######## idma_byte_lane_buffer_flat ########
Figure 1. M1 wires (idma_byte_lane_buffer_flat).
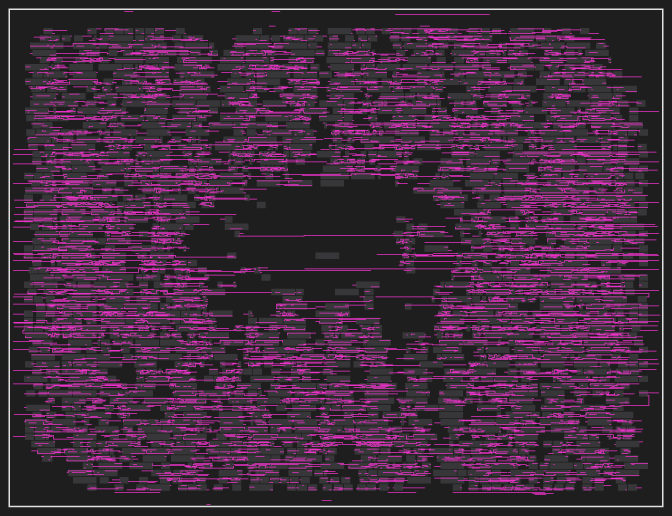
Figure 2. M2 wires (idma_byte_lane_buffer_flat).
Scale bar: 50 µm.
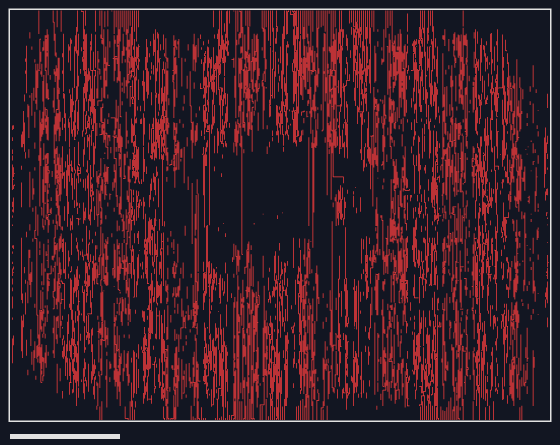
Figure 3. Signal wires on met3 (idma_byte_lane_buffer_flat).
Scale bar: 50 µm.
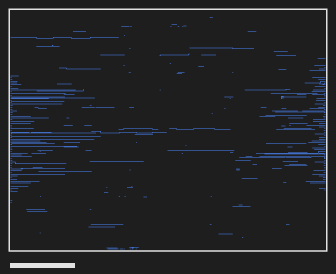
<file path="config.mk">
export PLATFORM = sky130hd
export DESIGN_NAME = idma_byte_lane_buffer_flat
export DESIGN_NICKNAME = d
export VERILOG_FILES = /design/src/rtl/idma_byte_lane_buffer_if.sv /design/src/rtl/idma_byte_lane_buffer.sv /design/src/flat_wrapper.sv
export SDC_FILE = /design/constraint.sdc
export NUM_CORES = 1
export LEC_CHECK = 0
export ABC_AREA = 0
export CAP_MARGIN = 20
export CORE_ASPECT_RATIO = 0.75
export CORE_MARGIN = 5
export CORE_UTILIZATION = 55
export DETAILED_ROUTE_END_ITERATION = 16
export GPL_ROUTABILITY_DRIVEN = 0
export GPL_TIMING_DRIVEN = 1
export PLACE_DENSITY = 0.8
export SYNTH_ARGS = -nofsm -noshare
export SYNTH_HDL_FRONTEND = slang
export SYNTH_SLANG_ARGS = --single-unit
</file>
<file path="constraint.sdc">
create_clock -name clk_i -period 27.3 [get_ports clk_i]
set_clock_uncertainty 0.05 [all_clocks]
set_input_delay 5.46 -clock clk_i [delete_from_list [all_inputs] [get_ports clk_i]]
set_output_delay 5.46 -clock clk_i [all_outputs]
set_load 0.01 [all_outputs]
</file>
<file path="src/rtl/idma_byte_lane_buffer_if.sv">
`default_nettype none
// ============================================================================
// Module  : idma_byte_lane_buffer_if
// Brief   : Push/pop bundle for the per-byte-lane elastic buffer.
// Revision: 1.0 - initial release
// ============================================================================
interface idma_byte_lane_buffer_if #(
    parameter int StrbWidth = 16
);
    logic                          clear_i;
    logic [StrbWidth-1:0][7:0]     data_i;
    logic [StrbWidth-1:0]          valid_i;
    logic [StrbWidth-1:0]          ready_o;
    logic [StrbWidth-1:0][7:0]     data_o;
    logic [StrbWidth-1:0]          valid_o;
    logic [StrbWidth-1:0]          ready_i;
    logic                          empty_o;
    logic                          full_o;

    // The buffer itself
    modport slave (
        input  clear_i, data_i, valid_i, ready_i,
        output ready_o, data_o, valid_o, empty_o, full_o
    );

    // The read/write backends surrounding the buffer
    modport master (
        output clear_i, data_i, valid_i, ready_i,
        input  ready_o, data_o, valid_o, empty_o, full_o
    );
endinterface
`default_nettype wire

</file>
<file path="src/rtl/idma_byte_lane_buffer.sv">
`default_nettype none
// ============================================================================
// Module  : idma_byte_lane_buffer
// Brief   : Independent per-byte-lane FIFOs between the read and write backends.
// Revision: 1.0 - initial release
// ============================================================================
module idma_byte_lane_buffer #(
    parameter int StrbWidth   = 16,
    parameter int BufferDepth = 3
) (
    input  wire logic                  clk_i,
    input  wire logic                  rst_i,
    idma_byte_lane_buffer_if.slave     bus
);
    typedef logic [7:0]           byte_t;
    typedef logic [StrbWidth-1:0] strb_t;

    localparam int CW = $clog2(BufferDepth + 1);
    localparam int PW = (BufferDepth > 1) ? $clog2(BufferDepth) : 1;

    strb_t w_ready;
    strb_t w_valid;

    for (genvar i = 0; i < StrbWidth; i++) begin : g_lane
        localparam logic [CW-1:0] c_depth    = CW'(BufferDepth);
        localparam logic [PW-1:0] c_last_ptr = PW'(BufferDepth - 1);

        byte_t         r_mem [BufferDepth];
        logic [PW-1:0] r_wptr;
        logic [PW-1:0] r_rptr;
        logic [CW-1:0] r_count;
        logic          w_push;
        logic          w_pop;

        // Handshakes derive from count only, so no comb path crosses the buffer
        assign w_ready[i] = (r_count != c_depth);
        assign w_valid[i] = (r_count != '0);
        assign w_push     = bus.valid_i[i] & w_ready[i];
        assign w_pop      = bus.ready_i[i] & w_valid[i];

        assign bus.data_o[i] = r_mem[r_rptr];

        always_ff @(posedge clk_i or posedge rst_i) begin
            if (rst_i) begin
                r_wptr  <= '0;
                r_rptr  <= '0;
                r_count <= '0;
                for (int k = 0; k < BufferDepth; k++) begin
                    r_mem[k] <= '0;
                end
            end else if (bus.clear_i) begin
                r_wptr  <= '0;
                r_rptr  <= '0;
                r_count <= '0;
            end else begin
                if (w_push) begin
                    r_mem[r_wptr] <= bus.data_i[i];
                    // Depth may be non-power-of-two, so wrap by compare
                    r_wptr <= (r_wptr == c_last_ptr) ? '0 : r_wptr + PW'(1);
                end
                if (w_pop) begin
                    r_rptr <= (r_rptr == c_last_ptr) ? '0 : r_rptr + PW'(1);
                end
                case ({w_push, w_pop})
                    2'b10:   r_count <= r_count + CW'(1);
                    2'b01:   r_count <= r_count - CW'(1);
                    default: r_count <= r_count;
                endcase
            end
        end

`ifndef SYNTHESIS
        a_count_bound: assert property (@(posedge clk_i) disable iff (rst_i)
            r_count <= c_depth);
        a_no_push_full: assert property (@(posedge clk_i) disable iff (rst_i)
            !(w_push && (r_count == c_depth)));
        a_no_pop_empty: assert property (@(posedge clk_i) disable iff (rst_i)
            !(w_pop && (r_count == '0)));
`endif
    end

    assign bus.ready_o = w_ready;
    assign bus.valid_o = w_valid;
    assign bus.empty_o = ~|w_valid;
    assign bus.full_o  = ~&w_ready;

endmodule
`default_nettype wire

</file>
<file path="src/flat_wrapper.sv">
// flat-port wrapper written by rule: the top's interface ports become plain ports
module idma_byte_lane_buffer_flat 
#(
    parameter int StrbWidth   = 16,
    parameter int BufferDepth = 3
)
  (clk_i, rst_i, bus_clear_i, bus_data_i, bus_valid_i, bus_ready_i, bus_ready_o, bus_data_o, bus_valid_o, bus_empty_o, bus_full_o);
  idma_byte_lane_buffer_if #(.StrbWidth(StrbWidth)) bus_i ();
  input  wire logic clk_i;
  input  wire logic rst_i;
  input wire logic [$bits(bus_i.clear_i)-1:0] bus_clear_i;
  input wire logic [$bits(bus_i.data_i)-1:0] bus_data_i;
  input wire logic [$bits(bus_i.valid_i)-1:0] bus_valid_i;
  input wire logic [$bits(bus_i.ready_i)-1:0] bus_ready_i;
  output wire logic [$bits(bus_i.ready_o)-1:0] bus_ready_o;
  output wire logic [$bits(bus_i.data_o)-1:0] bus_data_o;
  output wire logic [$bits(bus_i.valid_o)-1:0] bus_valid_o;
  output wire logic [$bits(bus_i.empty_o)-1:0] bus_empty_o;
  output wire logic [$bits(bus_i.full_o)-1:0] bus_full_o;
  assign bus_i.clear_i = bus_clear_i;
  assign bus_i.data_i = bus_data_i;
  assign bus_i.valid_i = bus_valid_i;
  assign bus_i.ready_i = bus_ready_i;
  assign bus_ready_o = bus_i.ready_o;
  assign bus_data_o = bus_i.data_o;
  assign bus_valid_o = bus_i.valid_o;
  assign bus_empty_o = bus_i.empty_o;
  assign bus_full_o = bus_i.full_o;
  idma_byte_lane_buffer #(.StrbWidth(StrbWidth), .BufferDepth(BufferDepth)) u_core (.clk_i(clk_i), .rst_i(rst_i), .bus(bus_i));
endmodule
</file>
==> flow_summary.toml <==
# generated from flow reports
[finish]
nClkBuffers = 69
largest_reg_flops = 384
area_delta_synth_final_pct = 22.1
combGateArea_mm2 = 0.0101
final_area_mm2 = 0.0278
lay_top_count = "dfrtp_1"
layout-drive-gt1-share = 0.253
fillers = 2915
final_cell_mix = "dfrtp_1 (480), mux2_2 (385), clkdlybuf4s50_1 (323), nand2_1 (191), mux2i_1 (149)"
final_core_util = 0.680
flops = 480
clk_share = 0.0572
finalNetCount = 2290
buffer_area_frac = 0.119

[status]
outcome = "finished clean"

[setup_path]
critPathArrivalTime_ns = 2.68
path_buffers = 1
crit_fanout = 11
crit_required_ns = 21.79
cp_slowest_cell = "nor2b_1"
ff2ff_path_depth = 3
endpoint = "bus_data_o[72]"

[synth]
netlist_top_cells_count = "dfrtp_1 (480), mux2_2 (385), nand2_1 (191)"
fa_ha_area_frac = 0
synth.largest_area_cell = "dfrtp_1"
synth.area.top_cells = "dfrtp_1 (53%), mux2_2 (19%), mux2i_1 (6.6%)"
syn_inst = 1852
synth-edff-count = 0
fp_nets = 2015
ys_sh_simple = 0.119
xor_share = 0
logic_family = "multiplexers"
avgSynthCellArea_um2 = 12.3
synth_stat.cells = 1852

[sta]
setup_tns_ns = 0
worst_slack_ns = 19.11
drv_slew = 0
hold_violations = 0
relSlewSlack = 0.238

[global_route]
overflow = 0
antenna_found_initial = 9
grt_pass1_vias = 16042
grt-busiest-layer = "met2"
grt_first_pass_wirelength_mm = 85.1

[floorplan]
tap_cells = 528
die-height_um = 186

[clock_network]
ctsResizeCount = 0
htreeDepth = 2
cts_root_buf = "clkbuf_16"
clk_latency_ns = 0.56
cts_tree = "done"
clk_pin_slew_ns = 0.06

[routing]
dr.max_layer_used = "met5"
vias_per_cell = 5.75
wl_met3_mm = 3.03
drt_iter0_drc = 814

[power_and_ir_drop]
seq_power_mw = 0.974
switching_share = 0.268
peakVddDrop_mv = 0.0512
top_power_group = "registers"

[placed_design]
portBuffers = 324
place_inst = 2605

[min_path]
min_path_type = "reg2reg"
About Figure 1:
main direction: horizontal
longest straight run: 63.5 µm
share of all routed wire: 42%
wire length on this layer: 22.6 mm
nets with wire on the layer: 2090
via count: 15483
met1 Usage GRT: 0.303
drt total wl: 53.5 mm

About Figure 2:
nets with wire on the layer: 2091
longest straight run: 83.7 µm
wire length on this layer: 26.3 mm
main direction: vertical
met2 Track Usage GR: 0.385

About Figure 3:
longest straight run: 69.0 µm
share of all routed wire: 5.7%
nets with wire on the layer: 204
wire length on this layer: 3030 µm
main direction: horizontal
GRT met3 Usage: 0.0523


######## multicycle_control ########
--- src/rtl/multicycle_control_pkg.sv ---
`default_nettype none
// multicycle_control_pkg: shared state encoding, opcodes and datapath select codes (rev 1.0).
package multicycle_control_pkg;

  typedef enum logic [3:0] {
    ST_RESET     = 4'd0,
    ST_FETCH     = 4'd1,
    ST_DECODE    = 4'd2,
    ST_MEM_ADDR  = 4'd3,
    ST_MEM_READ  = 4'd4,
    ST_MEM_WB    = 4'd5,
    ST_MEM_WRITE = 4'd6,
    ST_EXECUTE   = 4'd7,
    ST_R_WB      = 4'd8,
    ST_IMM_WB    = 4'd9,
    ST_BRANCH    = 4'd10,
    ST_JUMP      = 4'd11
  } state_e;

  localparam logic [5:0] OP_R    = 6'b000000;
  localparam logic [5:0] OP_LW   = 6'b100011;
  localparam logic [5:0] OP_SW   = 6'b101011;
  localparam logic [5:0] OP_BEQ  = 6'b000100;
  localparam logic [5:0] OP_J    = 6'b000010;
  localparam logic [5:0] OP_ADDI = 6'b001000;

  localparam logic [1:0] PCSRC_ALU    = 2'b00;
  localparam logic [1:0] PCSRC_BRANCH = 2'b01;
  localparam logic [1:0] PCSRC_JUMP   = 2'b10;

  localparam logic [1:0] ALUOP_ADD   = 2'b00;
  localparam logic [1:0] ALUOP_SUB   = 2'b01;
  localparam logic [1:0] ALUOP_FUNCT = 2'b10;

  localparam logic [1:0] SRCB_REG     = 2'b00;
  localparam logic [1:0] SRCB_FOUR    = 2'b01;
  localparam logic [1:0] SRCB_IMM     = 2'b10;
  localparam logic [1:0] SRCB_IMM_SH2 = 2'b11;

endpackage
`default_nettype wire

--- src/rtl/multicycle_control_opcode_decode.sv ---
`default_nettype none
// opcode_decode: maps the IR opcode field onto one-hot instruction class flags (rev 1.0).
module opcode_decode
  import multicycle_control_pkg::*;
(
  input  logic [5:0] opcode_i,
  output logic       is_r_o,
  output logic       is_lw_o,
  output logic       is_sw_o,
  output logic       is_beq_o,
  output logic       is_j_o,
  output logic       is_addi_o,
  output logic       is_illegal_o
);

  assign is_r_o       = (opcode_i == OP_R);
  assign is_lw_o      = (opcode_i == OP_LW);
  assign is_sw_o      = (opcode_i == OP_SW);
  assign is_beq_o     = (opcode_i == OP_BEQ);
  assign is_j_o       = (opcode_i == OP_J);
  assign is_addi_o    = (opcode_i == OP_ADDI);
  assign is_illegal_o = ~(is_r_o | is_lw_o | is_sw_o | is_beq_o | is_j_o | is_addi_o);

endmodule
`default_nettype wire

--- src/rtl/multicycle_control.sv ---
`default_nettype none
// multicycle_control: main FSM sequencing the shared multicycle datapath, with a
// memory-ready wait counter and sticky timeout (rev 1.0).
module multicycle_control
  import multicycle_control_pkg::*;
#(
  parameter int unsigned MEM_WAIT_MAX = 255
) (
  input  logic       clk,
  input  logic       reset,
  input  logic [5:0] opcode,
  input  logic       zero,
  input  logic       mem_ready,
  output logic       PCWrite,
  output logic       PCWriteCond,
  output logic       IorD,
  output logic       MemRead,
  output logic       MemWrite,
  output logic       MemtoReg,
  output logic       IRWrite,
  output logic       RegWrite,
  output logic       RegDst,
  output logic       ALUSrcA,
  output logic [1:0] PCSource,
  output logic [1:0] ALUOp,
  output logic [1:0] ALUSrcB,
  output logic       illegal_op,
  output logic       mem_timeout,
  output logic [3:0] state_out
);

  localparam logic [8:0] WAIT_LIMIT = 9'(MEM_WAIT_MAX);

  state_e     state_q, state_d;
  logic [7:0] wait_cnt_q, wait_cnt_d;
  logic       timeout_q, timeout_d;

  logic w_is_r, w_is_lw, w_is_sw, w_is_beq, w_is_j, w_is_addi, w_is_illegal;
  logic w_mem_state, w_stall, w_wait_expired;

  // zero only gates the external PC load alongside PCWriteCond.
  logic unused_zero;
  assign unused_zero = zero;

  opcode_decode u_opcode_decode (
    .opcode_i     (opcode),
    .is_r_o       (w_is_r),
    .is_lw_o      (w_is_lw),
    .is_sw_o      (w_is_sw),
    .is_beq_o     (w_is_beq),
    .is_j_o       (w_is_j),
    .is_addi_o    (w_is_addi),
    .is_illegal_o (w_is_illegal)
  );

  assign w_mem_state    = (state_q == ST_FETCH) || (state_q == ST_MEM_READ) ||
                          (state_q == ST_MEM_WRITE);
  assign w_stall        = w_mem_state && !mem_ready;
  assign w_wait_expired = ({1'b0, wait_cnt_q} + 9'd1) >= WAIT_LIMIT;

  assign state_out   = state_q;
  assign mem_timeout = timeout_q;

  always_ff @(posedge clk or posedge reset) begin
    if (reset) begin
      state_q    <= ST_RESET;
      wait_cnt_q <= '0;
      timeout_q  <= 1'b0;
    end else begin
      state_q    <= state_d;
      wait_cnt_q <= wait_cnt_d;
      timeout_q  <= timeout_d;
    end
  end

  always_comb begin
    state_d     = state_q;
    wait_cnt_d  = '0;
    timeout_d   = timeout_q;
    PCWrite     = 1'b0;
    PCWriteCond = 1'b0;
    IorD        = 1'b0;
    MemRead     = 1'b0;
    MemWrite    = 1'b0;
    MemtoReg    = 1'b0;
    IRWrite     = 1'b0;
    RegWrite    = 1'b0;
    RegDst      = 1'b0;
    ALUSrcA     = 1'b0;
    PCSource    = PCSRC_ALU;
    ALUOp       = ALUOP_ADD;
    ALUSrcB     = SRCB_REG;
    illegal_op  = 1'b0;

    // The counter runs only while a memory state is stalled; any other cycle clears it.
    if (w_stall) begin
      if (w_wait_expired) timeout_d = 1'b1;
      else wait_cnt_d = wait_cnt_q + 8'd1;
    end

    case (state_q)
      ST_RESET: state_d = ST_FETCH;
      ST_FETCH: begin
        MemRead = 1'b1;
        ALUSrcB = SRCB_FOUR;
        if (mem_ready) begin
          IRWrite = 1'b1;
          PCWrite = 1'b1;
          state_d = ST_DECODE;
        end
      end
      ST_DECODE: begin
        ALUSrcB = SRCB_IMM_SH2;
        if (w_is_lw || w_is_sw)       state_d = ST_MEM_ADDR;
        else if (w_is_r || w_is_addi) state_d = ST_EXECUTE;
        else if (w_is_beq)            state_d = ST_BRANCH;
        else if (w_is_j)              state_d = ST_JUMP;
        else begin
          illegal_op = w_is_illegal;
          state_d    = ST_FETCH;
        end
      end
      ST_MEM_ADDR: begin
        ALUSrcA = 1'b1;
        ALUSrcB = SRCB_IMM;
        state_d = w_is_sw ? ST_MEM_WRITE : ST_MEM_READ;
      end
      ST_MEM_READ: begin
        MemRead = 1'b1;
        IorD    = 1'b1;
        if (mem_ready)           state_d = ST_MEM_WB;
        else if (w_wait_expired) state_d = ST_FETCH;
      end
      ST_MEM_WB: begin
        RegWrite = 1'b1;
        MemtoReg = 1'b1;
        state_d  = ST_FETCH;
      end
      ST_MEM_WRITE: begin
        MemWrite = 1'b1;
        IorD     = 1'b1;
        if (mem_ready || w_wait_expired) state_d = ST_FETCH;
      end
      ST_EXECUTE: begin
        ALUSrcA = 1'b1;
        if (w_is_addi) begin
          ALUSrcB = SRCB_IMM;
          state_d = ST_IMM_WB;
        end else begin
          ALUOp   = ALUOP_FUNCT;
          state_d = ST_R_WB;
        end
      end
      ST_R_WB: begin
        RegWrite = 1'b1;
        RegDst   = 1'b1;
        state_d  = ST_FETCH;
      end
      ST_IMM_WB: begin
        RegWrite = 1'b1;
        state_d  = ST_FETCH;
      end
      ST_BRANCH: begin
        ALUSrcA     = 1'b1;
        ALUOp       = ALUOP_SUB;
        PCWriteCond = 1'b1;
        PCSource    = PCSRC_BRANCH;
        state_d     = ST_FETCH;
      end
      ST_JUMP: begin
        PCWrite  = 1'b1;
        PCSource = PCSRC_JUMP;
        state_d  = ST_FETCH;
      end
      default: state_d = ST_RESET;
    endcase
  end

endmodule
`default_nettype wire

--- config.mk ---
export PLATFORM = sky130hd
export DESIGN_NAME = multicycle_control
export DESIGN_NICKNAME = d
export VERILOG_FILES = /design/src/rtl/multicycle_control_pkg.sv /design/src/rtl/multicycle_control_opcode_decode.sv /design/src/rtl/multicycle_control.sv
export SDC_FILE = /design/constraint.sdc
export NUM_CORES = 1
export LEC_CHECK = 0
export ABC_AREA = 1
export CAP_MARGIN = 20
export CORE_ASPECT_RATIO = 0.8
export CORE_MARGIN = 3
export CORE_UTILIZATION = 45
export DETAILED_ROUTE_END_ITERATION = 10
export GPL_ROUTABILITY_DRIVEN = 0
export GPL_TIMING_DRIVEN = 0
export PLACE_DENSITY = 0.78
export SLEW_MARGIN = 20
export SYNTH_ARGS = -nofsm -noshare
export SYNTH_HDL_FRONTEND = slang
export SYNTH_SLANG_ARGS = --single-unit
--- constraint.sdc ---
create_clock -name clk -period 3.5 [get_ports clk]
set_input_delay 0.875 -clock clk [delete_from_list [all_inputs] [get_ports clk]]
set_output_delay 0.875 -clock clk [all_outputs]
set_load 0.03 [all_outputs]
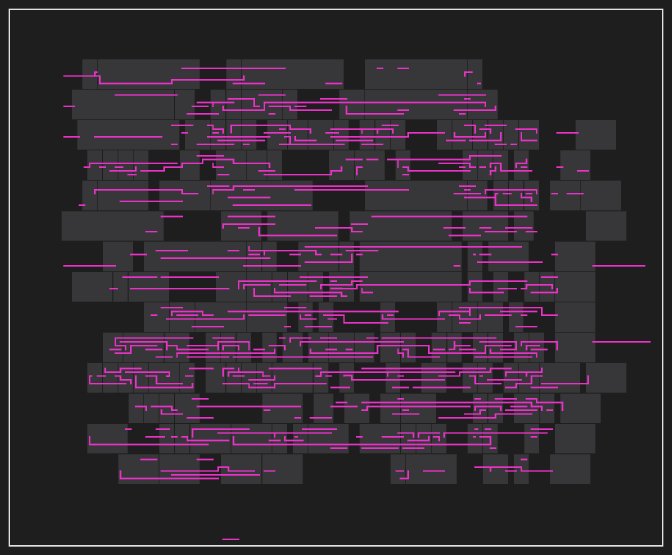
Figure 4: multicycle_control, M1 wires.
nets with wire on the layer: 175
longest straight run: 23.0 µm
share of all routed wire: 47%
wire length on this layer: 1130 µm
main direction: horizontal
via count: 1033
drt total wl: 2.39 mm
met1 Usage GRT: 0.256

==> flow_summary.toml <==
# generated from flow reports
[finish]
largest_reg_flops = 8
flops = 13
clk_share = 0.0194
instances_no_fill = 209
comb_cells = 111
fillers = 172

[setup_path]
r2r-start = "wait_cnt_q[0]$_DFF_PP0_"
crit_cells = 6
startpoint = "opcode[2]"
crit_required_ns = 2.62
rr_endpoint = "state_out[0]$_DFFE_PP0P_"
cp-start-kind = "input pin"
cp_slowest_cell = "clkdlybuf4s50_1"

[floorplan]
die_w_um = 58.4
core_mm2 = 0.00198
initial_utilization = 0.499

[power_and_ir_drop]
top_power_group = "combinational logic"
peakVddDrop_mv = 0.406
switching_share = 0.495
clockPowerShare = 0.112

[job]
warning_count = 28

[routing]
wl_met1_mm = 1.13
drcViolationCount = 0
wl_met3_um = 194

[placed_design]
place_ws_ns = -0.124

[global_route]
antenna_found_initial = 0

[synth]
synth_dominant_cell_count = "nor2_1"
ys_area_um2 = 987
syn_area_um2 = 987
xor_share = 0
synthArstFlopShare = 1.00
netlist-cell-type-count = 25
mux_share = 0
logic_family = "simple AND/OR/NAND/NOR gates"

[min_path]
min_to = "mem_timeout$_DFFE_PP0P_"
min_path_type = "reg2reg"

[clock_network]
clkSinkCount = 13

[sta]
final.min_clock_period_ns = 3.39
fmax_ghz = 0.295
hold_violations = 0
drv_slew = 0

[status]
outcome = "finished clean"

######## router_fifo ########
`src/rtl/router_fifo.sv`:
```
// ---------------------------------------------------------------------------
// router_fifo
//
// Output buffer for one destination port of the 1x3 packet router. It stores
// the byte stream from the register/parity stage while write_enb is high.
// Each stored byte carries a header tag (lfd_state), so the read side can
// find packet boundaries. A remaining-byte counter is loaded from each header
// as the header is read out. pkt_active stays high until the parity byte of
// that packet has been read.
//
// Parameters:
//   DATA_W  payload byte width (stored word is DATA_W+1 bits wide)
//   DEPTH   number of entries, power of two
//   ADDR_W  log2(DEPTH); the pointers carry one extra wrap bit
//
// Ports:
//   clk         clock, rising edge
//   rst         synchronous active-low reset
//   soft_reset  synchronous active-high flush (controller timeout)
//   write_enb   write request
//   read_enb    read request
//   lfd_state   the current write byte is a header; stored as the tag bit
//   data_in     byte from the register stage
//   full        no free entry
//   empty       no stored entry
//   data_out    registered read data, held while idle
//   pkt_active  read-side packet in progress
//
// Optional feature (macro ROUTER_FIFO_ERR_FLAGS_EN):
//   overflow    sticky; set by a write attempt while full
//   underflow   sticky; set by a read attempt while empty
// ---------------------------------------------------------------------------
module router_fifo #(
    parameter int DATA_W = 8,
    parameter int DEPTH  = 16,
    parameter int ADDR_W = 4
) (
    input  logic              clk,
    input  logic              rst,
    input  logic              soft_reset,
    input  logic              write_enb,
    input  logic              read_enb,
    input  logic              lfd_state,
    input  logic [DATA_W-1:0] data_in,
    output logic              full,
    output logic              empty,
    output logic [DATA_W-1:0] data_out,
`ifdef ROUTER_FIFO_ERR_FLAGS_EN
    output logic              overflow,
    output logic              underflow,
`endif
    output logic              pkt_active
);

    localparam logic [ADDR_W:0] PTR_ONE = {{ADDR_W{1'b0}}, 1'b1};

    logic [DATA_W:0] mem [DEPTH];
    logic [ADDR_W:0] wr_ptr;
    logic [ADDR_W:0] rd_ptr;
    logic [6:0]      rem_cnt;

    logic            clear;
    logic            wr_fire;
    logic            rd_fire;
    logic [DATA_W:0] rd_word;
    logic [6:0]      hdr_len;

    assign empty = (wr_ptr == rd_ptr);
    assign full  = (wr_ptr[ADDR_W] != rd_ptr[ADDR_W]) &&
                   (wr_ptr[ADDR_W-1:0] == rd_ptr[ADDR_W-1:0]);

    // A flush overrides any read or write presented on the same edge.
    assign clear   = !rst || soft_reset;
    assign wr_fire = write_enb && !full && !clear;
    assign rd_fire = read_enb && !empty && !clear;

    assign rd_word = mem[rd_ptr[ADDR_W-1:0]];
    // Header carries the payload length in bits [7:2]; +1 counts the parity byte.
    assign hdr_len = {1'b0, rd_word[7:2]} + 7'd1;

    assign pkt_active = (rem_cnt != 7'd0);

    // Storage has no reset; stale entries are unreachable once the pointers clear.
    always_ff @(posedge clk) begin
        if (wr_fire) begin
            mem[wr_ptr[ADDR_W-1:0]] <= {lfd_state, data_in};
        end
    end

    always_ff @(posedge clk) begin
        if (clear) begin
            wr_ptr   <= '0;
            rd_ptr   <= '0;
            rem_cnt  <= '0;
            data_out <= '0;
        end else begin
            if (wr_fire) begin
                wr_ptr <= wr_ptr + PTR_ONE;
            end
            if (rd_fire) begin
                rd_ptr   <= rd_ptr + PTR_ONE;
                data_out <= rd_word[DATA_W-1:0];
                // A header reloads the counter even when a packet is still open.
                if (rd_word[DATA_W]) begin
                    rem_cnt <= hdr_len;
                end else if (rem_cnt != 7'd0) begin
                    rem_cnt <= rem_cnt - 7'd1;
                end
            end
        end
    end

`ifdef ROUTER_FIFO_ERR_FLAGS_EN
    always_ff @(posedge clk) begin
        if (clear) begin
            overflow  <= 1'b0;
            underflow <= 1'b0;
        end else begin
            if (write_enb && full) begin
                overflow <= 1'b1;
            end
            if (read_enb && empty) begin
                underflow <= 1'b1;
            end
        end
    end
`endif

endmodule

```
`config.mk`:
```
export PLATFORM = sky130hd
export DESIGN_NAME = router_fifo
export DESIGN_NICKNAME = d
export VERILOG_FILES = /design/src/rtl/router_fifo.sv
export SDC_FILE = /design/constraint.sdc
export NUM_CORES = 1
export LEC_CHECK = 0
export ABC_CLOCK_PERIOD_IN_PS = 3200
export CAP_MARGIN = 20
export CORE_MARGIN = 1.5
export CORE_UTILIZATION = 60
export CTS_CLUSTER_SIZE = 28
export DETAILED_ROUTE_END_ITERATION = 8
export PLACE_DENSITY = 0.79
export SLEW_MARGIN = 20
export SYNTH_ARGS = -nofsm -noshare
export SYNTH_HDL_FRONTEND = slang
export SYNTH_SLANG_ARGS = --single-unit
```
`constraint.sdc`:
```
create_clock -name clk -period 3.2 [get_ports clk]
set_clock_uncertainty 0.15 [all_clocks]
set_input_delay 0.32 -clock clk [delete_from_list [all_inputs] [get_ports clk]]
set_output_delay 0.32 -clock clk [all_outputs]
set_load 0.02 [all_outputs]
```
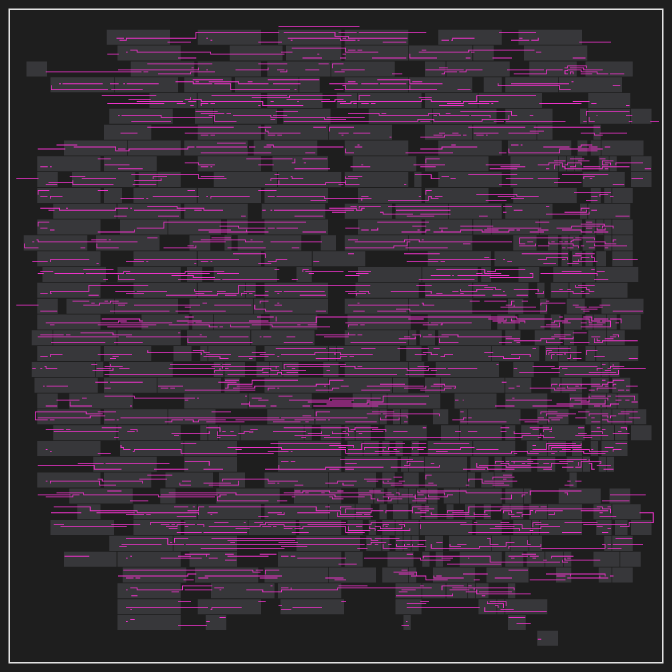
Figure 5: router_fifo, M1 wires.
nets with wire on the layer: 456
main direction: horizontal
share of all routed wire: 39%
drt total wl: 14.7 mm
met1 Usage GRT: 0.326

==> flow_summary.toml <==
# generated from flow reports
[setup_path]
crit_path_frequent_cell = "nand3_1"
path_cells = "buf_4, mux4_2, nand2_1, nand3_1, ha_1, nand3_1, nor2_1, o311a_1"

[synth]
synth_warnings = 0
netlist-cell-type-count = 56
synth_flop_count = 173
avgSynthCellArea_um2 = 17.3
synth.largest_area_cell = "edfxtp_1"

[global_route]
grt_usage = 0.251
overflow = 0

[sta]
post-route-period-util = 0.835
worst_pin_slew_ns = 0.913
hold_ws_ns = 0.303

[status]
violations = "DRC"
outcome = "finished, violations left"

[finish]
dominant-cell-class = "sequential cells"
area_delta_synth_final_pct = 14.3

[routing]
drcViolationCount = 6

[min_path]
min_path_type = "reg2reg"
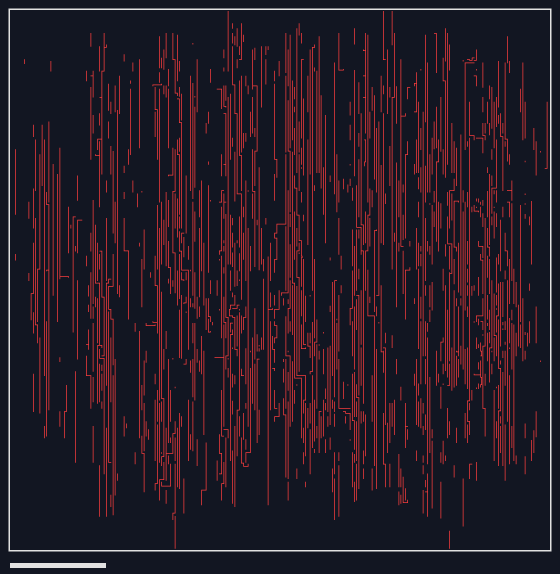
Figure 6: router_fifo, M2 wires.
Scale bar: 20 µm.
longest straight run: 54.6 µm
main direction: vertical
met2 Track Usage GR: 0.404
via count: 3917


######## platform_refresher ########
Figure 7. M1 wires (platform_refresher).
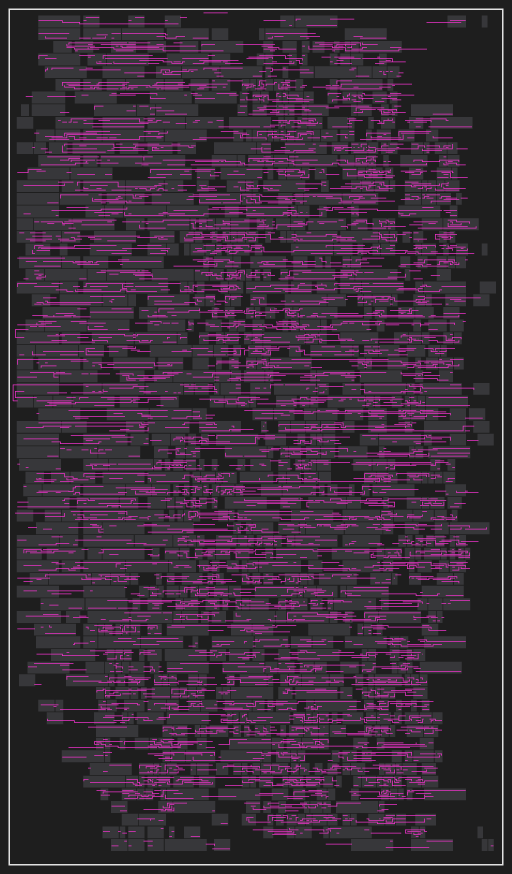
Figure 8. M2 wires (platform_refresher).
Scale bar: 20 µm.
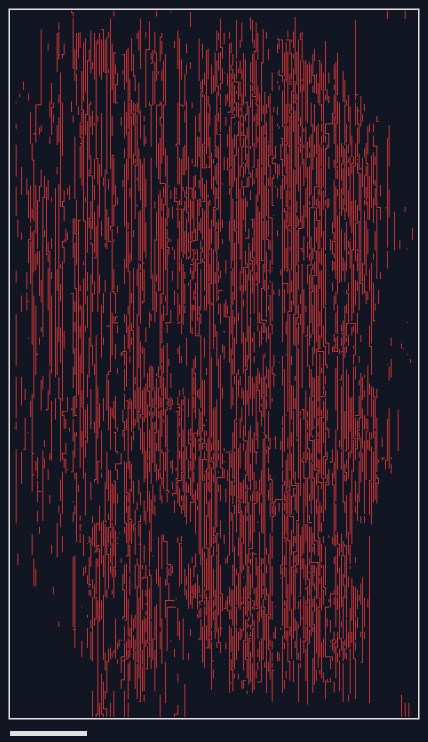
<file path="config.mk">
export PLATFORM = sky130hd
export DESIGN_NAME = platform_refresher
export DESIGN_NICKNAME = d
export VERILOG_FILES = /design/src/rtl/jump_pkg.sv /design/src/rtl/lfsr16.sv /design/src/rtl/platform_refresher.sv
export SDC_FILE = /design/constraint.sdc
export NUM_CORES = 1
export LEC_CHECK = 0
export CORE_ASPECT_RATIO = 1.75
export CORE_UTILIZATION = 62
export CTS_CLUSTER_DIAMETER = 150
export DETAILED_ROUTE_END_ITERATION = 6
export GPL_TIMING_DRIVEN = 1
export PLACE_DENSITY_LB_ADDON = 0.3
export REMOVE_ABC_BUFFERS = 1
export SLEW_MARGIN = 20
export SYNTH_ARGS = -nofsm -noshare
export SYNTH_HDL_FRONTEND = slang
export SYNTH_SLANG_ARGS = --single-unit
</file>
<file path="constraint.sdc">
create_clock -name Clock -period 4.4 [get_ports Clock]
set_clock_uncertainty 0.2 [all_clocks]
set_input_delay 0.88 -clock Clock [delete_from_list [all_inputs] [get_ports Clock]]
set_output_delay 0.88 -clock Clock [all_outputs]
set_load 0.005 [all_outputs]
</file>
<file path="src/rtl/jump_pkg.sv">
// Shared game-side types and constants.
// Game-state encodings, screen geometry, platform record.
package jump_pkg;

  localparam logic [2:0] GS_MENU    = 3'b000;
  localparam logic [2:0] GS_GAME    = 3'b001;
  localparam logic [2:0] GS_PAUSE   = 3'b010;
  localparam logic [2:0] GS_REFRESH = 3'b011;

  localparam int SCREEN_H = 480;
  localparam int SCREEN_W = 640;

  typedef struct packed {
    logic [9:0] x;
    logic [9:0] y;
  } plat_t;

  typedef enum logic [2:0] {
    ST_IDLE,
    ST_LOAD,
    ST_ARMED,
    ST_SCROLL,
    ST_DONE
  } ref_state_t;

  // Platform x drawn from the low LFSR bits: 0..511.
  function automatic logic [9:0] lfsr_x(
    input logic [15:0] s
  );
    return {1'b0, s[8:0]};
  endfunction

endpackage

</file>
<file path="src/rtl/lfsr16.sv">
// 16-bit Fibonacci LFSR, taps 16,14,13,11.
// Free-running: advances on every clock.
module lfsr16 #(
  parameter logic [15:0] SEED = 16'hACE1
) (
  input  logic        Clock,
  input  logic        Reset_n,
  output logic [15:0] state
);

  logic fb;

  assign fb = state[15] ^ state[13]
            ^ state[12] ^ state[10];

  // Shift left, feedback into bit 0.
  always_ff @(posedge Clock or negedge Reset_n) begin
    if (!Reset_n) state <= SEED;
    else          state <= {state[14:0], fb};
  end

endmodule

</file>
<file path="src/rtl/platform_refresher.sv">
// Platform table owner: seeds, requests refresh,
// scrolls and recycles platforms, then hands back.
module platform_refresher #(
  parameter int          NUM_PLAT    = 8,
  parameter int          SCREEN_H    = jump_pkg::SCREEN_H,
  parameter int          THRESH      = 160,
  parameter int          SCROLL_SPD  = 4,
  parameter int          SCROLL_DIST = 120,
  parameter int          PLAT_STEP   = 60,
  parameter logic [15:0] LFSR_SEED   = 16'hACE1
) (
  input  logic                        Clock,
  input  logic                        Reset_n,
  input  logic                        frame_tick,
  input  logic [2:0]                  outstate,
  input  logic                        loadplat,
  input  logic [9:0]                  doodle_y,
  input  logic [$clog2(NUM_PLAT)-1:0] rd_idx,
  output logic [9:0]                  rd_x,
  output logic [9:0]                  rd_y,
  output logic                        refresh_en,
  output logic                        trigger,
  output logic [2:0]                  scroll_dy,
  output logic                        busy
);

  import jump_pkg::*;

  localparam int IW = $clog2(NUM_PLAT);
  localparam logic [10:0] H11   = 11'(SCREEN_H);
  localparam logic [10:0] SPD11 = 11'(SCROLL_SPD);
  localparam logic [9:0]  SPD10 = 10'(SCROLL_SPD);
  localparam logic [9:0]  DST10 = 10'(SCROLL_DIST);
  localparam logic [9:0]  THR10 = 10'(THRESH);
  localparam logic [IW-1:0] LAST = IW'(NUM_PLAT - 1);

  ref_state_t      st;
  plat_t           tbl [NUM_PLAT];
  plat_t           scr [NUM_PLAT];
  logic [10:0]     sum [NUM_PLAT];
  logic [IW-1:0]   idx;
  logic [9:0]      acc;
  logic [9:0]      acc_nx;
  logic [9:0]      seed_y;
  logic [9:0]      new_x;
  logic [15:0]     lfsr;
  logic            menu;
  logic            ovr_load;
  logic            ovr_menu;

  lfsr16 #(.SEED(LFSR_SEED)) u_lfsr (
    .Clock  (Clock),
    .Reset_n(Reset_n),
    .state  (lfsr)
  );

  assign new_x  = lfsr_x(lfsr);
  assign acc_nx = acc + SPD10;
  assign seed_y = 10'(SCREEN_H - 40
                - int'(idx) * PLAT_STEP);

  assign menu     = (outstate == GS_MENU);
  assign ovr_load = loadplat
                  && (st == ST_ARMED
                   || st == ST_SCROLL
                   || st == ST_DONE);
  assign ovr_menu = menu
                  && st != ST_LOAD
                  && st != ST_IDLE;

  assign rd_x = tbl[rd_idx].x;
  assign rd_y = tbl[rd_idx].y;
  assign busy = (st == ST_LOAD)
             || (st == ST_SCROLL);

  // Next table image for one scroll step,
  // recycling anything that falls off-screen.
  always_comb begin
    for (int i = 0; i < NUM_PLAT; i++) begin
      sum[i] = {1'b0, tbl[i].y} + SPD11;
      scr[i] = tbl[i];
      if (sum[i] >= H11) begin
        scr[i].y = 10'(sum[i] - H11);
        scr[i].x = new_x;
      end else begin
        scr[i].y = sum[i][9:0];
      end
    end
  end

  // Control FSM, table writes and registered outputs.
  always_ff @(posedge Clock or negedge Reset_n) begin
    if (!Reset_n) begin
      st         <= ST_IDLE;
      idx        <= '0;
      acc        <= '0;
      refresh_en <= 1'b0;
      trigger    <= 1'b0;
      scroll_dy  <= '0;
      for (int i = 0; i < NUM_PLAT; i++)
        tbl[i] <= '0;
    end else begin
      trigger   <= 1'b0;
      scroll_dy <= '0;
      if (ovr_load) begin
        st         <= ST_LOAD;
        idx        <= '0;
        acc        <= '0;
        refresh_en <= 1'b0;
      end else if (ovr_menu) begin
        st         <= ST_IDLE;
        refresh_en <= 1'b0;
      end else begin
        unique case (st)
          ST_IDLE: begin
            if (loadplat) begin
              st  <= ST_LOAD;
              idx <= '0;
            end
          end
          ST_LOAD: begin
            tbl[idx] <= '{x: new_x, y: seed_y};
            idx      <= idx + 1'b1;
            if (idx == LAST) st <= ST_ARMED;
          end
          ST_ARMED: begin
            if (refresh_en
                && outstate == GS_REFRESH) begin
              refresh_en <= 1'b0;
              acc        <= '0;
              st         <= ST_SCROLL;
            end else if (frame_tick
                && outstate == GS_GAME
                && doodle_y < THR10) begin
              refresh_en <= 1'b1;
            end
          end
          ST_SCROLL: begin
            if (frame_tick) begin
              tbl       <= scr;
              scroll_dy <= 3'(SCROLL_SPD);
              acc       <= acc_nx;
              if (acc_nx == DST10) begin
                st      <= ST_DONE;
                trigger <= 1'b1;
              end
            end
          end
          ST_DONE: st <= ST_ARMED;
          default: st <= ST_IDLE;
        endcase
      end
    end
  end

endmodule
</file>
==> flow_summary.toml <==
# generated from flow reports
[power_and_ir_drop]
peakVddDrop_mv = 0.390
seq_power_mw = 2.54
power.total_mw = 8.12
share_comb_of_total_power = 0.499
clockPowerShare = 0.188
switching_share = 0.476
comb_cell_power_mw = 4.06
p_int_mw = 4.26

[finish]
finalNetCount = 1212
buffer_area_frac = 0.0406
final_area_mm2 = 0.0127
nClkBuffers = 17
final_core_util = 0.685
regArea_mm2 = 0.00424
dominant-cell-class = "multi-input combinational cells"
flops = 169
area_delta_synth_final_pct = 8.76
final_cell_mix = "dfrtp_1 (161), nand2_1 (97), o21ai_0 (80), nor2_1 (76), mux2_2 (73)"
nonClockBufferCount = 54
comb_share = 0.547
lay_top_count = "dfrtp_1"
nNonClkInverters = 23
fillers = 1410

[sta]
worst_pin_slew_ns = 0.929
worst_slack_ns = 0.536
relSlewSlack = 0.376
rsz0062_at_grt = "no"
hold_ws_ns = 0.153
setup_violations = 0
fmax_ghz = 0.259
post-route-period-util = 0.878

[clock_network]
clk_latency_ns = 0.44
clk_pin_slew_ns = 0.07
ctsResizeCount = 0
cts_tree = "done"
cts_buffer_depth = 2
post_cts_buffers = 0

[setup_path]
crit_path_frequent_cell = "clkdlybuf4s50_1"
startpoint = "rd_idx[1]"
crit_cells = 5
cp-start-kind = "input pin"
rr_endpoint = "tbl[69]$_DFFE_PN0P_"
endpoint = "rd_y[8]"
crit_required_ns = 3.32
endpoint_kind = "primary output"
path_buffers = 3

[synth]
synth.area.top_cells = "dfrtp_1 (35%), mux2_2 (7.1%), mux4_2 (6.6%)"
xor_share = 0.0488
yosys.area_share.aoi = 0.165
mux_share = 0.173
synthArstFlopShare = 1.00
synth_stat.cells = 1156
synth.largest_area_cell = "dfrtp_1"
ys_seq_share = 0.364

[routing]
wl_met3_mm = 1.73
drt_first_pass_iters = 6
drcViolationCount = 0
antenna_left = 0

[min_path]
min_to = "u_lfsr.state[10]$_DFF_PN1_"
holdPathStages = 0

[placed_design]
place_ws_ns = 0.555
gp_congestion = 0.938
place_inst = 1371

[floorplan]
tap_cells = 238
core_mm2 = 0.0185

[global_route]
gr-usage-met1 = 0.370
antenna_found_initial = 0
grt_max_degree = 91

[job]
cap_violations = 0

[status]
outcome = "finished clean"
## Picture notes: Figure 7
main direction: horizontal
wire length on this layer: 11000 µm
nets with wire on the layer: 1099
drt total wl: 29.8 mm
via count: 9482

## Picture notes: Figure 8
wire length on this layer: 15100 µm
longest straight run: 49.0 µm
main direction: vertical
met2 Track Usage GR: 0.550


######## eq_ctrl ########
Figure 9. M2 wires (eq_ctrl).
Scale bar: 50 µm.
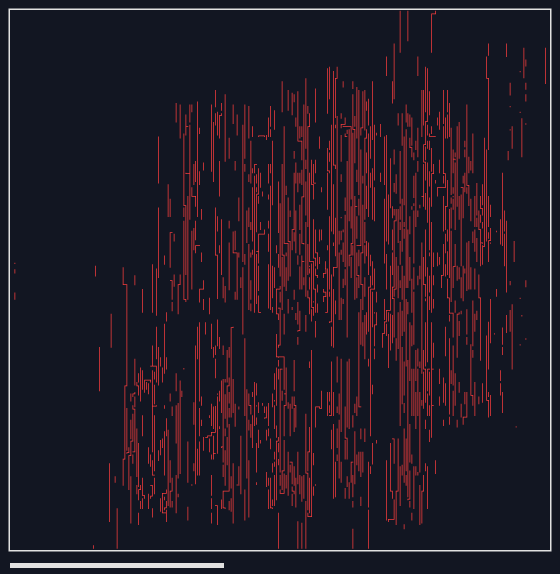
[src/rtl/eq_pkg.sv]
// Shared types, constants and the gain clamp used by the equalizer control block.
package eq_pkg;

    localparam int NUM_BANDS  = 6;
    localparam int GAIN_MAX   = 12;
    localparam int GAIN_W     = 5;
    localparam int BAND_W     = 3;
    localparam int GAIN_OUT_W = 16;

    // Display mode codes; the numeric values are consumed directly by the decoder.
    typedef enum logic [2:0] {
        S_OFF   = 3'd0,
        S_TITLE = 3'd1,
        S_BAND  = 3'd2,
        S_GAIN  = 3'd3
    } eq_state_t;

    // Limits expressed at the widened (GAIN_W+1) arithmetic width.
    localparam logic signed [GAIN_W:0] SUM_HI = (GAIN_W + 1)'(GAIN_MAX);
    localparam logic signed [GAIN_W:0] SUM_LO = -SUM_HI;

    // Clamp a widened add/sub result back into -GAIN_MAX..+GAIN_MAX.
    function automatic logic signed [GAIN_W-1:0] clamp_gain(input logic signed [GAIN_W:0] v);
        logic signed [GAIN_W:0] c;
        if (v > SUM_HI) begin
            c = SUM_HI;
        end else if (v < SUM_LO) begin
            c = SUM_LO;
        end else begin
            c = v;
        end
        return c[GAIN_W-1:0];
    endfunction

endpackage

[src/rtl/eq_gain_regfile.sv]
// Per-band signed gain storage with one saturating +/-1 write port, a global clear,
// and an asynchronous read of the band selected by i_idx (bands are 1-based).
module eq_gain_regfile
    import eq_pkg::*;
(
    input  logic                     i_clk,
    input  logic                     i_rst_n,
    input  logic                     i_clr,
    input  logic                     i_we,
    input  logic                     i_dir_up,
    input  logic [BAND_W-1:0]        i_idx,
    output logic signed [GAIN_W-1:0] o_wr_gain,
    output logic                     o_changed,
    output logic signed [GAIN_W-1:0] o_nxt_gain
);

    localparam logic signed [GAIN_W:0] STEP_UP = (GAIN_W + 1)'(1);
    localparam logic signed [GAIN_W:0] STEP_DN = -STEP_UP;

    logic signed [GAIN_W-1:0] r_gain [NUM_BANDS];
    logic signed [GAIN_W-1:0] w_rd_gain;
    logic signed [GAIN_W:0]   w_sum;

    // Asynchronous read; index 0 (and anything out of range) reads as zero.
    always_comb begin
        w_rd_gain = '0;
        for (int i = 0; i < NUM_BANDS; i++) begin
            if (i_idx == BAND_W'(i + 1)) begin
                w_rd_gain = r_gain[i];
            end
        end
    end

    // Step in one extra bit so the +/-1 never wraps before clamping.
    always_comb begin
        w_sum      = {w_rd_gain[GAIN_W-1], w_rd_gain} + (i_dir_up ? STEP_UP : STEP_DN);
        o_wr_gain  = clamp_gain(w_sum);
        o_changed  = (o_wr_gain != w_rd_gain);
        o_nxt_gain = w_rd_gain;
        if (i_clr) begin
            o_nxt_gain = '0;
        end else if (i_we && o_changed) begin
            o_nxt_gain = o_wr_gain;
        end
    end

    // Register file update: clear wins, otherwise a write that actually moves the gain.
    always_ff @(posedge i_clk or negedge i_rst_n) begin
        if (!i_rst_n) begin
            for (int i = 0; i < NUM_BANDS; i++) begin
                r_gain[i] <= '0;
            end
        end else begin
            for (int i = 0; i < NUM_BANDS; i++) begin
                if (i_clr) begin
                    r_gain[i] <= '0;
                end else if (i_we && o_changed && (i_idx == BAND_W'(i + 1))) begin
                    r_gain[i] <= o_wr_gain;
                end
            end
        end
    end

endmodule

[src/rtl/eq_ctrl.sv]
// User-control FSM for the 6-band equalizer: key pulses -> display mode, selected
// band and per-band gain, plus a valid/ready update channel to the coefficient stage.
//
// Update channel: o_upd_valid rises with a payload (o_upd_band, o_upd_gain) and both
// stay frozen until a cycle where o_upd_valid & i_upd_ready; that is the transfer and
// valid falls on the following edge. Valid never falls without a transfer except on
// reset. o_upd_band == 0 means "all bands" (issued by a clear).
module eq_ctrl
    import eq_pkg::*;
#(
    parameter int TITLE_CYCLES = 50000000
) (
    input  logic                  i_clk,
    input  logic                  i_rst_n,
    input  logic                  i_enable,
    input  logic                  i_key_next,
    input  logic                  i_key_up,
    input  logic                  i_key_down,
    input  logic                  i_key_clr,
    output logic [2:0]            o_state,
    output logic [BAND_W-1:0]     o_band,
    output logic [GAIN_OUT_W-1:0] o_gain,
    output logic                  o_upd_valid,
    output logic [BAND_W-1:0]     o_upd_band,
    output logic [GAIN_W-1:0]     o_upd_gain,
    input  logic                  i_upd_ready
);

    localparam int CNT_W = (TITLE_CYCLES > 2) ? $clog2(TITLE_CYCLES) : 1;
    localparam logic [CNT_W-1:0]  CNT_LAST  = CNT_W'(TITLE_CYCLES - 1);
    localparam logic [BAND_W-1:0] BAND_LAST = BAND_W'(NUM_BANDS);

    eq_state_t                r_state;
    logic [CNT_W-1:0]         r_cnt;
    logic [BAND_W-1:0]        r_band;
    logic [GAIN_OUT_W-1:0]    r_gain_out;
    logic                     r_upd_valid;
    logic [BAND_W-1:0]        r_upd_band;
    logic [GAIN_W-1:0]        r_upd_gain;

    logic                     w_active;
    logic                     w_clr;
    logic                     w_next;
    logic                     w_up;
    logic                     w_down;
    logic                     w_gain_we;
    logic [BAND_W-1:0]        w_band_nxt;
    logic signed [GAIN_W-1:0] w_wr_gain;
    logic                     w_changed;
    logic signed [GAIN_W-1:0] w_nxt_gain;
    logic                     w_raise_gain;

    // Key decode with priority clr > next > up > down; nothing acts while disabled or OFF.
    always_comb begin
        w_active = i_enable && (r_state != S_OFF);
        w_clr    = w_active && i_key_clr;
        w_next   = w_active && !i_key_clr && i_key_next;
        w_up     = w_active && !i_key_clr && !i_key_next && i_key_up;
        w_down   = w_active && !i_key_clr && !i_key_next && !i_key_up && i_key_down;
    end

    // Band selection (BAND mode only) with wrap-around at both ends.
    always_comb begin
        w_band_nxt = r_band;
        if (r_state == S_BAND) begin
            if (w_up) begin
                w_band_nxt = (r_band == BAND_LAST) ? BAND_W'(1) : r_band + BAND_W'(1);
            end else if (w_down) begin
                w_band_nxt = (r_band == BAND_W'(1)) ? BAND_LAST : r_band - BAND_W'(1);
            end
        end
    end

    // Gain edits only in GAIN mode and only while the update channel is idle (no queueing).
    always_comb begin
        w_gain_we    = (r_state == S_GAIN) && (w_up || w_down) && !r_upd_valid;
        w_raise_gain = w_gain_we && w_changed;
    end

    // In GAIN mode the band cannot move, so indexing by the next band also addresses the write.
    eq_gain_regfile u_regfile (
        .i_clk      (i_clk),
        .i_rst_n    (i_rst_n),
        .i_clr      (w_clr),
        .i_we       (w_gain_we),
        .i_dir_up   (w_up),
        .i_idx      (w_band_nxt),
        .o_wr_gain  (w_wr_gain),
        .o_changed  (w_changed),
        .o_nxt_gain (w_nxt_gain)
    );

    // Mode FSM, title timer, display registers and update handshake.
    always_ff @(posedge i_clk or negedge i_rst_n) begin
        if (!i_rst_n) begin
            r_state     <= S_OFF;
            r_cnt       <= '0;
            r_band      <= BAND_W'(1);
            r_gain_out  <= '0;
            r_upd_valid <= 1'b0;
            r_upd_band  <= BAND_W'(1);
            r_upd_gain  <= '0;
        end else begin
            r_band     <= w_band_nxt;
            r_gain_out <= {{(GAIN_OUT_W - GAIN_W){w_nxt_gain[GAIN_W-1]}}, w_nxt_gain};

            if (r_upd_valid) begin
                if (i_upd_ready) begin
                    r_upd_valid <= 1'b0;
                end
            end else if (w_raise_gain) begin
                r_upd_valid <= 1'b1;
                r_upd_band  <= r_band;
                r_upd_gain  <= w_wr_gain;
            end else if (w_clr) begin
                r_upd_valid <= 1'b1;
                r_upd_band  <= '0;
                r_upd_gain  <= '0;
            end

            if (!i_enable) begin
                r_state <= S_OFF;
            end else begin
                case (r_state)
                    S_OFF: begin
                        r_state <= S_TITLE;
                        r_cnt   <= '0;
                    end
                    S_TITLE: begin
                        r_cnt <= r_cnt + CNT_W'(1);
                        if (w_next || (r_cnt == CNT_LAST)) begin
                            r_state <= S_BAND;
                        end
                    end
                    S_BAND: begin
                        if (w_next) begin
                            r_state <= S_GAIN;
                        end
                    end
                    S_GAIN: begin
                        if (w_next) begin
                            r_state <= S_BAND;
                        end
                    end
                    default: r_state <= S_OFF;
                endcase
            end
        end
    end

    assign o_state     = r_state;
    assign o_band      = r_band;
    assign o_gain      = r_gain_out;
    assign o_upd_valid = r_upd_valid;
    assign o_upd_band  = r_upd_band;
    assign o_upd_gain  = r_upd_gain;

endmodule
[config.mk]
export PLATFORM = sky130hd
export DESIGN_NAME = eq_ctrl
export DESIGN_NICKNAME = d
export VERILOG_FILES = /design/src/rtl/eq_pkg.sv /design/src/rtl/eq_gain_regfile.sv /design/src/rtl/eq_ctrl.sv
export SDC_FILE = /design/constraint.sdc
export NUM_CORES = 1
export LEC_CHECK = 0
export CAP_MARGIN = 30
export CORE_MARGIN = 5
export CORE_UTILIZATION = 35
export CTS_CLUSTER_DIAMETER = 40
export DETAILED_ROUTE_END_ITERATION = 10
export GPL_TIMING_DRIVEN = 0
export MAX_ROUTING_LAYER = met4
export SLEW_MARGIN = 20
export SYNTH_ARGS = -nofsm -noshare
export SYNTH_HDL_FRONTEND = slang
export SYNTH_SLANG_ARGS = --single-unit
[constraint.sdc]
create_clock -name i_clk -period 6.7 [get_ports i_clk]
set_input_delay 1.675 -clock i_clk [delete_from_list [all_inputs] [get_ports i_clk]]
set_output_delay 1.675 -clock i_clk [all_outputs]
set_load 0.005 [all_outputs]
==> flow_summary.toml <==
# generated from flow reports
[status]
outcome = "finished clean"

[synth]
synth_stat.cells = 497
ys_area_mm2 = 0.00474
ys_seq_share = 0.396
synth.area.top_cells = "dfrtp_1 (39%), mux2i_1 (9.1%), nand2_1 (5.5%)"
synthArstFlopShare = 1.00
synth.largest_area_cell = "dfrtp_1"
synth-edff-count = 0
synth_flop_count = 75
yosys.area_share.aoi = 0.196
netlist_top_cells_count = "dfrtp_1 (73), nand2_1 (70), mux2i_1 (43)"
syn_inst = 497
syn_area_mm2 = 0.00474
xor_share = 0.0185
synth-main-ff-cell = "dfrtp_1"
ys_sh_simple = 0.205

[sta]
final.min_clock_period_ns = 6.49
clock_skew_ns = 0.0102
setup_tns_ns = 0
post-route-period-util = 0.969
hold_violations = 0
relSlewSlack = 0.483
rsz0062_at_grt = "no"
setup_violations = 0
worst_slack_ns = 0.205

[placed_design]
portBuffers = 37
gp_congestion = 0.932
place_inst = 711

[global_route]
use_met2 = 0.257
grt_max_degree = 50
antenna_found_initial = 0

[finish]
regArea_mm2 = 0.00188
reg_top3 = "u_regfile.r_gain: 30 flops, r_cnt: 26 flops"
combGateArea_mm2 = 0.00295
instances_no_fill = 748
flops = 75
nClkBuffers = 15
seq_area_frac = 0.300
largest_reg_flops = 30
clk_share = 0.0484
dominant-cell-class = "multi-input combinational cells"
comb_cells = 372
layout-drive-gt1-share = 0.206
final_core_util = 0.472
final_cell_mix = "dfrtp_1 (73), nand2_1 (70), mux2i_1 (39), buf_4 (34), clkdlybuf4s50_1 (32)"

[power_and_ir_drop]
seq_power_mw = 0.487
seq_power_share = 0.400
power.total_mw = 1.22
clockPowerShare = 0.398
comb_cell_power_mw = 0.246
switching_share = 0.283

[setup_path]
endpoint = "u_regfile.r_gain[7]$_DFFE_PN0P_"
r2r-start = "o_band[0]$_DFF_PN1_"
rr_endpoint = "u_regfile.r_gain[7]$_DFFE_PN0P_"
cp_slowest_cell = "or4_1"
cp_slowest_stage_delay_ns = 0.51

[clock_network]
cts_root_buf = "clkbuf_16"
cts_buffer_depth = 2
ctsResizeCount = 44
numCtsBuffers = 9
clk_latency_ns = 0.34
clkSinkCount = 75
clk_pin_slew_ns = 0.05

[routing]
antenna_left = 0
drt_iter0_drc = 355
wl_met1_mm = 6.03

[floorplan]
tap_cells = 176
chip_area_mm2 = 0.0160
die-height_um = 126

[min_path]
holdPathStages = 1
Notes on Figure 9 above:
main direction: vertical
nets with wire on the layer: 492
wire length on this layer: 6010 µm
share of all routed wire: 46%
drt total wl: 13.0 mm
via count: 4104


######## sevenseg_scan ########
Figure 10. M1 wires (sevenseg_scan).
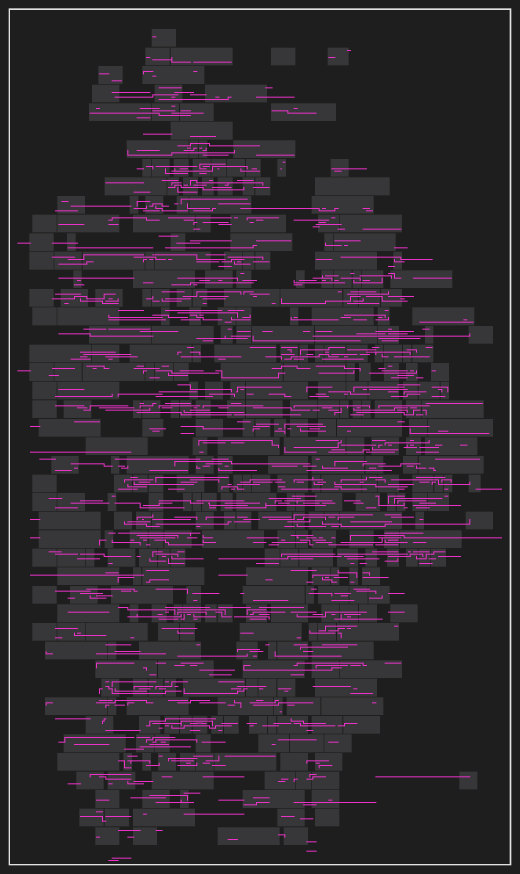
`src/rtl/sevenseg_pkg.sv`:
```
// Shared types and defaults for the 7-segment scanner.
// Anode helper builds an active-low one-hot select.
package sevenseg_pkg;

  typedef enum logic [1:0] {
    IDLE  = 2'd0,
    BLANK = 2'd1,
    SHOW  = 2'd2
  } scan_state_t;

  localparam int N_DIGITS_DEF  = 4;
  localparam int SLOT_CYC_DEF  = 50000;
  localparam int BLANK_CYC_DEF = 500;

  function automatic logic [7:0] onehot_n(
    input logic [2:0] idx
  );
    return ~(8'd1 << idx);
  endfunction

endpackage

```
`src/rtl/sevenseg_scan.sv`:
```
// Multiplexed N-digit common-anode display scanner with
// per-digit blanking and frame-aligned double buffering.
module sevenseg_scan
  import sevenseg_pkg::*;
#(
  parameter int N_DIGITS  = N_DIGITS_DEF,
  parameter int SLOT_CYC  = SLOT_CYC_DEF,
  parameter int BLANK_CYC = BLANK_CYC_DEF
) (
  input  logic                  clk,
  input  logic                  rst_n,
  input  logic                  en,
  input  logic                  wr_en,
  input  logic [4*N_DIGITS-1:0] wr_data,
  input  logic [N_DIGITS-1:0]   wr_dp,
  output logic [3:0]            digit_nib,
  output logic [N_DIGITS-1:0]   an_n,
  output logic                  dp_n,
  output logic                  frame_tick
);

  localparam int IW = (N_DIGITS > 1) ? $clog2(N_DIGITS) : 1;
  localparam int CW = $clog2(SLOT_CYC);
  localparam int DW = 4 * N_DIGITS;

  scan_state_t         state_q, state_d;
  logic [CW-1:0]       cnt_q, cnt_d;
  logic [IW-1:0]       idx_q, idx_d;

  logic [DW-1:0]       pend_data_q, pend_data_d;
  logic [N_DIGITS-1:0] pend_dp_q, pend_dp_d;
  logic                pend_valid_q, pend_valid_d;
  logic [DW-1:0]       disp_data_q, disp_data_d;
  logic [N_DIGITS-1:0] disp_dp_q, disp_dp_d;

  logic [3:0]          nib_q, nib_d;
  logic                dp_n_q, dp_n_d;

  logic                last_blank;
  logic                last_slot;
  logic                last_digit;
  logic                frame_end;
  logic                commit;
  logic [7:0]          an_sel;

  assign last_blank = (cnt_q == CW'(BLANK_CYC - 1));
  assign last_slot  = (cnt_q == CW'(SLOT_CYC - 1));
  assign last_digit = (idx_q == IW'(N_DIGITS - 1));

  always_ff @(posedge clk or negedge rst_n) begin
    if (!rst_n) begin
      state_q <= IDLE;
      cnt_q   <= '0;
      idx_q   <= '0;
    end else begin
      state_q <= state_d;
      cnt_q   <= cnt_d;
      idx_q   <= idx_d;
    end
  end

  always_comb begin
    state_d = state_q;
    cnt_d   = cnt_q;
    idx_d   = idx_q;
    if (!en) begin
      state_d = IDLE;
      cnt_d   = '0;
      idx_d   = '0;
    end else begin
      unique case (state_q)
        IDLE: begin
          state_d = BLANK;
          cnt_d   = '0;
          idx_d   = '0;
        end
        BLANK: begin
          cnt_d = cnt_q + CW'(1);
          if (last_blank) state_d = SHOW;
        end
        SHOW: begin
          if (last_slot) begin
            state_d = BLANK;
            cnt_d   = '0;
            idx_d   = last_digit ? '0 : idx_q + IW'(1);
          end else begin
            cnt_d = cnt_q + CW'(1);
          end
        end
        default: begin
          state_d = IDLE;
          cnt_d   = '0;
          idx_d   = '0;
        end
      endcase
    end
  end

  always_comb begin
    an_sel    = onehot_n(3'(idx_q));
    frame_end = en && (state_q == SHOW)
             && last_slot && last_digit;
    an_n      = '1;
    if (state_q == SHOW) an_n = an_sel[N_DIGITS-1:0];
  end

  assign frame_tick = frame_end;

  // Parked scanner has no frame to tear, so commit at once.
  assign commit = pend_valid_q
               && (frame_end || state_q == IDLE);

  always_comb begin
    pend_data_d  = pend_data_q;
    pend_dp_d    = pend_dp_q;
    pend_valid_d = pend_valid_q && !commit;
    disp_data_d  = disp_data_q;
    disp_dp_d    = disp_dp_q;
    if (commit) begin
      disp_data_d = pend_data_q;
      disp_dp_d   = pend_dp_q;
    end
    if (wr_en) begin
      pend_data_d  = wr_data;
      pend_dp_d    = wr_dp;
      pend_valid_d = 1'b1;
    end
  end

  always_ff @(posedge clk or negedge rst_n) begin
    if (!rst_n) begin
      pend_data_q  <= '0;
      pend_dp_q    <= '0;
      pend_valid_q <= 1'b0;
      disp_data_q  <= '0;
      disp_dp_q    <= '0;
    end else begin
      pend_data_q  <= pend_data_d;
      pend_dp_q    <= pend_dp_d;
      pend_valid_q <= pend_valid_d;
      disp_data_q  <= disp_data_d;
      disp_dp_q    <= disp_dp_d;
    end
  end

  always_comb begin
    nib_d  = disp_data_q[{idx_q, 2'b00} +: 4];
    dp_n_d = ~disp_dp_q[idx_q];
  end

  always_ff @(posedge clk or negedge rst_n) begin
    if (!rst_n) begin
      nib_q  <= '0;
      dp_n_q <= 1'b1;
    end else begin
      nib_q  <= nib_d;
      dp_n_q <= dp_n_d;
    end
  end

  assign digit_nib = nib_q;
  assign dp_n      = dp_n_q;

endmodule

```
`config.mk`:
```
export PLATFORM = sky130hd
export DESIGN_NAME = sevenseg_scan
export DESIGN_NICKNAME = d
export VERILOG_FILES = /design/src/rtl/sevenseg_pkg.sv /design/src/rtl/sevenseg_scan.sv
export SDC_FILE = /design/constraint.sdc
export NUM_CORES = 1
export LEC_CHECK = 0
export CAP_MARGIN = 15
export CORE_ASPECT_RATIO = 1.75
export CORE_MARGIN = 2
export CORE_UTILIZATION = 40
export DETAILED_ROUTE_END_ITERATION = 12
export GPL_TIMING_DRIVEN = 0
export HOLD_SLACK_MARGIN = 0.02
export PLACE_DENSITY = 0.71
export SETUP_SLACK_MARGIN = 0.15
export SYNTH_ARGS = -nofsm -noshare
export SYNTH_HDL_FRONTEND = slang
export SYNTH_SLANG_ARGS = --single-unit
```
`constraint.sdc`:
```
create_clock -name clk -period 1.9 [get_ports clk]
set_input_delay 0.38 -clock clk [delete_from_list [all_inputs] [get_ports clk]]
set_output_delay 0.38 -clock clk [all_outputs]
set_load 0.01 [all_outputs]
```
==> flow_summary.toml <==
# generated from flow reports
[clock_network]
post_cts_buffers = 19
cts_buffer_depth = 2
clkSinkCount = 66
ctsResizeCount = 64

[floorplan]
initial_utilization = 0.409
std_cell_rows = 44
tap_cells = 92

[placed_design]
gp_congestion = 0.853
hpwl_mm = 4.89

[setup_path]
setup.worst_path.class = "reg2out"
cp_slowest_cell = "dfrtp_2"
rr_endpoint = "disp_data_q[6]$_DFFE_PN0P_"
startpoint = "cnt_q[12]$_DFF_PN0_"
crit_fanout = 2

[sta]
rsz0062_at_grt = "yes"
hold_ws_ns = 0.167
setup_tns_ns = -1.90
relSlewSlack = 0.427
setup_violations = 31
post-route-period-util = 1.09
final.min_clock_period_ns = 2.07
worst_slack_ns = -0.170
worst_pin_slew_ns = 0.859

[synth]
synth-main-ff-cell = "dfrtp_1"
synth_flop_count = 66
netlist-cell-type-count = 38
netlist_top_cells_count = "dfrtp_1 (65), nand2_1 (30), o21ai_0 (23)"
synth_stat.cells = 308
synth_dominant_cell_count = "dfrtp_1"
fp_nets = 341
synth_warnings = 0
synth.largest_area_cell = "dfrtp_1"

[finish]
buffer_area_frac = 0.159
dominant-cell-class = "sequential cells"
reg_top3 = "cnt_q: 16 flops, disp_data_q: 16 flops, pend_data_q: 16 flops"
area_delta_synth_final_pct = 33.1
final_cell_mix = "dfrtp_1 (62), nand2_1 (26), clkdlybuf4s50_1 (26), buf_4 (22), o211ai_1 (21)"
finalNetCount = 412
lay_top_count = "dfrtp_1"
combGateArea_mm2 = 0.00165

[power_and_ir_drop]
seq_power_share = 0.426
switching_power_mw = 1.07
switching_share = 0.251
p_int_mw = 3.18

[job]
warning_count = 34

[routing]
drt_iter0_drc = 91
wl_met1_mm = 3.03
wl_met3_um = 195
antenna_left = 0

[status]
outcome = "finished, violations left"
violations = "setup timing"

[global_route]
grt_first_pass_wirelength_mm = 13.1
grt_max_degree = 67
About Figure 10:
wire length on this layer: 3030 µm
longest straight run: 23.0 µm
share of all routed wire: 39%
nets with wire on the layer: 373
main direction: horizontal
via count: 2520
drt total wl: 7.67 mm
met1 Usage GRT: 0.211


######## cursor_overlay ########
Figure 11. M1 wires (cursor_overlay).
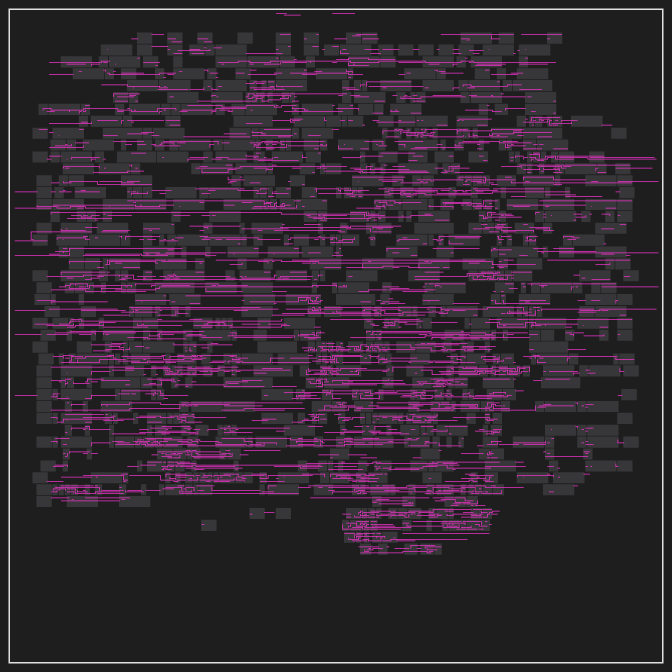
Figure 12. M2 wires (cursor_overlay).
Scale bar: 50 µm.
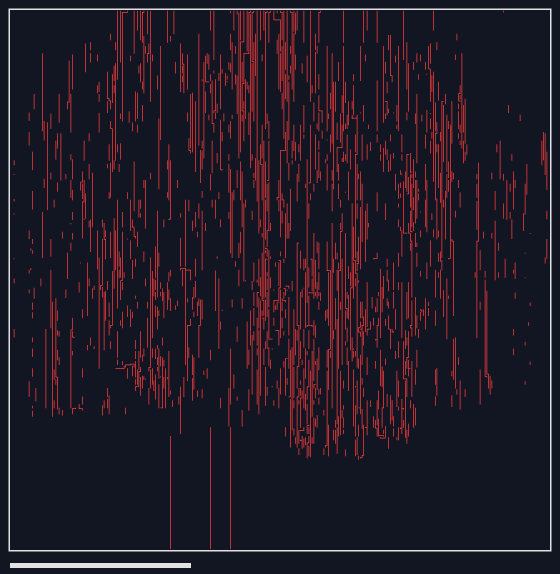
Figure 13. Signal wires on met3 (cursor_overlay).
Scale bar: 50 µm.
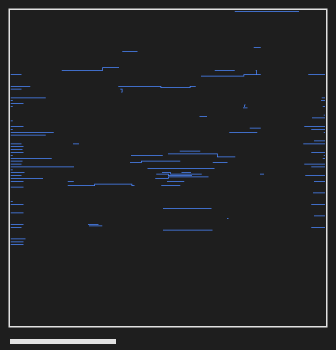
==> src/rtl/cursor_overlay.sv <==
// -----------------------------------------------------------------------------
// cursor_overlay
//
// Mouse-cursor overlay stage of the VGA pixel pipeline. It sits between the
// scene drawing stages and the VGA output register. The stage draws an arrow
// sprite, a scope crosshair or nothing at all. The cursor position and mode
// are latched once per frame, on the first cycle of vertical blanking, so the
// cursor cannot tear in the middle of a frame. Every signal passes through
// the same 3-stage pipeline:
//   S1 registers the inputs and the signed offsets dx/dy from the cursor.
//   S2 registers the shape-hit decision and the overlay colour.
//   S3 is the output register.
//
// Ports
//   clk, rst            pixel clock, synchronous active-high reset
//   xpos, ypos          cursor position (arrow tip / scope centre)
//   select_mode         request scope mode
//   hide                suppress the cursor
//   hcount, vcount      pixel counters
//   hsync, vsync        sync timing signals
//   hblnk, vblnk        blanking timing signals
//   rgb_in              upstream pixel colour
//   *_out               the same signals delayed by 3 cycles, with the
//                       cursor overlaid on rgb_out
//   mode_out            current mode: 0 ARROW, 1 SCOPE, 2 HIDDEN
// -----------------------------------------------------------------------------
module cursor_overlay #(
    parameter int               HCNT_W      = 11,
    parameter int               VCNT_W      = 10,
    parameter int               POS_W       = 12,
    parameter int               RGB_W       = 12,
    parameter int               ARROW_N     = 12,
    parameter int               SCOPE_GAP   = 2,
    parameter int               SCOPE_ARM   = 3,
    parameter int               SCOPE_XMAX  = 600,
    parameter logic [RGB_W-1:0] OUTLINE_RGB = 12'h000,
    parameter logic [RGB_W-1:0] FILL_RGB    = 12'hfff,
    parameter logic [RGB_W-1:0] SCOPE_RGB   = 12'h000
) (
    input  logic              clk,
    input  logic              rst,
    input  logic [POS_W-1:0]  xpos,
    input  logic [POS_W-1:0]  ypos,
    input  logic              select_mode,
    input  logic              hide,
    input  logic [HCNT_W-1:0] hcount,
    input  logic [VCNT_W-1:0] vcount,
    input  logic              hsync,
    input  logic              vsync,
    input  logic              hblnk,
    input  logic              vblnk,
    input  logic [RGB_W-1:0]  rgb_in,
    output logic [HCNT_W-1:0] hcount_out,
    output logic [VCNT_W-1:0] vcount_out,
    output logic              hsync_out,
    output logic              vsync_out,
    output logic              hblnk_out,
    output logic              vblnk_out,
    output logic [RGB_W-1:0]  rgb_out,
    output logic [1:0]        mode_out
);

    // Offsets are signed and one bit wider than the position, so
    // pixels left of or above the cursor come out negative and never wrap.
    localparam int DW = POS_W + 1;
    localparam int T  = ARROW_N + 5;

    localparam logic signed [DW-1:0] C_ZERO = DW'(0);
    localparam logic signed [DW-1:0] C_ONE  = DW'(1);
    localparam logic signed [DW-1:0] C_N    = DW'(ARROW_N);
    localparam logic signed [DW-1:0] C_NM1  = DW'(ARROW_N - 1);
    localparam logic signed [DW-1:0] C_TM1  = DW'(T - 1);
    localparam logic signed [DW-1:0] C_TMN  = DW'(T - ARROW_N);
    localparam logic signed [DW-1:0] C_TMN1 = DW'(T - ARROW_N - 1);
    localparam logic signed [DW-1:0] C_G1   = DW'(SCOPE_GAP + 1);
    localparam logic signed [DW-1:0] C_GA   = DW'(SCOPE_GAP + SCOPE_ARM);
    localparam logic signed [DW-1:0] C_NG1  = DW'(-(SCOPE_GAP + 1));
    localparam logic signed [DW-1:0] C_NGA  = DW'(-(SCOPE_GAP + SCOPE_ARM));
    localparam logic signed [DW:0]   C_T    = (DW+1)'(T);
    localparam logic [POS_W-1:0]     C_XMAX = POS_W'(SCOPE_XMAX);

    typedef enum logic [1:0] {
        MODE_ARROW  = 2'd0,
        MODE_SCOPE  = 2'd1,
        MODE_HIDDEN = 2'd2
    } mode_e;

    typedef struct packed {
        logic [HCNT_W-1:0] hcount;
        logic [VCNT_W-1:0] vcount;
        logic              hsync;
        logic              vsync;
        logic              hblnk;
        logic              vblnk;
        logic [RGB_W-1:0]  rgb;
    } pix_t;

    // Frame latch and mode state
    logic              fs;
    logic              vblnk_prev_q, vblnk_prev_d;
    logic [POS_W-1:0]  lx_q, lx_d, ly_q, ly_d;
    mode_e             mode_q, mode_d;

    // Pipeline stages
    pix_t                 pix_1_q, pix_1_d;
    logic signed [DW-1:0] dx_1_q, dx_1_d, dy_1_q, dy_1_d;
    mode_e                mode_1_q, mode_1_d;
    pix_t                 pix_2_q, pix_2_d;
    logic                 draw_2_q, draw_2_d;
    logic [RGB_W-1:0]     color_2_q, color_2_d;
    pix_t                 pix_3_q, pix_3_d;

    // Shape-hit terms evaluated in S2
    logic signed [DW:0] sum_s;
    logic               outline_hit;
    logic               fill_hit;
    logic               scope_hit;

    // Frame strobe, per-frame position latch and mode selection
    always_comb begin
        fs           = vblnk & ~vblnk_prev_q;
        vblnk_prev_d = vblnk;
        if (fs) begin
            lx_d = xpos;
            ly_d = ypos;
            if (hide) begin
                mode_d = MODE_HIDDEN;
            end else if (select_mode && (xpos < C_XMAX)) begin
                mode_d = MODE_SCOPE;
            end else begin
                mode_d = MODE_ARROW;
            end
        end else begin
            lx_d   = lx_q;
            ly_d   = ly_q;
            mode_d = mode_q;
        end
    end

    // S1: capture the pixel and compute its offset from the latched cursor
    always_comb begin
        pix_1_d.hcount = hcount;
        pix_1_d.vcount = vcount;
        pix_1_d.hsync  = hsync;
        pix_1_d.vsync  = vsync;
        pix_1_d.hblnk  = hblnk;
        pix_1_d.vblnk  = vblnk;
        pix_1_d.rgb    = rgb_in;
        dx_1_d   = $signed(DW'(hcount)) - $signed(DW'(lx_q));
        dy_1_d   = $signed(DW'(vcount)) - $signed(DW'(ly_q));
        mode_1_d = mode_q;
    end

    // S2: decide whether the pixel lies on the active shape, and its colour
    always_comb begin
        sum_s = (DW+1)'(dx_1_q) + (DW+1)'(dy_1_q);

        // Arrow outline: left edge, diagonal, bottom of the head, tail slope.
        outline_hit = ((dx_1_q == C_ZERO) && (dy_1_q >= C_ZERO) && (dy_1_q <= C_TM1))
                   || ((dx_1_q == dy_1_q) && (dx_1_q >= C_ONE) && (dx_1_q <= C_N))
                   || ((dy_1_q == C_N) && (dx_1_q >= C_TMN) && (dx_1_q <= C_NM1))
                   || ((sum_s == C_T) && (dx_1_q >= C_ONE) && (dx_1_q <= C_TMN1));

        fill_hit = (dx_1_q >= C_ONE) && (dy_1_q > dx_1_q)
                && ((dy_1_q < C_N) || (sum_s < C_T));

        scope_hit = ((dx_1_q == C_ZERO) && (dy_1_q == C_ZERO))
                 || ((dy_1_q == C_ZERO)
                     && (((dx_1_q >= C_G1) && (dx_1_q <= C_GA))
                      || ((dx_1_q <= C_NG1) && (dx_1_q >= C_NGA))))
                 || ((dx_1_q == C_ZERO)
                     && (((dy_1_q >= C_G1) && (dy_1_q <= C_GA))
                      || ((dy_1_q <= C_NG1) && (dy_1_q >= C_NGA))));

        pix_2_d = pix_1_q;
        case (mode_1_q)
            MODE_ARROW: begin
                if (outline_hit) begin
                    draw_2_d  = 1'b1;
                    color_2_d = OUTLINE_RGB;
                end else if (fill_hit) begin
                    draw_2_d  = 1'b1;
                    color_2_d = FILL_RGB;
                end else begin
                    draw_2_d  = 1'b0;
                    color_2_d = '0;
                end
            end
            MODE_SCOPE: begin
                if (scope_hit) begin
                    draw_2_d  = 1'b1;
                    color_2_d = SCOPE_RGB;
                end else begin
                    draw_2_d  = 1'b0;
                    color_2_d = '0;
                end
            end
            MODE_HIDDEN: begin
                draw_2_d  = 1'b0;
                color_2_d = '0;
            end
            default: begin
                draw_2_d  = 1'b0;
                color_2_d = '0;
            end
        endcase
    end

    // S3: overlay the cursor colour, never inside blanking
    always_comb begin
        pix_3_d = pix_2_q;
        if (pix_2_q.hblnk || pix_2_q.vblnk) begin
            pix_3_d.rgb = pix_2_q.rgb;
        end else if (draw_2_q) begin
            pix_3_d.rgb = color_2_q;
        end else begin
            pix_3_d.rgb = pix_2_q.rgb;
        end
    end

    // All state registers, cleared by the synchronous reset
    always_ff @(posedge clk) begin
        if (rst) begin
            vblnk_prev_q <= 1'b0;
            lx_q         <= '0;
            ly_q         <= '0;
            mode_q       <= MODE_ARROW;
            pix_1_q      <= '0;
            dx_1_q       <= '0;
            dy_1_q       <= '0;
            mode_1_q     <= MODE_ARROW;
            pix_2_q      <= '0;
            draw_2_q     <= 1'b0;
            color_2_q    <= '0;
            pix_3_q      <= '0;
        end else begin
            vblnk_prev_q <= vblnk_prev_d;
            lx_q         <= lx_d;
            ly_q         <= ly_d;
            mode_q       <= mode_d;
            pix_1_q      <= pix_1_d;
            dx_1_q       <= dx_1_d;
            dy_1_q       <= dy_1_d;
            mode_1_q     <= mode_1_d;
            pix_2_q      <= pix_2_d;
            draw_2_q     <= draw_2_d;
            color_2_q    <= color_2_d;
            pix_3_q      <= pix_3_d;
        end
    end

    assign hcount_out = pix_3_q.hcount;
    assign vcount_out = pix_3_q.vcount;
    assign hsync_out  = pix_3_q.hsync;
    assign vsync_out  = pix_3_q.vsync;
    assign hblnk_out  = pix_3_q.hblnk;
    assign vblnk_out  = pix_3_q.vblnk;
    assign rgb_out    = pix_3_q.rgb;
    assign mode_out   = mode_q;

endmodule
==> config.mk <==
export PLATFORM = sky130hd
export DESIGN_NAME = cursor_overlay
export DESIGN_NICKNAME = d
export VERILOG_FILES = /design/src/rtl/cursor_overlay.sv
export SDC_FILE = /design/constraint.sdc
export NUM_CORES = 1
export LEC_CHECK = 0
export CORE_MARGIN = 5
export CORE_UTILIZATION = 36
export DETAILED_ROUTE_END_ITERATION = 12
export GPL_TIMING_DRIVEN = 0
export SLEW_MARGIN = 20
export SYNTH_ARGS = -nofsm -noshare
export SYNTH_HDL_FRONTEND = slang
export SYNTH_SLANG_ARGS = --single-unit
==> constraint.sdc <==
create_clock -name clk -period 6.58 [get_ports clk]
set_input_delay 1.316 -clock clk [delete_from_list [all_inputs] [get_ports clk]]
set_output_delay 1.316 -clock clk [all_outputs]
set_load 0.005 [all_outputs]
==> flow_summary.toml <==
# generated from flow reports
[setup_path]
reg2reg_slack_ns = 3.41
startpoint = "hcount[0]"
cp_slowest_cell = "clkdlybuf4s50_1"

[finish]
flops = 167
combGateArea_mm2 = 0.00328
layout-drive-gt1-share = 0.0532
fillers = 1906
final_cell_mix = "dfxtp_1 (167), nor2b_1 (111), clkdlybuf4s50_1 (102), nand2_1 (79), a21oi_1 (61)"
seq_area_frac = 0.375
comb_cells = 509

[clock_network]
clkSinkCount = 167
cts_root_buf = "clkbuf_16"
cts_buffer_depth = 2
ctsResizeCount = 0

[synth]
synth.area.top_cells = "dfxtp_1 (48%), nor2b_1 (9.9%), ha_1 (8.4%)"
netlist.area_leader.share = 0.479
synth-main-ff-cell = "dfxtp_1"
ys_area_mm2 = 0.00698
logic_family = "simple AND/OR/NAND/NOR gates"
netlist-cell-type-count = 57

[power_and_ir_drop]
power_leakage_nw = 3.57
top_power_group = "registers"
switching_power_mw = 0.704
power.total_mw = 2.48
seq_power_mw = 1.11

[status]
outcome = "finished clean"

[floorplan]
initial_utilization = 0.362
core_mm2 = 0.0193

[sta]
final.min_clock_period_ns = 3.49
setup_violations = 0

[placed_design]
place_inst = 1135
portBuffers = 102

[global_route]
grt-busiest-layer = "met2"
grt_usage = 0.150
gr-usage-met1 = 0.205
antenna_found_initial = 0

[routing]
dr.max_layer_used = "met4"

[min_path]
worstHoldStart = "pix_2_q[26]$_SDFF_PP0_"
Notes on Figure 11 above:
share of all routed wire: 49%
wire length on this layer: 7970 µm
nets with wire on the layer: 929
main direction: horizontal
longest straight run: 52.7 µm
via count: 5366
drt total wl: 16.2 mm

Notes on Figure 12 above:
wire length on this layer: 7230 µm
main direction: vertical
longest straight run: 52.6 µm
share of all routed wire: 45%
met2 Track Usage GR: 0.234

Notes on Figure 13 above:
share of all routed wire: 5.1%
main direction: horizontal
nets with wire on the layer: 78
longest straight run: 31.3 µm
GRT met3 Usage: 0.0371


######## mem_bridge ########
### src/rtl/cpu_pkg.sv
`default_nettype none
// +--------------------------------------------------------------------------+
// | cpu_pkg : shared memory-sequencer state encoding and default widths      |
// | Revision: 1.0                                                            |
// +--------------------------------------------------------------------------+
package cpu_pkg;

  localparam int CPU_DATA_W = 16;
  localparam int CPU_ADDR_W = 16;

  typedef enum logic [1:0] {
    IDLE   = 2'b00,
    SETUP  = 2'b01,
    ACCESS = 2'b10,
    HOLD   = 2'b11
  } mem_state_t;

endpackage
`default_nettype wire

### src/rtl/mem_wait_timer.sv
`default_nettype none
// +--------------------------------------------------------------------------+
// | mem_wait_timer : ACCESS-phase watchdog counter for mem_bridge            |
// | Revision: 1.0                                                            |
// +--------------------------------------------------------------------------+
module mem_wait_timer #(
  parameter int MAX_WAIT = 15
) (
  input  logic clk,
  input  logic reset,
  input  logic clr,
  input  logic inc,
  output logic expired
);

  localparam int WAIT_W = $clog2(MAX_WAIT + 1);

  logic [WAIT_W-1:0] count;

  // Fires on the wait cycle whose increment brings the count up to MAX_WAIT.
  assign expired = inc && (count == WAIT_W'(MAX_WAIT - 1));

  always_ff @(posedge clk or negedge reset) begin
    if (!reset) begin
      count <= '0;
    end else if (clr) begin
      count <= '0;
    end else if (inc && (count != WAIT_W'(MAX_WAIT))) begin
      count <= count + 1'b1;
    end
  end

endmodule
`default_nettype wire

### src/rtl/mem_bridge.sv
`default_nettype none
// +--------------------------------------------------------------------------+
// | mem_bridge : req/done memory sequencer, SETUP/ACCESS/HOLD bus cycle      |
// | Optional watchdog: define MEM_BRIDGE_TIMEOUT_EN                          |
// | Revision: 1.0                                                            |
// +--------------------------------------------------------------------------+
module mem_bridge
  import cpu_pkg::*;
#(
  parameter int DATA_W   = CPU_DATA_W,
  parameter int ADDR_W   = CPU_ADDR_W,
  parameter int MAX_WAIT = 15
) (
  input  logic              clk,
  input  logic              reset,
  input  logic              req,
  input  logic              we,
  input  logic [ADDR_W-1:0] addr,
  input  logic [DATA_W-1:0] wdata,
  output logic              busy,
  output logic              done,
  output logic              err,
  output logic [DATA_W-1:0] rdata,
  output logic [ADDR_W-1:0] mem_addr,
  output logic [DATA_W-1:0] mem_wdata,
  input  logic [DATA_W-1:0] mem_rdata,
  output logic              mem_wr,
  output logic              mem_oe,
  input  logic              mem_ready
);

  mem_state_t state;
  logic       wr_flag;
  logic       expired;

`ifdef MEM_BRIDGE_TIMEOUT_EN
  logic wait_clr;
  logic wait_inc;

  assign wait_clr = (state == SETUP);
  assign wait_inc = (state == ACCESS) && !mem_ready;

  mem_wait_timer #(
    .MAX_WAIT (MAX_WAIT)
  ) u_wait_timer (
    .clk     (clk),
    .reset   (reset),
    .clr     (wait_clr),
    .inc     (wait_inc),
    .expired (expired)
  );
`else
  localparam int WAIT_W = $clog2(MAX_WAIT + 1);
  logic [WAIT_W-1:0] unused_max_wait;
  assign unused_max_wait = WAIT_W'(MAX_WAIT);
  assign expired         = 1'b0;
`endif

  always_ff @(posedge clk or negedge reset) begin
    if (!reset) begin
      state     <= IDLE;
      wr_flag   <= 1'b0;
      busy      <= 1'b0;
      done      <= 1'b0;
      err       <= 1'b0;
      rdata     <= '0;
      mem_addr  <= '0;
      mem_wdata <= '0;
      mem_wr    <= 1'b0;
      mem_oe    <= 1'b0;
    end else begin
      case (state)
        IDLE: begin
          if (req) begin
            state     <= SETUP;
            busy      <= 1'b1;
            wr_flag   <= we;
            mem_addr  <= addr;
            mem_wdata <= wdata;
          end
        end
        SETUP: begin
          state  <= ACCESS;
          mem_wr <= wr_flag;
          mem_oe <= !wr_flag;
        end
        ACCESS: begin
          // mem_ready takes priority over a watchdog expiry in the same cycle.
          if (mem_ready || expired) begin
            state  <= HOLD;
            mem_wr <= 1'b0;
            mem_oe <= 1'b0;
            done   <= 1'b1;
            err    <= !mem_ready;
            if (!wr_flag) begin
              rdata <= mem_ready ? mem_rdata : '1;
            end
          end
        end
        HOLD: begin
          state <= IDLE;
          busy  <= 1'b0;
          done  <= 1'b0;
          err   <= 1'b0;
        end
        default: state <= IDLE;
      endcase
    end
  end

endmodule
`default_nettype wire

### config.mk
export PLATFORM = sky130hd
export DESIGN_NAME = mem_bridge
export DESIGN_NICKNAME = d
export VERILOG_FILES = /design/src/rtl/cpu_pkg.sv /design/src/rtl/mem_wait_timer.sv /design/src/rtl/mem_bridge.sv
export SDC_FILE = /design/constraint.sdc
export NUM_CORES = 1
export LEC_CHECK = 0
export CAP_MARGIN = 10
export CORE_MARGIN = 3
export CORE_UTILIZATION = 37
export DETAILED_ROUTE_END_ITERATION = 10
export PLACE_DENSITY = 0.77
export SKIP_LAST_GASP = 1
export SLEW_MARGIN = 5
export SYNTH_ARGS = -nofsm -noshare
export SYNTH_HDL_FRONTEND = slang
export SYNTH_SLANG_ARGS = --single-unit
export TNS_END_PERCENT = 30
### constraint.sdc
create_clock -name clk -period 1.5 [get_ports clk]
set_input_delay 0.45 -clock clk [delete_from_list [all_inputs] [get_ports clk]]
set_output_delay 0.45 -clock clk [all_outputs]
set_load 0.03 [all_outputs]
==> flow_summary.toml <==
# generated from flow reports
[finish]
final_cell_mix = "dfrtp_1 (56), clkdlybuf4s50_1 (51), mux2_2 (39), dlygate4sd2_1 (21), buf_4 (17)"
area_delta_synth_final_pct = 56.2
instances_no_fill = 336
nonClockBufferCount = 116

[power_and_ir_drop]
power.total_mw = 8.04
comb_cell_power_mw = 4.53
seq_power_mw = 2.67

[status]
violations = "setup timing"
outcome = "finished, violations left"

[sta]
setup_violations = 3
worst_slack_ns = -0.00384
drv_slew = 0

[setup_path]
r2r-start = "state[0]$_DFFE_PN0P_"

[synth]
synth-edff-count = 0

[clock_network]
htreeDepth = 2

[placed_design]
gp_congestion = 0.723
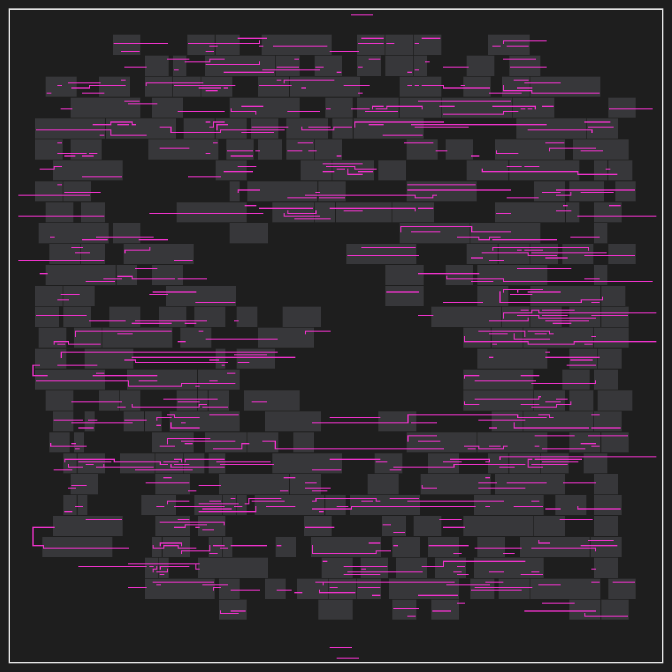
Figure 14: mem_bridge, M1 wires.
wire length on this layer: 2100 µm
main direction: horizontal
nets with wire on the layer: 255
share of all routed wire: 42%
longest straight run: 28.1 µm
drt total wl: 5.01 mm
via count: 1550
met1 Usage GRT: 0.175


######## r_clk_module ########
<file path="src/rtl/fifo_pkg.sv">
// Shared async FIFO definitions used by both the read and write clock domains.
// Optional read-level outputs in r_clk_module are enabled by defining R_LEVEL_EN.
package fifo_pkg;

    localparam int FIFO_ADDRESS_SIZE = 4;
    localparam int FIFO_MEMORY_DEPTH = 16;

    function automatic int ptr_width(input int address_size);
        return address_size + 1;
    endfunction

    function automatic bit depth_matches(input int memory_depth, input int address_size);
        return memory_depth == (1 << address_size);
    endfunction

    // Memory address msb is the binary count bit ADDRESS_SIZE-1, recovered from the Gray pointer.
    function automatic logic addr_msb(input logic [31:0] gray, input int address_size);
        return gray[address_size] ^ gray[address_size-1];
    endfunction

endpackage

</file>
<file path="src/rtl/binary_to_gray.sv">
// Combinational binary to Gray-code converter.
module binary_to_gray #(
    parameter int SIZE = 5
) (
    input  logic [SIZE-1:0] bin,
    output logic [SIZE-1:0] gray
);

    assign gray = bin ^ (bin >> 1);

endmodule

</file>
<file path="src/rtl/d_ff_async.sv">
// Register bank with asynchronous active-high reset to a configurable value.
module d_ff_async #(
    parameter int              SIZE        = 1,
    parameter logic [SIZE-1:0] RESET_VALUE = '0
) (
    input  logic            clk,
    input  logic            rst,
    input  logic [SIZE-1:0] d,
    output logic [SIZE-1:0] q
);

    always_ff @(posedge clk or posedge rst) begin
        if (rst) begin
            q <= RESET_VALUE;
        end else begin
            q <= d;
        end
    end

endmodule

</file>
<file path="src/rtl/gray_to_binary.sv">
// Combinational Gray-code to binary converter.
module gray_to_binary #(
    parameter int SIZE = 5
) (
    input  logic [SIZE-1:0] gray,
    output logic [SIZE-1:0] bin
);

    for (genvar i = 0; i < SIZE; i++) begin : g_bit
        assign bin[i] = ^(gray >> i);
    end

endmodule

</file>
<file path="src/rtl/r_level_calc.sv">
// Registered read-side fill level and almost-empty flag from the synchronized write pointer.
import fifo_pkg::*;

module r_level_calc #(
    parameter int ADDRESS_SIZE        = FIFO_ADDRESS_SIZE,
    parameter int ALMOST_EMPTY_THRESH = 2
) (
    input  logic                  clk,
    input  logic                  rst,
    input  logic [ADDRESS_SIZE:0] w_gray_sync,
    input  logic [ADDRESS_SIZE:0] r_bnext,
    output logic [ADDRESS_SIZE:0] r_level,
    output logic                  r_almost_empty
);

    localparam int PTR_W = ptr_width(ADDRESS_SIZE);
    localparam logic [PTR_W-1:0] THRESH = PTR_W'(ALMOST_EMPTY_THRESH);

    logic [PTR_W-1:0] w_bin_sync;
    logic [PTR_W-1:0] level_next;

    gray_to_binary #(.SIZE(PTR_W)) u_w_g2b (
        .gray (w_gray_sync),
        .bin  (w_bin_sync)
    );

    // Modulo subtraction gives the correct count across pointer wrap.
    assign level_next = w_bin_sync - r_bnext;

    always_ff @(posedge clk or posedge rst) begin
        if (rst) begin
            r_level        <= '0;
            r_almost_empty <= 1'b1;
        end else begin
            r_level        <= level_next;
            r_almost_empty <= (level_next <= THRESH);
        end
    end

endmodule

</file>
<file path="src/rtl/two_ff_synchronizer.sv">
// Two-stage synchronizer for a Gray-coded bus crossing into the clk domain.
module two_ff_synchronizer #(
    parameter int SIZE = 5
) (
    input  logic            clk,
    input  logic            rst_n,
    input  logic [SIZE-1:0] d,
    output logic [SIZE-1:0] q
);

    logic [SIZE-1:0] stage1;

    always_ff @(posedge clk or negedge rst_n) begin
        if (!rst_n) begin
            stage1 <= '0;
            q      <= '0;
        end else begin
            stage1 <= d;
            q      <= stage1;
        end
    end

endmodule

</file>
<file path="src/rtl/r_clk_module.sv">
// Read-clock-domain half of the async FIFO: Gray read pointer, read address and empty flag.
// Define R_LEVEL_EN to add the r_level and r_almost_empty outputs.
import fifo_pkg::*;

module r_clk_module #(
    parameter int MEMORY_DEPTH        = FIFO_MEMORY_DEPTH,
    parameter int ADDRESS_SIZE        = FIFO_ADDRESS_SIZE,
    parameter int ALMOST_EMPTY_THRESH = 2
) (
    input  logic                    r_clk,
    input  logic                    r_rst,
    input  logic                    r_en,
    input  logic [ADDRESS_SIZE:0]   w_ptr,
    output logic [ADDRESS_SIZE:0]   r_ptr,
    output logic [ADDRESS_SIZE-1:0] r_addr,
    output logic                    r_empty
`ifdef R_LEVEL_EN
    ,
    output logic [ADDRESS_SIZE:0]   r_level,
    output logic                    r_almost_empty
`endif
);

    localparam int PTR_W = ptr_width(ADDRESS_SIZE);

    if (!depth_matches(MEMORY_DEPTH, ADDRESS_SIZE)) begin : g_bad_depth
        $error("r_clk_module: MEMORY_DEPTH must equal 2**ADDRESS_SIZE");
    end

    logic [PTR_W-1:0] r_bin;
    logic [PTR_W-1:0] r_bnext;
    logic [PTR_W-1:0] r_gnext;
    logic [PTR_W-1:0] rq2_wptr;
    logic             rd_accept;
    logic             addr_msb_q;
    logic             addr_msb_next;
    logic             empty_next;
    logic             r_rst_n;

    assign r_rst_n = ~r_rst;

    gray_to_binary #(.SIZE(PTR_W)) u_r_g2b (
        .gray (r_ptr),
        .bin  (r_bin)
    );

    assign rd_accept = r_en & ~r_empty;
    assign r_bnext   = r_bin + PTR_W'(rd_accept);

    binary_to_gray #(.SIZE(PTR_W)) u_r_b2g (
        .bin  (r_bnext),
        .gray (r_gnext)
    );

    d_ff_async #(.SIZE(PTR_W)) u_r_ptr_ff (
        .clk (r_clk),
        .rst (r_rst),
        .d   (r_gnext),
        .q   (r_ptr)
    );

    // The msb is kept in its own register so the address mapping matches the write side.
    assign addr_msb_next = addr_msb(32'(r_gnext), ADDRESS_SIZE);

    d_ff_async #(.SIZE(1)) u_addr_msb_ff (
        .clk (r_clk),
        .rst (r_rst),
        .d   (addr_msb_next),
        .q   (addr_msb_q)
    );

    assign r_addr = {addr_msb_q, r_ptr[ADDRESS_SIZE-2:0]};

    two_ff_synchronizer #(.SIZE(PTR_W)) u_wptr_sync (
        .clk   (r_clk),
        .rst_n (r_rst_n),
        .d     (w_ptr),
        .q     (rq2_wptr)
    );

    assign empty_next = (r_gnext == rq2_wptr);

    d_ff_async #(.SIZE(1), .RESET_VALUE(1'b1)) u_empty_ff (
        .clk (r_clk),
        .rst (r_rst),
        .d   (empty_next),
        .q   (r_empty)
    );

`ifdef R_LEVEL_EN
    r_level_calc #(
        .ADDRESS_SIZE        (ADDRESS_SIZE),
        .ALMOST_EMPTY_THRESH (ALMOST_EMPTY_THRESH)
    ) u_level (
        .clk            (r_clk),
        .rst            (r_rst),
        .w_gray_sync    (rq2_wptr),
        .r_bnext        (r_bnext),
        .r_level        (r_level),
        .r_almost_empty (r_almost_empty)
    );
`endif

endmodule

</file>
<file path="config.mk">
export PLATFORM = sky130hd
export DESIGN_NAME = r_clk_module
export DESIGN_NICKNAME = d
export VERILOG_FILES = /design/src/rtl/fifo_pkg.sv /design/src/rtl/binary_to_gray.sv /design/src/rtl/d_ff_async.sv /design/src/rtl/gray_to_binary.sv /design/src/rtl/r_level_calc.sv /design/src/rtl/two_ff_synchronizer.sv /design/src/rtl/r_clk_module.sv
export SDC_FILE = /design/constraint.sdc
export NUM_CORES = 1
export LEC_CHECK = 0
export CORE_MARGIN = 2
export CORE_UTILIZATION = 47
export DETAILED_ROUTE_END_ITERATION = 7
export GPL_ROUTABILITY_DRIVEN = 0
export PLACE_DENSITY = 0.84
export SETUP_SLACK_MARGIN = 0.3
export SLEW_MARGIN = 20
export SYNTH_ARGS = -nofsm -noshare
export SYNTH_HDL_FRONTEND = slang
export SYNTH_SLANG_ARGS = --single-unit
</file>
<file path="constraint.sdc">
create_clock -name r_clk -period 3.6 [get_ports r_clk]
set_clock_uncertainty 0.15 [all_clocks]
set_input_delay 0.54 -clock r_clk [delete_from_list [all_inputs] [get_ports r_clk]]
set_output_delay 0.54 -clock r_clk [all_outputs]
set_load 0.05 [all_outputs]
</file>
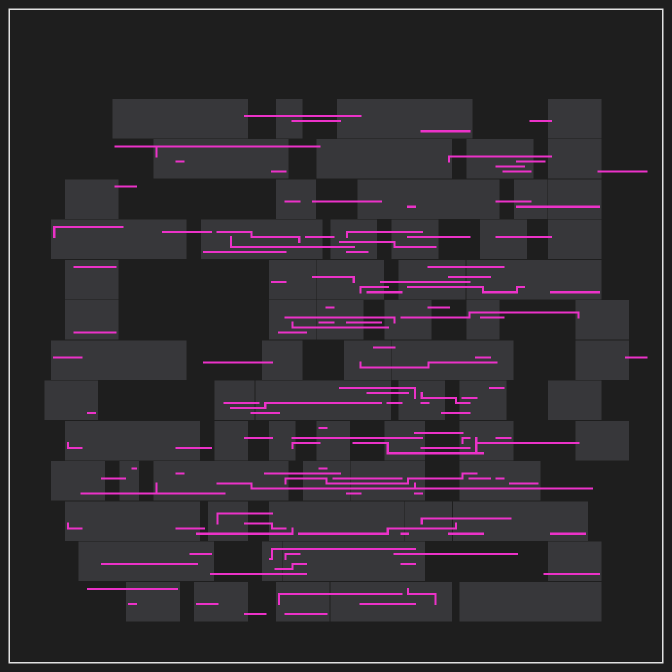
Figure 15: r_clk_module, M1 wires.
main direction: horizontal
nets with wire on the layer: 65
wire length on this layer: 462 µm
longest straight run: 23.0 µm
share of all routed wire: 43%
met1 Usage GRT: 0.169
drt total wl: 1.07 mm
via count: 420

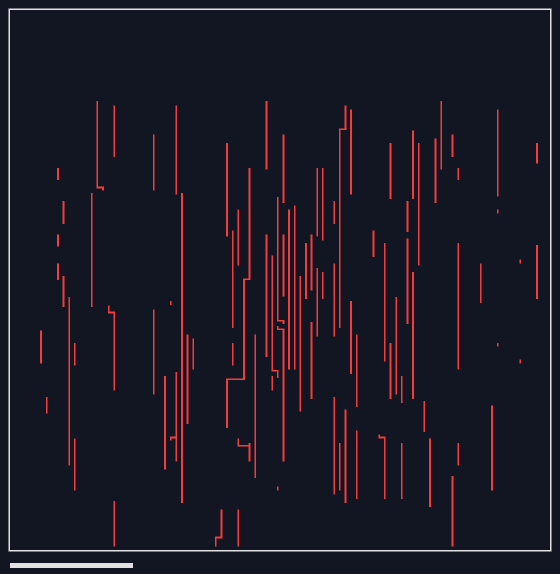
Figure 16: r_clk_module, M2 wires.
Scale bar: 10 µm.
longest straight run: 25.2 µm
nets with wire on the layer: 69
wire length on this layer: 531 µm
share of all routed wire: 50%
main direction: vertical
met2 Track Usage GR: 0.218

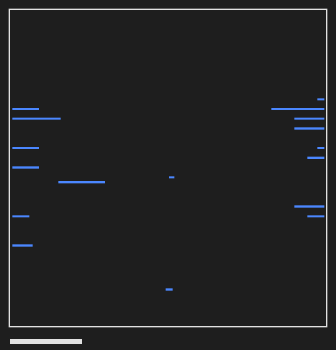
Figure 17: r_clk_module, signal wires on met3.
Scale bar: 10 µm.
main direction: horizontal
share of all routed wire: 5.0%
GRT met3 Usage: 0.0245

==> flow_summary.toml <==
# generated from flow reports
[synth]
syn_area_um2 = 754
synth_dominant_cell_count = "dfrtp_1"
syn_inst = 51
ys_area_um2 = 754
netlist.area_leader.share = 0.531
ys_sh_simple = 0.0929
synth.largest_area_cell = "dfrtp_1"
netlist_top_cells_count = "dfrtp_1 (16), xnor2_1 (5), xor2_1 (5)"
yosys.area_share.aoi = 0.00663

[placed_design]
place_inst = 80
hpwl_um = 837

[setup_path]
crit_family = "XOR/XNOR gates"
critPathArrivalTime_ns = 3.14
rr_endpoint = "u_empty_ff.q$_DFF_PP1_"
reg2reg_slack_ns = 0.50
setup.worst_path.class = "reg2reg"

[clock_network]
cts_root_buf = "clkbuf_4"
htreeDepth = 1
post_cts_buffers = 0

[finish]
layout-drive-gt1-share = 0.176
comb_share = 0.310
buffer_area_frac = 0.179

[sta]
rsz0062_at_grt = "no"
hold_violations = 0

[routing]
dr_wl_met2_um = 530
wire_per_inst_um = 12.7

[status]
outcome = "finished clean"

[floorplan]
initial_utilization = 0.501

[min_path]
min_to = "u_wptr_sync.q[1]$_DFF_PP0_"

######## mux_scan_ctrl ########
`config.mk`:
```
export PLATFORM = sky130hd
export DESIGN_NAME = mux_scan_ctrl
export DESIGN_NICKNAME = d
export VERILOG_FILES = /design/src/rtl/mux_scan_ctrl.sv
export SDC_FILE = /design/constraint.sdc
export NUM_CORES = 1
export LEC_CHECK = 0
export CORE_AREA = 2 2 59 61
export CTS_CLUSTER_DIAMETER = 40
export DETAILED_ROUTE_END_ITERATION = 10
export DIE_AREA = 0 0 61 63
export SYNTH_ARGS = -nofsm -noshare
export SYNTH_HDL_FRONTEND = slang
export SYNTH_SLANG_ARGS = --single-unit
```
`constraint.sdc`:
```
create_clock -name CLK -period 3.8 [get_ports CLK]
set_input_delay 0.76 -clock CLK [delete_from_list [all_inputs] [get_ports CLK]]
set_output_delay 0.76 -clock CLK [all_outputs]
set_load 0.05 [all_outputs]
```
`src/rtl/mux_scan_ctrl.sv`:
```
// -----------------------------------------------------------------------------
// mux_scan_ctrl
//
// Select sequencer and capture stage for an 8:1 multiplexer. A start request
// steps the select lines S2..S0 through channels 0..7. The block waits SETTLE
// cycles on each channel and then samples the mux output Z into bit <sel> of a
// capture buffer. The finished byte goes out on DATA with a VALID/READY
// handshake. All outputs come straight from flops.
//
// Parameters:
//   SETTLE  wait cycles per channel before Z is sampled (0..15)
//
// Ports:
//   CLK    in   system clock, rising edge
//   RST    in   asynchronous active-high reset
//   START  in   scan request, honoured only while idle
//   BUSY   out  high whenever the sequencer is not idle
//   S2..S0 out  mux select (S2 = MSB)
//   Z      in   mux output, synchronous to CLK
//   DATA   out  captured byte, bit i = Z sampled with select = i
//   VALID  out  DATA available
//   READY  in   consumer accepts DATA
//   PAR    out  even parity of DATA (only with MUX_SCAN_PARITY_EN)
//
// Optional feature macro: MUX_SCAN_PARITY_EN adds the registered PAR output.
// -----------------------------------------------------------------------------
module mux_scan_ctrl #(
  parameter int unsigned SETTLE = 1
) (
  input  logic       CLK,
  input  logic       RST,
  input  logic       START,
  output logic       BUSY,
  output logic       S2,
  output logic       S1,
  output logic       S0,
  input  logic       Z,
  output logic [7:0] DATA,
  output logic       VALID,
  input  logic       READY
`ifdef MUX_SCAN_PARITY_EN
  ,
  output logic       PAR
`endif
);

  typedef enum logic [1:0] {
    ST_IDLE = 2'd0,
    ST_SCAN = 2'd1,
    ST_OUT  = 2'd2
  } state_t;

  localparam logic [3:0] SETTLE_CNT = 4'(SETTLE);

  // XOR of all data bits; the result is 0 when the byte has an even number of ones.
  function automatic logic even_parity(input logic [7:0] value);
    return ^value;
  endfunction

  state_t     state_q, state_d;
  logic [2:0] sel_q,   sel_d;
  logic [3:0] cnt_q,   cnt_d;
  logic [7:0] cap_q,   cap_d;
  logic [7:0] data_q,  data_d;
  logic       valid_q, valid_d;
  logic       busy_q,  busy_d;
`ifdef MUX_SCAN_PARITY_EN
  logic       par_q,   par_d;
`endif

  // Next-state logic for the sequencer, the capture buffer and the output registers.
  always_comb begin
    state_d = state_q;
    sel_d   = sel_q;
    cnt_d   = cnt_q;
    cap_d   = cap_q;
    data_d  = data_q;
    valid_d = valid_q;
    busy_d  = busy_q;

    case (state_q)
      ST_IDLE: begin
        if (START) begin
          state_d = ST_SCAN;
          sel_d   = 3'd0;
          cnt_d   = SETTLE_CNT;
          busy_d  = 1'b1;
        end else begin
          state_d = ST_IDLE;
        end
      end

      ST_SCAN: begin
        if (cnt_q != 4'd0) begin
          cnt_d = cnt_q - 4'd1;
        end else begin
          // Final cycle of this channel: Z is taken only here, so settle glitches are ignored.
          cap_d[sel_q] = Z;
          if (sel_q == 3'd7) begin
            // The published byte must include the bit captured on this edge.
            data_d  = cap_d;
            valid_d = 1'b1;
            state_d = ST_OUT;
          end else begin
            sel_d = sel_q + 3'd1;
            cnt_d = SETTLE_CNT;
          end
        end
      end

      ST_OUT: begin
        if (READY) begin
          valid_d = 1'b0;
          sel_d   = 3'd0;
          cap_d   = 8'h00;
          busy_d  = 1'b0;
          state_d = ST_IDLE;
        end else begin
          state_d = ST_OUT;
        end
      end

      default: begin
        state_d = ST_IDLE;
        sel_d   = 3'd0;
        cnt_d   = 4'd0;
        cap_d   = 8'h00;
        valid_d = 1'b0;
        busy_d  = 1'b0;
      end
    endcase
  end

`ifdef MUX_SCAN_PARITY_EN
  // Parity follows the next DATA value, so PAR and DATA update on the same edge.
  always_comb begin
    par_d = even_parity(data_d);
  end
`endif

  // State and output registers; reset aborts any scan and drops the partial byte.
  always_ff @(posedge CLK or posedge RST) begin
    if (RST) begin
      state_q <= ST_IDLE;
      sel_q   <= 3'd0;
      cnt_q   <= 4'd0;
      cap_q   <= 8'h00;
      data_q  <= 8'h00;
      valid_q <= 1'b0;
      busy_q  <= 1'b0;
`ifdef MUX_SCAN_PARITY_EN
      par_q   <= 1'b0;
`endif
    end else begin
      state_q <= state_d;
      sel_q   <= sel_d;
      cnt_q   <= cnt_d;
      cap_q   <= cap_d;
      data_q  <= data_d;
      valid_q <= valid_d;
      busy_q  <= busy_d;
`ifdef MUX_SCAN_PARITY_EN
      par_q   <= par_d;
`endif
    end
  end

  assign BUSY  = busy_q;
  assign S2    = sel_q[2];
  assign S1    = sel_q[1];
  assign S0    = sel_q[0];
  assign DATA  = data_q;
  assign VALID = valid_q;
`ifdef MUX_SCAN_PARITY_EN
  assign PAR   = par_q;
`endif

endmodule

```
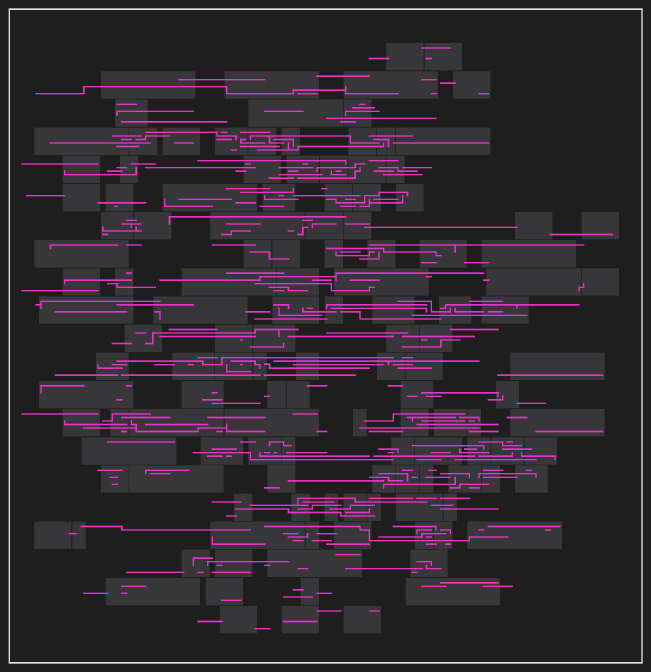
Figure 18: mux_scan_ctrl, M1 wires.
main direction: horizontal
wire length on this layer: 1390 µm
longest straight run: 20.7 µm
nets with wire on the layer: 133
share of all routed wire: 51%
via count: 989
met1 Usage GRT: 0.240
drt total wl: 2.70 mm

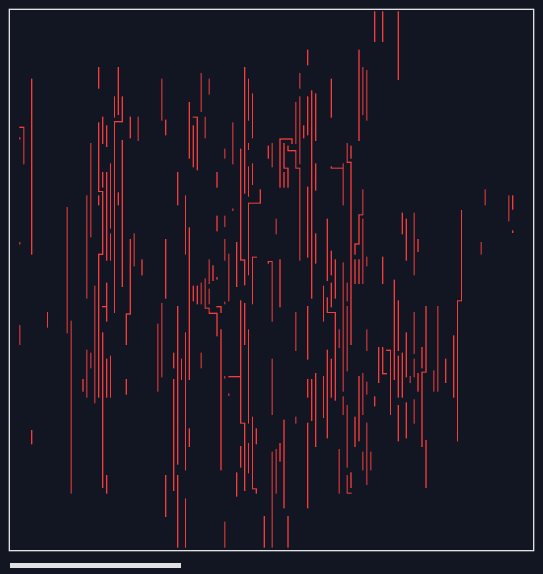
Figure 19: mux_scan_ctrl, M2 wires.
Scale bar: 20 µm.
longest straight run: 24.1 µm
wire length on this layer: 1220 µm
met2 Track Usage GR: 0.245

==> flow_summary.toml <==
# generated from flow reports
[sta]
clock_skew_ns = 0.00581
post-route-period-util = 0.662
relSlewSlack = 0.318
worst_slack_ns = 1.29

[synth]
synth_dominant_cell_count = "dfrtp_1"
synth_stat.cells = 119
netlist.area_leader.share = 0.493
mux_share = 0.0849
fa_ha_area_frac = 0.0365
fp_nets = 128
ys_seq_share = 0.493
avgSynthCellArea_um2 = 11.5
syn_area_mm2 = 0.00137

[power_and_ir_drop]
clockPowerShare = 0.107
switching_share = 0.447
p_int_mw = 0.651
power_leakage_nw = 0.640
share_comb_of_total_power = 0.492
p_per_area_mw_per_mm2 = 750
seq_power_share = 0.401
comb_cell_power_mw = 0.580
power.total_mw = 1.18

[clock_network]
cts_tree = "done"
ctsResizeCount = 0
htreeDepth = 1
cts_buffer_depth = 2

[finish]
comb_share = 0.396
area_delta_synth_final_pct = 14.7
comb_cells = 79
dominant-cell-class = "sequential cells"
regArea_um2 = 676
final_core_util = 0.486
clk_share = 0.0175
final_cell_mix = "dfrtp_1 (27), clkdlybuf4s50_1 (17), o21ai_0 (9), o2bb2ai_1 (9)"
final_area_mm2 = 0.00157
fillers = 307

[floorplan]
die-height_um = 63
std_cell_rows = 21
core_mm2 = 0.00323
die_w_um = 61

[setup_path]
crit_required_ns = 3.04
cp-start-kind = "flip-flop"
r2r-start = "sel_q[1]$_DFFE_PP0P_"
cp_slowest_cell = "clkdlybuf4s50_1"
critPathArrivalTime_ns = 1.75
setup.worst_path.class = "reg2out"
path_cells = "clkdlybuf4s50_1"
endpoint = "S1"
crit_fanout = 11
rr_endpoint = "DATA[5]$_DFFE_PP0P_"
reg2reg_slack_ns = 1.52

[routing]
drt_iter0_drc = 36
drt_first_pass_iters = 6
antenna_left = 0

[min_path]
holdPathStages = 1

[placed_design]
place_area_mm2 = 0.00154
place_inst = 174

[status]
outcome = "finished clean"

[job]
warning_count = 27

[global_route]
grt-busiest-layer = "met2"

######## serial_chunk_adder ########
Figure 20. Clock routing (serial_chunk_adder).
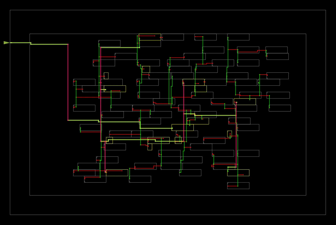
Figure 21. M2 wires (serial_chunk_adder).
Scale bar: 50 µm.
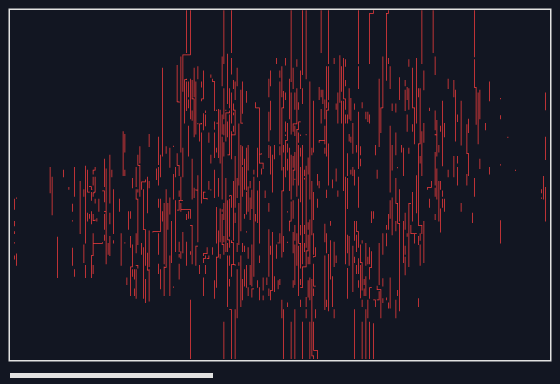
### config.mk
export PLATFORM = sky130hd
export DESIGN_NAME = serial_chunk_adder
export DESIGN_NICKNAME = d
export VERILOG_FILES = /design/src/rtl/serial_chunk_adder.sv
export SDC_FILE = /design/constraint.sdc
export NUM_CORES = 1
export LEC_CHECK = 0
export ABC_AREA = 1
export CAP_MARGIN = 20
export CORE_ASPECT_RATIO = 0.6
export CORE_MARGIN = 8
export CORE_UTILIZATION = 41
export CTS_BUF_LIST = sky130_fd_sc_hd__clkbuf_8 sky130_fd_sc_hd__clkbuf_16
export DETAILED_ROUTE_END_ITERATION = 12
export GPL_ROUTABILITY_DRIVEN = 1
export PLACE_DENSITY = 0.73
export SLEW_MARGIN = 20
export SYNTH_ARGS = -nofsm -noshare
export SYNTH_HDL_FRONTEND = slang
export SYNTH_SLANG_ARGS = --single-unit
### constraint.sdc
create_clock -name clk -period 5.1 [get_ports clk]
set_clock_uncertainty 0.2 [all_clocks]
set_input_delay 1.275 -clock clk [delete_from_list [all_inputs] [get_ports clk]]
set_output_delay 1.275 -clock clk [all_outputs]
set_load 0.05 [all_outputs]
### src/rtl/serial_chunk_adder.sv
// Serial adder/subtractor: adds two WIDTH-bit operands CHUNK bits per clock,
// LSB chunk first, with a valid/ready handshake on both sides.
module serial_chunk_adder #(
    parameter int unsigned WIDTH = 16,
    parameter int unsigned CHUNK = 4
) (
    input  logic             clk,
    input  logic             rst_n,
    input  logic             in_valid,
    output logic             in_ready,
    input  logic [WIDTH-1:0] a,
    input  logic [WIDTH-1:0] b,
    input  logic             cin,
    input  logic             sub,
    output logic             out_valid,
    input  logic             out_ready,
    output logic [WIDTH-1:0] s,
    output logic             cout,
    output logic             ovf
);

    localparam int unsigned N     = WIDTH / CHUNK;
    localparam int unsigned CNT_W = (N > 1) ? $clog2(N) : 1;
    localparam logic [CNT_W-1:0] LAST = CNT_W'(N - 1);

    // Reject configurations where the operand does not split into whole chunks
    if ((WIDTH % CHUNK) != 0 || CHUNK == 0) begin : g_bad_cfg
        $error("serial_chunk_adder: WIDTH must be a multiple of CHUNK");
    end

    typedef enum logic [1:0] {
        IDLE = 2'd0,
        RUN  = 2'd1,
        DONE = 2'd2
    } state_t;

    state_t           state;
    logic [CNT_W-1:0] cnt;
    logic [WIDTH-1:0] op_a;
    logic [WIDTH-1:0] op_b;
    logic [WIDTH-1:0] res;
    logic             carry;

    logic [CHUNK:0]       sum_c;
    logic                 ovf_c;
    logic [WIDTH+CHUNK-1:0] res_ext_c;
    logic [WIDTH-1:0]     res_nxt_c;

    // Current chunk add; operands shift right so the live chunk is always at the bottom
    always_comb begin
        sum_c     = {1'b0, op_a[CHUNK-1:0]} + {1'b0, op_b[CHUNK-1:0]}
                  + {{CHUNK{1'b0}}, carry};
        // carry into the MSB is a^b^s at that bit; XOR with carry out gives overflow
        ovf_c     = op_a[CHUNK-1] ^ op_b[CHUNK-1] ^ sum_c[CHUNK-1] ^ sum_c[CHUNK];
        res_ext_c = {sum_c[CHUNK-1:0], res};
        res_nxt_c = res_ext_c[WIDTH+CHUNK-1:CHUNK];
    end

    // Control FSM, datapath registers and registered outputs
    always_ff @(posedge clk or negedge rst_n) begin
        if (!rst_n) begin
            state     <= IDLE;
            in_ready  <= 1'b1;
            out_valid <= 1'b0;
            cnt       <= '0;
            op_a      <= '0;
            op_b      <= '0;
            res       <= '0;
            carry     <= 1'b0;
            s         <= '0;
            cout      <= 1'b0;
            ovf       <= 1'b0;
        end else begin
            case (state)
                IDLE: begin
                    if (in_valid) begin
                        op_a     <= a;
                        op_b     <= sub ? ~b : b;
                        carry    <= sub ? 1'b1 : cin;
                        cnt      <= '0;
                        in_ready <= 1'b0;
                        state    <= RUN;
                    end
                end
                RUN: begin
                    op_a  <= op_a >> CHUNK;
                    op_b  <= op_b >> CHUNK;
                    res   <= res_nxt_c;
                    carry <= sum_c[CHUNK];
                    if (cnt == LAST) begin
                        s         <= res_nxt_c;
                        cout      <= sum_c[CHUNK];
                        ovf       <= ovf_c;
                        out_valid <= 1'b1;
                        state     <= DONE;
                    end else begin
                        cnt <= cnt + CNT_W'(1);
                    end
                end
                DONE: begin
                    if (out_ready) begin
                        out_valid <= 1'b0;
                        in_ready  <= 1'b1;
                        state     <= IDLE;
                    end
                end
                default: begin
                    state     <= IDLE;
                    in_ready  <= 1'b1;
                    out_valid <= 1'b0;
                end
            endcase
        end
    end

endmodule

==> flow_summary.toml <==
# generated from flow reports
[finish]
reg_top3 = "op_a: 16 flops, op_b: 16 flops, s: 16 flops"
layout-drive-gt1-share = 0.0810
final_cell_mix = "nand2_1 (144), dfrtp_1 (68), clkdlybuf4s50_1 (56), inv_1 (51), o21ai_1 (26)"
finalNetCount = 496
final_area_mm2 = 0.00421
flops = 69
seq_area_frac = 0.411
diodes = 0
nonClockBufferCount = 58
fillers = 710
instances_no_fill = 565

[routing]
drt_first_pass_iters = 5
drt_iter0_drc = 149
wl_met3_um = 414
drcViolationCount = 0
vias_per_cell = 4.83
wl_mm = 7.58
wl_met1_mm = 3.48
wire_per_inst_um = 13.4

[clock_network]
numCtsBuffers = 9
cts_tree = "done"
post_cts_buffers = 0
cts_root_buf = "clkbuf_16"

[min_path]
min_path_type = "reg2reg"
worstHoldStart = "in_ready$_DFFE_PN1P_"

[placed_design]
place_ws_ns = 1.57

[power_and_ir_drop]
seq_power_mw = 0.935
p_int_mw = 1.64
power.total_mw = 2.99
share_comb_of_total_power = 0.495
seq_power_share = 0.313
clockPowerShare = 0.192
switching_power_mw = 1.35

[synth]
synth_stat.cells = 403
ys_sh_simple = 0.216
avgSynthCellArea_um2 = 8.35
synth.largest_area_cell = "dfrtp_1"
ys_seq_share = 0.514

[setup_path]
cp_slowest_stage_delay_ns = 0.65
setup.worst_path.class = "in2reg"
endpoint_kind = "flip-flop"

[sta]
fmax_ghz = 0.308
hold_violations = 0
setup_violations = 0
rsz0062_at_grt = "no"
hold_ws_ns = 0.263

[global_route]
overflow = 0
use_met3 = 0.0439
grt_usage = 0.140
grt-busiest-layer = "met2"

[status]
outcome = "finished clean"

[floorplan]
io_pins = 58
About Figure 20:
Insertion Delay late pin: 0.33 ns
Power Clock: 0.574 mW
clock buf count: 10

About Figure 21:
wire length on this layer: 3530 µm
longest straight run: 29.2 µm
via count: 2729
met2 Track Usage GR: 0.221


######## mem_loader_flat ########
Figure 22. M1 wires (mem_loader_flat).
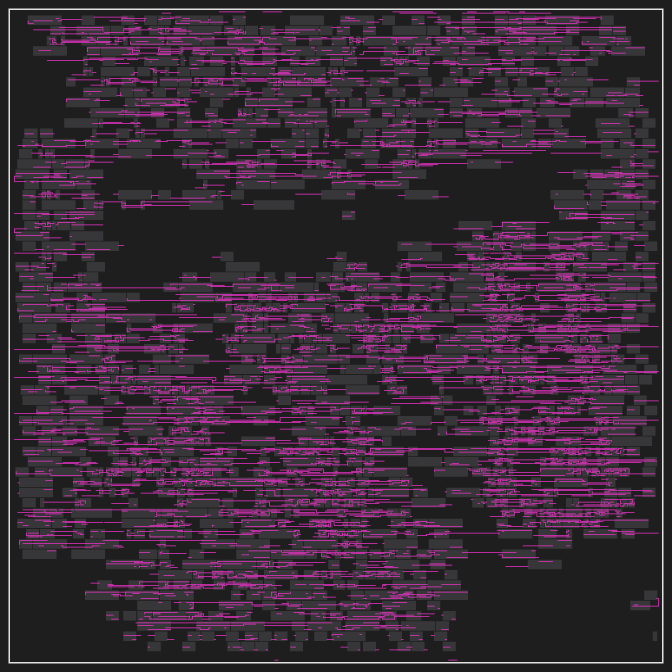
### src/rtl/mem_loader_pkg.sv
// Shared definitions for the mem_loader block.
//   state_e            : sequencer state encoding
//   ADDR_STEP_DEFAULT  : default byte increment per memory word
//   CYC_W              : width of the run-cycle counter
//   WORD_W             : width of one memory / stream word
package mem_loader_pkg;

    localparam int unsigned ADDR_STEP_DEFAULT = 4;
    localparam int unsigned CYC_W             = 32;
    localparam int unsigned WORD_W            = 32;

    typedef enum logic [2:0] {
        S_IDLE,
        S_LOAD_I,
        S_LOAD_D,
        S_RUN,
        S_DUMP_RD,
        S_DUMP_WT,
        S_DUMP_OUT
    } state_e;

endpackage

### src/rtl/mem_loader_if.sv
// Bus bundle between mem_loader and its surroundings: the host load stream,
// the host dump stream and the two cpu external memory-access ports.
//   master : the loader side (drives ready/valid outputs and memory requests)
//   slave  : the host link plus memory side
interface mem_loader_if;
    import mem_loader_pkg::*;

    // host load stream
    logic              in_valid;
    logic              in_ready;
    logic [WORD_W-1:0] in_data;
    // host dump stream
    logic              out_valid;
    logic              out_ready;
    logic [WORD_W-1:0] out_data;
    // instruction memory port (addr_ext / wen_ext / ren_ext / wdata_ext)
    logic [31:0]       imem_addr;
    logic              imem_wen;
    logic              imem_ren;
    logic [WORD_W-1:0] imem_wdata;
    // data memory port (*_ext_2)
    logic [31:0]       dmem_addr;
    logic              dmem_wen;
    logic              dmem_ren;
    logic [WORD_W-1:0] dmem_wdata;
    logic [WORD_W-1:0] dmem_rdata;

    modport master (
        input  in_valid, in_data, out_ready, dmem_rdata,
        output in_ready, out_valid, out_data,
               imem_addr, imem_wen, imem_ren, imem_wdata,
               dmem_addr, dmem_wen, dmem_ren, dmem_wdata
    );

    modport slave (
        output in_valid, in_data, out_ready, dmem_rdata,
        input  in_ready, out_valid, out_data,
               imem_addr, imem_wen, imem_ren, imem_wdata,
               dmem_addr, dmem_wen, dmem_ren, dmem_wdata
    );

endinterface

### src/rtl/word_addr_gen.sv
// Word counter shared by every phase of mem_loader.
//   clr       : return to word 0 (wins over inc)
//   inc       : advance one word
//   last_idx  : index of the final word of the current phase
//   addr      : k * ADDR_STEP for the current word k
//   next_addr : address of word k+1
//   is_last   : k == last_idx
// The address is kept as its own accumulator so no multiplier is needed.
module word_addr_gen
    import mem_loader_pkg::*;
#(
    parameter int unsigned ADDR_STEP = ADDR_STEP_DEFAULT,
    parameter int unsigned CNT_W     = 11
) (
    input  logic             clk,
    input  logic             arst_n,
    input  logic             clr,
    input  logic             inc,
    input  logic [CNT_W-1:0] last_idx,
    output logic [31:0]      addr,
    output logic [31:0]      next_addr,
    output logic             is_last
);

    localparam logic [31:0] STEP = 32'(ADDR_STEP);

    logic [CNT_W-1:0] cnt_q, cnt_d;
    logic [31:0]      addr_q, addr_d;

    always_comb begin
        // NOTE: every signal gets a default before any branch so no path leaves it unassigned, which would infer a latch.
        cnt_d  = cnt_q;
        addr_d = addr_q;
        if (clr) begin
            cnt_d  = '0;
            addr_d = '0;
        end else if (inc) begin
            cnt_d  = cnt_q + CNT_W'(1);
            addr_d = addr_q + STEP;
        end
    end

    always_ff @(posedge clk or negedge arst_n) begin
        // NOTE: non-blocking assignments here so all flops update together from pre-edge values.
        if (!arst_n) begin
            cnt_q  <= '0;
            addr_q <= '0;
        end else begin
            cnt_q  <= cnt_d;
            addr_q <= addr_d;
        end
    end

    assign addr      = addr_q;
    assign next_addr = addr_q + STEP;
    assign is_last   = (cnt_q == last_idx);

endmodule

### src/rtl/mem_loader.sv
// Host-side initiator for the cpu external memory ports.
// Sequence: load IMEM_WORDS words into instruction memory, DMEM_WORDS words
// into data memory, enable the cpu for run_cycles cycles, then read the data
// memory region back and stream it out.
//   clk, arst_n : clock, asynchronous active-low reset
//   start       : begin a sequence (only honoured in IDLE)
//   run_cycles  : cpu enable duration, latched on accepted start
//   busy        : sequence in progress
//   done        : one-cycle pulse after the final dump word is accepted
//   cpu_enable  : cpu enable
//   bus         : load/dump streams and both memory ports (master view)
module mem_loader
    import mem_loader_pkg::*;
#(
    parameter int unsigned IMEM_WORDS = 512,
    parameter int unsigned DMEM_WORDS = 1024,
    parameter int unsigned ADDR_STEP  = ADDR_STEP_DEFAULT,
    parameter int unsigned CNT_W      = 11
) (
    input  logic             clk,
    input  logic             arst_n,
    input  logic             start,
    input  logic [CYC_W-1:0] run_cycles,
    output logic             busy,
    output logic             done,
    output logic             cpu_enable,
    mem_loader_if.master     bus
);

    localparam logic [CNT_W-1:0] IMEM_LAST = CNT_W'(IMEM_WORDS - 1);
    localparam logic [CNT_W-1:0] DMEM_LAST = CNT_W'(DMEM_WORDS - 1);

    state_e            state_q, state_d;
    logic [CYC_W-1:0]  run_cnt_q, run_cnt_d;
    logic              in_ready_q, in_ready_d;
    logic              out_valid_q, out_valid_d;
    logic [WORD_W-1:0] out_data_q, out_data_d;
    logic [31:0]       imem_addr_q, imem_addr_d;
    logic              imem_wen_q, imem_wen_d;
    logic [WORD_W-1:0] imem_wdata_q, imem_wdata_d;
    logic [31:0]       dmem_addr_q, dmem_addr_d;
    logic              dmem_wen_q, dmem_wen_d;
    logic              dmem_ren_q, dmem_ren_d;
    logic [WORD_W-1:0] dmem_wdata_q, dmem_wdata_d;
    logic              busy_q, busy_d;
    logic              done_q, done_d;
    logic              cpu_en_q, cpu_en_d;

    logic              k_clr, k_inc, k_is_last;
    logic [CNT_W-1:0]  k_last_idx;
    logic [31:0]       k_addr, k_next_addr;
    logic              in_hs;

    assign k_last_idx = (state_q == S_LOAD_I) ? IMEM_LAST : DMEM_LAST;
    assign in_hs      = bus.in_valid & in_ready_q;

    word_addr_gen #(
        .ADDR_STEP (ADDR_STEP),
        .CNT_W     (CNT_W)
    ) u_word_addr_gen (
        .clk       (clk),
        .arst_n    (arst_n),
        .clr       (k_clr),
        .inc       (k_inc),
        .last_idx  (k_last_idx),
        .addr      (k_addr),
        .next_addr (k_next_addr),
        .is_last   (k_is_last)
    );

    always_comb begin
        state_d      = state_q;
        run_cnt_d    = run_cnt_q;
        in_ready_d   = in_ready_q;
        out_valid_d  = out_valid_q;
        out_data_d   = out_data_q;
        imem_addr_d  = imem_addr_q;
        imem_wen_d   = 1'b0;
        imem_wdata_d = imem_wdata_q;
        dmem_addr_d  = dmem_addr_q;
        dmem_wen_d   = 1'b0;
        dmem_ren_d   = dmem_ren_q;
        dmem_wdata_d = dmem_wdata_q;
        busy_d       = busy_q;
        done_d       = 1'b0;
        cpu_en_d     = cpu_en_q;
        k_clr        = 1'b0;
        k_inc        = 1'b0;

        unique case (state_q)
            S_IDLE: begin
                if (start) begin
                    state_d    = S_LOAD_I;
                    run_cnt_d  = run_cycles;
                    in_ready_d = 1'b1;
                    busy_d     = 1'b1;
                    k_clr      = 1'b1;
                end
            end

            S_LOAD_I: begin
                if (in_hs) begin
                    imem_wen_d   = 1'b1;
                    imem_addr_d  = k_addr;
                    imem_wdata_d = bus.in_data;
                    if (k_is_last) begin
                        k_clr   = 1'b1;
                        state_d = S_LOAD_D;
                    end else begin
                        k_inc   = 1'b1;
                    end
                end
            end

            S_LOAD_D: begin
                if (in_hs) begin
                    dmem_wen_d   = 1'b1;
                    dmem_addr_d  = k_addr;
                    dmem_wdata_d = bus.in_data;
                    if (k_is_last) begin
                        k_clr      = 1'b1;
                        in_ready_d = 1'b0;
                        state_d    = (run_cnt_q == '0) ? S_DUMP_RD : S_RUN;
                    end else begin
                        k_inc      = 1'b1;
                    end
                end
            end

            S_RUN: begin
                // The final dmem write is on the bus during the first RUN
                // cycle, so enable only rises one cycle later.
                if (run_cnt_q != '0) begin
                    cpu_en_d  = 1'b1;
                    run_cnt_d = run_cnt_q - CYC_W'(1);
                end else begin
                    // Issue the first read on the way into DUMP_RD so it is
                    // on the bus during that state.
                    cpu_en_d    = 1'b0;
                    k_clr       = 1'b1;
                    dmem_ren_d  = 1'b1;
                    dmem_addr_d = '0;
                    state_d     = S_DUMP_RD;
                end
            end

            S_DUMP_RD: begin
                if (dmem_ren_q) begin
                    dmem_ren_d = 1'b0;
                    state_d    = S_DUMP_WT;
                end else begin
                    // Arrived straight from LOAD_D: the last write occupies
                    // the port this cycle, so the read goes out next cycle.
                    dmem_ren_d  = 1'b1;
                    dmem_addr_d = k_addr;
                end
            end

            S_DUMP_WT: begin
                out_data_d  = bus.dmem_rdata;
                out_valid_d = 1'b1;
                state_d     = S_DUMP_OUT;
            end

            S_DUMP_OUT: begin
                if (bus.out_ready) begin
                    out_valid_d = 1'b0;
                    if (k_is_last) begin
                        k_clr   = 1'b1;
                        done_d  = 1'b1;
                        busy_d  = 1'b0;
                        state_d = S_IDLE;
                    end else begin
                        k_inc       = 1'b1;
                        dmem_ren_d  = 1'b1;
                        dmem_addr_d = k_next_addr;
                        state_d     = S_DUMP_RD;
                    end
                end
            end

            default: state_d = S_IDLE;
        endcase
    end

    always_ff @(posedge clk or negedge arst_n) begin
        if (!arst_n) begin
            state_q      <= S_IDLE;
            run_cnt_q    <= '0;
            in_ready_q   <= 1'b0;
            out_valid_q  <= 1'b0;
            out_data_q   <= '0;
            imem_addr_q  <= '0;
            imem_wen_q   <= 1'b0;
            imem_wdata_q <= '0;
            dmem_addr_q  <= '0;
            dmem_wen_q   <= 1'b0;
            dmem_ren_q   <= 1'b0;
            dmem_wdata_q <= '0;
            busy_q       <= 1'b0;
            done_q       <= 1'b0;
            cpu_en_q     <= 1'b0;
        end else begin
            state_q      <= state_d;
            run_cnt_q    <= run_cnt_d;
            in_ready_q   <= in_ready_d;
            out_valid_q  <= out_valid_d;
            out_data_q   <= out_data_d;
            imem_addr_q  <= imem_addr_d;
            imem_wen_q   <= imem_wen_d;
            imem_wdata_q <= imem_wdata_d;
            dmem_addr_q  <= dmem_addr_d;
            dmem_wen_q   <= dmem_wen_d;
            dmem_ren_q   <= dmem_ren_d;
            dmem_wdata_q <= dmem_wdata_d;
            busy_q       <= busy_d;
            done_q       <= done_d;
            cpu_en_q     <= cpu_en_d;
        end
    end

    assign busy           = busy_q;
    assign done           = done_q;
    assign cpu_enable     = cpu_en_q;
    assign bus.in_ready   = in_ready_q;
    assign bus.out_valid  = out_valid_q;
    assign bus.out_data   = out_data_q;
    assign bus.imem_addr  = imem_addr_q;
    assign bus.imem_wen   = imem_wen_q;
    assign bus.imem_ren   = 1'b0;
    assign bus.imem_wdata = imem_wdata_q;
    assign bus.dmem_addr  = dmem_addr_q;
    assign bus.dmem_wen   = dmem_wen_q;
    assign bus.dmem_ren   = dmem_ren_q;
    assign bus.dmem_wdata = dmem_wdata_q;

endmodule
### src/flat_wrapper.sv
// flat-port wrapper written by rule: the top's interface ports become plain ports
module mem_loader_flat import mem_loader_pkg::*;
#(
    parameter int unsigned IMEM_WORDS = 512,
    parameter int unsigned DMEM_WORDS = 1024,
    parameter int unsigned ADDR_STEP  = ADDR_STEP_DEFAULT,
    parameter int unsigned CNT_W      = 11
)
  (clk, arst_n, start, run_cycles, busy, done, cpu_enable, bus_in_valid, bus_in_data, bus_out_ready, bus_dmem_rdata, bus_in_ready, bus_out_valid, bus_out_data, bus_imem_addr, bus_imem_wen, bus_imem_ren, bus_imem_wdata, bus_dmem_addr, bus_dmem_wen, bus_dmem_ren, bus_dmem_wdata);
  mem_loader_if bus_i ();
  input  logic clk;
  input  logic arst_n;
  input  logic start;
  input  logic [CYC_W-1:0] run_cycles;
  output logic busy;
  output logic done;
  output logic cpu_enable;
  input wire logic [$bits(bus_i.in_valid)-1:0] bus_in_valid;
  input wire logic [$bits(bus_i.in_data)-1:0] bus_in_data;
  input wire logic [$bits(bus_i.out_ready)-1:0] bus_out_ready;
  input wire logic [$bits(bus_i.dmem_rdata)-1:0] bus_dmem_rdata;
  output wire logic [$bits(bus_i.in_ready)-1:0] bus_in_ready;
  output wire logic [$bits(bus_i.out_valid)-1:0] bus_out_valid;
  output wire logic [$bits(bus_i.out_data)-1:0] bus_out_data;
  output wire logic [$bits(bus_i.imem_addr)-1:0] bus_imem_addr;
  output wire logic [$bits(bus_i.imem_wen)-1:0] bus_imem_wen;
  output wire logic [$bits(bus_i.imem_ren)-1:0] bus_imem_ren;
  output wire logic [$bits(bus_i.imem_wdata)-1:0] bus_imem_wdata;
  output wire logic [$bits(bus_i.dmem_addr)-1:0] bus_dmem_addr;
  output wire logic [$bits(bus_i.dmem_wen)-1:0] bus_dmem_wen;
  output wire logic [$bits(bus_i.dmem_ren)-1:0] bus_dmem_ren;
  output wire logic [$bits(bus_i.dmem_wdata)-1:0] bus_dmem_wdata;
  assign bus_i.in_valid = bus_in_valid;
  assign bus_i.in_data = bus_in_data;
  assign bus_i.out_ready = bus_out_ready;
  assign bus_i.dmem_rdata = bus_dmem_rdata;
  assign bus_in_ready = bus_i.in_ready;
  assign bus_out_valid = bus_i.out_valid;
  assign bus_out_data = bus_i.out_data;
  assign bus_imem_addr = bus_i.imem_addr;
  assign bus_imem_wen = bus_i.imem_wen;
  assign bus_imem_ren = bus_i.imem_ren;
  assign bus_imem_wdata = bus_i.imem_wdata;
  assign bus_dmem_addr = bus_i.dmem_addr;
  assign bus_dmem_wen = bus_i.dmem_wen;
  assign bus_dmem_ren = bus_i.dmem_ren;
  assign bus_dmem_wdata = bus_i.dmem_wdata;
  mem_loader #(.IMEM_WORDS(IMEM_WORDS), .DMEM_WORDS(DMEM_WORDS), .ADDR_STEP(ADDR_STEP), .CNT_W(CNT_W)) u_core (.clk(clk), .arst_n(arst_n), .start(start), .run_cycles(run_cycles), .busy(busy), .done(done), .cpu_enable(cpu_enable), .bus(bus_i));
endmodule
### config.mk
export PLATFORM = sky130hd
export DESIGN_NAME = mem_loader_flat
export DESIGN_NICKNAME = d
export VERILOG_FILES = /design/src/rtl/mem_loader_pkg.sv /design/src/rtl/mem_loader_if.sv /design/src/rtl/word_addr_gen.sv /design/src/rtl/mem_loader.sv /design/src/flat_wrapper.sv
export SDC_FILE = /design/constraint.sdc
export NUM_CORES = 1
export LEC_CHECK = 0
export CORE_UTILIZATION = 40
export CTS_BUF_LIST = sky130_fd_sc_hd__clkbuf_4 sky130_fd_sc_hd__clkbuf_8 sky130_fd_sc_hd__clkbuf_16
export DETAILED_ROUTE_END_ITERATION = 16
export PLACE_DENSITY = 0.69
export SLEW_MARGIN = 20
export SYNTH_ARGS = -nofsm -noshare
export SYNTH_HDL_FRONTEND = slang
export SYNTH_HIERARCHICAL = 1
export SYNTH_SLANG_ARGS = --single-unit
### constraint.sdc
create_clock -name clk -period 3.03 [get_ports clk]
set_clock_uncertainty 0.05 [all_clocks]
set_input_delay 0.606 -clock clk [delete_from_list [all_inputs] [get_ports clk]]
set_output_delay 0.606 -clock clk [all_outputs]
set_load 0.005 [all_outputs]
==> flow_summary.toml <==
# generated from flow reports
[synth]
syn_inst = 1089
netlist.area_leader.share = 0.524
yosys.area_share.aoi = 0.112
ys_seq_share = 0.524
logic_family = "simple AND/OR/NAND/NOR gates"
netlist-cell-type-count = 64
synthArstFlopShare = 1.00
synth-main-ff-cell = "dfrtp_1"
avgSynthCellArea_um2 = 10.7

[min_path]
worstHoldStart = "u_core/bus.dmem_wdata[28]$_DFFE_PN0P_"

[power_and_ir_drop]
power_leakage_nw = 6.98
p_int_mw = 8.00
peakVddDrop_mv = 0.422
power.total_mw = 11.4
seq_power_share = 0.392

[setup_path]
crit_required_ns = 3.45
r2r-start = "u_core/state_q[1]$_DFFE_PN0P_"
path_cells = "nor2b_2, nand2b_1, xnor2_1, nand3_1, nor3_2, a21oi_1, o31a_1, buf_4, nand4_1, or4_4, or4_1, a21oi_2"

[routing]
wl_met3_mm = 1.76
dr.max_layer_used = "met4"
vias_per_cell = 5.38
dr_wl_met2_mm = 15.3

[clock_network]
cts_buffer_depth = 3
post_cts_buffers = 1

[finish]
finalNetCount = 1485
lay_top_count = "clkdlybuf4s50_1"
final_area_mm2 = 0.0161
final_core_util = 0.562
nNonClkInverters = 16

[floorplan]
tap_cells = 384
initial_utilization = 0.406

[global_route]
use_met3 = 0.0343
overflow = 0
grt_max_degree = 75
antenna_found_initial = 0

[status]
outcome = "finished clean"

[sta]
setup_tns_ns = 0
worst_slack_ns = 0.161
About Figure 22:
nets with wire on the layer: 1330
share of all routed wire: 44%
via count: 9594
drt total wl: 32.1 mm
met1 Usage GRT: 0.290


######## systolic_result_drain ########
Figure 23. Clock routing (systolic_result_drain).
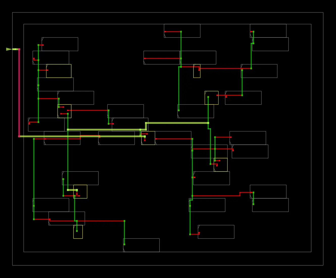
===== config.mk =====
export PLATFORM = sky130hd
export DESIGN_NAME = systolic_result_drain
export DESIGN_NICKNAME = d
export VERILOG_FILES = /design/src/rtl/systolic_result_drain.sv
export SDC_FILE = /design/constraint.sdc
export NUM_CORES = 1
export LEC_CHECK = 0
export CORE_ASPECT_RATIO = 0.8
export CORE_MARGIN = 2
export CORE_UTILIZATION = 47
export DETAILED_ROUTE_END_ITERATION = 7
export GPL_TIMING_DRIVEN = 1
export PLACE_DENSITY = 0.83
export SLEW_MARGIN = 10
export SYNTH_ARGS = -nofsm -noshare
export SYNTH_HDL_FRONTEND = slang
export SYNTH_SLANG_ARGS = --single-unit

===== constraint.sdc =====
create_clock -name clk -period 2.9 [get_ports clk]
set_input_delay 0.58 -clock clk [delete_from_list [all_inputs] [get_ports clk]]
set_output_delay 0.58 -clock clk [all_outputs]
set_load 0.005 [all_outputs]

===== src/rtl/systolic_result_drain.sv =====
// -----------------------------------------------------------------------------
// systolic_result_drain
//
// Streams a finished SIZE x SIZE result matrix out of the systolic array.
// A start handshake launches a sweep of the array's row/column selects over
// every element. Each sampled value is presented on a val/rdy stream at one
// element per cycle. The stream holds while the consumer applies backpressure.
//
// Ports
//   clk        : clock, all state updates on the rising edge
//   rst        : synchronous active-high reset
//   start_val  : request to drain the current matrix
//   start_rdy  : drain can be accepted (IDLE and not in reset)
//   col_major  : order select, sampled on start handshake (1 = row fastest)
//   out_rsel   : row select to the array
//   out_csel   : column select to the array
//   b_s_out    : array result at (out_rsel, out_csel), combinational on selects
//   send_msg   : result element
//   send_last  : marks the final element of the matrix
//   send_val   : send_msg valid
//   send_rdy   : consumer accepts
//   done       : one-cycle pulse after the final element is accepted
// -----------------------------------------------------------------------------
module systolic_result_drain #(
    parameter int SIZE  = 16,
    parameter int NBITS = 16
) (
    input  logic                    clk,
    input  logic                    rst,
    input  logic                    start_val,
    output logic                    start_rdy,
    input  logic                    col_major,
    output logic [$clog2(SIZE)-1:0] out_rsel,
    output logic [$clog2(SIZE)-1:0] out_csel,
    input  logic [NBITS-1:0]        b_s_out,
    output logic [NBITS-1:0]        send_msg,
    output logic                    send_last,
    output logic                    send_val,
    input  logic                    send_rdy,
    output logic                    done
);

    localparam int AW = $clog2(SIZE);
    localparam logic [AW-1:0] IDX_MAX  = AW'(SIZE - 1);
    localparam logic [AW-1:0] IDX_ZERO = AW'(0);

    typedef enum logic [1:0] {
        ST_IDLE  = 2'd0,
        ST_DRAIN = 2'd1,
        ST_FLUSH = 2'd2
    } state_e;

    state_e             state_q, state_d;
    logic [AW-1:0]      rsel_q, rsel_d;
    logic [AW-1:0]      csel_q, csel_d;
    logic               cm_q, cm_d;
    logic [NBITS-1:0]   msg_q, msg_d;
    logic               val_q, val_d;
    logic               last_q, last_d;
    logic               done_q, done_d;
    logic               is_last_s;
    logic               load_s;

    // The final element is (SIZE-1, SIZE-1) in both sweep orders.
    assign is_last_s = (rsel_q == IDX_MAX) && (csel_q == IDX_MAX);
    // Output register is free when empty or being consumed this cycle.
    assign load_s    = !val_q || send_rdy;

    // Next-state and datapath decisions.
    always_comb begin
        state_d = state_q;
        rsel_d  = rsel_q;
        csel_d  = csel_q;
        cm_d    = cm_q;
        msg_d   = msg_q;
        val_d   = val_q;
        last_d  = last_q;
        done_d  = 1'b0;
        case (state_q)
            ST_IDLE: begin
                if (start_val) begin
                    cm_d    = col_major;
                    rsel_d  = IDX_ZERO;
                    csel_d  = IDX_ZERO;
                    state_d = ST_DRAIN;
                end else begin
                    state_d = ST_IDLE;
                end
            end
            ST_DRAIN: begin
                if (load_s) begin
                    msg_d  = b_s_out;
                    val_d  = 1'b1;
                    last_d = is_last_s;
                    if (is_last_s) begin
                        // Counters park on the last index so the selects hold.
                        state_d = ST_FLUSH;
                    end else if (cm_q) begin
                        rsel_d = rsel_q + 1'b1;
                        csel_d = (rsel_q == IDX_MAX) ? csel_q + 1'b1 : csel_q;
                    end else begin
                        csel_d = csel_q + 1'b1;
                        rsel_d = (csel_q == IDX_MAX) ? rsel_q + 1'b1 : rsel_q;
                    end
                end else begin
                    state_d = ST_DRAIN;
                end
            end
            ST_FLUSH: begin
                if (val_q && send_rdy && last_q) begin
                    val_d   = 1'b0;
                    last_d  = 1'b0;
                    done_d  = 1'b1;
                    state_d = ST_IDLE;
                end else begin
                    state_d = ST_FLUSH;
                end
            end
            default: begin
                state_d = ST_IDLE;
            end
        endcase
    end

    // State and output registers with synchronous reset.
    always_ff @(posedge clk) begin
        if (rst) begin
            state_q <= ST_IDLE;
            rsel_q  <= IDX_ZERO;
            csel_q  <= IDX_ZERO;
            cm_q    <= 1'b0;
            msg_q   <= {NBITS{1'b0}};
            val_q   <= 1'b0;
            last_q  <= 1'b0;
            done_q  <= 1'b0;
        end else begin
            state_q <= state_d;
            rsel_q  <= rsel_d;
            csel_q  <= csel_d;
            cm_q    <= cm_d;
            msg_q   <= msg_d;
            val_q   <= val_d;
            last_q  <= last_d;
            done_q  <= done_d;
        end
    end

    assign start_rdy = (state_q == ST_IDLE) && !rst;
    assign out_rsel  = rsel_q;
    assign out_csel  = csel_q;
    assign send_msg  = msg_q;
    assign send_val  = val_q;
    assign send_last = last_q;
    assign done      = done_q;

endmodule

==> flow_summary.toml <==
# generated from flow reports
[synth]
synth_stat.cells = 163
synth-main-ff-cell = "dfxtp_1"
ys_area_mm2 = 0.00132
ys_seq_share = 0.456
synth-edff-count = 0
synth_flop_count = 30

[power_and_ir_drop]
seq_power_mw = 0.477
power_leakage_nw = 0.663

[finish]
final_cell_mix = "clkdlybuf4s50_1 (48), nand2_1 (41), dfxtp_1 (30), a21oi_1 (20), nand3_1 (11)"
comb_cells = 120
regArea_um2 = 601
instances_no_fill = 251

[setup_path]
cp_slowest_cell = "clkdlybuf4s50_1"
setup.worst_path.class = "in2out"
path_buffers = 2
crit_family = "buffers and inverters"
startpoint = "rst"
endpoint = "start_rdy"

[sta]
worst_pin_slew_ns = 0.571
fmax_ghz = 0.429
setup_tns_ns = 0
drv_slew = 0

[min_path]
min_path_type = "reg2reg"
holdPathStages = 2

[routing]
drt_iter0_drc = 79

[status]
outcome = "finished clean"

[floorplan]
initial_utilization = 0.487

[clock_network]
post_cts_buffers = 0
htreeDepth = 2
## Picture notes: Figure 23
Insertion Delay late pin: 0.32 ns
Clock Sinks: 30
clock buf count: 7


######## memory ########
Figure 24. Clock routing (memory).
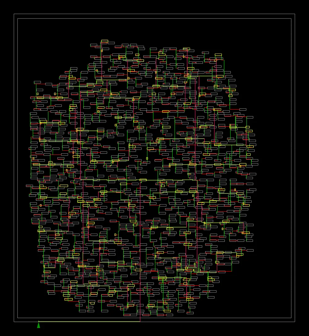
Figure 25. M2 wires (memory).
Scale bar: 100 µm.
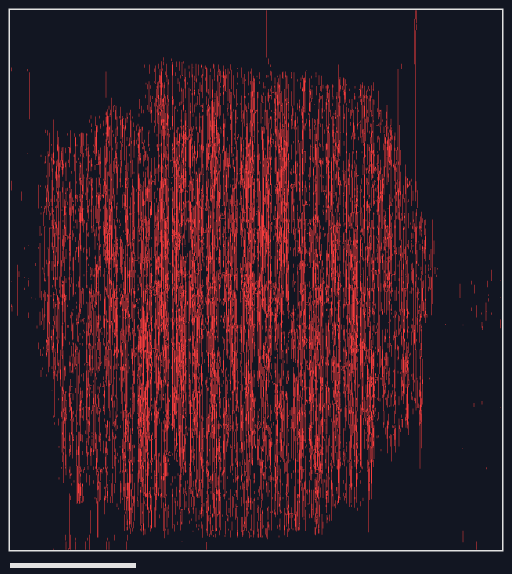
### src/rtl/memory.sv
// Single-port synchronous RAM behind a valid/ready request interface.
// One word is written or read per accepted request; read data is registered.
module memory #(
  parameter int WIDTH      = 16,
  parameter int DEPTH      = 64,
  parameter int ADDR_WIDTH = $clog2(DEPTH)
) (
  input  logic                  clk_i,
  input  logic                  rst_i,
  input  logic                  wr_rd_i,
  input  logic                  valid_i,
  input  logic [WIDTH-1:0]      wdata_i,
  input  logic [ADDR_WIDTH-1:0] addr_i,
  output logic [WIDTH-1:0]      rdata_o,
  output logic                  ready_o
);

  logic [WIDTH-1:0] r_mem [DEPTH];
  logic [WIDTH-1:0] r_rdata;
  logic             r_ready;
  logic             w_acc;

  assign w_acc   = valid_i & r_ready;
  assign rdata_o = r_rdata;
  assign ready_o = r_ready;

  // Storage is flop-based so every location clears asynchronously with rst_i.
  always_ff @(posedge clk_i or posedge rst_i) begin
    if (rst_i) begin
      r_ready <= 1'b0;
      r_rdata <= '0;
      for (int i = 0; i < DEPTH; i++) r_mem[i] <= '0;
    end else begin
      r_ready <= 1'b1;
      if (w_acc) begin
        if (wr_rd_i) r_mem[addr_i] <= wdata_i;
        else         r_rdata       <= r_mem[addr_i];
      end
    end
  end

endmodule

### config.mk
export PLATFORM = sky130hd
export DESIGN_NAME = memory
export DESIGN_NICKNAME = d
export VERILOG_FILES = /design/src/rtl/memory.sv
export SDC_FILE = /design/constraint.sdc
export NUM_CORES = 2
export LEC_CHECK = 0
export ABC_CLOCK_PERIOD_IN_PS = 57900
export CAP_MARGIN = 25
export CORE_ASPECT_RATIO = 1.1
export CORE_MARGIN = 5
export CORE_UTILIZATION = 30
export DETAILED_ROUTE_END_ITERATION = 12
export GPL_ROUTABILITY_DRIVEN = 0
export PLACE_DENSITY = 0.5
export REMOVE_ABC_BUFFERS = 1
export SLEW_MARGIN = 20
export SYNTH_ARGS = -nofsm -noshare
export SYNTH_HDL_FRONTEND = slang
export SYNTH_SLANG_ARGS = --single-unit
### constraint.sdc
create_clock -name clk_i -period 57.9 [get_ports clk_i]
set_input_delay 5.79 -clock clk_i [delete_from_list [all_inputs] [get_ports clk_i]]
set_output_delay 5.79 -clock clk_i [all_outputs]
set_load 0.1 [all_outputs]
==> flow_summary.toml <==
# generated from flow reports
[floorplan]
initial_utilization = 0.301
std_cell_rows = 153
die_w_um = 390
chip_area_mm2 = 0.167

[synth]
synthArstFlopShare = 1.00
ys_sh_simple = 0.0276
syn_inst = 3356
synth_flop_count = 1041

[status]
outcome = "finished clean"

[finish]
combGateArea_mm2 = 0.0201
finalNetCount = 3352
largest_reg_flops = 1024
area_delta_synth_final_pct = 13.4

[setup_path]
crit_required_ns = 58.78
startpoint = "rst_i"
cp-start-kind = "input pin"
endpoint_kind = "asynchronous set/reset pin"
rr_endpoint = "r_mem[19]$_DFFE_PP0P_"

[sta]
clock_skew_ns = 0.0333
drv_slew = 0
final.min_clock_period_ns = 9.99

[power_and_ir_drop]
top_power_group = "registers"
clockPowerShare = 0.439
switching_power_mw = 0.430
comb_cell_power_mw = 0.156

[global_route]
grt_pass1_vias = 30926
grt-busiest-layer = "met2"

[routing]
dr.max_layer_used = "met4"

[placed_design]
place_area_mm2 = 0.0501
hpwl_mm = 95.6

[clock_network]
cts_root_buf = "clkbuf_16"
clk_pin_slew_ns = 0.06

[min_path]
holdPathStages = 1
Notes on Figure 24 above:
FFs & Latches: 1041
Power Clock: 0.736 mW
clock buf count: 185
Clock Sinks: 1041
Insertion Delay late pin: 0.74 ns

Notes on Figure 25 above:
nets with wire on the layer: 3096
longest straight run: 152 µm
via count: 29896
drt total wl: 161 mm


######## lab3_demux4 ########
Figure 26. M1 wires (lab3_demux4).
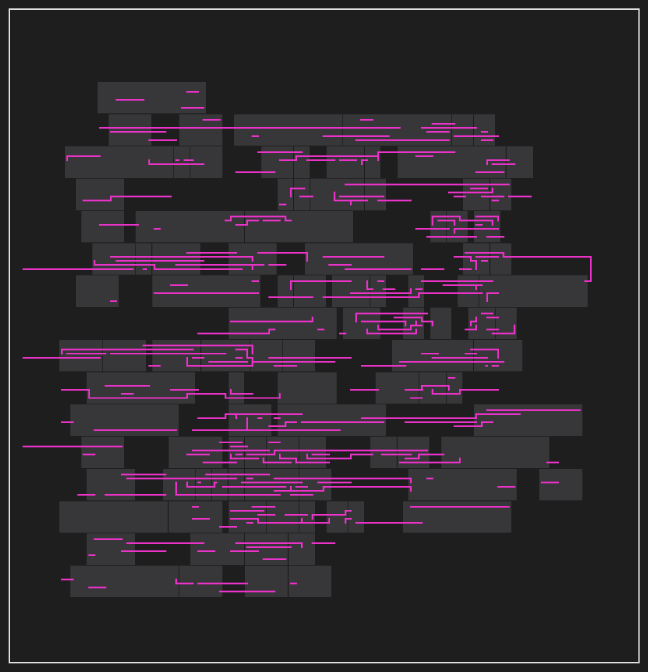
Figure 27. M2 wires (lab3_demux4).
Scale bar: 20 µm.
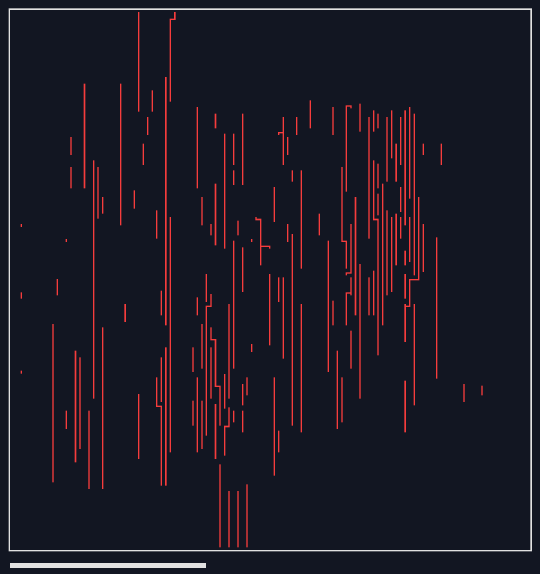
Figure 28. Signal wires on met3 (lab3_demux4).
Scale bar: 20 µm.
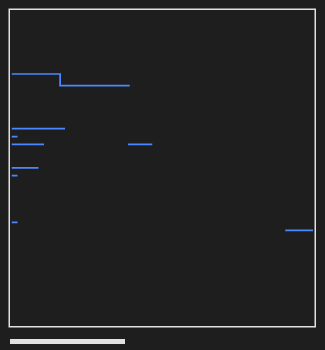
### config.mk
export PLATFORM = sky130hd
export DESIGN_NAME = lab3_demux4
export DESIGN_NICKNAME = d
export VERILOG_FILES = /design/src/rtl/lab3_demux4.sv
export SDC_FILE = /design/constraint.sdc
export NUM_CORES = 1
export LEC_CHECK = 0
export CAP_MARGIN = 20
export CORE_AREA = 4 4 49 51
export DETAILED_ROUTE_END_ITERATION = 12
export DIE_AREA = 0 0 53 55
export PLACE_DENSITY = 0.72
export SLEW_MARGIN = 5
export SYNTH_ARGS = -nofsm -noshare
export SYNTH_HDL_FRONTEND = slang
export SYNTH_SLANG_ARGS = --single-unit
### constraint.sdc
create_clock -name clk -period 1.9 [get_ports clk]
set_input_delay 0.19 -clock clk [delete_from_list [all_inputs] [get_ports clk]]
set_output_delay 0.19 -clock clk [all_outputs]
set_load 0.01 [all_outputs]
### src/rtl/lab3_demux4.sv
// lab3_demux4: receive side of the 4-slot time-multiplexed link.
// Collects slot beats into a shadow register and publishes all four lanes
// at once when a complete frame has arrived; partial frames are discarded.
module lab3_demux4 #(
    parameter int unsigned DATA_W  = 1,
    parameter int unsigned TIMEOUT = 16
) (
    input  logic                  clk,
    input  logic                  reset,
    input  logic                  sof,
    input  logic                  din_valid,
    input  logic [DATA_W-1:0]     din,
    output logic [4*DATA_W-1:0]   y,
    output logic                  frame_valid,
    output logic                  frame_err,
    output logic [1:0]            slot,
    output logic                  busy
);

    typedef enum logic {
        IDLE,
        COLLECT
    } state_t;

    localparam logic [7:0] IDLE_LAST = 8'(TIMEOUT - 1);

    state_t                  state, state_nx;
    logic [3*DATA_W-1:0]     shadow, shadow_nx;
    logic [4*DATA_W-1:0]     y_nx;
    logic [1:0]              slot_nx;
    logic [7:0]              idle_cnt, idle_cnt_nx;
    logic                    frame_valid_nx, frame_err_nx;

    assign busy = (state == COLLECT);

    // State and all registered outputs; reset discards any partial frame silently.
    always_ff @(posedge clk or posedge reset) begin
        if (reset) begin
            state       <= IDLE;
            shadow      <= '0;
            y           <= '0;
            slot        <= '0;
            idle_cnt    <= '0;
            frame_valid <= 1'b0;
            frame_err   <= 1'b0;
        end else begin
            state       <= state_nx;
            shadow      <= shadow_nx;
            y           <= y_nx;
            slot        <= slot_nx;
            idle_cnt    <= idle_cnt_nx;
            frame_valid <= frame_valid_nx;
            frame_err   <= frame_err_nx;
        end
    end

    // Next-state, lane steering, idle timeout and event pulses.
    always_comb begin
        state_nx       = state;
        shadow_nx      = shadow;
        y_nx           = y;
        slot_nx        = slot;
        idle_cnt_nx    = idle_cnt;
        frame_valid_nx = 1'b0;
        frame_err_nx   = 1'b0;

        case (state)
            IDLE: begin
                idle_cnt_nx = '0;
                // Non-sof beats while idle are dropped without error.
                if (din_valid && sof) begin
                    shadow_nx[0 +: DATA_W] = din;
                    slot_nx                = 2'd1;
                    state_nx               = COLLECT;
                end
            end

            COLLECT: begin
                if (din_valid) begin
                    idle_cnt_nx = '0;
                    if (sof) begin
                        // Early restart: drop the old frame, keep this beat as slot 0.
                        frame_err_nx           = 1'b1;
                        shadow_nx[0 +: DATA_W] = din;
                        slot_nx                = 2'd1;
                    end else begin
                        case (slot)
                            2'd3: begin
                                y_nx           = {din, shadow};
                                frame_valid_nx = 1'b1;
                                slot_nx        = 2'd0;
                                state_nx       = IDLE;
                            end
                            2'd2: begin
                                shadow_nx[2*DATA_W +: DATA_W] = din;
                                slot_nx                       = 2'd3;
                            end
                            2'd1: begin
                                shadow_nx[DATA_W +: DATA_W] = din;
                                slot_nx                     = 2'd2;
                            end
                            default: begin
                                shadow_nx[0 +: DATA_W] = din;
                                slot_nx                = 2'd1;
                            end
                        endcase
                    end
                end else if (idle_cnt == IDLE_LAST) begin
                    frame_err_nx = 1'b1;
                    slot_nx      = 2'd0;
                    idle_cnt_nx  = '0;
                    state_nx     = IDLE;
                end else begin
                    idle_cnt_nx = idle_cnt + 8'd1;
                end
            end

            default: begin
                state_nx = IDLE;
            end
        endcase
    end

endmodule

==> flow_summary.toml <==
# generated from flow reports
[setup_path]
crit_fanout = 9
path_cells = "clkdlybuf4s50_1"
ff2ff_path_depth = 3
reg2reg_slack_ns = 0.36
crit_family = "buffers and inverters"
crit_required_ns = 1.71

[synth]
netlist.area_leader.share = 0.525
yosys.area_share.aoi = 0.121
fp_nets = 95
netlist_top_cells_count = "dfrtp_1 (20), nand2_1 (9), mux2_2 (7)"
ys_sh_simple = 0.163
synth_warnings = 0
ys_area_um2 = 953
syn_inst = 85
ys_seq_share = 0.525
synth_flop_count = 20
synth_dominant_cell_count = "dfrtp_1"
netlist-cell-type-count = 28
synth-main-ff-cell = "dfrtp_1"

[power_and_ir_drop]
seq_power_share = 0.496
peakVddDrop_mv = 0.654
comb_cell_power_mw = 0.340
clockPowerShare = 0.210
switching_share = 0.282

[sta]
rsz0062_at_grt = "no"
setup_violations = 0
final.min_clock_period_ns = 1.56
hold_ws_ns = 0.207
drv_slew = 0
worst_pin_slew_ns = 0.406
hold_violations = 0

[floorplan]
die_w_um = 53
core_mm2 = 0.00194
chip_area_mm2 = 0.00292
tap_cells = 27

[clock_network]
clk_pin_slew_ns = 0.11
ctsResizeCount = 0
cts_buffer_depth = 2
cts_tree = "done"
clkSinkCount = 20
post_cts_buffers = 0

[finish]
seq_area_frac = 0.430
dominant-cell-class = "sequential cells"
combGateArea_um2 = 429
finalNetCount = 114
area_delta_synth_final_pct = 22.0
lay_top_count = "dfrtp_1"
layout-drive-gt1-share = 0.155
reg_top3 = "idle_cnt: 8 flops, y: 4 flops, shadow: 3 flops"
largest_reg_flops = 8
comb_cells = 59
final_area_mm2 = 0.00116

[placed_design]
hpwl_mm = 1.30
place_area_mm2 = 0.00113

[status]
outcome = "finished clean"

[global_route]
grt_usage = 0.138
overflow = 0
antenna_found_initial = 0
grt_first_pass_wirelength_mm = 2.88

[routing]
dr.max_layer_used = "met4"
drt_first_pass_iters = 2
drt_iter0_drc = 3
dr_wl_met2_um = 818
antenna_left = 0

[min_path]
min_path_type = "in2async"

[job]
cap_violations = 0
## Picture notes: Figure 26
share of all routed wire: 49%
wire length on this layer: 830 µm
longest straight run: 25.3 µm
main direction: horizontal
drt total wl: 1.71 mm
via count: 665
met1 Usage GRT: 0.171

## Picture notes: Figure 27
longest straight run: 25.2 µm
share of all routed wire: 48%
met2 Track Usage GR: 0.231

## Picture notes: Figure 28
nets with wire on the layer: 8
wire length on this layer: 51.4 µm
GRT met3 Usage: 0.0268


######## range_line_parser ########
Figure 29. M1 wires (range_line_parser).
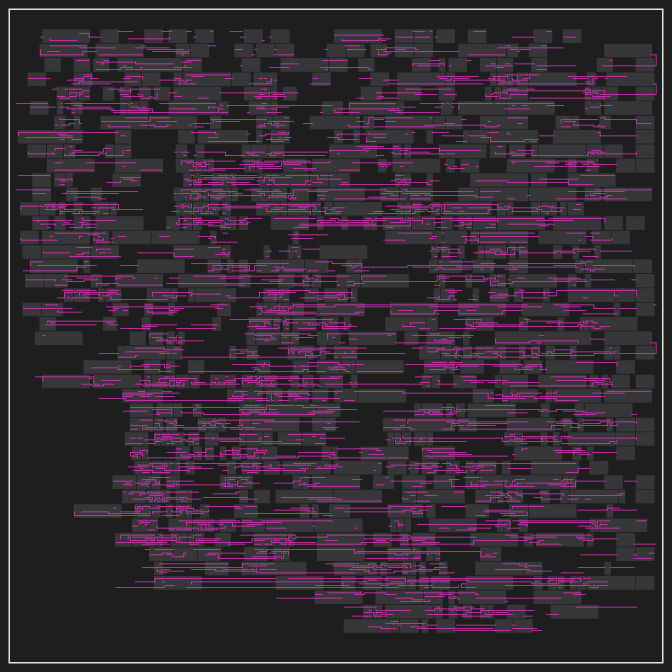
File: src/rtl/range_parse_pkg.sv
// Shared ASCII constants, parser state encoding and character helpers
// for the range line parser.
package range_parse_pkg;

  localparam logic [7:0] CH_NL   = 8'h0A;
  localparam logic [7:0] CH_CR   = 8'h0D;
  localparam logic [7:0] CH_DASH = 8'h2D;
  localparam logic [7:0] CH_BANG = 8'h21;
  localparam logic [7:0] CH_0    = 8'h30;
  localparam logic [7:0] CH_9    = 8'h39;

  typedef enum logic [2:0] {
    LINE_START,
    LOW_FIRST,
    LOW,
    HIGH_FIRST,
    HIGH,
    SKIP,
    DONE
  } state_t;

  function automatic logic is_digit(input logic [7:0] c);
    return (c >= CH_0) && (c <= CH_9);
  endfunction

endpackage

File: src/rtl/range_line_parser_dec_accum.sv
// Decimal accumulator: loads or shifts in one digit per enabled cycle and
// flags when the value produced by the incoming digit exceeds 2^ADDR_W-1.
module dec_accum #(
  parameter int ADDR_W = 17
) (
  input  logic              clk,
  input  logic              rst,
  input  logic              load,
  input  logic              step,
  input  logic [3:0]        digit,
  output logic [ADDR_W+3:0] acc,
  output logic              ovf
);

  localparam int ACC_W = ADDR_W + 4;
  localparam logic [ACC_W-1:0] MAX_VAL = {4'b0000, {ADDR_W{1'b1}}};

  logic [ACC_W-1:0] acc_next;

  // acc never exceeds MAX_VAL when stepped, so acc*10+9 always fits in ACC_W.
  always_comb begin
    acc_next = (acc << 3) + (acc << 1) + ACC_W'(digit);
    if (load) begin
      acc_next = ACC_W'(digit);
    end
  end

  assign ovf = acc_next > MAX_VAL;

  always_ff @(posedge clk or posedge rst) begin
    if (rst) begin
      acc <= '0;
    end else if (load || step) begin
      acc <= acc_next;
    end
  end

endmodule

File: src/rtl/range_line_parser.sv
// ASCII range-line parser feeding the fresh-range FIFO write port.
// Optional macro RANGE_SWAP_EN: write low>high lines with bounds swapped.
module range_line_parser
  import range_parse_pkg::*;
#(
  parameter int ADDR_W = 17,
  parameter int CNT_W  = 16
) (
  input  logic              clk,
  input  logic              rst,
  input  logic              in_valid,
  input  logic [7:0]        in_data,
  output logic              in_ready,
  input  logic              fifo_ready,
  output logic              wr_en,
  output logic [ADDR_W-1:0] range_low,
  output logic [ADDR_W-1:0] range_high,
  output logic              range_fresh,
  output logic              done,
  output logic              err,
  output logic [CNT_W-1:0]  rec_count,
  output logic [CNT_W-1:0]  err_count
);

  localparam int ACC_W = ADDR_W + 4;

  state_t              state;
  logic                pend;
  logic                fresh_cur;
  logic [ADDR_W-1:0]   low_cur;
  logic [ACC_W-1:0]    acc;
  logic                ovf;
  logic                accept;
  logic                take;
  logic                is_dig;
  logic [3:0]          dig;
  logic                load;
  logic                step;
  logic                swap_needed;
  logic                inverted_err;
  logic                line_err;

  assign in_ready = (state == DONE) || !pend;
  assign wr_en    = pend && fifo_ready;
  assign accept   = in_valid && in_ready;
  // CR is consumed but otherwise invisible to the state machine.
  assign take     = accept && (in_data != CH_CR);
  assign is_dig   = is_digit(in_data);
  assign dig      = in_data[3:0];

  // acc is within range whenever HIGH sees the newline, so the full-width
  // compare is exact.
  assign swap_needed = ACC_W'(low_cur) > acc;

`ifdef RANGE_SWAP_EN
  assign inverted_err = 1'b0;
`else
  assign inverted_err = swap_needed;
`endif

  always_comb begin
    load = 1'b0;
    step = 1'b0;
    if (take && is_dig) begin
      case (state)
        LINE_START, LOW_FIRST, HIGH_FIRST: load = 1'b1;
        LOW, HIGH:                         step = 1'b1;
        default: ;
      endcase
    end
  end

  always_comb begin
    line_err = 1'b0;
    if (take) begin
      case (state)
        LINE_START: line_err = !((in_data == CH_NL) || (in_data == CH_BANG) || (is_dig && !ovf));
        LOW_FIRST, HIGH_FIRST: line_err = is_dig ? ovf : 1'b1;
        LOW:  line_err = is_dig ? ovf : (in_data != CH_DASH);
        HIGH: line_err = is_dig ? ovf : ((in_data == CH_NL) ? inverted_err : 1'b1);
        default: line_err = 1'b0;
      endcase
    end
  end

  dec_accum #(.ADDR_W(ADDR_W)) u_dec_accum (
    .clk   (clk),
    .rst   (rst),
    .load  (load),
    .step  (step),
    .digit (dig),
    .acc   (acc),
    .ovf   (ovf)
  );

  always_ff @(posedge clk or posedge rst) begin
    if (rst) begin
      state       <= LINE_START;
      pend        <= 1'b0;
      range_low   <= '0;
      range_high  <= '0;
      range_fresh <= 1'b1;
      done        <= 1'b0;
      err         <= 1'b0;
      rec_count   <= '0;
      err_count   <= '0;
      fresh_cur   <= 1'b1;
      low_cur     <= '0;
    end else begin
      if (wr_en) begin
        pend      <= 1'b0;
        rec_count <= rec_count + CNT_W'(1);
      end

      if (line_err) begin
        err <= 1'b1;
        if (!(&err_count)) begin
          err_count <= err_count + CNT_W'(1);
        end
      end

      if (take) begin
        case (state)
          LINE_START: begin
            if (in_data == CH_NL) begin
              state <= DONE;
              done  <= 1'b1;
            end else if (in_data == CH_BANG) begin
              fresh_cur <= 1'b0;
              state     <= LOW_FIRST;
            end else if (is_dig && !ovf) begin
              fresh_cur <= 1'b1;
              state     <= LOW;
            end else begin
              state <= SKIP;
            end
          end
          LOW_FIRST, HIGH_FIRST: begin
            if (is_dig && !ovf) begin
              state <= (state == LOW_FIRST) ? LOW : HIGH;
            end else if (in_data == CH_NL) begin
              state <= LINE_START;
            end else begin
              state <= SKIP;
            end
          end
          LOW: begin
            if (is_dig) begin
              if (ovf) state <= SKIP;
            end else if (in_data == CH_DASH) begin
              low_cur <= acc[ADDR_W-1:0];
              state   <= HIGH_FIRST;
            end else if (in_data == CH_NL) begin
              state <= LINE_START;
            end else begin
              state <= SKIP;
            end
          end
          HIGH: begin
            if (is_dig) begin
              if (ovf) state <= SKIP;
            end else if (in_data == CH_NL) begin
              if (!line_err) begin
                pend        <= 1'b1;
                range_fresh <= fresh_cur;
                range_low   <= swap_needed ? acc[ADDR_W-1:0] : low_cur;
                range_high  <= swap_needed ? low_cur : acc[ADDR_W-1:0];
              end
              state <= LINE_START;
            end else begin
              state <= SKIP;
            end
          end
          SKIP: begin
            if (in_data == CH_NL) state <= LINE_START;
          end
          DONE: state <= DONE;
          default: state <= SKIP;
        endcase
      end
    end
  end

endmodule

File: config.mk
export PLATFORM = sky130hd
export DESIGN_NAME = range_line_parser
export DESIGN_NICKNAME = d
export VERILOG_FILES = /design/src/rtl/range_parse_pkg.sv /design/src/rtl/range_line_parser_dec_accum.sv /design/src/rtl/range_line_parser.sv
export SDC_FILE = /design/constraint.sdc
export NUM_CORES = 1
export LEC_CHECK = 0
export ABC_CLOCK_PERIOD_IN_PS = 4900
export CAP_MARGIN = 20
export CORE_UTILIZATION = 45
export DETAILED_ROUTE_END_ITERATION = 12
export GPL_ROUTABILITY_DRIVEN = 0
export HOLD_SLACK_MARGIN = 0.02
export PLACE_DENSITY_LB_ADDON = 0.15
export SLEW_MARGIN = 20
export SYNTH_ARGS = -nofsm -noshare
export SYNTH_HDL_FRONTEND = slang
export SYNTH_SLANG_ARGS = --single-unit
export TNS_END_PERCENT = 1
File: constraint.sdc
create_clock -name clk -period 4.9 [get_ports clk]
set_clock_uncertainty 0.15 [all_clocks]
set_input_delay 0.49 -clock clk [delete_from_list [all_inputs] [get_ports clk]]
set_output_delay 0.49 -clock clk [all_outputs]
set_load 0.02 [all_outputs]
==> flow_summary.toml <==
# generated from flow reports
[setup_path]
endpoint_kind = "flip-flop"
critPathArrivalTime_ns = 4.39
ff2ff_path_depth = 10
r2r-start = "u_dec_accum.acc[12]$_DFFE_PP0P_"
path_cells = "clkdlybuf4s50_1, inv_1, fa_1, inv_1, ha_1, a211oi_2, o31ai_2, a2111oi_0, o21ai_1, xnor2_1, o211ai_1, o31ai_2, buf_12, nand2b_1, a311o_1"
rr_endpoint = "range_fresh$_DFFE_PP1P_"

[synth]
synthArstFlopShare = 1.00
avgSynthCellArea_um2 = 9.64
fp_nets = 755
ys_seq_share = 0.424
netlist-cell-type-count = 58
netlist_top_cells_count = "dfrtp_1 (110), nand2_1 (82), o21ai_0 (67)"
fa_ha_area_frac = 0.110
mux_share = 0.0613
synth.largest_area_cell = "dfrtp_1"
synth_dominant_cell_count = "dfrtp_1"
synth_warnings = 0
syn_area_mm2 = 0.00662

[clock_network]
cts_root_buf = "clkbuf_16"
cts_tree = "done"
hold_buffers = 0
post_cts_buffers = 0
numCtsBuffers = 9

[finish]
dominant-cell-class = "multi-input combinational cells"
nonClockBufferCount = 86
regArea_mm2 = 0.00281
top_register = "u_dec_accum.acc"
layout-drive-gt1-share = 0.0696
final_core_util = 0.563
combGateArea_mm2 = 0.00357
flops = 112
largest_reg_flops = 21
lay_top_count = "dfrtp_1"
final_area_mm2 = 0.00793

[power_and_ir_drop]
switching_share = 0.261
seq_power_share = 0.476
p_clk_mw = 0.819
switching_power_mw = 0.532

[floorplan]
core_mm2 = 0.0141
io_pins = 83
chip_area_mm2 = 0.0152
tap_cells = 180
initial_utilization = 0.469
die-height_um = 123
std_cell_rows = 43

[routing]
dr_wl_met2_mm = 6.55
wl_met1_mm = 7.45
vias_per_cell = 5.59
drt_iter0_drc = 288

[sta]
post-route-period-util = 0.877
worst_pin_slew_ns = 1.00
rsz0062_at_grt = "no"
worst_slack_ns = 0.601
setup_tns_ns = 0

[job]
warning_count = 26

[status]
outcome = "finished clean"

[min_path]
min_to = "rec_count[15]$_DFFE_PP0P_"
min_path_type = "reg2reg"

[global_route]
grt-busiest-layer = "met2"
grt_usage = 0.203
use_met3 = 0.0281

[placed_design]
place_area_mm2 = 0.00760
place_inst = 926
hpwl_mm = 10.6
## Picture notes: Figure 29
main direction: horizontal
share of all routed wire: 51%
nets with wire on the layer: 740
via count: 5262
met1 Usage GRT: 0.298
drt total wl: 14.6 mm


######## seq_add_ctrl ########
Figure 30. M1 wires (seq_add_ctrl).
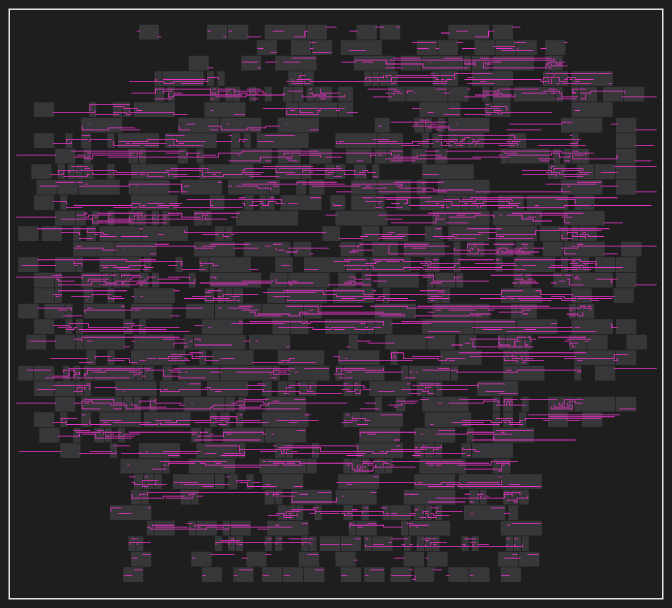
Figure 31. M2 wires (seq_add_ctrl).
Scale bar: 20 µm.
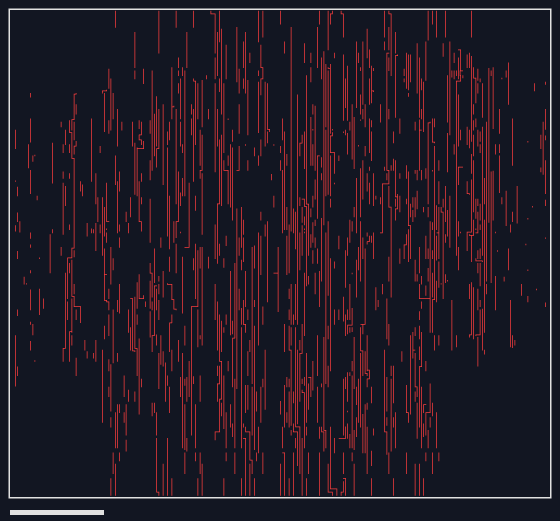
`src/rtl/seq_add_pkg.sv`:
```
// Shared types and defaults for the byte-serial add/subtract controller.
package seq_add_pkg;

  localparam int unsigned NBYTES_DEFAULT = 4;

  typedef enum logic [1:0] {
    IDLE = 2'd0,
    ADD  = 2'd1,
    DONE = 2'd2
  } state_t;

endpackage

```
`src/rtl/seq_add_ctrl_rca.sv`:
```
// 8-bit ripple-carry adder: the single shared datapath adder of seq_add_ctrl.
module RippleCarryAdder_8bit (
  input  logic [7:0] a,
  input  logic [7:0] b,
  input  logic       c_in,
  output logic [7:0] sum,
  output logic       c_out
);

  logic [8:0] carry;

  // Chain of full adders, carry rippling from bit 0 upward.
  always_comb begin
    carry    = '0;
    sum      = '0;
    carry[0] = c_in;
    for (int i = 0; i < 8; i++) begin
      sum[i]     = a[i] ^ b[i] ^ carry[i];
      carry[i+1] = (a[i] & b[i]) | (carry[i] & (a[i] ^ b[i]));
    end
  end

  assign c_out = carry[8];

endmodule

```
`src/rtl/seq_add_ctrl.sv`:
```
// Byte-serial add/subtract: one byte per cycle through a shared 8-bit adder,
// with carry, signed overflow and a single-cycle done pulse.
module seq_add_ctrl
  import seq_add_pkg::*;
#(
  parameter  int unsigned NBYTES = NBYTES_DEFAULT,
  localparam int unsigned W      = 8 * NBYTES
) (
  input  logic         clk,
  input  logic         rst,
  input  logic         start,
  input  logic         sub,
  input  logic [W-1:0] a,
  input  logic [W-1:0] b,
  output logic         busy,
  output logic         done,
  output logic [W-1:0] result,
  output logic         c_out,
  output logic         overflow
);

  localparam int unsigned IW = (NBYTES > 1) ? $clog2(NBYTES) : 1;

  state_t         state;
  logic [IW-1:0]  idx;
  logic           carry;
  logic [W-1:0]   a_reg;
  logic [W-1:0]   b_reg;
  logic           sub_reg;

  logic [7:0]     add_in1;
  logic [7:0]     add_in2;
  logic           add_cin;
  logic [7:0]     add_sum;
  logic           add_cout;
  logic           last_byte;
  logic           ovf_next;

  // Operand byte select; subtraction is a + ~b + 1 with the +1 as the first carry-in.
  always_comb begin
    add_in1   = a_reg[8*32'(idx) +: 8];
    add_in2   = b_reg[8*32'(idx) +: 8] ^ {8{sub_reg}};
    add_cin   = (idx == '0) ? sub_reg : carry;
    last_byte = (idx == IW'(NBYTES - 1));
    ovf_next  = (a_reg[W-1] == (b_reg[W-1] ^ sub_reg)) && (add_sum[7] != a_reg[W-1]);
  end

  RippleCarryAdder_8bit u_rca (
    .a     (add_in1),
    .b     (add_in2),
    .c_in  (add_cin),
    .sum   (add_sum),
    .c_out (add_cout)
  );

  always_ff @(posedge clk) begin
    if (rst) begin
      state    <= IDLE;
      idx      <= '0;
      carry    <= 1'b0;
      a_reg    <= '0;
      b_reg    <= '0;
      sub_reg  <= 1'b0;
      busy     <= 1'b0;
      done     <= 1'b0;
      result   <= '0;
      c_out    <= 1'b0;
      overflow <= 1'b0;
    end else begin
      unique case (state)
        IDLE: begin
          if (start) begin
            a_reg   <= a;
            b_reg   <= b;
            sub_reg <= sub;
            idx     <= '0;
            busy    <= 1'b1;
            state   <= ADD;
          end
        end
        ADD: begin
          result[8*32'(idx) +: 8] <= add_sum;
          carry                   <= add_cout;
          if (last_byte) begin
            c_out    <= add_cout;
            overflow <= ovf_next;
            done     <= 1'b1;
            state    <= DONE;
          end else begin
            idx <= idx + IW'(1);
          end
        end
        DONE: begin
          done  <= 1'b0;
          busy  <= 1'b0;
          state <= IDLE;
        end
        default: state <= IDLE;
      endcase
    end
  end

endmodule

```
`config.mk`:
```
export PLATFORM = sky130hd
export DESIGN_NAME = seq_add_ctrl
export DESIGN_NICKNAME = d
export VERILOG_FILES = /design/src/rtl/seq_add_pkg.sv /design/src/rtl/seq_add_ctrl_rca.sv /design/src/rtl/seq_add_ctrl.sv
export SDC_FILE = /design/constraint.sdc
export NUM_CORES = 1
export LEC_CHECK = 0
export CAP_MARGIN = 20
export CORE_ASPECT_RATIO = 0.9
export CORE_UTILIZATION = 40
export DETAILED_ROUTE_END_ITERATION = 12
export GPL_ROUTABILITY_DRIVEN = 0
export MAX_ROUTING_LAYER = met4
export PLACE_DENSITY_LB_ADDON = 0.15
export SLEW_MARGIN = 20
export SYNTH_ARGS = -nofsm -noshare
export SYNTH_HDL_FRONTEND = slang
export SYNTH_SLANG_ARGS = --single-unit
```
`constraint.sdc`:
```
create_clock -name clk -period 11.06 [get_ports clk]
set_input_delay 1.106 -clock clk [delete_from_list [all_inputs] [get_ports clk]]
set_output_delay 1.106 -clock clk [all_outputs]
set_load 0.01 [all_outputs]
```
==> flow_summary.toml <==
# generated from flow reports
[sta]
hold_violations = 0
post-route-period-util = 0.463
clock_skew_ns = 0.00892

[status]
outcome = "finished clean"

[power_and_ir_drop]
p_clk_mw = 0.322
comb_cell_power_mw = 0.132
switching_power_mw = 0.216
seq_power_share = 0.475
p_int_mw = 0.648

[setup_path]
endpoint_kind = "flip-flop"
crit_required_ns = 11.29
reg2reg_slack_ns = 5.93

[synth]
netlist_top_cells_count = "nand2_1 (133), dfxtp_1 (106), a21oi_1 (73)"
fa_ha_area_frac = 0.0517
synth-edff-count = 0
ys_area_mm2 = 0.00455
synthArstFlopShare = 0
mux_share = 0.0817
synth.largest_area_cell = "dfxtp_1"
ys_sh_simple = 0.177
syn_inst = 494

[finish]
final_area_mm2 = 0.00589
nNonClkInverters = 9
nClkBuffers = 12
finalNetCount = 653
area_delta_synth_final_pct = 29.5
combGateArea_mm2 = 0.00218
fillers = 1034
comb_cells = 338

[placed_design]
portBuffers = 103

[global_route]
grt-busiest-layer = "met2"
grt_max_degree = 107
grt_pass1_vias = 3627
use_met3 = 0.0288

[floorplan]
std_cell_rows = 36
io_pins = 104
die_w_um = 114

[clock_network]
cts_tree = "done"
numCtsBuffers = 9
cts_root_buf = "clkbuf_16"
hold_buffers = 0
htreeDepth = 3
clk_latency_ns = 0.34

[routing]
dr_wl_met2_mm = 5.12
antenna_left = 0
wire_per_inst_um = 14.8

[min_path]
min_to = "a_reg[26]$_SDFFE_PP0P_"
min_path_type = "reg2reg"
Notes on Figure 30 above:
wire length on this layer: 5050 µm
longest straight run: 30.4 µm
main direction: horizontal
met1 Usage GRT: 0.256
via count: 3742
drt total wl: 10.8 mm

Notes on Figure 31 above:
main direction: vertical
longest straight run: 48.6 µm
nets with wire on the layer: 530
met2 Track Usage GR: 0.325


######## alu_op_sequencer ########
Figure 32. M1 wires (alu_op_sequencer).
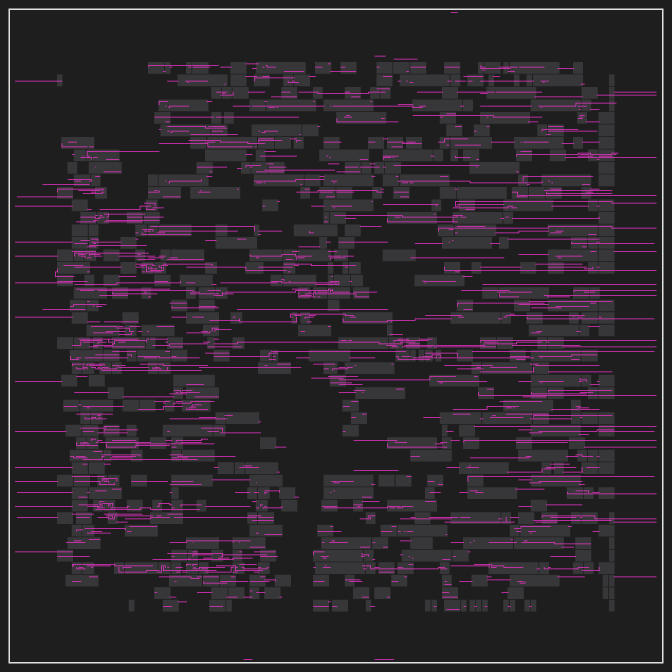
Figure 33. M2 wires (alu_op_sequencer).
Scale bar: 50 µm.
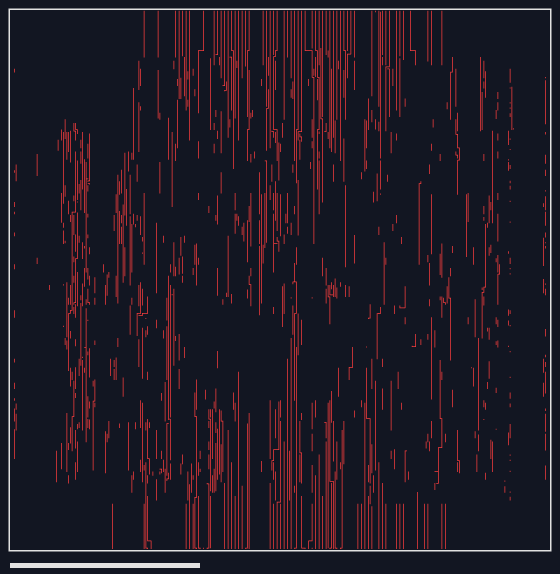
<file path="config.mk">
export PLATFORM = sky130hd
export DESIGN_NAME = alu_op_sequencer
export DESIGN_NICKNAME = d
export VERILOG_FILES = /design/src/rtl/alu_op_sequencer.sv
export SDC_FILE = /design/constraint.sdc
export NUM_CORES = 1
export LEC_CHECK = 0
export CAP_MARGIN = 20
export CELL_PAD_IN_SITES_DETAIL_PLACEMENT = 0
export CELL_PAD_IN_SITES_GLOBAL_PLACEMENT = 1
export CORE_MARGIN = 10
export CORE_UTILIZATION = 29
export CTS_CLUSTER_DIAMETER = 100
export DETAILED_ROUTE_END_ITERATION = 10
export PLACE_DENSITY_LB_ADDON = 0.1
export SLEW_MARGIN = 20
export SYNTH_ARGS = -nofsm -noshare
export SYNTH_HDL_FRONTEND = slang
export SYNTH_SLANG_ARGS = --single-unit
</file>
<file path="constraint.sdc">
create_clock -name clk -period 9.46 [get_ports clk]
set_input_delay 2.365 -clock clk [delete_from_list [all_inputs] [get_ports clk]]
set_output_delay 2.365 -clock clk [all_outputs]
set_load 0.02 [all_outputs]
</file>
<file path="src/rtl/alu_op_sequencer.sv">
// alu_op_sequencer: issues one operation at a time to the external 32-bit
// ripple ALU, captures its result and flags, and returns them on a
// valid/ready response channel.
// Optional feature macro: ALU_SEQ_MULT_EN builds the iterative unsigned
// multiply (op 1000). Without it op 1000 is answered as an illegal op.
module alu_op_sequencer #(
    parameter int WIDTH = 32
) (
    input  logic             clk,
    input  logic             rst_n,
    input  logic             req_valid,
    output logic             req_ready,
    input  logic [3:0]       req_op,
    input  logic [WIDTH-1:0] req_a,
    input  logic [WIDTH-1:0] req_b,
    output logic [WIDTH-1:0] alu_a,
    output logic [WIDTH-1:0] alu_b,
    output logic             alu_sel1,
    output logic             alu_sel0,
    output logic             alu_binv,
    output logic             alu_cin,
    input  logic [WIDTH-1:0] alu_result,
    input  logic             alu_co,
    input  logic             alu_ovr,
    output logic             rsp_valid,
    input  logic             rsp_ready,
    output logic [WIDTH-1:0] rsp_result,
    output logic [WIDTH-1:0] rsp_hi,
    output logic             rsp_zero,
    output logic             rsp_ovr,
    output logic             rsp_err
);

    localparam logic [3:0] OP_AND   = 4'b0000;
    localparam logic [3:0] OP_OR    = 4'b0001;
    localparam logic [3:0] OP_ADD   = 4'b0010;
    localparam logic [3:0] OP_SUB   = 4'b0110;
    localparam logic [3:0] OP_SLT   = 4'b0111;
    localparam logic [3:0] OP_MULTU = 4'b1000;

`ifdef ALU_SEQ_MULT_EN
    localparam int CNT_W = $clog2(WIDTH);
    typedef enum logic [1:0] {S_IDLE, S_EXEC, S_RESP, S_MUL} state_t;
`else
    typedef enum logic [1:0] {S_IDLE, S_EXEC, S_RESP} state_t;
`endif

    state_t           state_q, state_d;
    logic             ready_q, ready_d;
    logic [3:0]       op_q, op_d;
    logic [WIDTH-1:0] a_q, a_d;          // operand A; multiplier / low product word during MUL
    logic [WIDTH-1:0] b_q, b_d;          // operand B; multiplicand during MUL
    logic [WIDTH-1:0] rsp_result_q, rsp_result_d;
    logic [WIDTH-1:0] rsp_hi_q, rsp_hi_d;
    logic             rsp_zero_q, rsp_zero_d;
    logic             rsp_ovr_q, rsp_ovr_d;
    logic             rsp_err_q, rsp_err_d;
    logic [WIDTH-1:0] exec_res;
    logic [3:0]       alu_ctl;
`ifdef ALU_SEQ_MULT_EN
    logic [WIDTH-1:0] hi_q, hi_d;
    logic [CNT_W-1:0] cnt_q, cnt_d;
`else
    logic             unused_co;
    assign unused_co = alu_co;
`endif

    function automatic logic is_legal(input logic [3:0] op);
        case (op)
            OP_AND, OP_OR, OP_ADD, OP_SUB, OP_SLT: return 1'b1;
`ifdef ALU_SEQ_MULT_EN
            OP_MULTU: return 1'b1;
`endif
            default: return 1'b0;
        endcase
    endfunction

    // {sel1, sel0, binv, cin} for each single-cycle op
    function automatic logic [3:0] ctrl_for_op(input logic [3:0] op);
        case (op)
            OP_OR:   return 4'b0100;
            OP_ADD:  return 4'b1000;
            OP_SUB:  return 4'b1011;
            OP_SLT:  return 4'b1111;
            default: return 4'b0000;
        endcase
    endfunction

    assign {alu_sel1, alu_sel0, alu_binv, alu_cin} = alu_ctl;
    assign req_ready  = ready_q;
    assign rsp_valid  = (state_q == S_RESP);
    assign rsp_result = rsp_result_q;
    assign rsp_hi     = rsp_hi_q;
    assign rsp_zero   = rsp_zero_q;
    assign rsp_ovr    = rsp_ovr_q;
    assign rsp_err    = rsp_err_q;

    // Drive the ALU operand and control lines from the current state only
    always_comb begin
        alu_a   = '0;
        alu_b   = '0;
        alu_ctl = 4'b0000;
        case (state_q)
            S_EXEC: begin
                alu_a   = a_q;
                alu_b   = b_q;
                alu_ctl = ctrl_for_op(op_q);
            end
`ifdef ALU_SEQ_MULT_EN
            S_MUL: begin
                alu_a   = hi_q;
                alu_b   = a_q[0] ? b_q : '0;
                alu_ctl = 4'b1000;
            end
`endif
            default: ;
        endcase
    end

    // Next-state, operand latching and response capture
    always_comb begin
        state_d      = state_q;
        op_d         = op_q;
        a_d          = a_q;
        b_d          = b_q;
        rsp_result_d = rsp_result_q;
        rsp_hi_d     = rsp_hi_q;
        rsp_zero_d   = rsp_zero_q;
        rsp_ovr_d    = rsp_ovr_q;
        rsp_err_d    = rsp_err_q;
        exec_res     = '0;
`ifdef ALU_SEQ_MULT_EN
        hi_d         = hi_q;
        cnt_d        = cnt_q;
`endif
        case (state_q)
            S_IDLE: begin
                if (req_valid && ready_q) begin
                    op_d = req_op;
                    a_d  = req_a;
                    b_d  = req_b;
`ifdef ALU_SEQ_MULT_EN
                    hi_d  = '0;
                    cnt_d = '0;
`endif
                    if (!is_legal(req_op)) begin
                        state_d      = S_RESP;
                        rsp_result_d = '0;
                        rsp_hi_d     = '0;
                        rsp_zero_d   = 1'b0;
                        rsp_ovr_d    = 1'b0;
                        rsp_err_d    = 1'b1;
                    end
`ifdef ALU_SEQ_MULT_EN
                    else if (req_op == OP_MULTU) begin
                        state_d = S_MUL;
                    end
`endif
                    else begin
                        state_d = S_EXEC;
                    end
                end
            end
            S_EXEC: begin
                // SLT only carries its set bit in bit 0; upper ALU bits are noise
                exec_res     = (op_q == OP_SLT) ? {{(WIDTH-1){1'b0}}, alu_result[0]} : alu_result;
                rsp_result_d = exec_res;
                rsp_hi_d     = '0;
                rsp_zero_d   = (exec_res == '0);
                rsp_ovr_d    = ((op_q == OP_ADD) || (op_q == OP_SUB)) ? alu_ovr : 1'b0;
                rsp_err_d    = 1'b0;
                state_d      = S_RESP;
            end
`ifdef ALU_SEQ_MULT_EN
            S_MUL: begin
                // Shift-add step: the 33-bit sum shifts right into {hi, lo}
                hi_d  = {alu_co, alu_result[WIDTH-1:1]};
                a_d   = {alu_result[0], a_q[WIDTH-1:1]};
                cnt_d = cnt_q + CNT_W'(1);
                if (cnt_q == CNT_W'(WIDTH - 1)) begin
                    rsp_result_d = {alu_result[0], a_q[WIDTH-1:1]};
                    rsp_hi_d     = {alu_co, alu_result[WIDTH-1:1]};
                    rsp_zero_d   = ({alu_result[0], a_q[WIDTH-1:1]} == '0);
                    rsp_ovr_d    = 1'b0;
                    rsp_err_d    = 1'b0;
                    state_d      = S_RESP;
                end
            end
`endif
            S_RESP: begin
                if (rsp_ready) begin
                    state_d = S_IDLE;
                end
            end
            default: state_d = S_IDLE;
        endcase
        ready_d = (state_d == S_IDLE);
    end

    // Control and response registers; reset aborts any op in flight
    always_ff @(posedge clk) begin
        if (!rst_n) begin
            state_q      <= S_IDLE;
            ready_q      <= 1'b0;
            rsp_result_q <= '0;
            rsp_hi_q     <= '0;
            rsp_zero_q   <= 1'b0;
            rsp_ovr_q    <= 1'b0;
            rsp_err_q    <= 1'b0;
`ifdef ALU_SEQ_MULT_EN
            cnt_q        <= '0;
`endif
        end else begin
            state_q      <= state_d;
            ready_q      <= ready_d;
            rsp_result_q <= rsp_result_d;
            rsp_hi_q     <= rsp_hi_d;
            rsp_zero_q   <= rsp_zero_d;
            rsp_ovr_q    <= rsp_ovr_d;
            rsp_err_q    <= rsp_err_d;
`ifdef ALU_SEQ_MULT_EN
            cnt_q        <= cnt_d;
`endif
        end
    end

    // Latched op and operand datapath registers
    always_ff @(posedge clk) begin
        op_q <= op_d;
        a_q  <= a_d;
        b_q  <= b_d;
`ifdef ALU_SEQ_MULT_EN
        hi_q <= hi_d;
`endif
    end

endmodule

</file>
==> flow_summary.toml <==
# generated from flow reports
[job]
cap_violations = 0
warning_count = 27

[finish]
fillers = 1362
instances_no_fill = 725
final_core_util = 0.466
final_cell_mix = "clkdlybuf4s50_1 (209), edfxtp_1 (68), and2_1 (64), dfxtp_1 (38)"
seq_area_frac = 0.414
lay_top_count = "clkdlybuf4s50_1"
regArea_mm2 = 0.00280
finalNetCount = 642
area_delta_synth_final_pct = 57.5

[setup_path]
ff2ff_path_depth = 4
crit_required_ns = 7.10
path_buffers = 2
startpoint = "state_q[0]$_SDFF_PN0_"
rr_endpoint = "rsp_result[1]$_SDFFE_PN0P_"
path_cells = "nor2b_4, buf_12, and2_1, clkdlybuf4s50_1"
cp-start-kind = "flip-flop"
r2r-start = "state_q[0]$_SDFF_PN0_"
crit_family = "buffers and inverters"

[synth]
synth-main-ff-cell = "edfxtp_1"
fa_ha_area_frac = 0
netlist.area_leader.share = 0.475
synth_flop_count = 106
synth-edff-count = 68
synth.area.top_cells = "edfxtp_1 (47%), dfxtp_1 (18%), and2_1 (9.5%)"
avgSynthCellArea_um2 = 13.0
netlist-cell-type-count = 33
ys_seq_share = 0.652
netlist_top_cells_count = "edfxtp_1 (68), and2_1 (65), dfxtp_1 (38)"
yosys.area_share.aoi = 0.0777
synth.largest_area_cell = "edfxtp_1"

[floorplan]
io_pins = 243
die-height_um = 142
die_w_um = 142
std_cell_rows = 44

[placed_design]
portBuffers = 209

[sta]
hold_ws_ns = 0.459
hold_violations = 0
drv_slew = 0
post-route-period-util = 0.492
setup_tns_ns = 0
final.min_clock_period_ns = 4.66

[clock_network]
clkSinkCount = 106
ctsResizeCount = 0
htreeDepth = 3

[min_path]
worstHoldStart = "rsp_ovr$_SDFFE_PN0P_"
holdPathStages = 2

[global_route]
grt_pass1_vias = 3161
overflow = 0
use_met3 = 0.0607
grt_usage = 0.123
grt-busiest-layer = "met2"
grt_max_degree = 56
gr-usage-met1 = 0.143

[power_and_ir_drop]
comb_cell_power_mw = 0.111
switching_share = 0.214
p_per_area_mw_per_mm2 = 152
p_clk_mw = 0.402
p_int_mw = 0.810
share_comb_of_total_power = 0.108

[routing]
drt_iter0_drc = 146
drcViolationCount = 0

[status]
outcome = "finished clean"
Notes on Figure 32 above:
share of all routed wire: 39%
longest straight run: 46.0 µm
wire length on this layer: 5040 µm
main direction: horizontal
drt total wl: 12.8 mm
via count: 3104

Notes on Figure 33 above:
wire length on this layer: 6050 µm
nets with wire on the layer: 556
longest straight run: 55.2 µm
met2 Track Usage GR: 0.189


######## pc_fetch_ctrl ########
**src/rtl/pc_fetch_ctrl.sv**
```systemverilog
// Instruction-fetch controller: keeps the PC, issues one request at a time to
// instruction memory, and fills the IF/ID register. Handles stalls, branches and flush.
//
// state   | meaning
// IDLE    | out of reset, no request issued yet
// REQ     | request outstanding at imem_addr; accepted data goes into IF/ID
// HOLD    | stalled, request withdrawn, IF/ID frozen
// DISCARD | branch taken while a request was in flight; its data will be dropped
module pc_fetch_ctrl #(
    parameter int                 WIDTH    = 64,
    parameter logic [WIDTH-1:0]   RESET_PC = '0
) (
    input  logic             clk,
    input  logic             reset,
    input  logic             br_taken,
    input  logic [WIDTH-1:0] br_target,
    input  logic             stall,
    output logic             imem_req,
    output logic [WIDTH-1:0] imem_addr,
    input  logic             imem_ack,
    input  logic [31:0]      imem_rdata,
    output logic             if_valid,
    output logic [WIDTH-1:0] if_pc,
    output logic [31:0]      if_instr,
    output logic             flush
);

    typedef enum logic [1:0] {IDLE, REQ, HOLD, DISCARD} state_t;

    state_t           state;
    state_t           state_nxt;
    logic [WIDTH-1:0] pc;
    logic [WIDTH-1:0] br_aligned;
    logic [WIDTH-1:0] pc_inc;

    assign br_aligned = br_target & ~WIDTH'(3);
    assign pc_inc     = pc + WIDTH'(4);

    always_ff @(posedge clk) begin
        if (reset) begin
            state <= IDLE;
        end else begin
            state <= state_nxt;
        end
    end

    always_comb begin
        state_nxt = state;
        case (state)
            IDLE:    state_nxt = REQ;
            REQ: begin
                if (br_taken) begin
                    state_nxt = imem_ack ? REQ : DISCARD;
                end else if (imem_ack && stall) begin
                    state_nxt = HOLD;
                end
            end
            HOLD: begin
                if (!stall) begin
                    state_nxt = REQ;
                end
            end
            DISCARD: begin
                if (!br_taken && imem_ack) begin
                    state_nxt = REQ;
                end
            end
            default: state_nxt = IDLE;
        endcase
    end

    always_comb begin
        imem_req = (state == REQ) || (state == DISCARD);
    end

    // Datapath: pc tracks where fetch continues, imem_addr is what is on the bus.
    always_ff @(posedge clk) begin
        if (reset) begin
            pc        <= RESET_PC;
            imem_addr <= RESET_PC;
            if_valid  <= 1'b0;
            if_pc     <= '0;
            if_instr  <= '0;
            flush     <= 1'b0;
        end else begin
            flush <= br_taken && (state != IDLE);
            case (state)
                REQ: begin
                    if (br_taken) begin
                        pc       <= br_aligned;
                        if_valid <= 1'b0;
                        if (imem_ack) begin
                            imem_addr <= br_aligned;
                        end
                    end else if (imem_ack && !stall) begin
                        if_valid  <= 1'b1;
                        if_pc     <= imem_addr;
                        if_instr  <= imem_rdata;
                        pc        <= pc_inc;
                        imem_addr <= pc_inc;
                    end else if (!imem_ack && !stall) begin
                        if_valid <= 1'b0;
                    end
                end
                HOLD: begin
                    if (br_taken) begin
                        pc       <= br_aligned;
                        if_valid <= 1'b0;
                        if (!stall) begin
                            imem_addr <= br_aligned;
                        end
                    end else if (!stall) begin
                        imem_addr <= pc;
                    end
                end
                DISCARD: begin
                    // Old request stays on the bus until acked; only the redirect target moves.
                    if (br_taken) begin
                        pc       <= br_aligned;
                        if_valid <= 1'b0;
                    end else if (imem_ack) begin
                        imem_addr <= pc;
                    end
                end
                default: ;
            endcase
        end
    end

endmodule

```
**config.mk**
```make
export PLATFORM = sky130hd
export DESIGN_NAME = pc_fetch_ctrl
export DESIGN_NICKNAME = d
export VERILOG_FILES = /design/src/rtl/pc_fetch_ctrl.sv
export SDC_FILE = /design/constraint.sdc
export NUM_CORES = 1
export LEC_CHECK = 0
export ABC_AREA = 1
export CORE_MARGIN = 4
export CORE_UTILIZATION = 32
export CTS_CLUSTER_SIZE = 40
export DETAILED_ROUTE_END_ITERATION = 16
export SKIP_CTS_REPAIR_TIMING = 1
export SLEW_MARGIN = 5
export SYNTH_ARGS = -nofsm -noshare
export SYNTH_HDL_FRONTEND = slang
export SYNTH_SLANG_ARGS = --single-unit
export TNS_END_PERCENT = 20
```
**constraint.sdc**
```tcl
create_clock -name clk -period 2.2 [get_ports clk]
set_clock_uncertainty 0.2 [all_clocks]
set_input_delay 0.33 -clock clk [delete_from_list [all_inputs] [get_ports clk]]
set_output_delay 0.33 -clock clk [all_outputs]
set_load 0.01 [all_outputs]
```
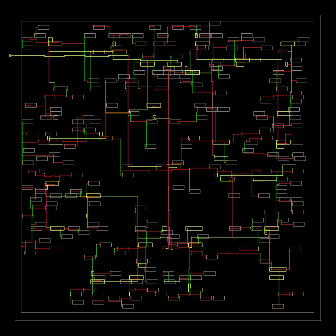
Figure 34: pc_fetch_ctrl, clock routing.
FFs & Latches: 228
Power Clock: 4.98 mW
Insertion Delay late pin: 0.57 ns
Clock Sinks: 228
Num CTS Buffers: 29

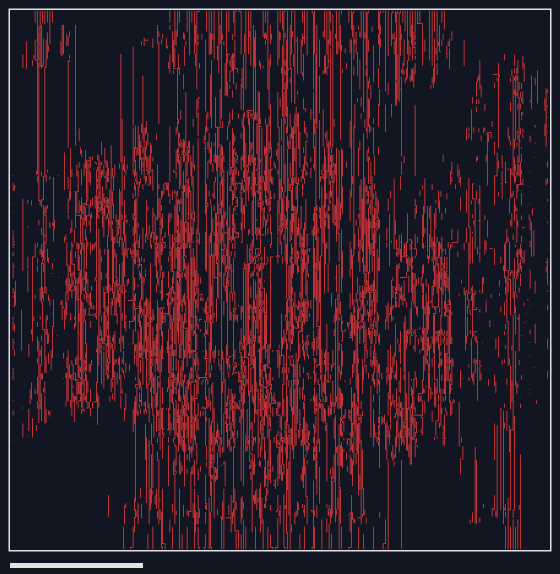
Figure 35: pc_fetch_ctrl, M2 wires.
Scale bar: 50 µm.
share of all routed wire: 46%
nets with wire on the layer: 1858
met2 Track Usage GR: 0.371
via count: 14398

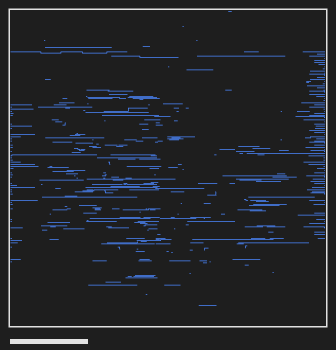
Figure 36: pc_fetch_ctrl, signal wires on met3.
Scale bar: 50 µm.
share of all routed wire: 7.0%
longest straight run: 60.7 µm
main direction: horizontal
nets with wire on the layer: 266
wire length on this layer: 3380 µm
GRT met3 Usage: 0.0321
drt total wl: 48.4 mm

==> flow_summary.toml <==
# generated from flow reports
[power_and_ir_drop]
top_power_group = "registers"
p_int_mw = 9.05
power.total_mw = 13.3
power_leakage_nw = 7.00
switching_share = 0.320

[global_route]
antenna_found_initial = 1
grt_usage = 0.224
grt_pass1_vias = 13575
grt_max_degree = 96

[finish]
diodes = 0
nClkBuffers = 39
nNonClkInverters = 130
instances_no_fill = 2751
dominant-cell-class = "multi-input combinational cells"
area_delta_synth_final_pct = 39.9
combGateArea_mm2 = 0.00663
buffer_area_frac = 0.216
comb_share = 0.391
reg_top3 = "if_pc: 64 flops, imem_addr: 64 flops, pc: 64 flops"
nonClockBufferCount = 366

[min_path]
worstHoldStart = "br_taken"
min_to = "state[0]$_SDFFE_PP0P_"
holdPathStages = 5

[setup_path]
setup.worst_path.class = "reg2reg"
crit_fanout = 5
crit_cells = 10
ff2ff_path_depth = 10
cp-start-kind = "flip-flop"
rr_endpoint = "imem_addr[54]$_SDFFE_PP0P_"
path_buffers = 0
startpoint = "pc[3]$_SDFFE_PP0P_"

[placed_design]
place_area_mm2 = 0.0159
place_ws_ns = -0.0145
place_inst = 2699

[synth]
synth_stat.cells = 1943
synth.area.top_cells = "dfxtp_1 (38%), nor2_1 (13%), o21ai_0 (12%)"
synth-main-ff-cell = "dfxtp_1"
avgSynthCellArea_um2 = 6.24
yosys.area_share.aoi = 0.261
logic_family = "simple AND/OR/NAND/NOR gates"
synth_dominant_cell_count = "nor2_1"
fp_nets = 2045
ys_seq_share = 0.376
xor_share = 0
ys_sh_simple = 0.280

[routing]
dr.max_layer_used = "met5"
antenna_left = 0
wl_met3_mm = 3.38
wl_met1_mm = 21.0

[clock_network]
htreeDepth = 1
clk_pin_slew_ns = 0.06
cts_tree = "done"
cts_root_buf = "clkbuf_16"

[sta]
final.min_clock_period_ns = 2.18
post-route-period-util = 0.990
fmax_ghz = 0.459

[job]
warning_count = 29

[status]
outcome = "finished clean"

######## intersect_unit ########
<file path="config.mk">
export PLATFORM = sky130hd
export DESIGN_NAME = intersect_unit
export DESIGN_NICKNAME = d
export VERILOG_FILES = /design/src/rtl/sam_pkg.sv /design/src/rtl/reg_fifo.sv /design/src/rtl/intersect_unit.sv
export SDC_FILE = /design/constraint.sdc
export NUM_CORES = 1
export LEC_CHECK = 0
export ABC_AREA = 1
export CAP_MARGIN = 10
export CORE_ASPECT_RATIO = 0.6
export CORE_MARGIN = 4
export CORE_UTILIZATION = 57
export CTS_CLUSTER_SIZE = 8
export DETAILED_ROUTE_END_ITERATION = 8
export PLACE_DENSITY = 0.8
export RECOVER_POWER = 100
export SLEW_MARGIN = 20
export SYNTH_ARGS = -nofsm -noshare
export SYNTH_HDL_FRONTEND = slang
export SYNTH_HIERARCHICAL = 1
export SYNTH_SLANG_ARGS = --single-unit
</file>
<file path="constraint.sdc">
create_clock -name clk -period 5.1 [get_ports clk]
set_input_delay 1.02 -clock clk [delete_from_list [all_inputs] [get_ports clk]]
set_output_delay 1.02 -clock clk [all_outputs]
set_load 0.02 [all_outputs]
</file>
<file path="src/rtl/sam_pkg.sv">
// Shared token encoding and helpers for SAM-style sparse stream blocks.
// A stream word is DATA_W+1 bits; the top bit marks a control token.
package sam_pkg;

  localparam int DATA_W   = 16;
  localparam int FLAG_BIT = DATA_W;

  localparam logic [DATA_W-1:0] DONE_TOKEN  = 16'h0100;
  localparam logic [DATA_W-1:0] MAYBE_TOKEN = 16'h0200;

  typedef enum logic {
    JOIN_INTERSECT = 1'b0,
    JOIN_UNION     = 1'b1
  } joiner_op_t;

  typedef enum logic {
    ST_START = 1'b0,
    ST_RUN   = 1'b1
  } join_state_t;

  function automatic logic is_done(input logic [DATA_W:0] word);
    return word[FLAG_BIT] && (word[DATA_W-1:0] == DONE_TOKEN);
  endfunction

  function automatic logic is_stop(input logic [DATA_W:0] word);
    return word[FLAG_BIT] && (word[DATA_W-1:0] < DATA_W'(16));
  endfunction

endpackage

</file>
<file path="src/rtl/reg_fifo.sv">
// Small registered valid/ready FIFO; empty output reads as zero.
// Ready depends only on occupancy, so it never combinationally follows valid.
module reg_fifo #(
  parameter int WIDTH = 17,
  parameter int DEPTH = 2
) (
  input  logic             clk,
  input  logic             rst_n,
  input  logic             clk_en,
  input  logic [WIDTH-1:0] in_data,
  input  logic             in_valid,
  output logic             in_ready,
  output logic [WIDTH-1:0] out_data,
  output logic             out_valid,
  input  logic             out_ready
);

  localparam int AW = (DEPTH > 1) ? $clog2(DEPTH) : 1;
  localparam int CW = $clog2(DEPTH + 1);

  logic [WIDTH-1:0] mem [DEPTH];
  logic [AW-1:0]    wr_ptr, rd_ptr;
  logic [CW-1:0]    count;
  logic             push, pop;

  assign in_ready  = (count != CW'(DEPTH));
  assign out_valid = (count != '0);
  assign out_data  = out_valid ? mem[rd_ptr] : '0;
  assign push      = clk_en && in_valid && in_ready;
  assign pop       = clk_en && out_valid && out_ready;

  always_ff @(posedge clk) begin
    if (push) mem[wr_ptr] <= in_data;
  end

  always_ff @(posedge clk or negedge rst_n) begin
    if (!rst_n) begin
      wr_ptr <= '0;
      rd_ptr <= '0;
      count  <= '0;
    end else begin
      if (push) wr_ptr <= (wr_ptr == AW'(DEPTH - 1)) ? '0 : wr_ptr + AW'(1);
      if (pop)  rd_ptr <= (rd_ptr == AW'(DEPTH - 1)) ? '0 : rd_ptr + AW'(1);
      case ({push, pop})
        2'b10:   count <= count + CW'(1);
        2'b01:   count <= count - CW'(1);
        default: count <= count;
      endcase
    end
  end

endmodule

</file>
<file path="src/rtl/intersect_unit.sv">
// Two-stream coordinate joiner (intersect/union) with paired position streams.
// Inputs and outputs are buffered; the join decision is combinational between them.
module intersect_unit #(
  parameter int DATA_W = 16,
  parameter int FIFO_D = 2
) (
  input  logic            clk,
  input  logic            rst_n,
  input  logic            clk_en,
  input  logic            tile_en,
  input  logic            joiner_op,
  input  logic [DATA_W:0] coord_in_0,
  input  logic            coord_in_0_valid,
  output logic            coord_in_0_ready,
  input  logic [DATA_W:0] coord_in_1,
  input  logic            coord_in_1_valid,
  output logic            coord_in_1_ready,
  input  logic [DATA_W:0] pos_in_0,
  input  logic            pos_in_0_valid,
  output logic            pos_in_0_ready,
  input  logic [DATA_W:0] pos_in_1,
  input  logic            pos_in_1_valid,
  output logic            pos_in_1_ready,
  output logic [DATA_W:0] coord_out,
  output logic            coord_out_valid,
  input  logic            coord_out_ready,
  output logic [DATA_W:0] pos_out_0,
  output logic            pos_out_0_valid,
  input  logic            pos_out_0_ready,
  output logic [DATA_W:0] pos_out_1,
  output logic            pos_out_1_valid,
  input  logic            pos_out_1_ready
);
  import sam_pkg::*;

  localparam int W = DATA_W + 1;
  localparam logic [W-1:0] MAYBE_WORD = {1'b1, MAYBE_TOKEN};
  localparam logic [W-1:0] DONE_WORD  = {1'b1, DONE_TOKEN};

  logic         live, en;
  logic [W-1:0] c0, c1, p0, p1;
  logic         c0_v, c1_v, p0_v, p1_v;
  logic         c0_rdy, c1_rdy, p0_rdy, p1_rdy;
  logic         oc_rdy, op0_rdy, op1_rdy;
  logic         oc_v, op0_v, op1_v;
  logic [W-1:0] oc_d, op0_d, op1_d;
  logic         avail0, avail1, space, go, is_union;
  logic         pop0, pop1, emit, emit_done;
  join_state_t  state, state_next;

  // Holds every handshake low until the first enabled clock after reset.
  always_ff @(posedge clk or negedge rst_n) begin
    if (!rst_n)      live <= 1'b0;
    else if (clk_en) live <= 1'b1;
  end

  assign en = tile_en && live;

  reg_fifo #(.WIDTH(W), .DEPTH(FIFO_D)) u_c0 (
    .clk(clk), .rst_n(rst_n), .clk_en(clk_en),
    .in_data(coord_in_0), .in_valid(coord_in_0_valid && en), .in_ready(c0_rdy),
    .out_data(c0), .out_valid(c0_v), .out_ready(pop0));
  reg_fifo #(.WIDTH(W), .DEPTH(FIFO_D)) u_p0 (
    .clk(clk), .rst_n(rst_n), .clk_en(clk_en),
    .in_data(pos_in_0), .in_valid(pos_in_0_valid && en), .in_ready(p0_rdy),
    .out_data(p0), .out_valid(p0_v), .out_ready(pop0));
  reg_fifo #(.WIDTH(W), .DEPTH(FIFO_D)) u_c1 (
    .clk(clk), .rst_n(rst_n), .clk_en(clk_en),
    .in_data(coord_in_1), .in_valid(coord_in_1_valid && en), .in_ready(c1_rdy),
    .out_data(c1), .out_valid(c1_v), .out_ready(pop1));
  reg_fifo #(.WIDTH(W), .DEPTH(FIFO_D)) u_p1 (
    .clk(clk), .rst_n(rst_n), .clk_en(clk_en),
    .in_data(pos_in_1), .in_valid(pos_in_1_valid && en), .in_ready(p1_rdy),
    .out_data(p1), .out_valid(p1_v), .out_ready(pop1));

  assign coord_in_0_ready = en && c0_rdy;
  assign pos_in_0_ready   = en && p0_rdy;
  assign coord_in_1_ready = en && c1_rdy;
  assign pos_in_1_ready   = en && p1_rdy;

  assign avail0   = c0_v && p0_v;
  assign avail1   = c1_v && p1_v;
  assign space    = oc_rdy && op0_rdy && op1_rdy;
  assign go       = en && avail0 && avail1 && space;
  assign is_union = (joiner_op == JOIN_UNION);

  // A one-sided DONE is treated as a stop for popping: the other side drains up to its DONE.
  always_comb begin
    pop0      = 1'b0;
    pop1      = 1'b0;
    emit      = 1'b0;
    emit_done = 1'b0;
    oc_d      = '0;
    op0_d     = '0;
    op1_d     = '0;
    if (go) begin
      if (!c0[DATA_W] && !c1[DATA_W]) begin
        if (c0 == c1) begin
          emit = 1'b1; pop0 = 1'b1; pop1 = 1'b1;
          oc_d = c0; op0_d = p0; op1_d = p1;
        end else if (c0 < c1) begin
          emit = is_union; pop0 = 1'b1;
          oc_d = c0; op0_d = p0; op1_d = MAYBE_WORD;
        end else begin
          emit = is_union; pop1 = 1'b1;
          oc_d = c1; op0_d = MAYBE_WORD; op1_d = p1;
        end
      end else if (!c0[DATA_W]) begin
        emit = is_union; pop0 = 1'b1;
        oc_d = c0; op0_d = p0; op1_d = MAYBE_WORD;
      end else if (!c1[DATA_W]) begin
        emit = is_union; pop1 = 1'b1;
        oc_d = c1; op0_d = MAYBE_WORD; op1_d = p1;
      end else if (is_done(c0) && is_done(c1)) begin
        emit = 1'b1; emit_done = 1'b1; pop0 = 1'b1; pop1 = 1'b1;
        oc_d = DONE_WORD; op0_d = DONE_WORD; op1_d = DONE_WORD;
      end else if (is_done(c0)) begin
        pop1 = 1'b1;
      end else if (is_done(c1)) begin
        pop0 = 1'b1;
      end else begin
        pop0 = 1'b1; pop1 = 1'b1;
        if (is_stop(c0) && is_stop(c1)) begin
          emit  = 1'b1;
          oc_d  = (c0 >= c1) ? c0 : c1;
          op0_d = oc_d;
          op1_d = oc_d;
        end
      end
    end
  end

  always_ff @(posedge clk or negedge rst_n) begin
    if (!rst_n)      state <= ST_START;
    else if (clk_en) state <= state_next;
  end

  always_comb begin
    state_next = state;
    if (!tile_en)                                   state_next = ST_START;
    else if (emit_done)                             state_next = ST_START;
    else if (state == ST_START && avail0 && avail1) state_next = ST_RUN;
  end

  reg_fifo #(.WIDTH(W), .DEPTH(FIFO_D)) u_oc (
    .clk(clk), .rst_n(rst_n), .clk_en(clk_en),
    .in_data(oc_d), .in_valid(emit), .in_ready(oc_rdy),
    .out_data(coord_out), .out_valid(oc_v), .out_ready(coord_out_ready && en));
  reg_fifo #(.WIDTH(W), .DEPTH(FIFO_D)) u_op0 (
    .clk(clk), .rst_n(rst_n), .clk_en(clk_en),
    .in_data(op0_d), .in_valid(emit), .in_ready(op0_rdy),
    .out_data(pos_out_0), .out_valid(op0_v), .out_ready(pos_out_0_ready && en));
  reg_fifo #(.WIDTH(W), .DEPTH(FIFO_D)) u_op1 (
    .clk(clk), .rst_n(rst_n), .clk_en(clk_en),
    .in_data(op1_d), .in_valid(emit), .in_ready(op1_rdy),
    .out_data(pos_out_1), .out_valid(op1_v), .out_ready(pos_out_1_ready && en));

  assign coord_out_valid = en && oc_v;
  assign pos_out_0_valid = en && op0_v;
  assign pos_out_1_valid = en && op1_v;

endmodule

</file>
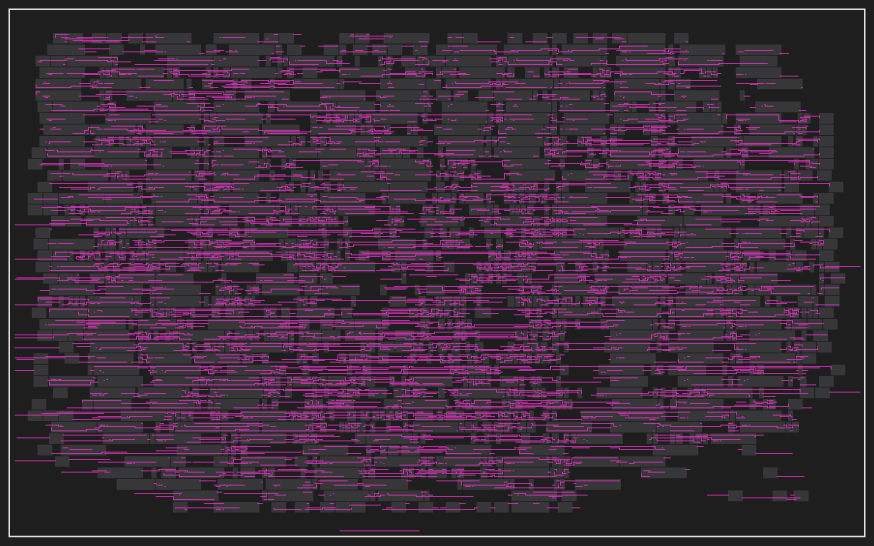
Figure 37: intersect_unit, M1 wires.
share of all routed wire: 45%
longest straight run: 51.1 µm
nets with wire on the layer: 1400
wire length on this layer: 14300 µm
drt total wl: 31.4 mm
met1 Usage GRT: 0.386

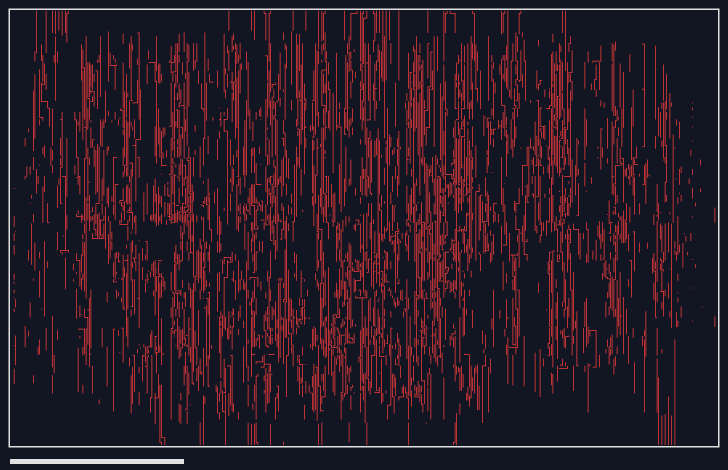
Figure 38: intersect_unit, M2 wires.
Scale bar: 50 µm.
share of all routed wire: 42%
main direction: vertical
met2 Track Usage GR: 0.338
via count: 9477

==> flow_summary.toml <==
# generated from flow reports
[finish]
regArea_mm2 = 0.00787
fillers = 1621
final_core_util = 0.691
finalNetCount = 1511
combGateArea_mm2 = 0.00395
buffer_area_frac = 0.0976
nClkBuffers = 69

[placed_design]
place_ws_ns = 0.862
gp_congestion = 0.972

[synth]
synth-main-ff-cell = "edfxtp_1"
ys_sh_simple = 0.205
netlist.area_leader.share = 0.549
fa_ha_area_frac = 0.0240
netlist-cell-type-count = 41
avgSynthCellArea_um2 = 10.3
synth.largest_area_cell = "edfxtp_1"
synth_warnings = 6
fp_nets = 1366

[sta]
drv_slew = 46
hold_violations = 0
setup_tns_ns = 0
clock_skew_ns = 0.0161
hold_ws_ns = 0.471
worst_slack_ns = 0.578
worst_pin_slew_ns = 1.75

[clock_network]
htreeDepth = 2
ctsResizeCount = 0

[routing]
drt_iter0_drc = 1001

[setup_path]
cp_slowest_cell = "dfrtp_1"
crit_family = "simple AND/OR/NAND/NOR gates"

[global_route]
grt-busiest-layer = "met1"
use_met3 = 0.0663
grt_usage = 0.242

[status]
violations = "capacitance limit, slew limit"
outcome = "finished, violations left"

[job]
cap_violations = 3

[power_and_ir_drop]
top_power_group = "combinational logic"
clockPowerShare = 0.259

######## rr_mux_arbiter_flat ########
Figure 39. Clock routing (rr_mux_arbiter_flat).
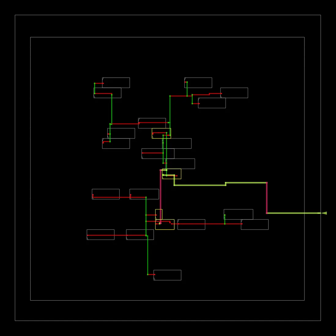
**config.mk**
```make
export PLATFORM = sky130hd
export DESIGN_NAME = rr_mux_arbiter_flat
export DESIGN_NICKNAME = d
export VERILOG_FILES = /design/src/rtl/rr_mux_arbiter_if.sv /design/src/rtl/rr_mux_arbiter.sv /design/src/flat_wrapper.sv
export SDC_FILE = /design/constraint.sdc
export NUM_CORES = 1
export LEC_CHECK = 0
export CELL_PAD_IN_SITES_DETAIL_PLACEMENT = 1
export CELL_PAD_IN_SITES_GLOBAL_PLACEMENT = 2
export CORE_MARGIN = 4
export CORE_UTILIZATION = 20
export DETAILED_ROUTE_END_ITERATION = 10
export GPL_TIMING_DRIVEN = 0
export PLACE_DENSITY = 0.78
export SYNTH_ARGS = -nofsm -noshare
export SYNTH_HDL_FRONTEND = slang
export SYNTH_SLANG_ARGS = --single-unit
```
**constraint.sdc**
```tcl
create_clock -name clk -period 1.6 [get_ports clk]
set_clock_uncertainty 0.15 [all_clocks]
set_input_delay 0.16 -clock clk [delete_from_list [all_inputs] [get_ports clk]]
set_output_delay 0.16 -clock clk [all_outputs]
set_load 0.02 [all_outputs]
```
**src/rtl/rr_mux_arbiter_if.sv**
```systemverilog
// Requester-side and consumer-side signals of the round-robin packet mux.
// master = requesters/consumer (drives beats and out_ready); slave = arbiter.
interface rr_mux_arbiter_if #(
   parameter int N = 4,
   parameter int W = 8
);
   logic [N-1:0]   req_valid;
   logic [N*W-1:0] req_data;
   logic [N-1:0]   req_last;
   logic [N-1:0]   req_ready;
   logic           out_valid;
   logic [W-1:0]   out_data;
   logic           out_last;
   logic           out_ready;
   logic [N-1:0]   grant;
   logic           busy;

   modport master (
      output req_valid, req_data, req_last, out_ready,
      input  req_ready, out_valid, out_data, out_last, grant, busy
   );

   modport slave (
      input  req_valid, req_data, req_last, out_ready,
      output req_ready, out_valid, out_data, out_last, grant, busy
   );
endinterface

```
**src/rtl/rr_mux_arbiter.sv**
```systemverilog
// Round-robin N:1 packet mux: grant locked per packet, one-entry output register.
// Latency: grant 1 cycle after request, beat 1 cycle later; stalls req_ready while output is full and unready.
module rr_mux_arbiter #(
   parameter int N = 4,
   parameter int W = 8
) (
   input  logic            clk,
   input  logic            rst,
   rr_mux_arbiter_if.slave bus
);

   localparam int PW = (N > 1) ? $clog2(N) : 1;

   localparam logic [0:0] IDLE   = 1'b0;
   localparam logic [0:0] LOCKED = 1'b1;

   logic [0:0]    state;
   logic [PW-1:0] ptr;
   logic [PW-1:0] gidx;
   logic [N-1:0]  grant_q;

   logic          out_valid_q;
   logic [W-1:0]  out_data_q;
   logic          out_last_q;

   logic          win_found;
   logic [PW-1:0] win_idx;
   logic [N-1:0]  win_onehot;
   logic [PW-1:0] ptr_next;
   logic          load_ok;
   logic [N-1:0]  ready_vec;
   logic          xfer;
   logic [W-1:0]  sel_data;
   logic          sel_last;

   // Scan downward so the closest valid index at/after p is written last and wins.
   function automatic logic [PW:0] rr_pick(input logic [N-1:0] v, input logic [PW-1:0] p);
      logic [PW:0] res;
      int          j;
      res = '0;
      for (int k = N - 1; k >= 0; k--) begin
         j = int'(p) + k;
         if (j >= N) j = j - N;
         if (v[j]) res = {1'b1, PW'(j)};
      end
      return res;
   endfunction

   function automatic logic [N-1:0] to_onehot(input logic [PW-1:0] idx);
      logic [N-1:0] r;
      r = '0;
      for (int i = 0; i < N; i++) begin
         if (PW'(i) == idx) r[i] = 1'b1;
      end
      return r;
   endfunction

   always_comb begin
      win_found = 1'b0;
      win_idx   = '0;
      {win_found, win_idx} = rr_pick(bus.req_valid, ptr);
   end

   assign win_onehot = to_onehot(win_idx);
   assign ptr_next   = (gidx == PW'(N - 1)) ? '0 : gidx + PW'(1);

   // AND-OR mux keyed directly off the one-hot grant register.
   always_comb begin
      sel_data = '0;
      sel_last = 1'b0;
      for (int i = 0; i < N; i++) begin
         if (grant_q[i]) begin
            sel_data = sel_data | bus.req_data[i*W +: W];
            sel_last = sel_last | bus.req_last[i];
         end
      end
   end

   assign load_ok = !out_valid_q || bus.out_ready;

   always_comb begin
      ready_vec = '0;
      if (state == LOCKED && load_ok) ready_vec = grant_q;
   end

   assign xfer = |(bus.req_valid & ready_vec);

   always_ff @(posedge clk) begin
      if (rst) begin
         state       <= IDLE;
         ptr         <= '0;
         gidx        <= '0;
         grant_q     <= '0;
         out_valid_q <= 1'b0;
         out_data_q  <= '0;
         out_last_q  <= 1'b0;
      end else begin
         case (state)
            IDLE: begin
               if (win_found) begin
                  state   <= LOCKED;
                  gidx    <= win_idx;
                  grant_q <= win_onehot;
               end
            end
            LOCKED: begin
               if (xfer && sel_last) begin
                  state   <= IDLE;
                  grant_q <= '0;
                  ptr     <= ptr_next;
               end
            end
            default: begin
               state   <= IDLE;
               grant_q <= '0;
            end
         endcase

         // Load has priority over drain so a simultaneous drain+load sustains 1 beat/cycle.
         if (xfer) begin
            out_valid_q <= 1'b1;
            out_data_q  <= sel_data;
            out_last_q  <= sel_last;
         end else if (bus.out_ready) begin
            out_valid_q <= 1'b0;
         end
      end
   end

   assign bus.req_ready = ready_vec;
   assign bus.out_valid = out_valid_q;
   assign bus.out_data  = out_data_q;
   assign bus.out_last  = out_last_q;
   assign bus.grant     = grant_q;
   assign bus.busy      = (state == LOCKED);

   a_grant_onehot: assert property (@(posedge clk) disable iff (rst)
      $onehot0(grant_q));

   a_busy_matches_grant: assert property (@(posedge clk) disable iff (rst)
      (state == LOCKED) == (grant_q != '0));

   a_out_hold: assert property (@(posedge clk) disable iff (rst)
      (out_valid_q && !bus.out_ready) |=> (out_valid_q && $stable(out_data_q) && $stable(out_last_q)));

   a_grant_locked: assert property (@(posedge clk) disable iff (rst)
      ((state == LOCKED) && !(xfer && sel_last)) |=> $stable(grant_q));

endmodule

```
**src/flat_wrapper.sv**
```systemverilog
// flat-port wrapper written by rule: the top's interface ports become plain ports
module rr_mux_arbiter_flat 
#(
   parameter int N = 4,
   parameter int W = 8
)
  (clk, rst, bus_req_valid, bus_req_data, bus_req_last, bus_out_ready, bus_req_ready, bus_out_valid, bus_out_data, bus_out_last, bus_grant, bus_busy);
  rr_mux_arbiter_if #(.N(N), .W(W)) bus_i ();
  input  logic clk;
  input  logic rst;
  input wire logic [$bits(bus_i.req_valid)-1:0] bus_req_valid;
  input wire logic [$bits(bus_i.req_data)-1:0] bus_req_data;
  input wire logic [$bits(bus_i.req_last)-1:0] bus_req_last;
  input wire logic [$bits(bus_i.out_ready)-1:0] bus_out_ready;
  output wire logic [$bits(bus_i.req_ready)-1:0] bus_req_ready;
  output wire logic [$bits(bus_i.out_valid)-1:0] bus_out_valid;
  output wire logic [$bits(bus_i.out_data)-1:0] bus_out_data;
  output wire logic [$bits(bus_i.out_last)-1:0] bus_out_last;
  output wire logic [$bits(bus_i.grant)-1:0] bus_grant;
  output wire logic [$bits(bus_i.busy)-1:0] bus_busy;
  assign bus_i.req_valid = bus_req_valid;
  assign bus_i.req_data = bus_req_data;
  assign bus_i.req_last = bus_req_last;
  assign bus_i.out_ready = bus_out_ready;
  assign bus_req_ready = bus_i.req_ready;
  assign bus_out_valid = bus_i.out_valid;
  assign bus_out_data = bus_i.out_data;
  assign bus_out_last = bus_i.out_last;
  assign bus_grant = bus_i.grant;
  assign bus_busy = bus_i.busy;
  rr_mux_arbiter #(.N(N), .W(W)) u_core (.clk(clk), .rst(rst), .bus(bus_i));
endmodule
```
==> flow_summary.toml <==
# generated from flow reports
[synth]
synth-edff-count = 0
synth.largest_area_cell = "dfxtp_1"
ys_area_mm2 = 0.00110
synth.area.top_cells = "dfxtp_1 (35%), a22oi_1 (12%), a311oi_2 (11%)"

[setup_path]
endpoint = "bus_req_ready[2]"
cp-start-kind = "flip-flop"
crit_required_ns = 1.29

[status]
outcome = "finished clean"

[routing]
drt_first_pass_iters = 4

[clock_network]
cts_tree = "done"

[floorplan]
tap_cells = 70
io_pins = 62

[finish]
nNonClkInverters = 1
largest_reg_flops = 8

[power_and_ir_drop]
top_power_group = "registers"
switching_share = 0.282
## Picture notes: Figure 39
FFs & Latches: 19
Power Clock: 0.334 mW
Num CTS Buffers: 3
clock buf count: 3
Insertion Delay late pin: 0.25 ns


######## hi_lo_multiply_divide_unit ########
**src/rtl/hi_lo_multiply_divide_unit.sv**
```systemverilog
// Execute-stage HI/LO unit.
// Runs iterative MULT/MULTU/DIV/DIVU (32 iterations plus a sign-fix cycle) and single-cycle
// MTHI/MTLO, and owns the architectural HI and LO registers. While an iterative operation is
// in flight it stalls the Decode->Execute register.
module hi_lo_multiply_divide_unit #(
  parameter int unsigned ITERATIONS = 32
) (
  input  logic        clk,
  input  logic        reset_n,
  input  logic [5:0]  ALU_function_execute,
  input  logic        HI_register_write_execute,
  input  logic        LO_register_write_execute,
  input  logic [31:0] src_A_execute,
  input  logic [31:0] src_B_execute,
  output logic        stall_execute,
  output logic        busy,
  output logic [31:0] HI_register_read_data,
  output logic [31:0] LO_register_read_data
);

  localparam logic [5:0] FnMthi  = 6'h11;
  localparam logic [5:0] FnMtlo  = 6'h13;
  localparam logic [5:0] FnMult  = 6'h18;
  localparam logic [5:0] FnMultu = 6'h19;
  localparam logic [5:0] FnDiv   = 6'h1A;
  localparam logic [5:0] FnDivu  = 6'h1B;

  localparam logic [4:0] LastIter = 5'(ITERATIONS - 1);

  typedef enum logic [1:0] {StIdle, StMul, StDiv, StFix} state_e;

  state_e      state_q, state_d;
  logic [31:0] hi_q, hi_d;
  logic [31:0] lo_q, lo_d;
  logic [4:0]  cnt_q, cnt_d;
  // MUL: {partial product, remaining multiplier bits}. DIV: [31:0] holds dividend/quotient.
  logic [63:0] acc_q, acc_d;
  // Multiplicand magnitude for MUL, divisor magnitude for DIV.
  logic [31:0] mcand_q, mcand_d;
  logic [31:0] rem_q, rem_d;
  logic        neg_res_q, neg_res_d;
  logic        neg_rem_q, neg_rem_d;
  logic        div0_q, div0_d;
  logic        is_div_q, is_div_d;

  logic        is_mul_op, is_div_op, is_signed_op, start;
  logic [31:0] abs_a, abs_b;
  logic [32:0] mul_sum;
  logic [32:0] rem_shift, rem_diff;
  logic [63:0] prod_fix;
  logic [31:0] quo_fix, rem_fix;

  assign is_mul_op    = (ALU_function_execute == FnMult) || (ALU_function_execute == FnMultu);
  assign is_div_op    = (ALU_function_execute == FnDiv) || (ALU_function_execute == FnDivu);
  assign is_signed_op = (ALU_function_execute == FnMult) || (ALU_function_execute == FnDiv);
  assign start        = (state_q == StIdle) && HI_register_write_execute &&
                        LO_register_write_execute && (is_mul_op || is_div_op);

  assign abs_a = (is_signed_op && src_A_execute[31]) ? -src_A_execute : src_A_execute;
  assign abs_b = (is_signed_op && src_B_execute[31]) ? -src_B_execute : src_B_execute;

  // One shift-add step: add multiplicand into the upper half when the low multiplier bit is set.
  assign mul_sum = {1'b0, acc_q[63:32]} + (acc_q[0] ? {1'b0, mcand_q} : 33'd0);

  // One restoring-division step; rem_diff[32] set means the trial subtraction went negative.
  assign rem_shift = {rem_q, acc_q[31]};
  assign rem_diff  = rem_shift - {1'b0, mcand_q};

  // Sign fix-up; a zero divisor leaves rem = |A|, so the dividend sign rule restores A in HI.
  assign prod_fix = neg_res_q ? -acc_q : acc_q;
  assign quo_fix  = div0_q ? 32'hFFFF_FFFF : (neg_res_q ? -acc_q[31:0] : acc_q[31:0]);
  assign rem_fix  = neg_rem_q ? -rem_q : rem_q;

  assign stall_execute = reset_n && (start || (state_q == StMul) || (state_q == StDiv));
  assign busy          = (state_q != StIdle);

  assign HI_register_read_data = hi_q;
  assign LO_register_read_data = lo_q;

  // Next-state logic: operation launch, iteration steps, fix-up and MTHI/MTLO writes.
  always_comb begin
    state_d   = state_q;
    hi_d      = hi_q;
    lo_d      = lo_q;
    cnt_d     = cnt_q;
    acc_d     = acc_q;
    mcand_d   = mcand_q;
    rem_d     = rem_q;
    neg_res_d = neg_res_q;
    neg_rem_d = neg_rem_q;
    div0_d    = div0_q;
    is_div_d  = is_div_q;
    case (state_q)
      StIdle: begin
        if (start) begin
          acc_d     = {32'd0, is_mul_op ? abs_b : abs_a};
          mcand_d   = is_mul_op ? abs_a : abs_b;
          rem_d     = 32'd0;
          cnt_d     = 5'd0;
          neg_res_d = is_signed_op && (src_A_execute[31] ^ src_B_execute[31]);
          neg_rem_d = is_signed_op && src_A_execute[31];
          div0_d    = (src_B_execute == 32'd0);
          is_div_d  = is_div_op;
          state_d   = is_mul_op ? StMul : StDiv;
        end else if ((ALU_function_execute == FnMthi) && HI_register_write_execute &&
                     !LO_register_write_execute) begin
          hi_d = src_A_execute;
        end else if ((ALU_function_execute == FnMtlo) && LO_register_write_execute &&
                     !HI_register_write_execute) begin
          lo_d = src_A_execute;
        end
      end
      StMul: begin
        acc_d = {mul_sum, acc_q[31:1]};
        cnt_d = cnt_q + 5'd1;
        if (cnt_q == LastIter) state_d = StFix;
      end
      StDiv: begin
        rem_d = rem_diff[32] ? rem_shift[31:0] : rem_diff[31:0];
        acc_d = {acc_q[63:32], acc_q[30:0], ~rem_diff[32]};
        cnt_d = cnt_q + 5'd1;
        if (cnt_q == LastIter) state_d = StFix;
      end
      StFix: begin
        if (is_div_q) begin
          hi_d = rem_fix;
          lo_d = quo_fix;
        end else begin
          hi_d = prod_fix[63:32];
          lo_d = prod_fix[31:0];
        end
        state_d = StIdle;
      end
      default: state_d = StIdle;
    endcase
  end

  // State and datapath registers; reset aborts any operation and clears HI/LO.
  always_ff @(posedge clk or negedge reset_n) begin
    if (!reset_n) begin
      state_q   <= StIdle;
      hi_q      <= 32'd0;
      lo_q      <= 32'd0;
      cnt_q     <= 5'd0;
      acc_q     <= 64'd0;
      mcand_q   <= 32'd0;
      rem_q     <= 32'd0;
      neg_res_q <= 1'b0;
      neg_rem_q <= 1'b0;
      div0_q    <= 1'b0;
      is_div_q  <= 1'b0;
    end else begin
      state_q   <= state_d;
      hi_q      <= hi_d;
      lo_q      <= lo_d;
      cnt_q     <= cnt_d;
      acc_q     <= acc_d;
      mcand_q   <= mcand_d;
      rem_q     <= rem_d;
      neg_res_q <= neg_res_d;
      neg_rem_q <= neg_rem_d;
      div0_q    <= div0_d;
      is_div_q  <= is_div_d;
    end
  end

endmodule

```
**config.mk**
```make
export PLATFORM = sky130hd
export DESIGN_NAME = hi_lo_multiply_divide_unit
export DESIGN_NICKNAME = d
export VERILOG_FILES = /design/src/rtl/hi_lo_multiply_divide_unit.sv
export SDC_FILE = /design/constraint.sdc
export NUM_CORES = 1
export LEC_CHECK = 0
export ABC_CLOCK_PERIOD_IN_PS = 5200
export CORE_MARGIN = 2
export CORE_UTILIZATION = 58
export CTS_CLUSTER_SIZE = 24
export DETAILED_ROUTE_END_ITERATION = 8
export GPL_TIMING_DRIVEN = 0
export PLACE_DENSITY = 0.8
export SKIP_CTS_REPAIR_TIMING = 1
export SYNTH_ARGS = -nofsm -noshare
export SYNTH_HDL_FRONTEND = slang
export SYNTH_SLANG_ARGS = --single-unit
export TNS_END_PERCENT = 1
```
**constraint.sdc**
```tcl
create_clock -name clk -period 5.2 [get_ports clk]
set_input_delay 0.78 -clock clk [delete_from_list [all_inputs] [get_ports clk]]
set_output_delay 0.78 -clock clk [all_outputs]
set_load 0.1 [all_outputs]
```
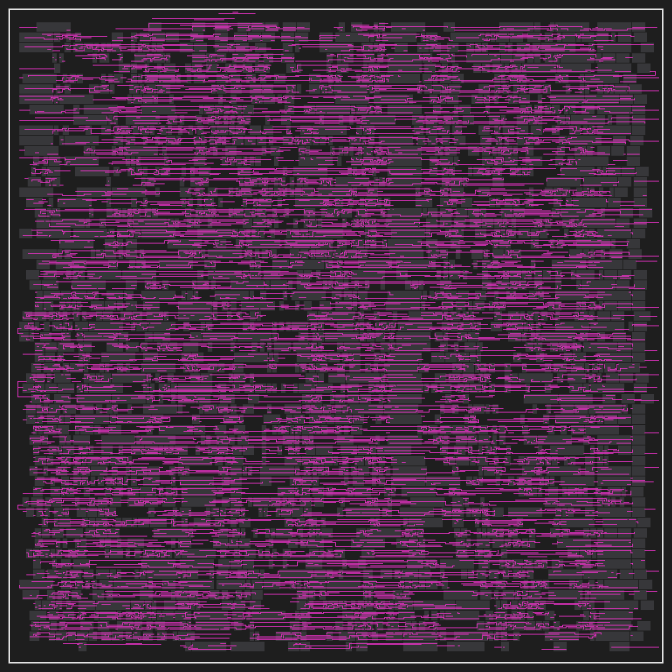
Figure 40: hi_lo_multiply_divide_unit, M1 wires.
share of all routed wire: 42%
longest straight run: 70.4 µm
nets with wire on the layer: 2213
wire length on this layer: 25.6 mm
main direction: horizontal
drt total wl: 60.8 mm
met1 Usage GRT: 0.594
via count: 17235

==> flow_summary.toml <==
# generated from flow reports
[status]
outcome = "finished clean"

[synth]
synth_flop_count = 203
netlist.area_leader.share = 0.311
fp_nets = 2209
mux_share = 0.0234
ys_area_mm2 = 0.0163
synth_stat.cells = 2059
ys_sh_simple = 0.183
syn_area_mm2 = 0.0163
ys_seq_share = 0.311

[routing]
wl_met3_mm = 8.04
wire_per_inst_um = 23.2
dr_wl_met2_mm = 24.0
vias_per_cell = 6.59

[global_route]
grt-busiest-layer = "met1"
antenna_found_initial = 0
grt_pass1_vias = 15209

[finish]
lay_top_count = "nand2_1"
final_area_mm2 = 0.0189
nClkBuffers = 30
nonClockBufferCount = 269
comb_cells = 1657
dominant-cell-class = "multi-input combinational cells"
largest_reg_flops = 64
regArea_mm2 = 0.00508
clk_share = 0.0365
finalNetCount = 2374
layout-drive-gt1-share = 0.0255

[setup_path]
r2r-start = "acc_q[31]$_DFFE_PN0P_"
cp_slowest_cell = "nor4bb_2"
crit_fanout = 10
reg2reg_slack_ns = 0.46
crit_required_ns = 4.42
endpoint_kind = "primary output"
crit_family = "buffers and inverters"
cp_slowest_stage_delay_ns = 0.81
ff2ff_path_depth = 15

[clock_network]
cts_tree = "done"
numCtsBuffers = 23
cts_root_buf = "clkbuf_16"

[placed_design]
place_area_mm2 = 0.0182

[sta]
relSlewSlack = 0.336
setup_violations = 0
post-route-period-util = 0.928
drv_slew = 0
fmax_ghz = 0.207
worst_slack_ns = 0.375
hold_ws_ns = 0.300
final.min_clock_period_ns = 4.82
worst_pin_slew_ns = 0.992
rsz0062_at_grt = "no"

[power_and_ir_drop]
power_leakage_nw = 7.92
seq_power_share = 0.235
comb_cell_power_mw = 7.75
p_per_area_mw_per_mm2 = 643
top_power_group = "combinational logic"
switching_share = 0.546
switching_power_mw = 6.63

[job]
warning_count = 31
cap_violations = 0

[floorplan]
tap_cells = 378
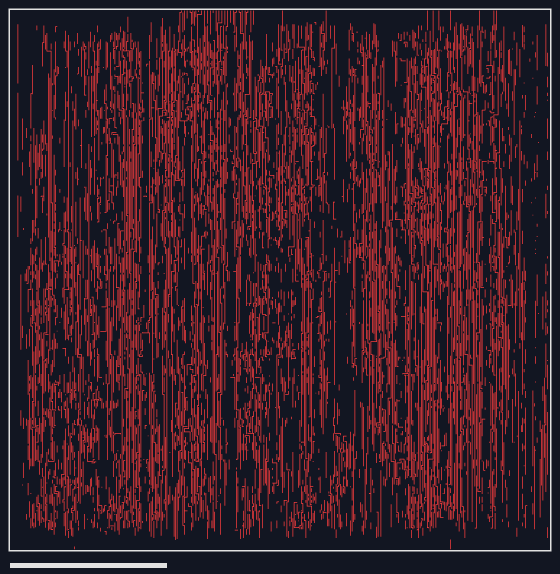
Figure 41: hi_lo_multiply_divide_unit, M2 wires.
Scale bar: 50 µm.
share of all routed wire: 40%
wire length on this layer: 24.0 mm
nets with wire on the layer: 1940
main direction: vertical
longest straight run: 89.1 µm
met2 Track Usage GR: 0.569


######## lcd_reader ########
Figure 42. M1 wires (lcd_reader).
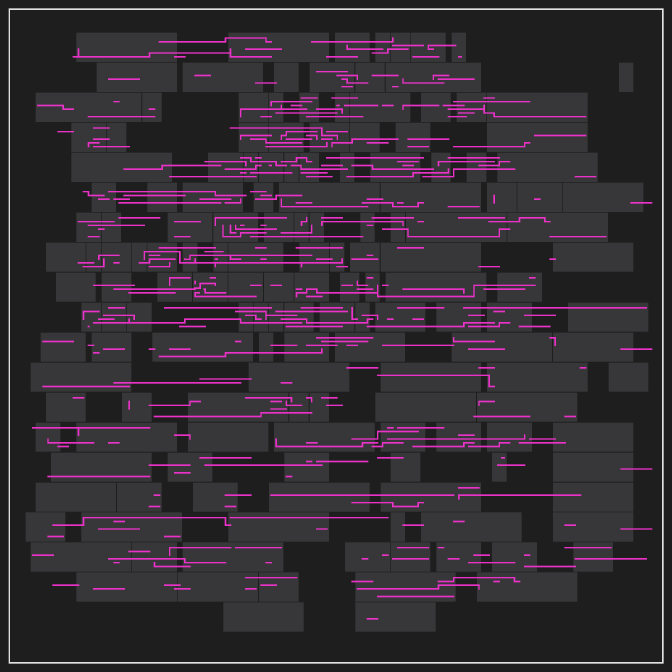
$ cat config.mk
export PLATFORM = sky130hd
export DESIGN_NAME = lcd_reader
export DESIGN_NICKNAME = d
export VERILOG_FILES = /design/src/rtl/lcd_reader_pkg.sv /design/src/rtl/lcd_reader_timer.sv /design/src/rtl/lcd_reader.sv
export SDC_FILE = /design/constraint.sdc
export NUM_CORES = 1
export LEC_CHECK = 0
export CORE_MARGIN = 1
export CORE_UTILIZATION = 47
export DETAILED_ROUTE_END_ITERATION = 16
export PLACE_DENSITY_LB_ADDON = 0.05
export SYNTH_ARGS = -nofsm -noshare
export SYNTH_HDL_FRONTEND = slang
export SYNTH_HIERARCHICAL = 1
export SYNTH_SLANG_ARGS = --single-unit
export TNS_END_PERCENT = 20
$ cat constraint.sdc
create_clock -name clk -period 1.9 [get_ports clk]
set_input_delay 0.57 -clock clk [delete_from_list [all_inputs] [get_ports clk]]
set_output_delay 0.57 -clock clk [all_outputs]
set_load 0.1 [all_outputs]
$ cat src/rtl/lcd_reader_pkg.sv
// Shared definitions for the HD44780 4-bit bus read side.
// Contents: FSM state encoding, RS select values, busy-flag bit index and
// the ns-to-cycle conversion used to size every LCD timing count.
package lcd_reader_pkg;

    typedef enum logic [2:0] {
        S_IDLE,
        S_ARB,
        S_SETUP,
        S_E1H,
        S_E1L,
        S_E2H,
        S_E2L,
        S_DONE
    } state_t;

    localparam logic LCD_RS_STATUS = 1'b0;
    localparam logic LCD_RS_DATA   = 1'b1;

    // Busy flag position in the assembled byte and within the high nibble.
    localparam int unsigned BF_BIT = 7;
    localparam int unsigned BF_NIB = BF_BIT - 4;

    // ceil(ns * MHz / 1000), never less than one cycle.
    function automatic int unsigned ns2cyc(input int unsigned ns, input int unsigned freq_mhz);
        int unsigned c;
        c = (ns * freq_mhz + 999) / 1000;
        return (c == 0) ? 1 : c;
    endfunction

    function automatic int unsigned max3(input int unsigned a, input int unsigned b,
                                         input int unsigned c);
        int unsigned m;
        m = (a > b) ? a : b;
        return (m > c) ? m : c;
    endfunction

endpackage

$ cat src/rtl/lcd_reader_timer.sv
// lcd_timer: loadable down-counter for LCD phase timing.
// Ports: i_clk, i_rst_n (async active-low), i_load/i_load_val (reload),
//        o_done (count has reached zero).
// Loading N-1 on state entry keeps the owning state active for N cycles.
module lcd_timer #(
    parameter int unsigned WIDTH = 5
) (
    input  logic             i_clk,
    input  logic             i_rst_n,
    input  logic             i_load,
    input  logic [WIDTH-1:0] i_load_val,
    output logic             o_done
);

    logic [WIDTH-1:0] r_cnt;

    always_ff @(posedge i_clk or negedge i_rst_n) begin
        if (!i_rst_n) begin
            r_cnt <= '0;
        end else if (i_load) begin
            r_cnt <= i_load_val;
        end else if (r_cnt != '0) begin
            r_cnt <= r_cnt - 1'b1;
        end
    end

    assign o_done = (r_cnt == '0);

endmodule

$ cat src/rtl/lcd_reader.sv
// lcd_reader: read-side controller for the 4-bit HD44780 LCD bus.
// Performs one RW=1 transaction per request (status when req_rs=0, data when
// req_rs=1) after winning the shared pins through bus_req/bus_gnt, and returns
// {high nibble, low nibble} on rsp_data with a one-cycle rsp_valid.
// Ports: clk, rst (async active-low); req_valid/req_rs/req_ready request side;
//        rsp_valid/rsp_data/rsp_timeout response side; bus_req/bus_gnt pin
//        arbitration; lcd_e/lcd_rs/lcd_rw/lcd_dat_i LCD pins.
// Optional feature macro: LCD_READER_POLL_EN -- status reads with BF=1 are
// repeated without releasing the bus until BF=0 or POLL_MAX reads are done.
module lcd_reader
    import lcd_reader_pkg::*;
#(
    parameter int unsigned CLK_FREQ   = 50,
    parameter int unsigned T_SETUP_NS = 60,
    parameter int unsigned T_EHIGH_NS = 480,
    parameter int unsigned T_ELOW_NS  = 520,
    parameter int unsigned POLL_MAX   = 1000
) (
    input  logic       clk,
    input  logic       rst,
    input  logic       req_valid,
    input  logic       req_rs,
    output logic       req_ready,
    output logic       rsp_valid,
    output logic [7:0] rsp_data,
    output logic       rsp_timeout,
    output logic       bus_req,
    input  logic       bus_gnt,
    output logic       lcd_e,
    output logic       lcd_rs,
    output logic       lcd_rw,
    input  logic [3:0] lcd_dat_i
);

    localparam int unsigned N_SETUP = ns2cyc(T_SETUP_NS, CLK_FREQ);
    localparam int unsigned N_EHIGH = ns2cyc(T_EHIGH_NS, CLK_FREQ);
    localparam int unsigned N_ELOW  = ns2cyc(T_ELOW_NS, CLK_FREQ);
    localparam int unsigned N_MAX   = max3(N_SETUP, N_EHIGH, N_ELOW);
    localparam int unsigned CNT_W   = (N_MAX > 1) ? $clog2(N_MAX) : 1;

    if (POLL_MAX == 0) begin : g_bad_poll_max
        $error("lcd_reader: POLL_MAX must be at least 1");
    end

    state_t           r_state, w_state_nxt;
    logic             w_tmr_load, w_tmr_done;
    logic [CNT_W-1:0] w_tmr_val;
    logic             w_repoll;
    logic             w_own_nxt, w_busreq_nxt;
    logic             r_rs_lat;
    logic [3:0]       r_dat_sync, r_hi, r_lo;
    logic             r_req_ready, r_rsp_valid, r_bus_req;
    logic             r_lcd_e, r_lcd_rs, r_lcd_rw;
    logic [7:0]       r_rsp_data;

    lcd_timer #(.WIDTH(CNT_W)) u_timer (
        .i_clk      (clk),
        .i_rst_n    (rst),
        .i_load     (w_tmr_load),
        .i_load_val (w_tmr_val),
        .o_done     (w_tmr_done)
    );

    always_comb begin
        w_state_nxt = r_state;
        unique case (r_state)
            S_IDLE:  if (req_valid)  w_state_nxt = S_ARB;
            S_ARB:   if (bus_gnt)    w_state_nxt = S_SETUP;
            S_SETUP: if (w_tmr_done) w_state_nxt = S_E1H;
            S_E1H:   if (w_tmr_done) w_state_nxt = S_E1L;
            S_E1L:   if (w_tmr_done) w_state_nxt = S_E2H;
            S_E2H:   if (w_tmr_done) w_state_nxt = S_E2L;
            S_E2L:   if (w_tmr_done) w_state_nxt = w_repoll ? S_SETUP : S_DONE;
            S_DONE:  w_state_nxt = S_IDLE;
            default: w_state_nxt = S_IDLE;
        endcase

        // Any state change (including the E2L -> SETUP re-poll) reloads the timer.
        w_tmr_load = (w_state_nxt != r_state);
        w_tmr_val  = '0;
        unique case (w_state_nxt)
            S_SETUP:     w_tmr_val = CNT_W'(N_SETUP - 1);
            S_E1H, S_E2H: w_tmr_val = CNT_W'(N_EHIGH - 1);
            S_E1L, S_E2L: w_tmr_val = CNT_W'(N_ELOW - 1);
            default:     w_tmr_val = '0;
        endcase

        // Pin outputs are registered from the next state so they never glitch.
        w_own_nxt    = w_state_nxt inside {S_SETUP, S_E1H, S_E1L, S_E2H, S_E2L};
        w_busreq_nxt = w_own_nxt || (w_state_nxt == S_ARB);
    end

    always_ff @(posedge clk or negedge rst) begin
        if (!rst) begin
            r_state     <= S_IDLE;
            r_rs_lat    <= LCD_RS_STATUS;
            r_dat_sync  <= '0;
            r_hi        <= '0;
            r_lo        <= '0;
            r_req_ready <= 1'b1;
            r_rsp_valid <= 1'b0;
            r_rsp_data  <= '0;
            r_bus_req   <= 1'b0;
            r_lcd_e     <= 1'b0;
            r_lcd_rs    <= 1'b0;
            r_lcd_rw    <= 1'b0;
        end else begin
            r_state    <= w_state_nxt;
            r_dat_sync <= lcd_dat_i;
            if (r_state == S_IDLE && req_valid) r_rs_lat <= req_rs;
            if (r_state == S_E1H && w_tmr_done) r_hi <= r_dat_sync;
            if (r_state == S_E2H && w_tmr_done) r_lo <= r_dat_sync;
            r_req_ready <= (w_state_nxt == S_IDLE);
            r_rsp_valid <= (w_state_nxt == S_DONE);
            if (w_state_nxt == S_DONE) r_rsp_data <= {r_hi, r_lo};
            r_bus_req <= w_busreq_nxt;
            r_lcd_e   <= (w_state_nxt == S_E1H) || (w_state_nxt == S_E2H);
            r_lcd_rs  <= w_own_nxt && (r_rs_lat == LCD_RS_DATA);
            r_lcd_rw  <= w_own_nxt;
        end
    end

`ifdef LCD_READER_POLL_EN
    localparam int unsigned AW = (POLL_MAX > 1) ? $clog2(POLL_MAX) : 1;

    // r_attempt counts reads already repeated; the read in flight is r_attempt+1.
    logic [AW-1:0] r_attempt;
    logic          r_rsp_timeout;

    assign w_repoll = (r_rs_lat == LCD_RS_STATUS) && r_hi[BF_NIB] &&
                      (r_attempt < AW'(POLL_MAX - 1));

    always_ff @(posedge clk or negedge rst) begin
        if (!rst) begin
            r_attempt     <= '0;
            r_rsp_timeout <= 1'b0;
        end else begin
            if (r_state == S_IDLE && req_valid) begin
                r_attempt <= '0;
            end else if (r_state == S_E2L && w_tmr_done && w_repoll) begin
                r_attempt <= r_attempt + 1'b1;
            end
            // Reaching DONE with BF still set on a status read means the limit ran out.
            if (w_state_nxt == S_DONE) begin
                r_rsp_timeout <= (r_rs_lat == LCD_RS_STATUS) && r_hi[BF_NIB];
            end
        end
    end

    assign rsp_timeout = r_rsp_timeout;
`else
    assign w_repoll    = 1'b0;
    assign rsp_timeout = 1'b0;
`endif

    assign req_ready = r_req_ready;
    assign rsp_valid = r_rsp_valid;
    assign rsp_data  = r_rsp_data;
    assign bus_req   = r_bus_req;
    assign lcd_e     = r_lcd_e;
    assign lcd_rs    = r_lcd_rs;
    assign lcd_rw    = r_lcd_rw;

endmodule

==> flow_summary.toml <==
# generated from flow reports
[routing]
wire_per_inst_um = 14.2
wl_met1_mm = 1.20
wl_met3_um = 150

[synth]
netlist.area_leader.share = 0.554
synth_stat.cells = 126
xor_share = 0.0228
synth-main-ff-cell = "dfrtp_1"
synth.largest_area_cell = "dfrtp_1"

[power_and_ir_drop]
seq_power_share = 0.632
p_per_area_mw_per_mm2 = 570
top_power_group = "registers"
switching_share = 0.231
peakVddDrop_mv = 0.470
switching_power_mw = 0.277

[setup_path]
critPathArrivalTime_ns = 2.11
crit_cells = 8
endpoint = "u_timer/r_cnt[0]$_DFFE_PN0P_"
crit_fanout = 8
cp_slowest_stage_delay_ns = 0.41
path_buffers = 2
setup.worst_path.class = "reg2reg"
reg2reg_slack_ns = 0.05
rr_endpoint = "u_timer/r_cnt[0]$_DFFE_PN0P_"
path_cells = "inv_2, ha_2, nor4b_4, buf_4, nand2b_4, a221o_1, nand2_1, o21ai_1"
startpoint = "u_timer/r_cnt[0]$_DFFE_PN0P_"

[finish]
buffer_area_frac = 0.217
fillers = 246
regArea_um2 = 877
comb_cells = 80
comb_share = 0.305
instances_no_fill = 205
flops = 35
finalNetCount = 170
nClkBuffers = 6

[sta]
final.min_clock_period_ns = 1.85
post-route-period-util = 0.974
fmax_ghz = 0.541
setup_tns_ns = 0
clock_skew_ns = 0.00970
setup_violations = 0
hold_ws_ns = 0.503

[global_route]
grt_usage = 0.178
grt_first_pass_wirelength_mm = 4.35
grt_max_degree = 36
grt-busiest-layer = "met2"
use_met2 = 0.278
antenna_found_initial = 0

[min_path]
min_to = "lcd_rs$_DFF_PN0_"

[placed_design]
portBuffers = 22
place_area_mm2 = 0.00199
gp_congestion = 0.916

[clock_network]
cts_tree = "done"
numCtsBuffers = 5
cts_buffer_depth = 2

[floorplan]
std_cell_rows = 20

[status]
outcome = "finished clean"
Notes on Figure 42 above:
share of all routed wire: 41%
longest straight run: 16.6 µm
wire length on this layer: 1200 µm
drt total wl: 2.91 mm
via count: 1084


######## apb_requester ########
**config.mk**
```make
export PLATFORM = sky130hd
export DESIGN_NAME = apb_requester
export DESIGN_NICKNAME = d
export VERILOG_FILES = /design/src/rtl/apb_requester.sv
export SDC_FILE = /design/constraint.sdc
export NUM_CORES = 1
export LEC_CHECK = 0
export CORE_MARGIN = 8
export CORE_UTILIZATION = 44
export DETAILED_ROUTE_END_ITERATION = 16
export PLACE_DENSITY = 0.86
export SLEW_MARGIN = 10
export SYNTH_ARGS = -nofsm -noshare
export SYNTH_HDL_FRONTEND = slang
export SYNTH_SLANG_ARGS = --single-unit
export TNS_END_PERCENT = 10
```
**constraint.sdc**
```tcl
create_clock -name clk -period 4 [get_ports clk]
set_input_delay 0.6 -clock clk [delete_from_list [all_inputs] [get_ports clk]]
set_output_delay 0.6 -clock clk [all_outputs]
set_load 0.01 [all_outputs]
```
**src/rtl/apb_requester.sv**
```systemverilog
// apb_requester: APB (AMBA 3) requester.
// Turns single-beat valid/ready commands into APB SETUP/ACCESS transfers and
// returns read data / error status on a valid/ready response port.
// Only one transfer is in flight at a time. A programmable wait-state limit
// aborts transfers to a slave that holds pready low for too long.
//
// Ports:
//   clk, rst        - clock, asynchronous active-high reset
//   cmd_*           - command port (valid/ready, write, addr, wdata)
//   rsp_*           - response port (valid/ready, rdata, err, timeout)
//   busy            - a transfer is in progress (state != IDLE)
//   psel..pwdata    - APB requester outputs
//   prdata, pready,
//   pslverr         - APB completer inputs
module apb_requester #(
    parameter int ADDR_W  = 12,
    parameter int DATA_W  = 32,
    parameter int TIMEOUT = 16     // legal range 2..65535
) (
    input  logic              clk,
    input  logic              rst,
    input  logic              cmd_valid,
    output logic              cmd_ready,
    input  logic              cmd_write,
    input  logic [ADDR_W-1:0] cmd_addr,
    input  logic [DATA_W-1:0] cmd_wdata,
    output logic              rsp_valid,
    input  logic              rsp_ready,
    output logic [DATA_W-1:0] rsp_rdata,
    output logic              rsp_err,
    output logic              rsp_timeout,
    output logic              busy,
    output logic              psel,
    output logic              penable,
    output logic              pwrite,
    output logic [ADDR_W-1:0] paddr,
    output logic [DATA_W-1:0] pwdata,
    input  logic [DATA_W-1:0] prdata,
    input  logic              pready,
    input  logic              pslverr
);

    localparam int CNT_W = (TIMEOUT > 1) ? $clog2(TIMEOUT) : 1;
    localparam logic [CNT_W-1:0] CNT_LAST = CNT_W'(TIMEOUT - 1);

    typedef enum logic [1:0] {IDLE, SETUP, ACCESS} state_t;

    state_t           state;
    logic [CNT_W-1:0] wait_cnt;

    // A pending response blocks new commands so the response fields stay stable
    // until consumed. Gated by rst so nothing is accepted while in reset.
    assign cmd_ready = (state == IDLE) && !rsp_valid && !rst;

    always_ff @(posedge clk or posedge rst) begin
        if (rst) begin
            state       <= IDLE;
            wait_cnt    <= '0;
            psel        <= 1'b0;
            penable     <= 1'b0;
            pwrite      <= 1'b0;
            paddr       <= '0;
            pwdata      <= '0;
            rsp_valid   <= 1'b0;
            rsp_rdata   <= '0;
            rsp_err     <= 1'b0;
            rsp_timeout <= 1'b0;
            busy        <= 1'b0;
        end else begin
            case (state)
                IDLE: begin
                    if (rsp_valid && rsp_ready)
                        rsp_valid <= 1'b0;
                    // cmd_ready already excludes a pending response, so the
                    // two branches never fire together.
                    if (cmd_valid && cmd_ready) begin
                        state    <= SETUP;
                        psel     <= 1'b1;
                        penable  <= 1'b0;
                        busy     <= 1'b1;
                        wait_cnt <= '0;
                        pwrite   <= cmd_write;
                        paddr    <= cmd_addr;
                        pwdata   <= cmd_write ? cmd_wdata : '0;
                    end
                end
                SETUP: begin
                    state   <= ACCESS;
                    penable <= 1'b1;
                end
                ACCESS: begin
                    if (pready) begin
                        // Completion wins even on the cycle a timeout would fire.
                        state       <= IDLE;
                        psel        <= 1'b0;
                        penable     <= 1'b0;
                        busy        <= 1'b0;
                        rsp_valid   <= 1'b1;
                        rsp_err     <= pslverr;
                        rsp_timeout <= 1'b0;
                        rsp_rdata   <= pwrite ? '0 : prdata;
                    end else if (wait_cnt == CNT_LAST) begin
                        state       <= IDLE;
                        psel        <= 1'b0;
                        penable     <= 1'b0;
                        busy        <= 1'b0;
                        rsp_valid   <= 1'b1;
                        rsp_err     <= 1'b1;
                        rsp_timeout <= 1'b1;
                        rsp_rdata   <= '0;
                    end else if (wait_cnt != '1) begin
                        wait_cnt <= wait_cnt + 1'b1;
                    end
                end
                default: begin
                    state   <= IDLE;
                    psel    <= 1'b0;
                    penable <= 1'b0;
                    busy    <= 1'b0;
                end
            endcase
        end
    end

endmodule
```
==> flow_summary.toml <==
# generated from flow reports
[floorplan]
initial_utilization = 0.448
std_cell_rows = 32
tap_cells = 102
core_mm2 = 0.00765
die-height_um = 104
die_w_um = 104

[finish]
buffer_area_frac = 0.317
nonClockBufferCount = 171
comb_cells = 170
area_delta_synth_final_pct = 56.6
flops = 87
clk_share = 0.0394
seq_area_frac = 0.406
fillers = 569
finalNetCount = 533
nClkBuffers = 9

[setup_path]
endpoint_kind = "primary output"
setup.worst_path.class = "in2out"
cp-start-kind = "input pin"
crit_fanout = 2
crit_required_ns = 3.40
cp_slowest_stage_delay_ns = 0.54
endpoint = "cmd_ready"

[min_path]
worstHoldStart = "rsp_rdata[20]$_DFFE_PP0P_"
holdPathStages = 1
min_path_type = "reg2reg"

[routing]
wl_met3_um = 763
dr_wl_met2_mm = 4.93
drt_first_pass_iters = 4
vias_per_cell = 5.22
drt_iter0_drc = 102
wire_per_inst_um = 18.1

[clock_network]
clk_pin_slew_ns = 0.10
cts_buffer_depth = 2
clkSinkCount = 87
numCtsBuffers = 9
cts_tree = "done"

[status]
outcome = "finished clean"

[sta]
final.min_clock_period_ns = 2.80
setup_tns_ns = 0
worst_pin_slew_ns = 1.13
setup_violations = 0
hold_violations = 0

[power_and_ir_drop]
seq_power_mw = 1.49
power_leakage_nw = 2.30
clockPowerShare = 0.170
seq_power_share = 0.396
switching_share = 0.324
p_int_mw = 2.55
top_power_group = "combinational logic"
share_comb_of_total_power = 0.434

[synth]
synth_warnings = 0
synth.area.top_cells = "dfrtp_1 (64%), o21ai_0 (9.5%), a22o_1 (8.2%)"
fa_ha_area_frac = 0.00365
ys_area_mm2 = 0.00343
fp_nets = 374
avgSynthCellArea_um2 = 11.8
synth_dominant_cell_count = "dfrtp_1"
mux_share = 0.0592
ys_seq_share = 0.636

[global_route]
grt_usage = 0.184
antenna_found_initial = 0
grt_first_pass_wirelength_mm = 16.4
grt-busiest-layer = "met2"

[placed_design]
hpwl_mm = 7.41
place_area_mm2 = 0.00515
portBuffers = 166

[job]
warning_count = 26
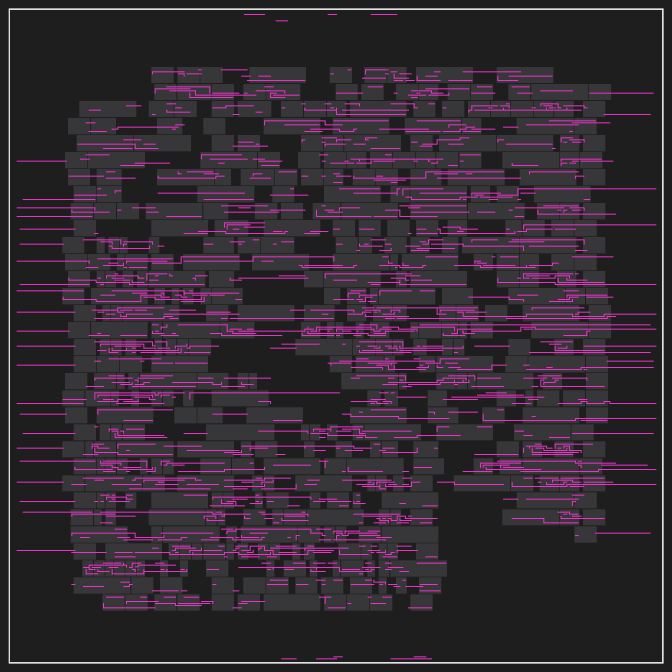
Figure 43: apb_requester, M1 wires.
wire length on this layer: 4130 µm
share of all routed wire: 41%
longest straight run: 36.8 µm
met1 Usage GRT: 0.216
via count: 2900
drt total wl: 10.1 mm

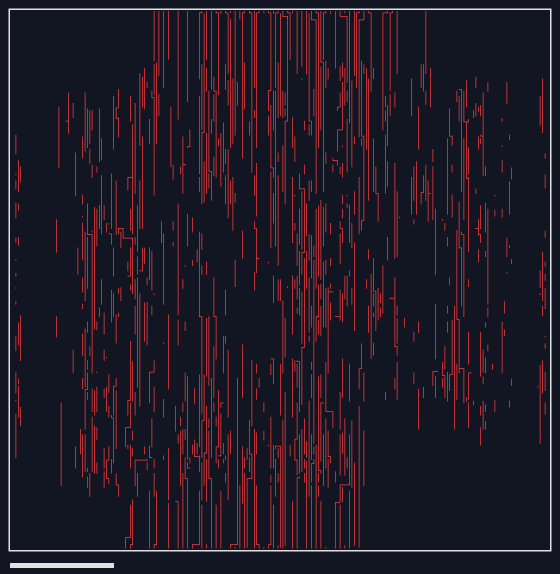
Figure 44: apb_requester, M2 wires.
Scale bar: 20 µm.
main direction: vertical
wire length on this layer: 4930 µm
met2 Track Usage GR: 0.306



==> screenshots <==
M2 wires.
shot_01.png
Scale bar: 20 µm.
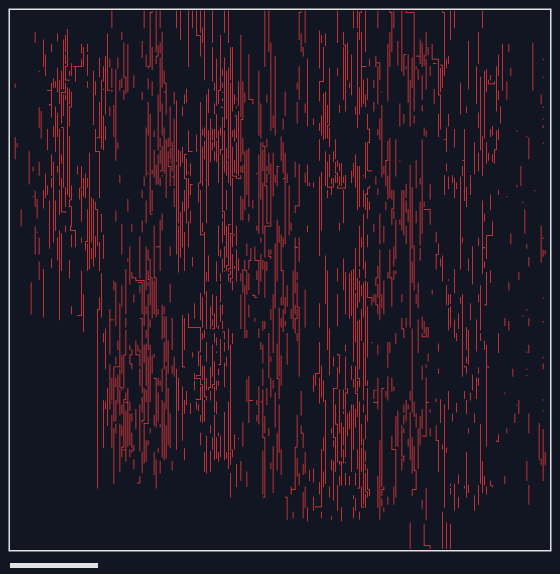
shot_02.png
Scale bar: 20 µm.
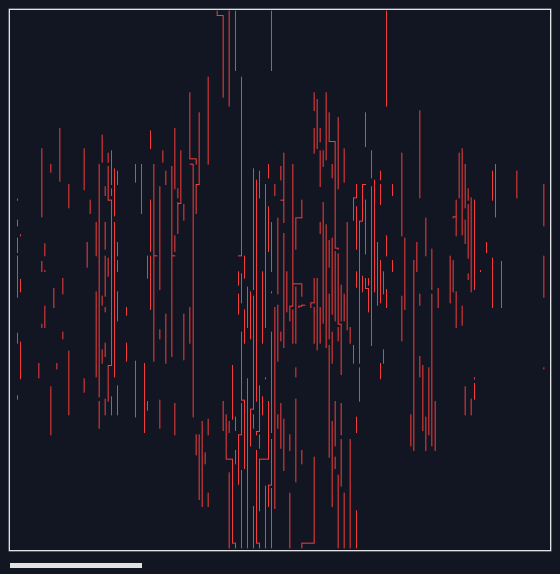
shot_03.png
Scale bar: 20 µm.
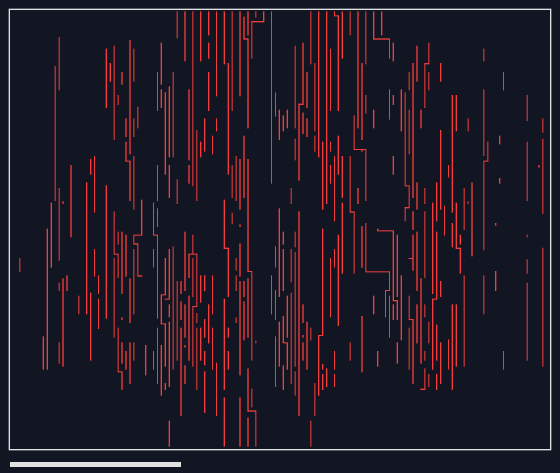
shot_04.png
Scale bar: 50 µm.
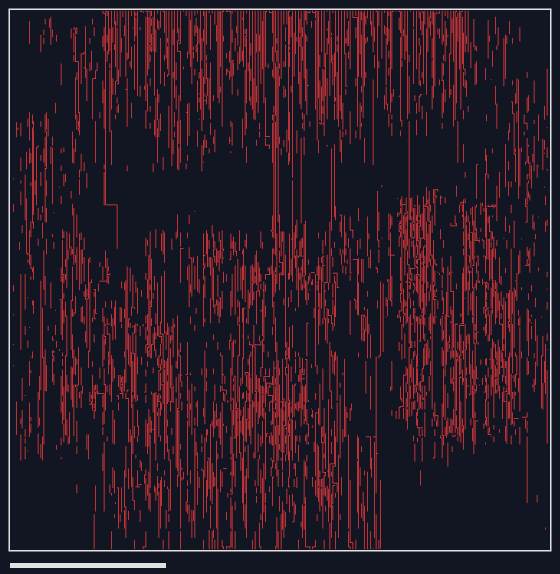
shot_05.png
Scale bar: 20 µm.
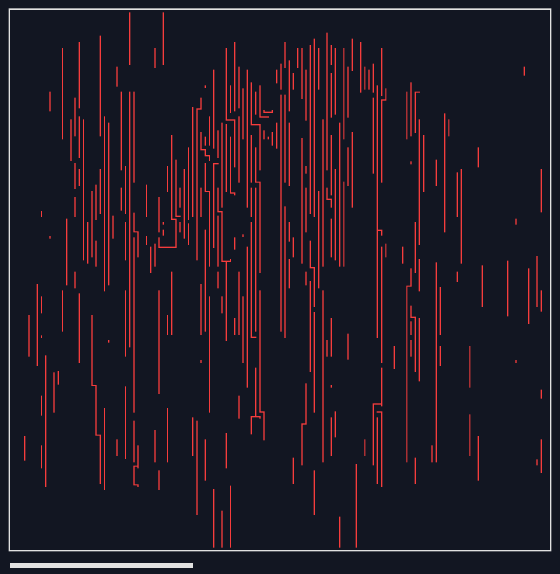
shot_06.png
Scale bar: 20 µm.
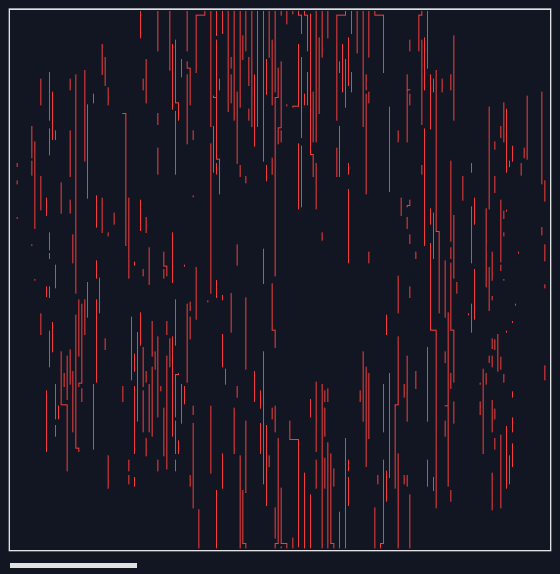
range_line_parser -> shot_01.png
mem_loader_flat -> shot_04.png
rr_mux_arbiter_flat -> shot_02.png
mem_bridge -> shot_06.png
systolic_result_drain -> shot_03.png
lcd_reader -> shot_05.png


==> notes/layouts.md <==
Pictures saved along the way, in no particular order.

Clock routing.
image #1
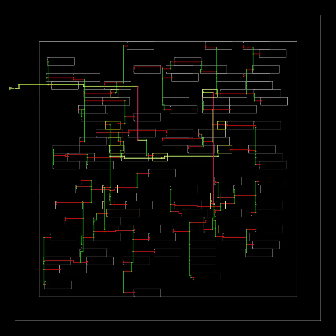
image #2
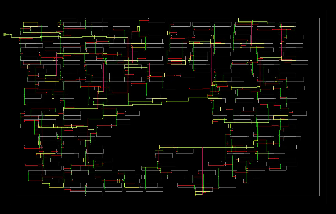
image #3
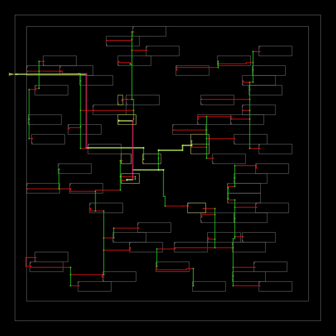
image #4
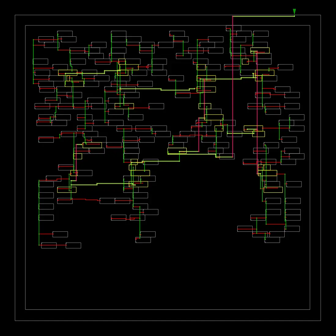
image #5
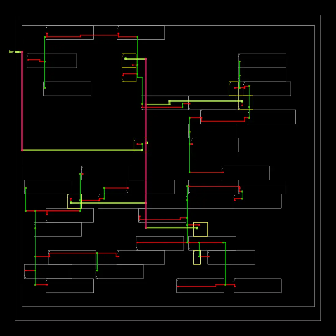
image #6
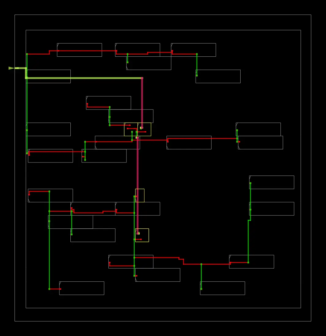
- image #2 = intersect_unit
- image #4 = cursor_overlay
- image #5 = lcd_reader
- image #6 = mux_scan_ctrl
- image #1 = apb_requester
- image #3 = mem_bridge
- fewest sequential cells: image #6
- most sequential cells: image #2

Power and IR drop assume default switching activity.
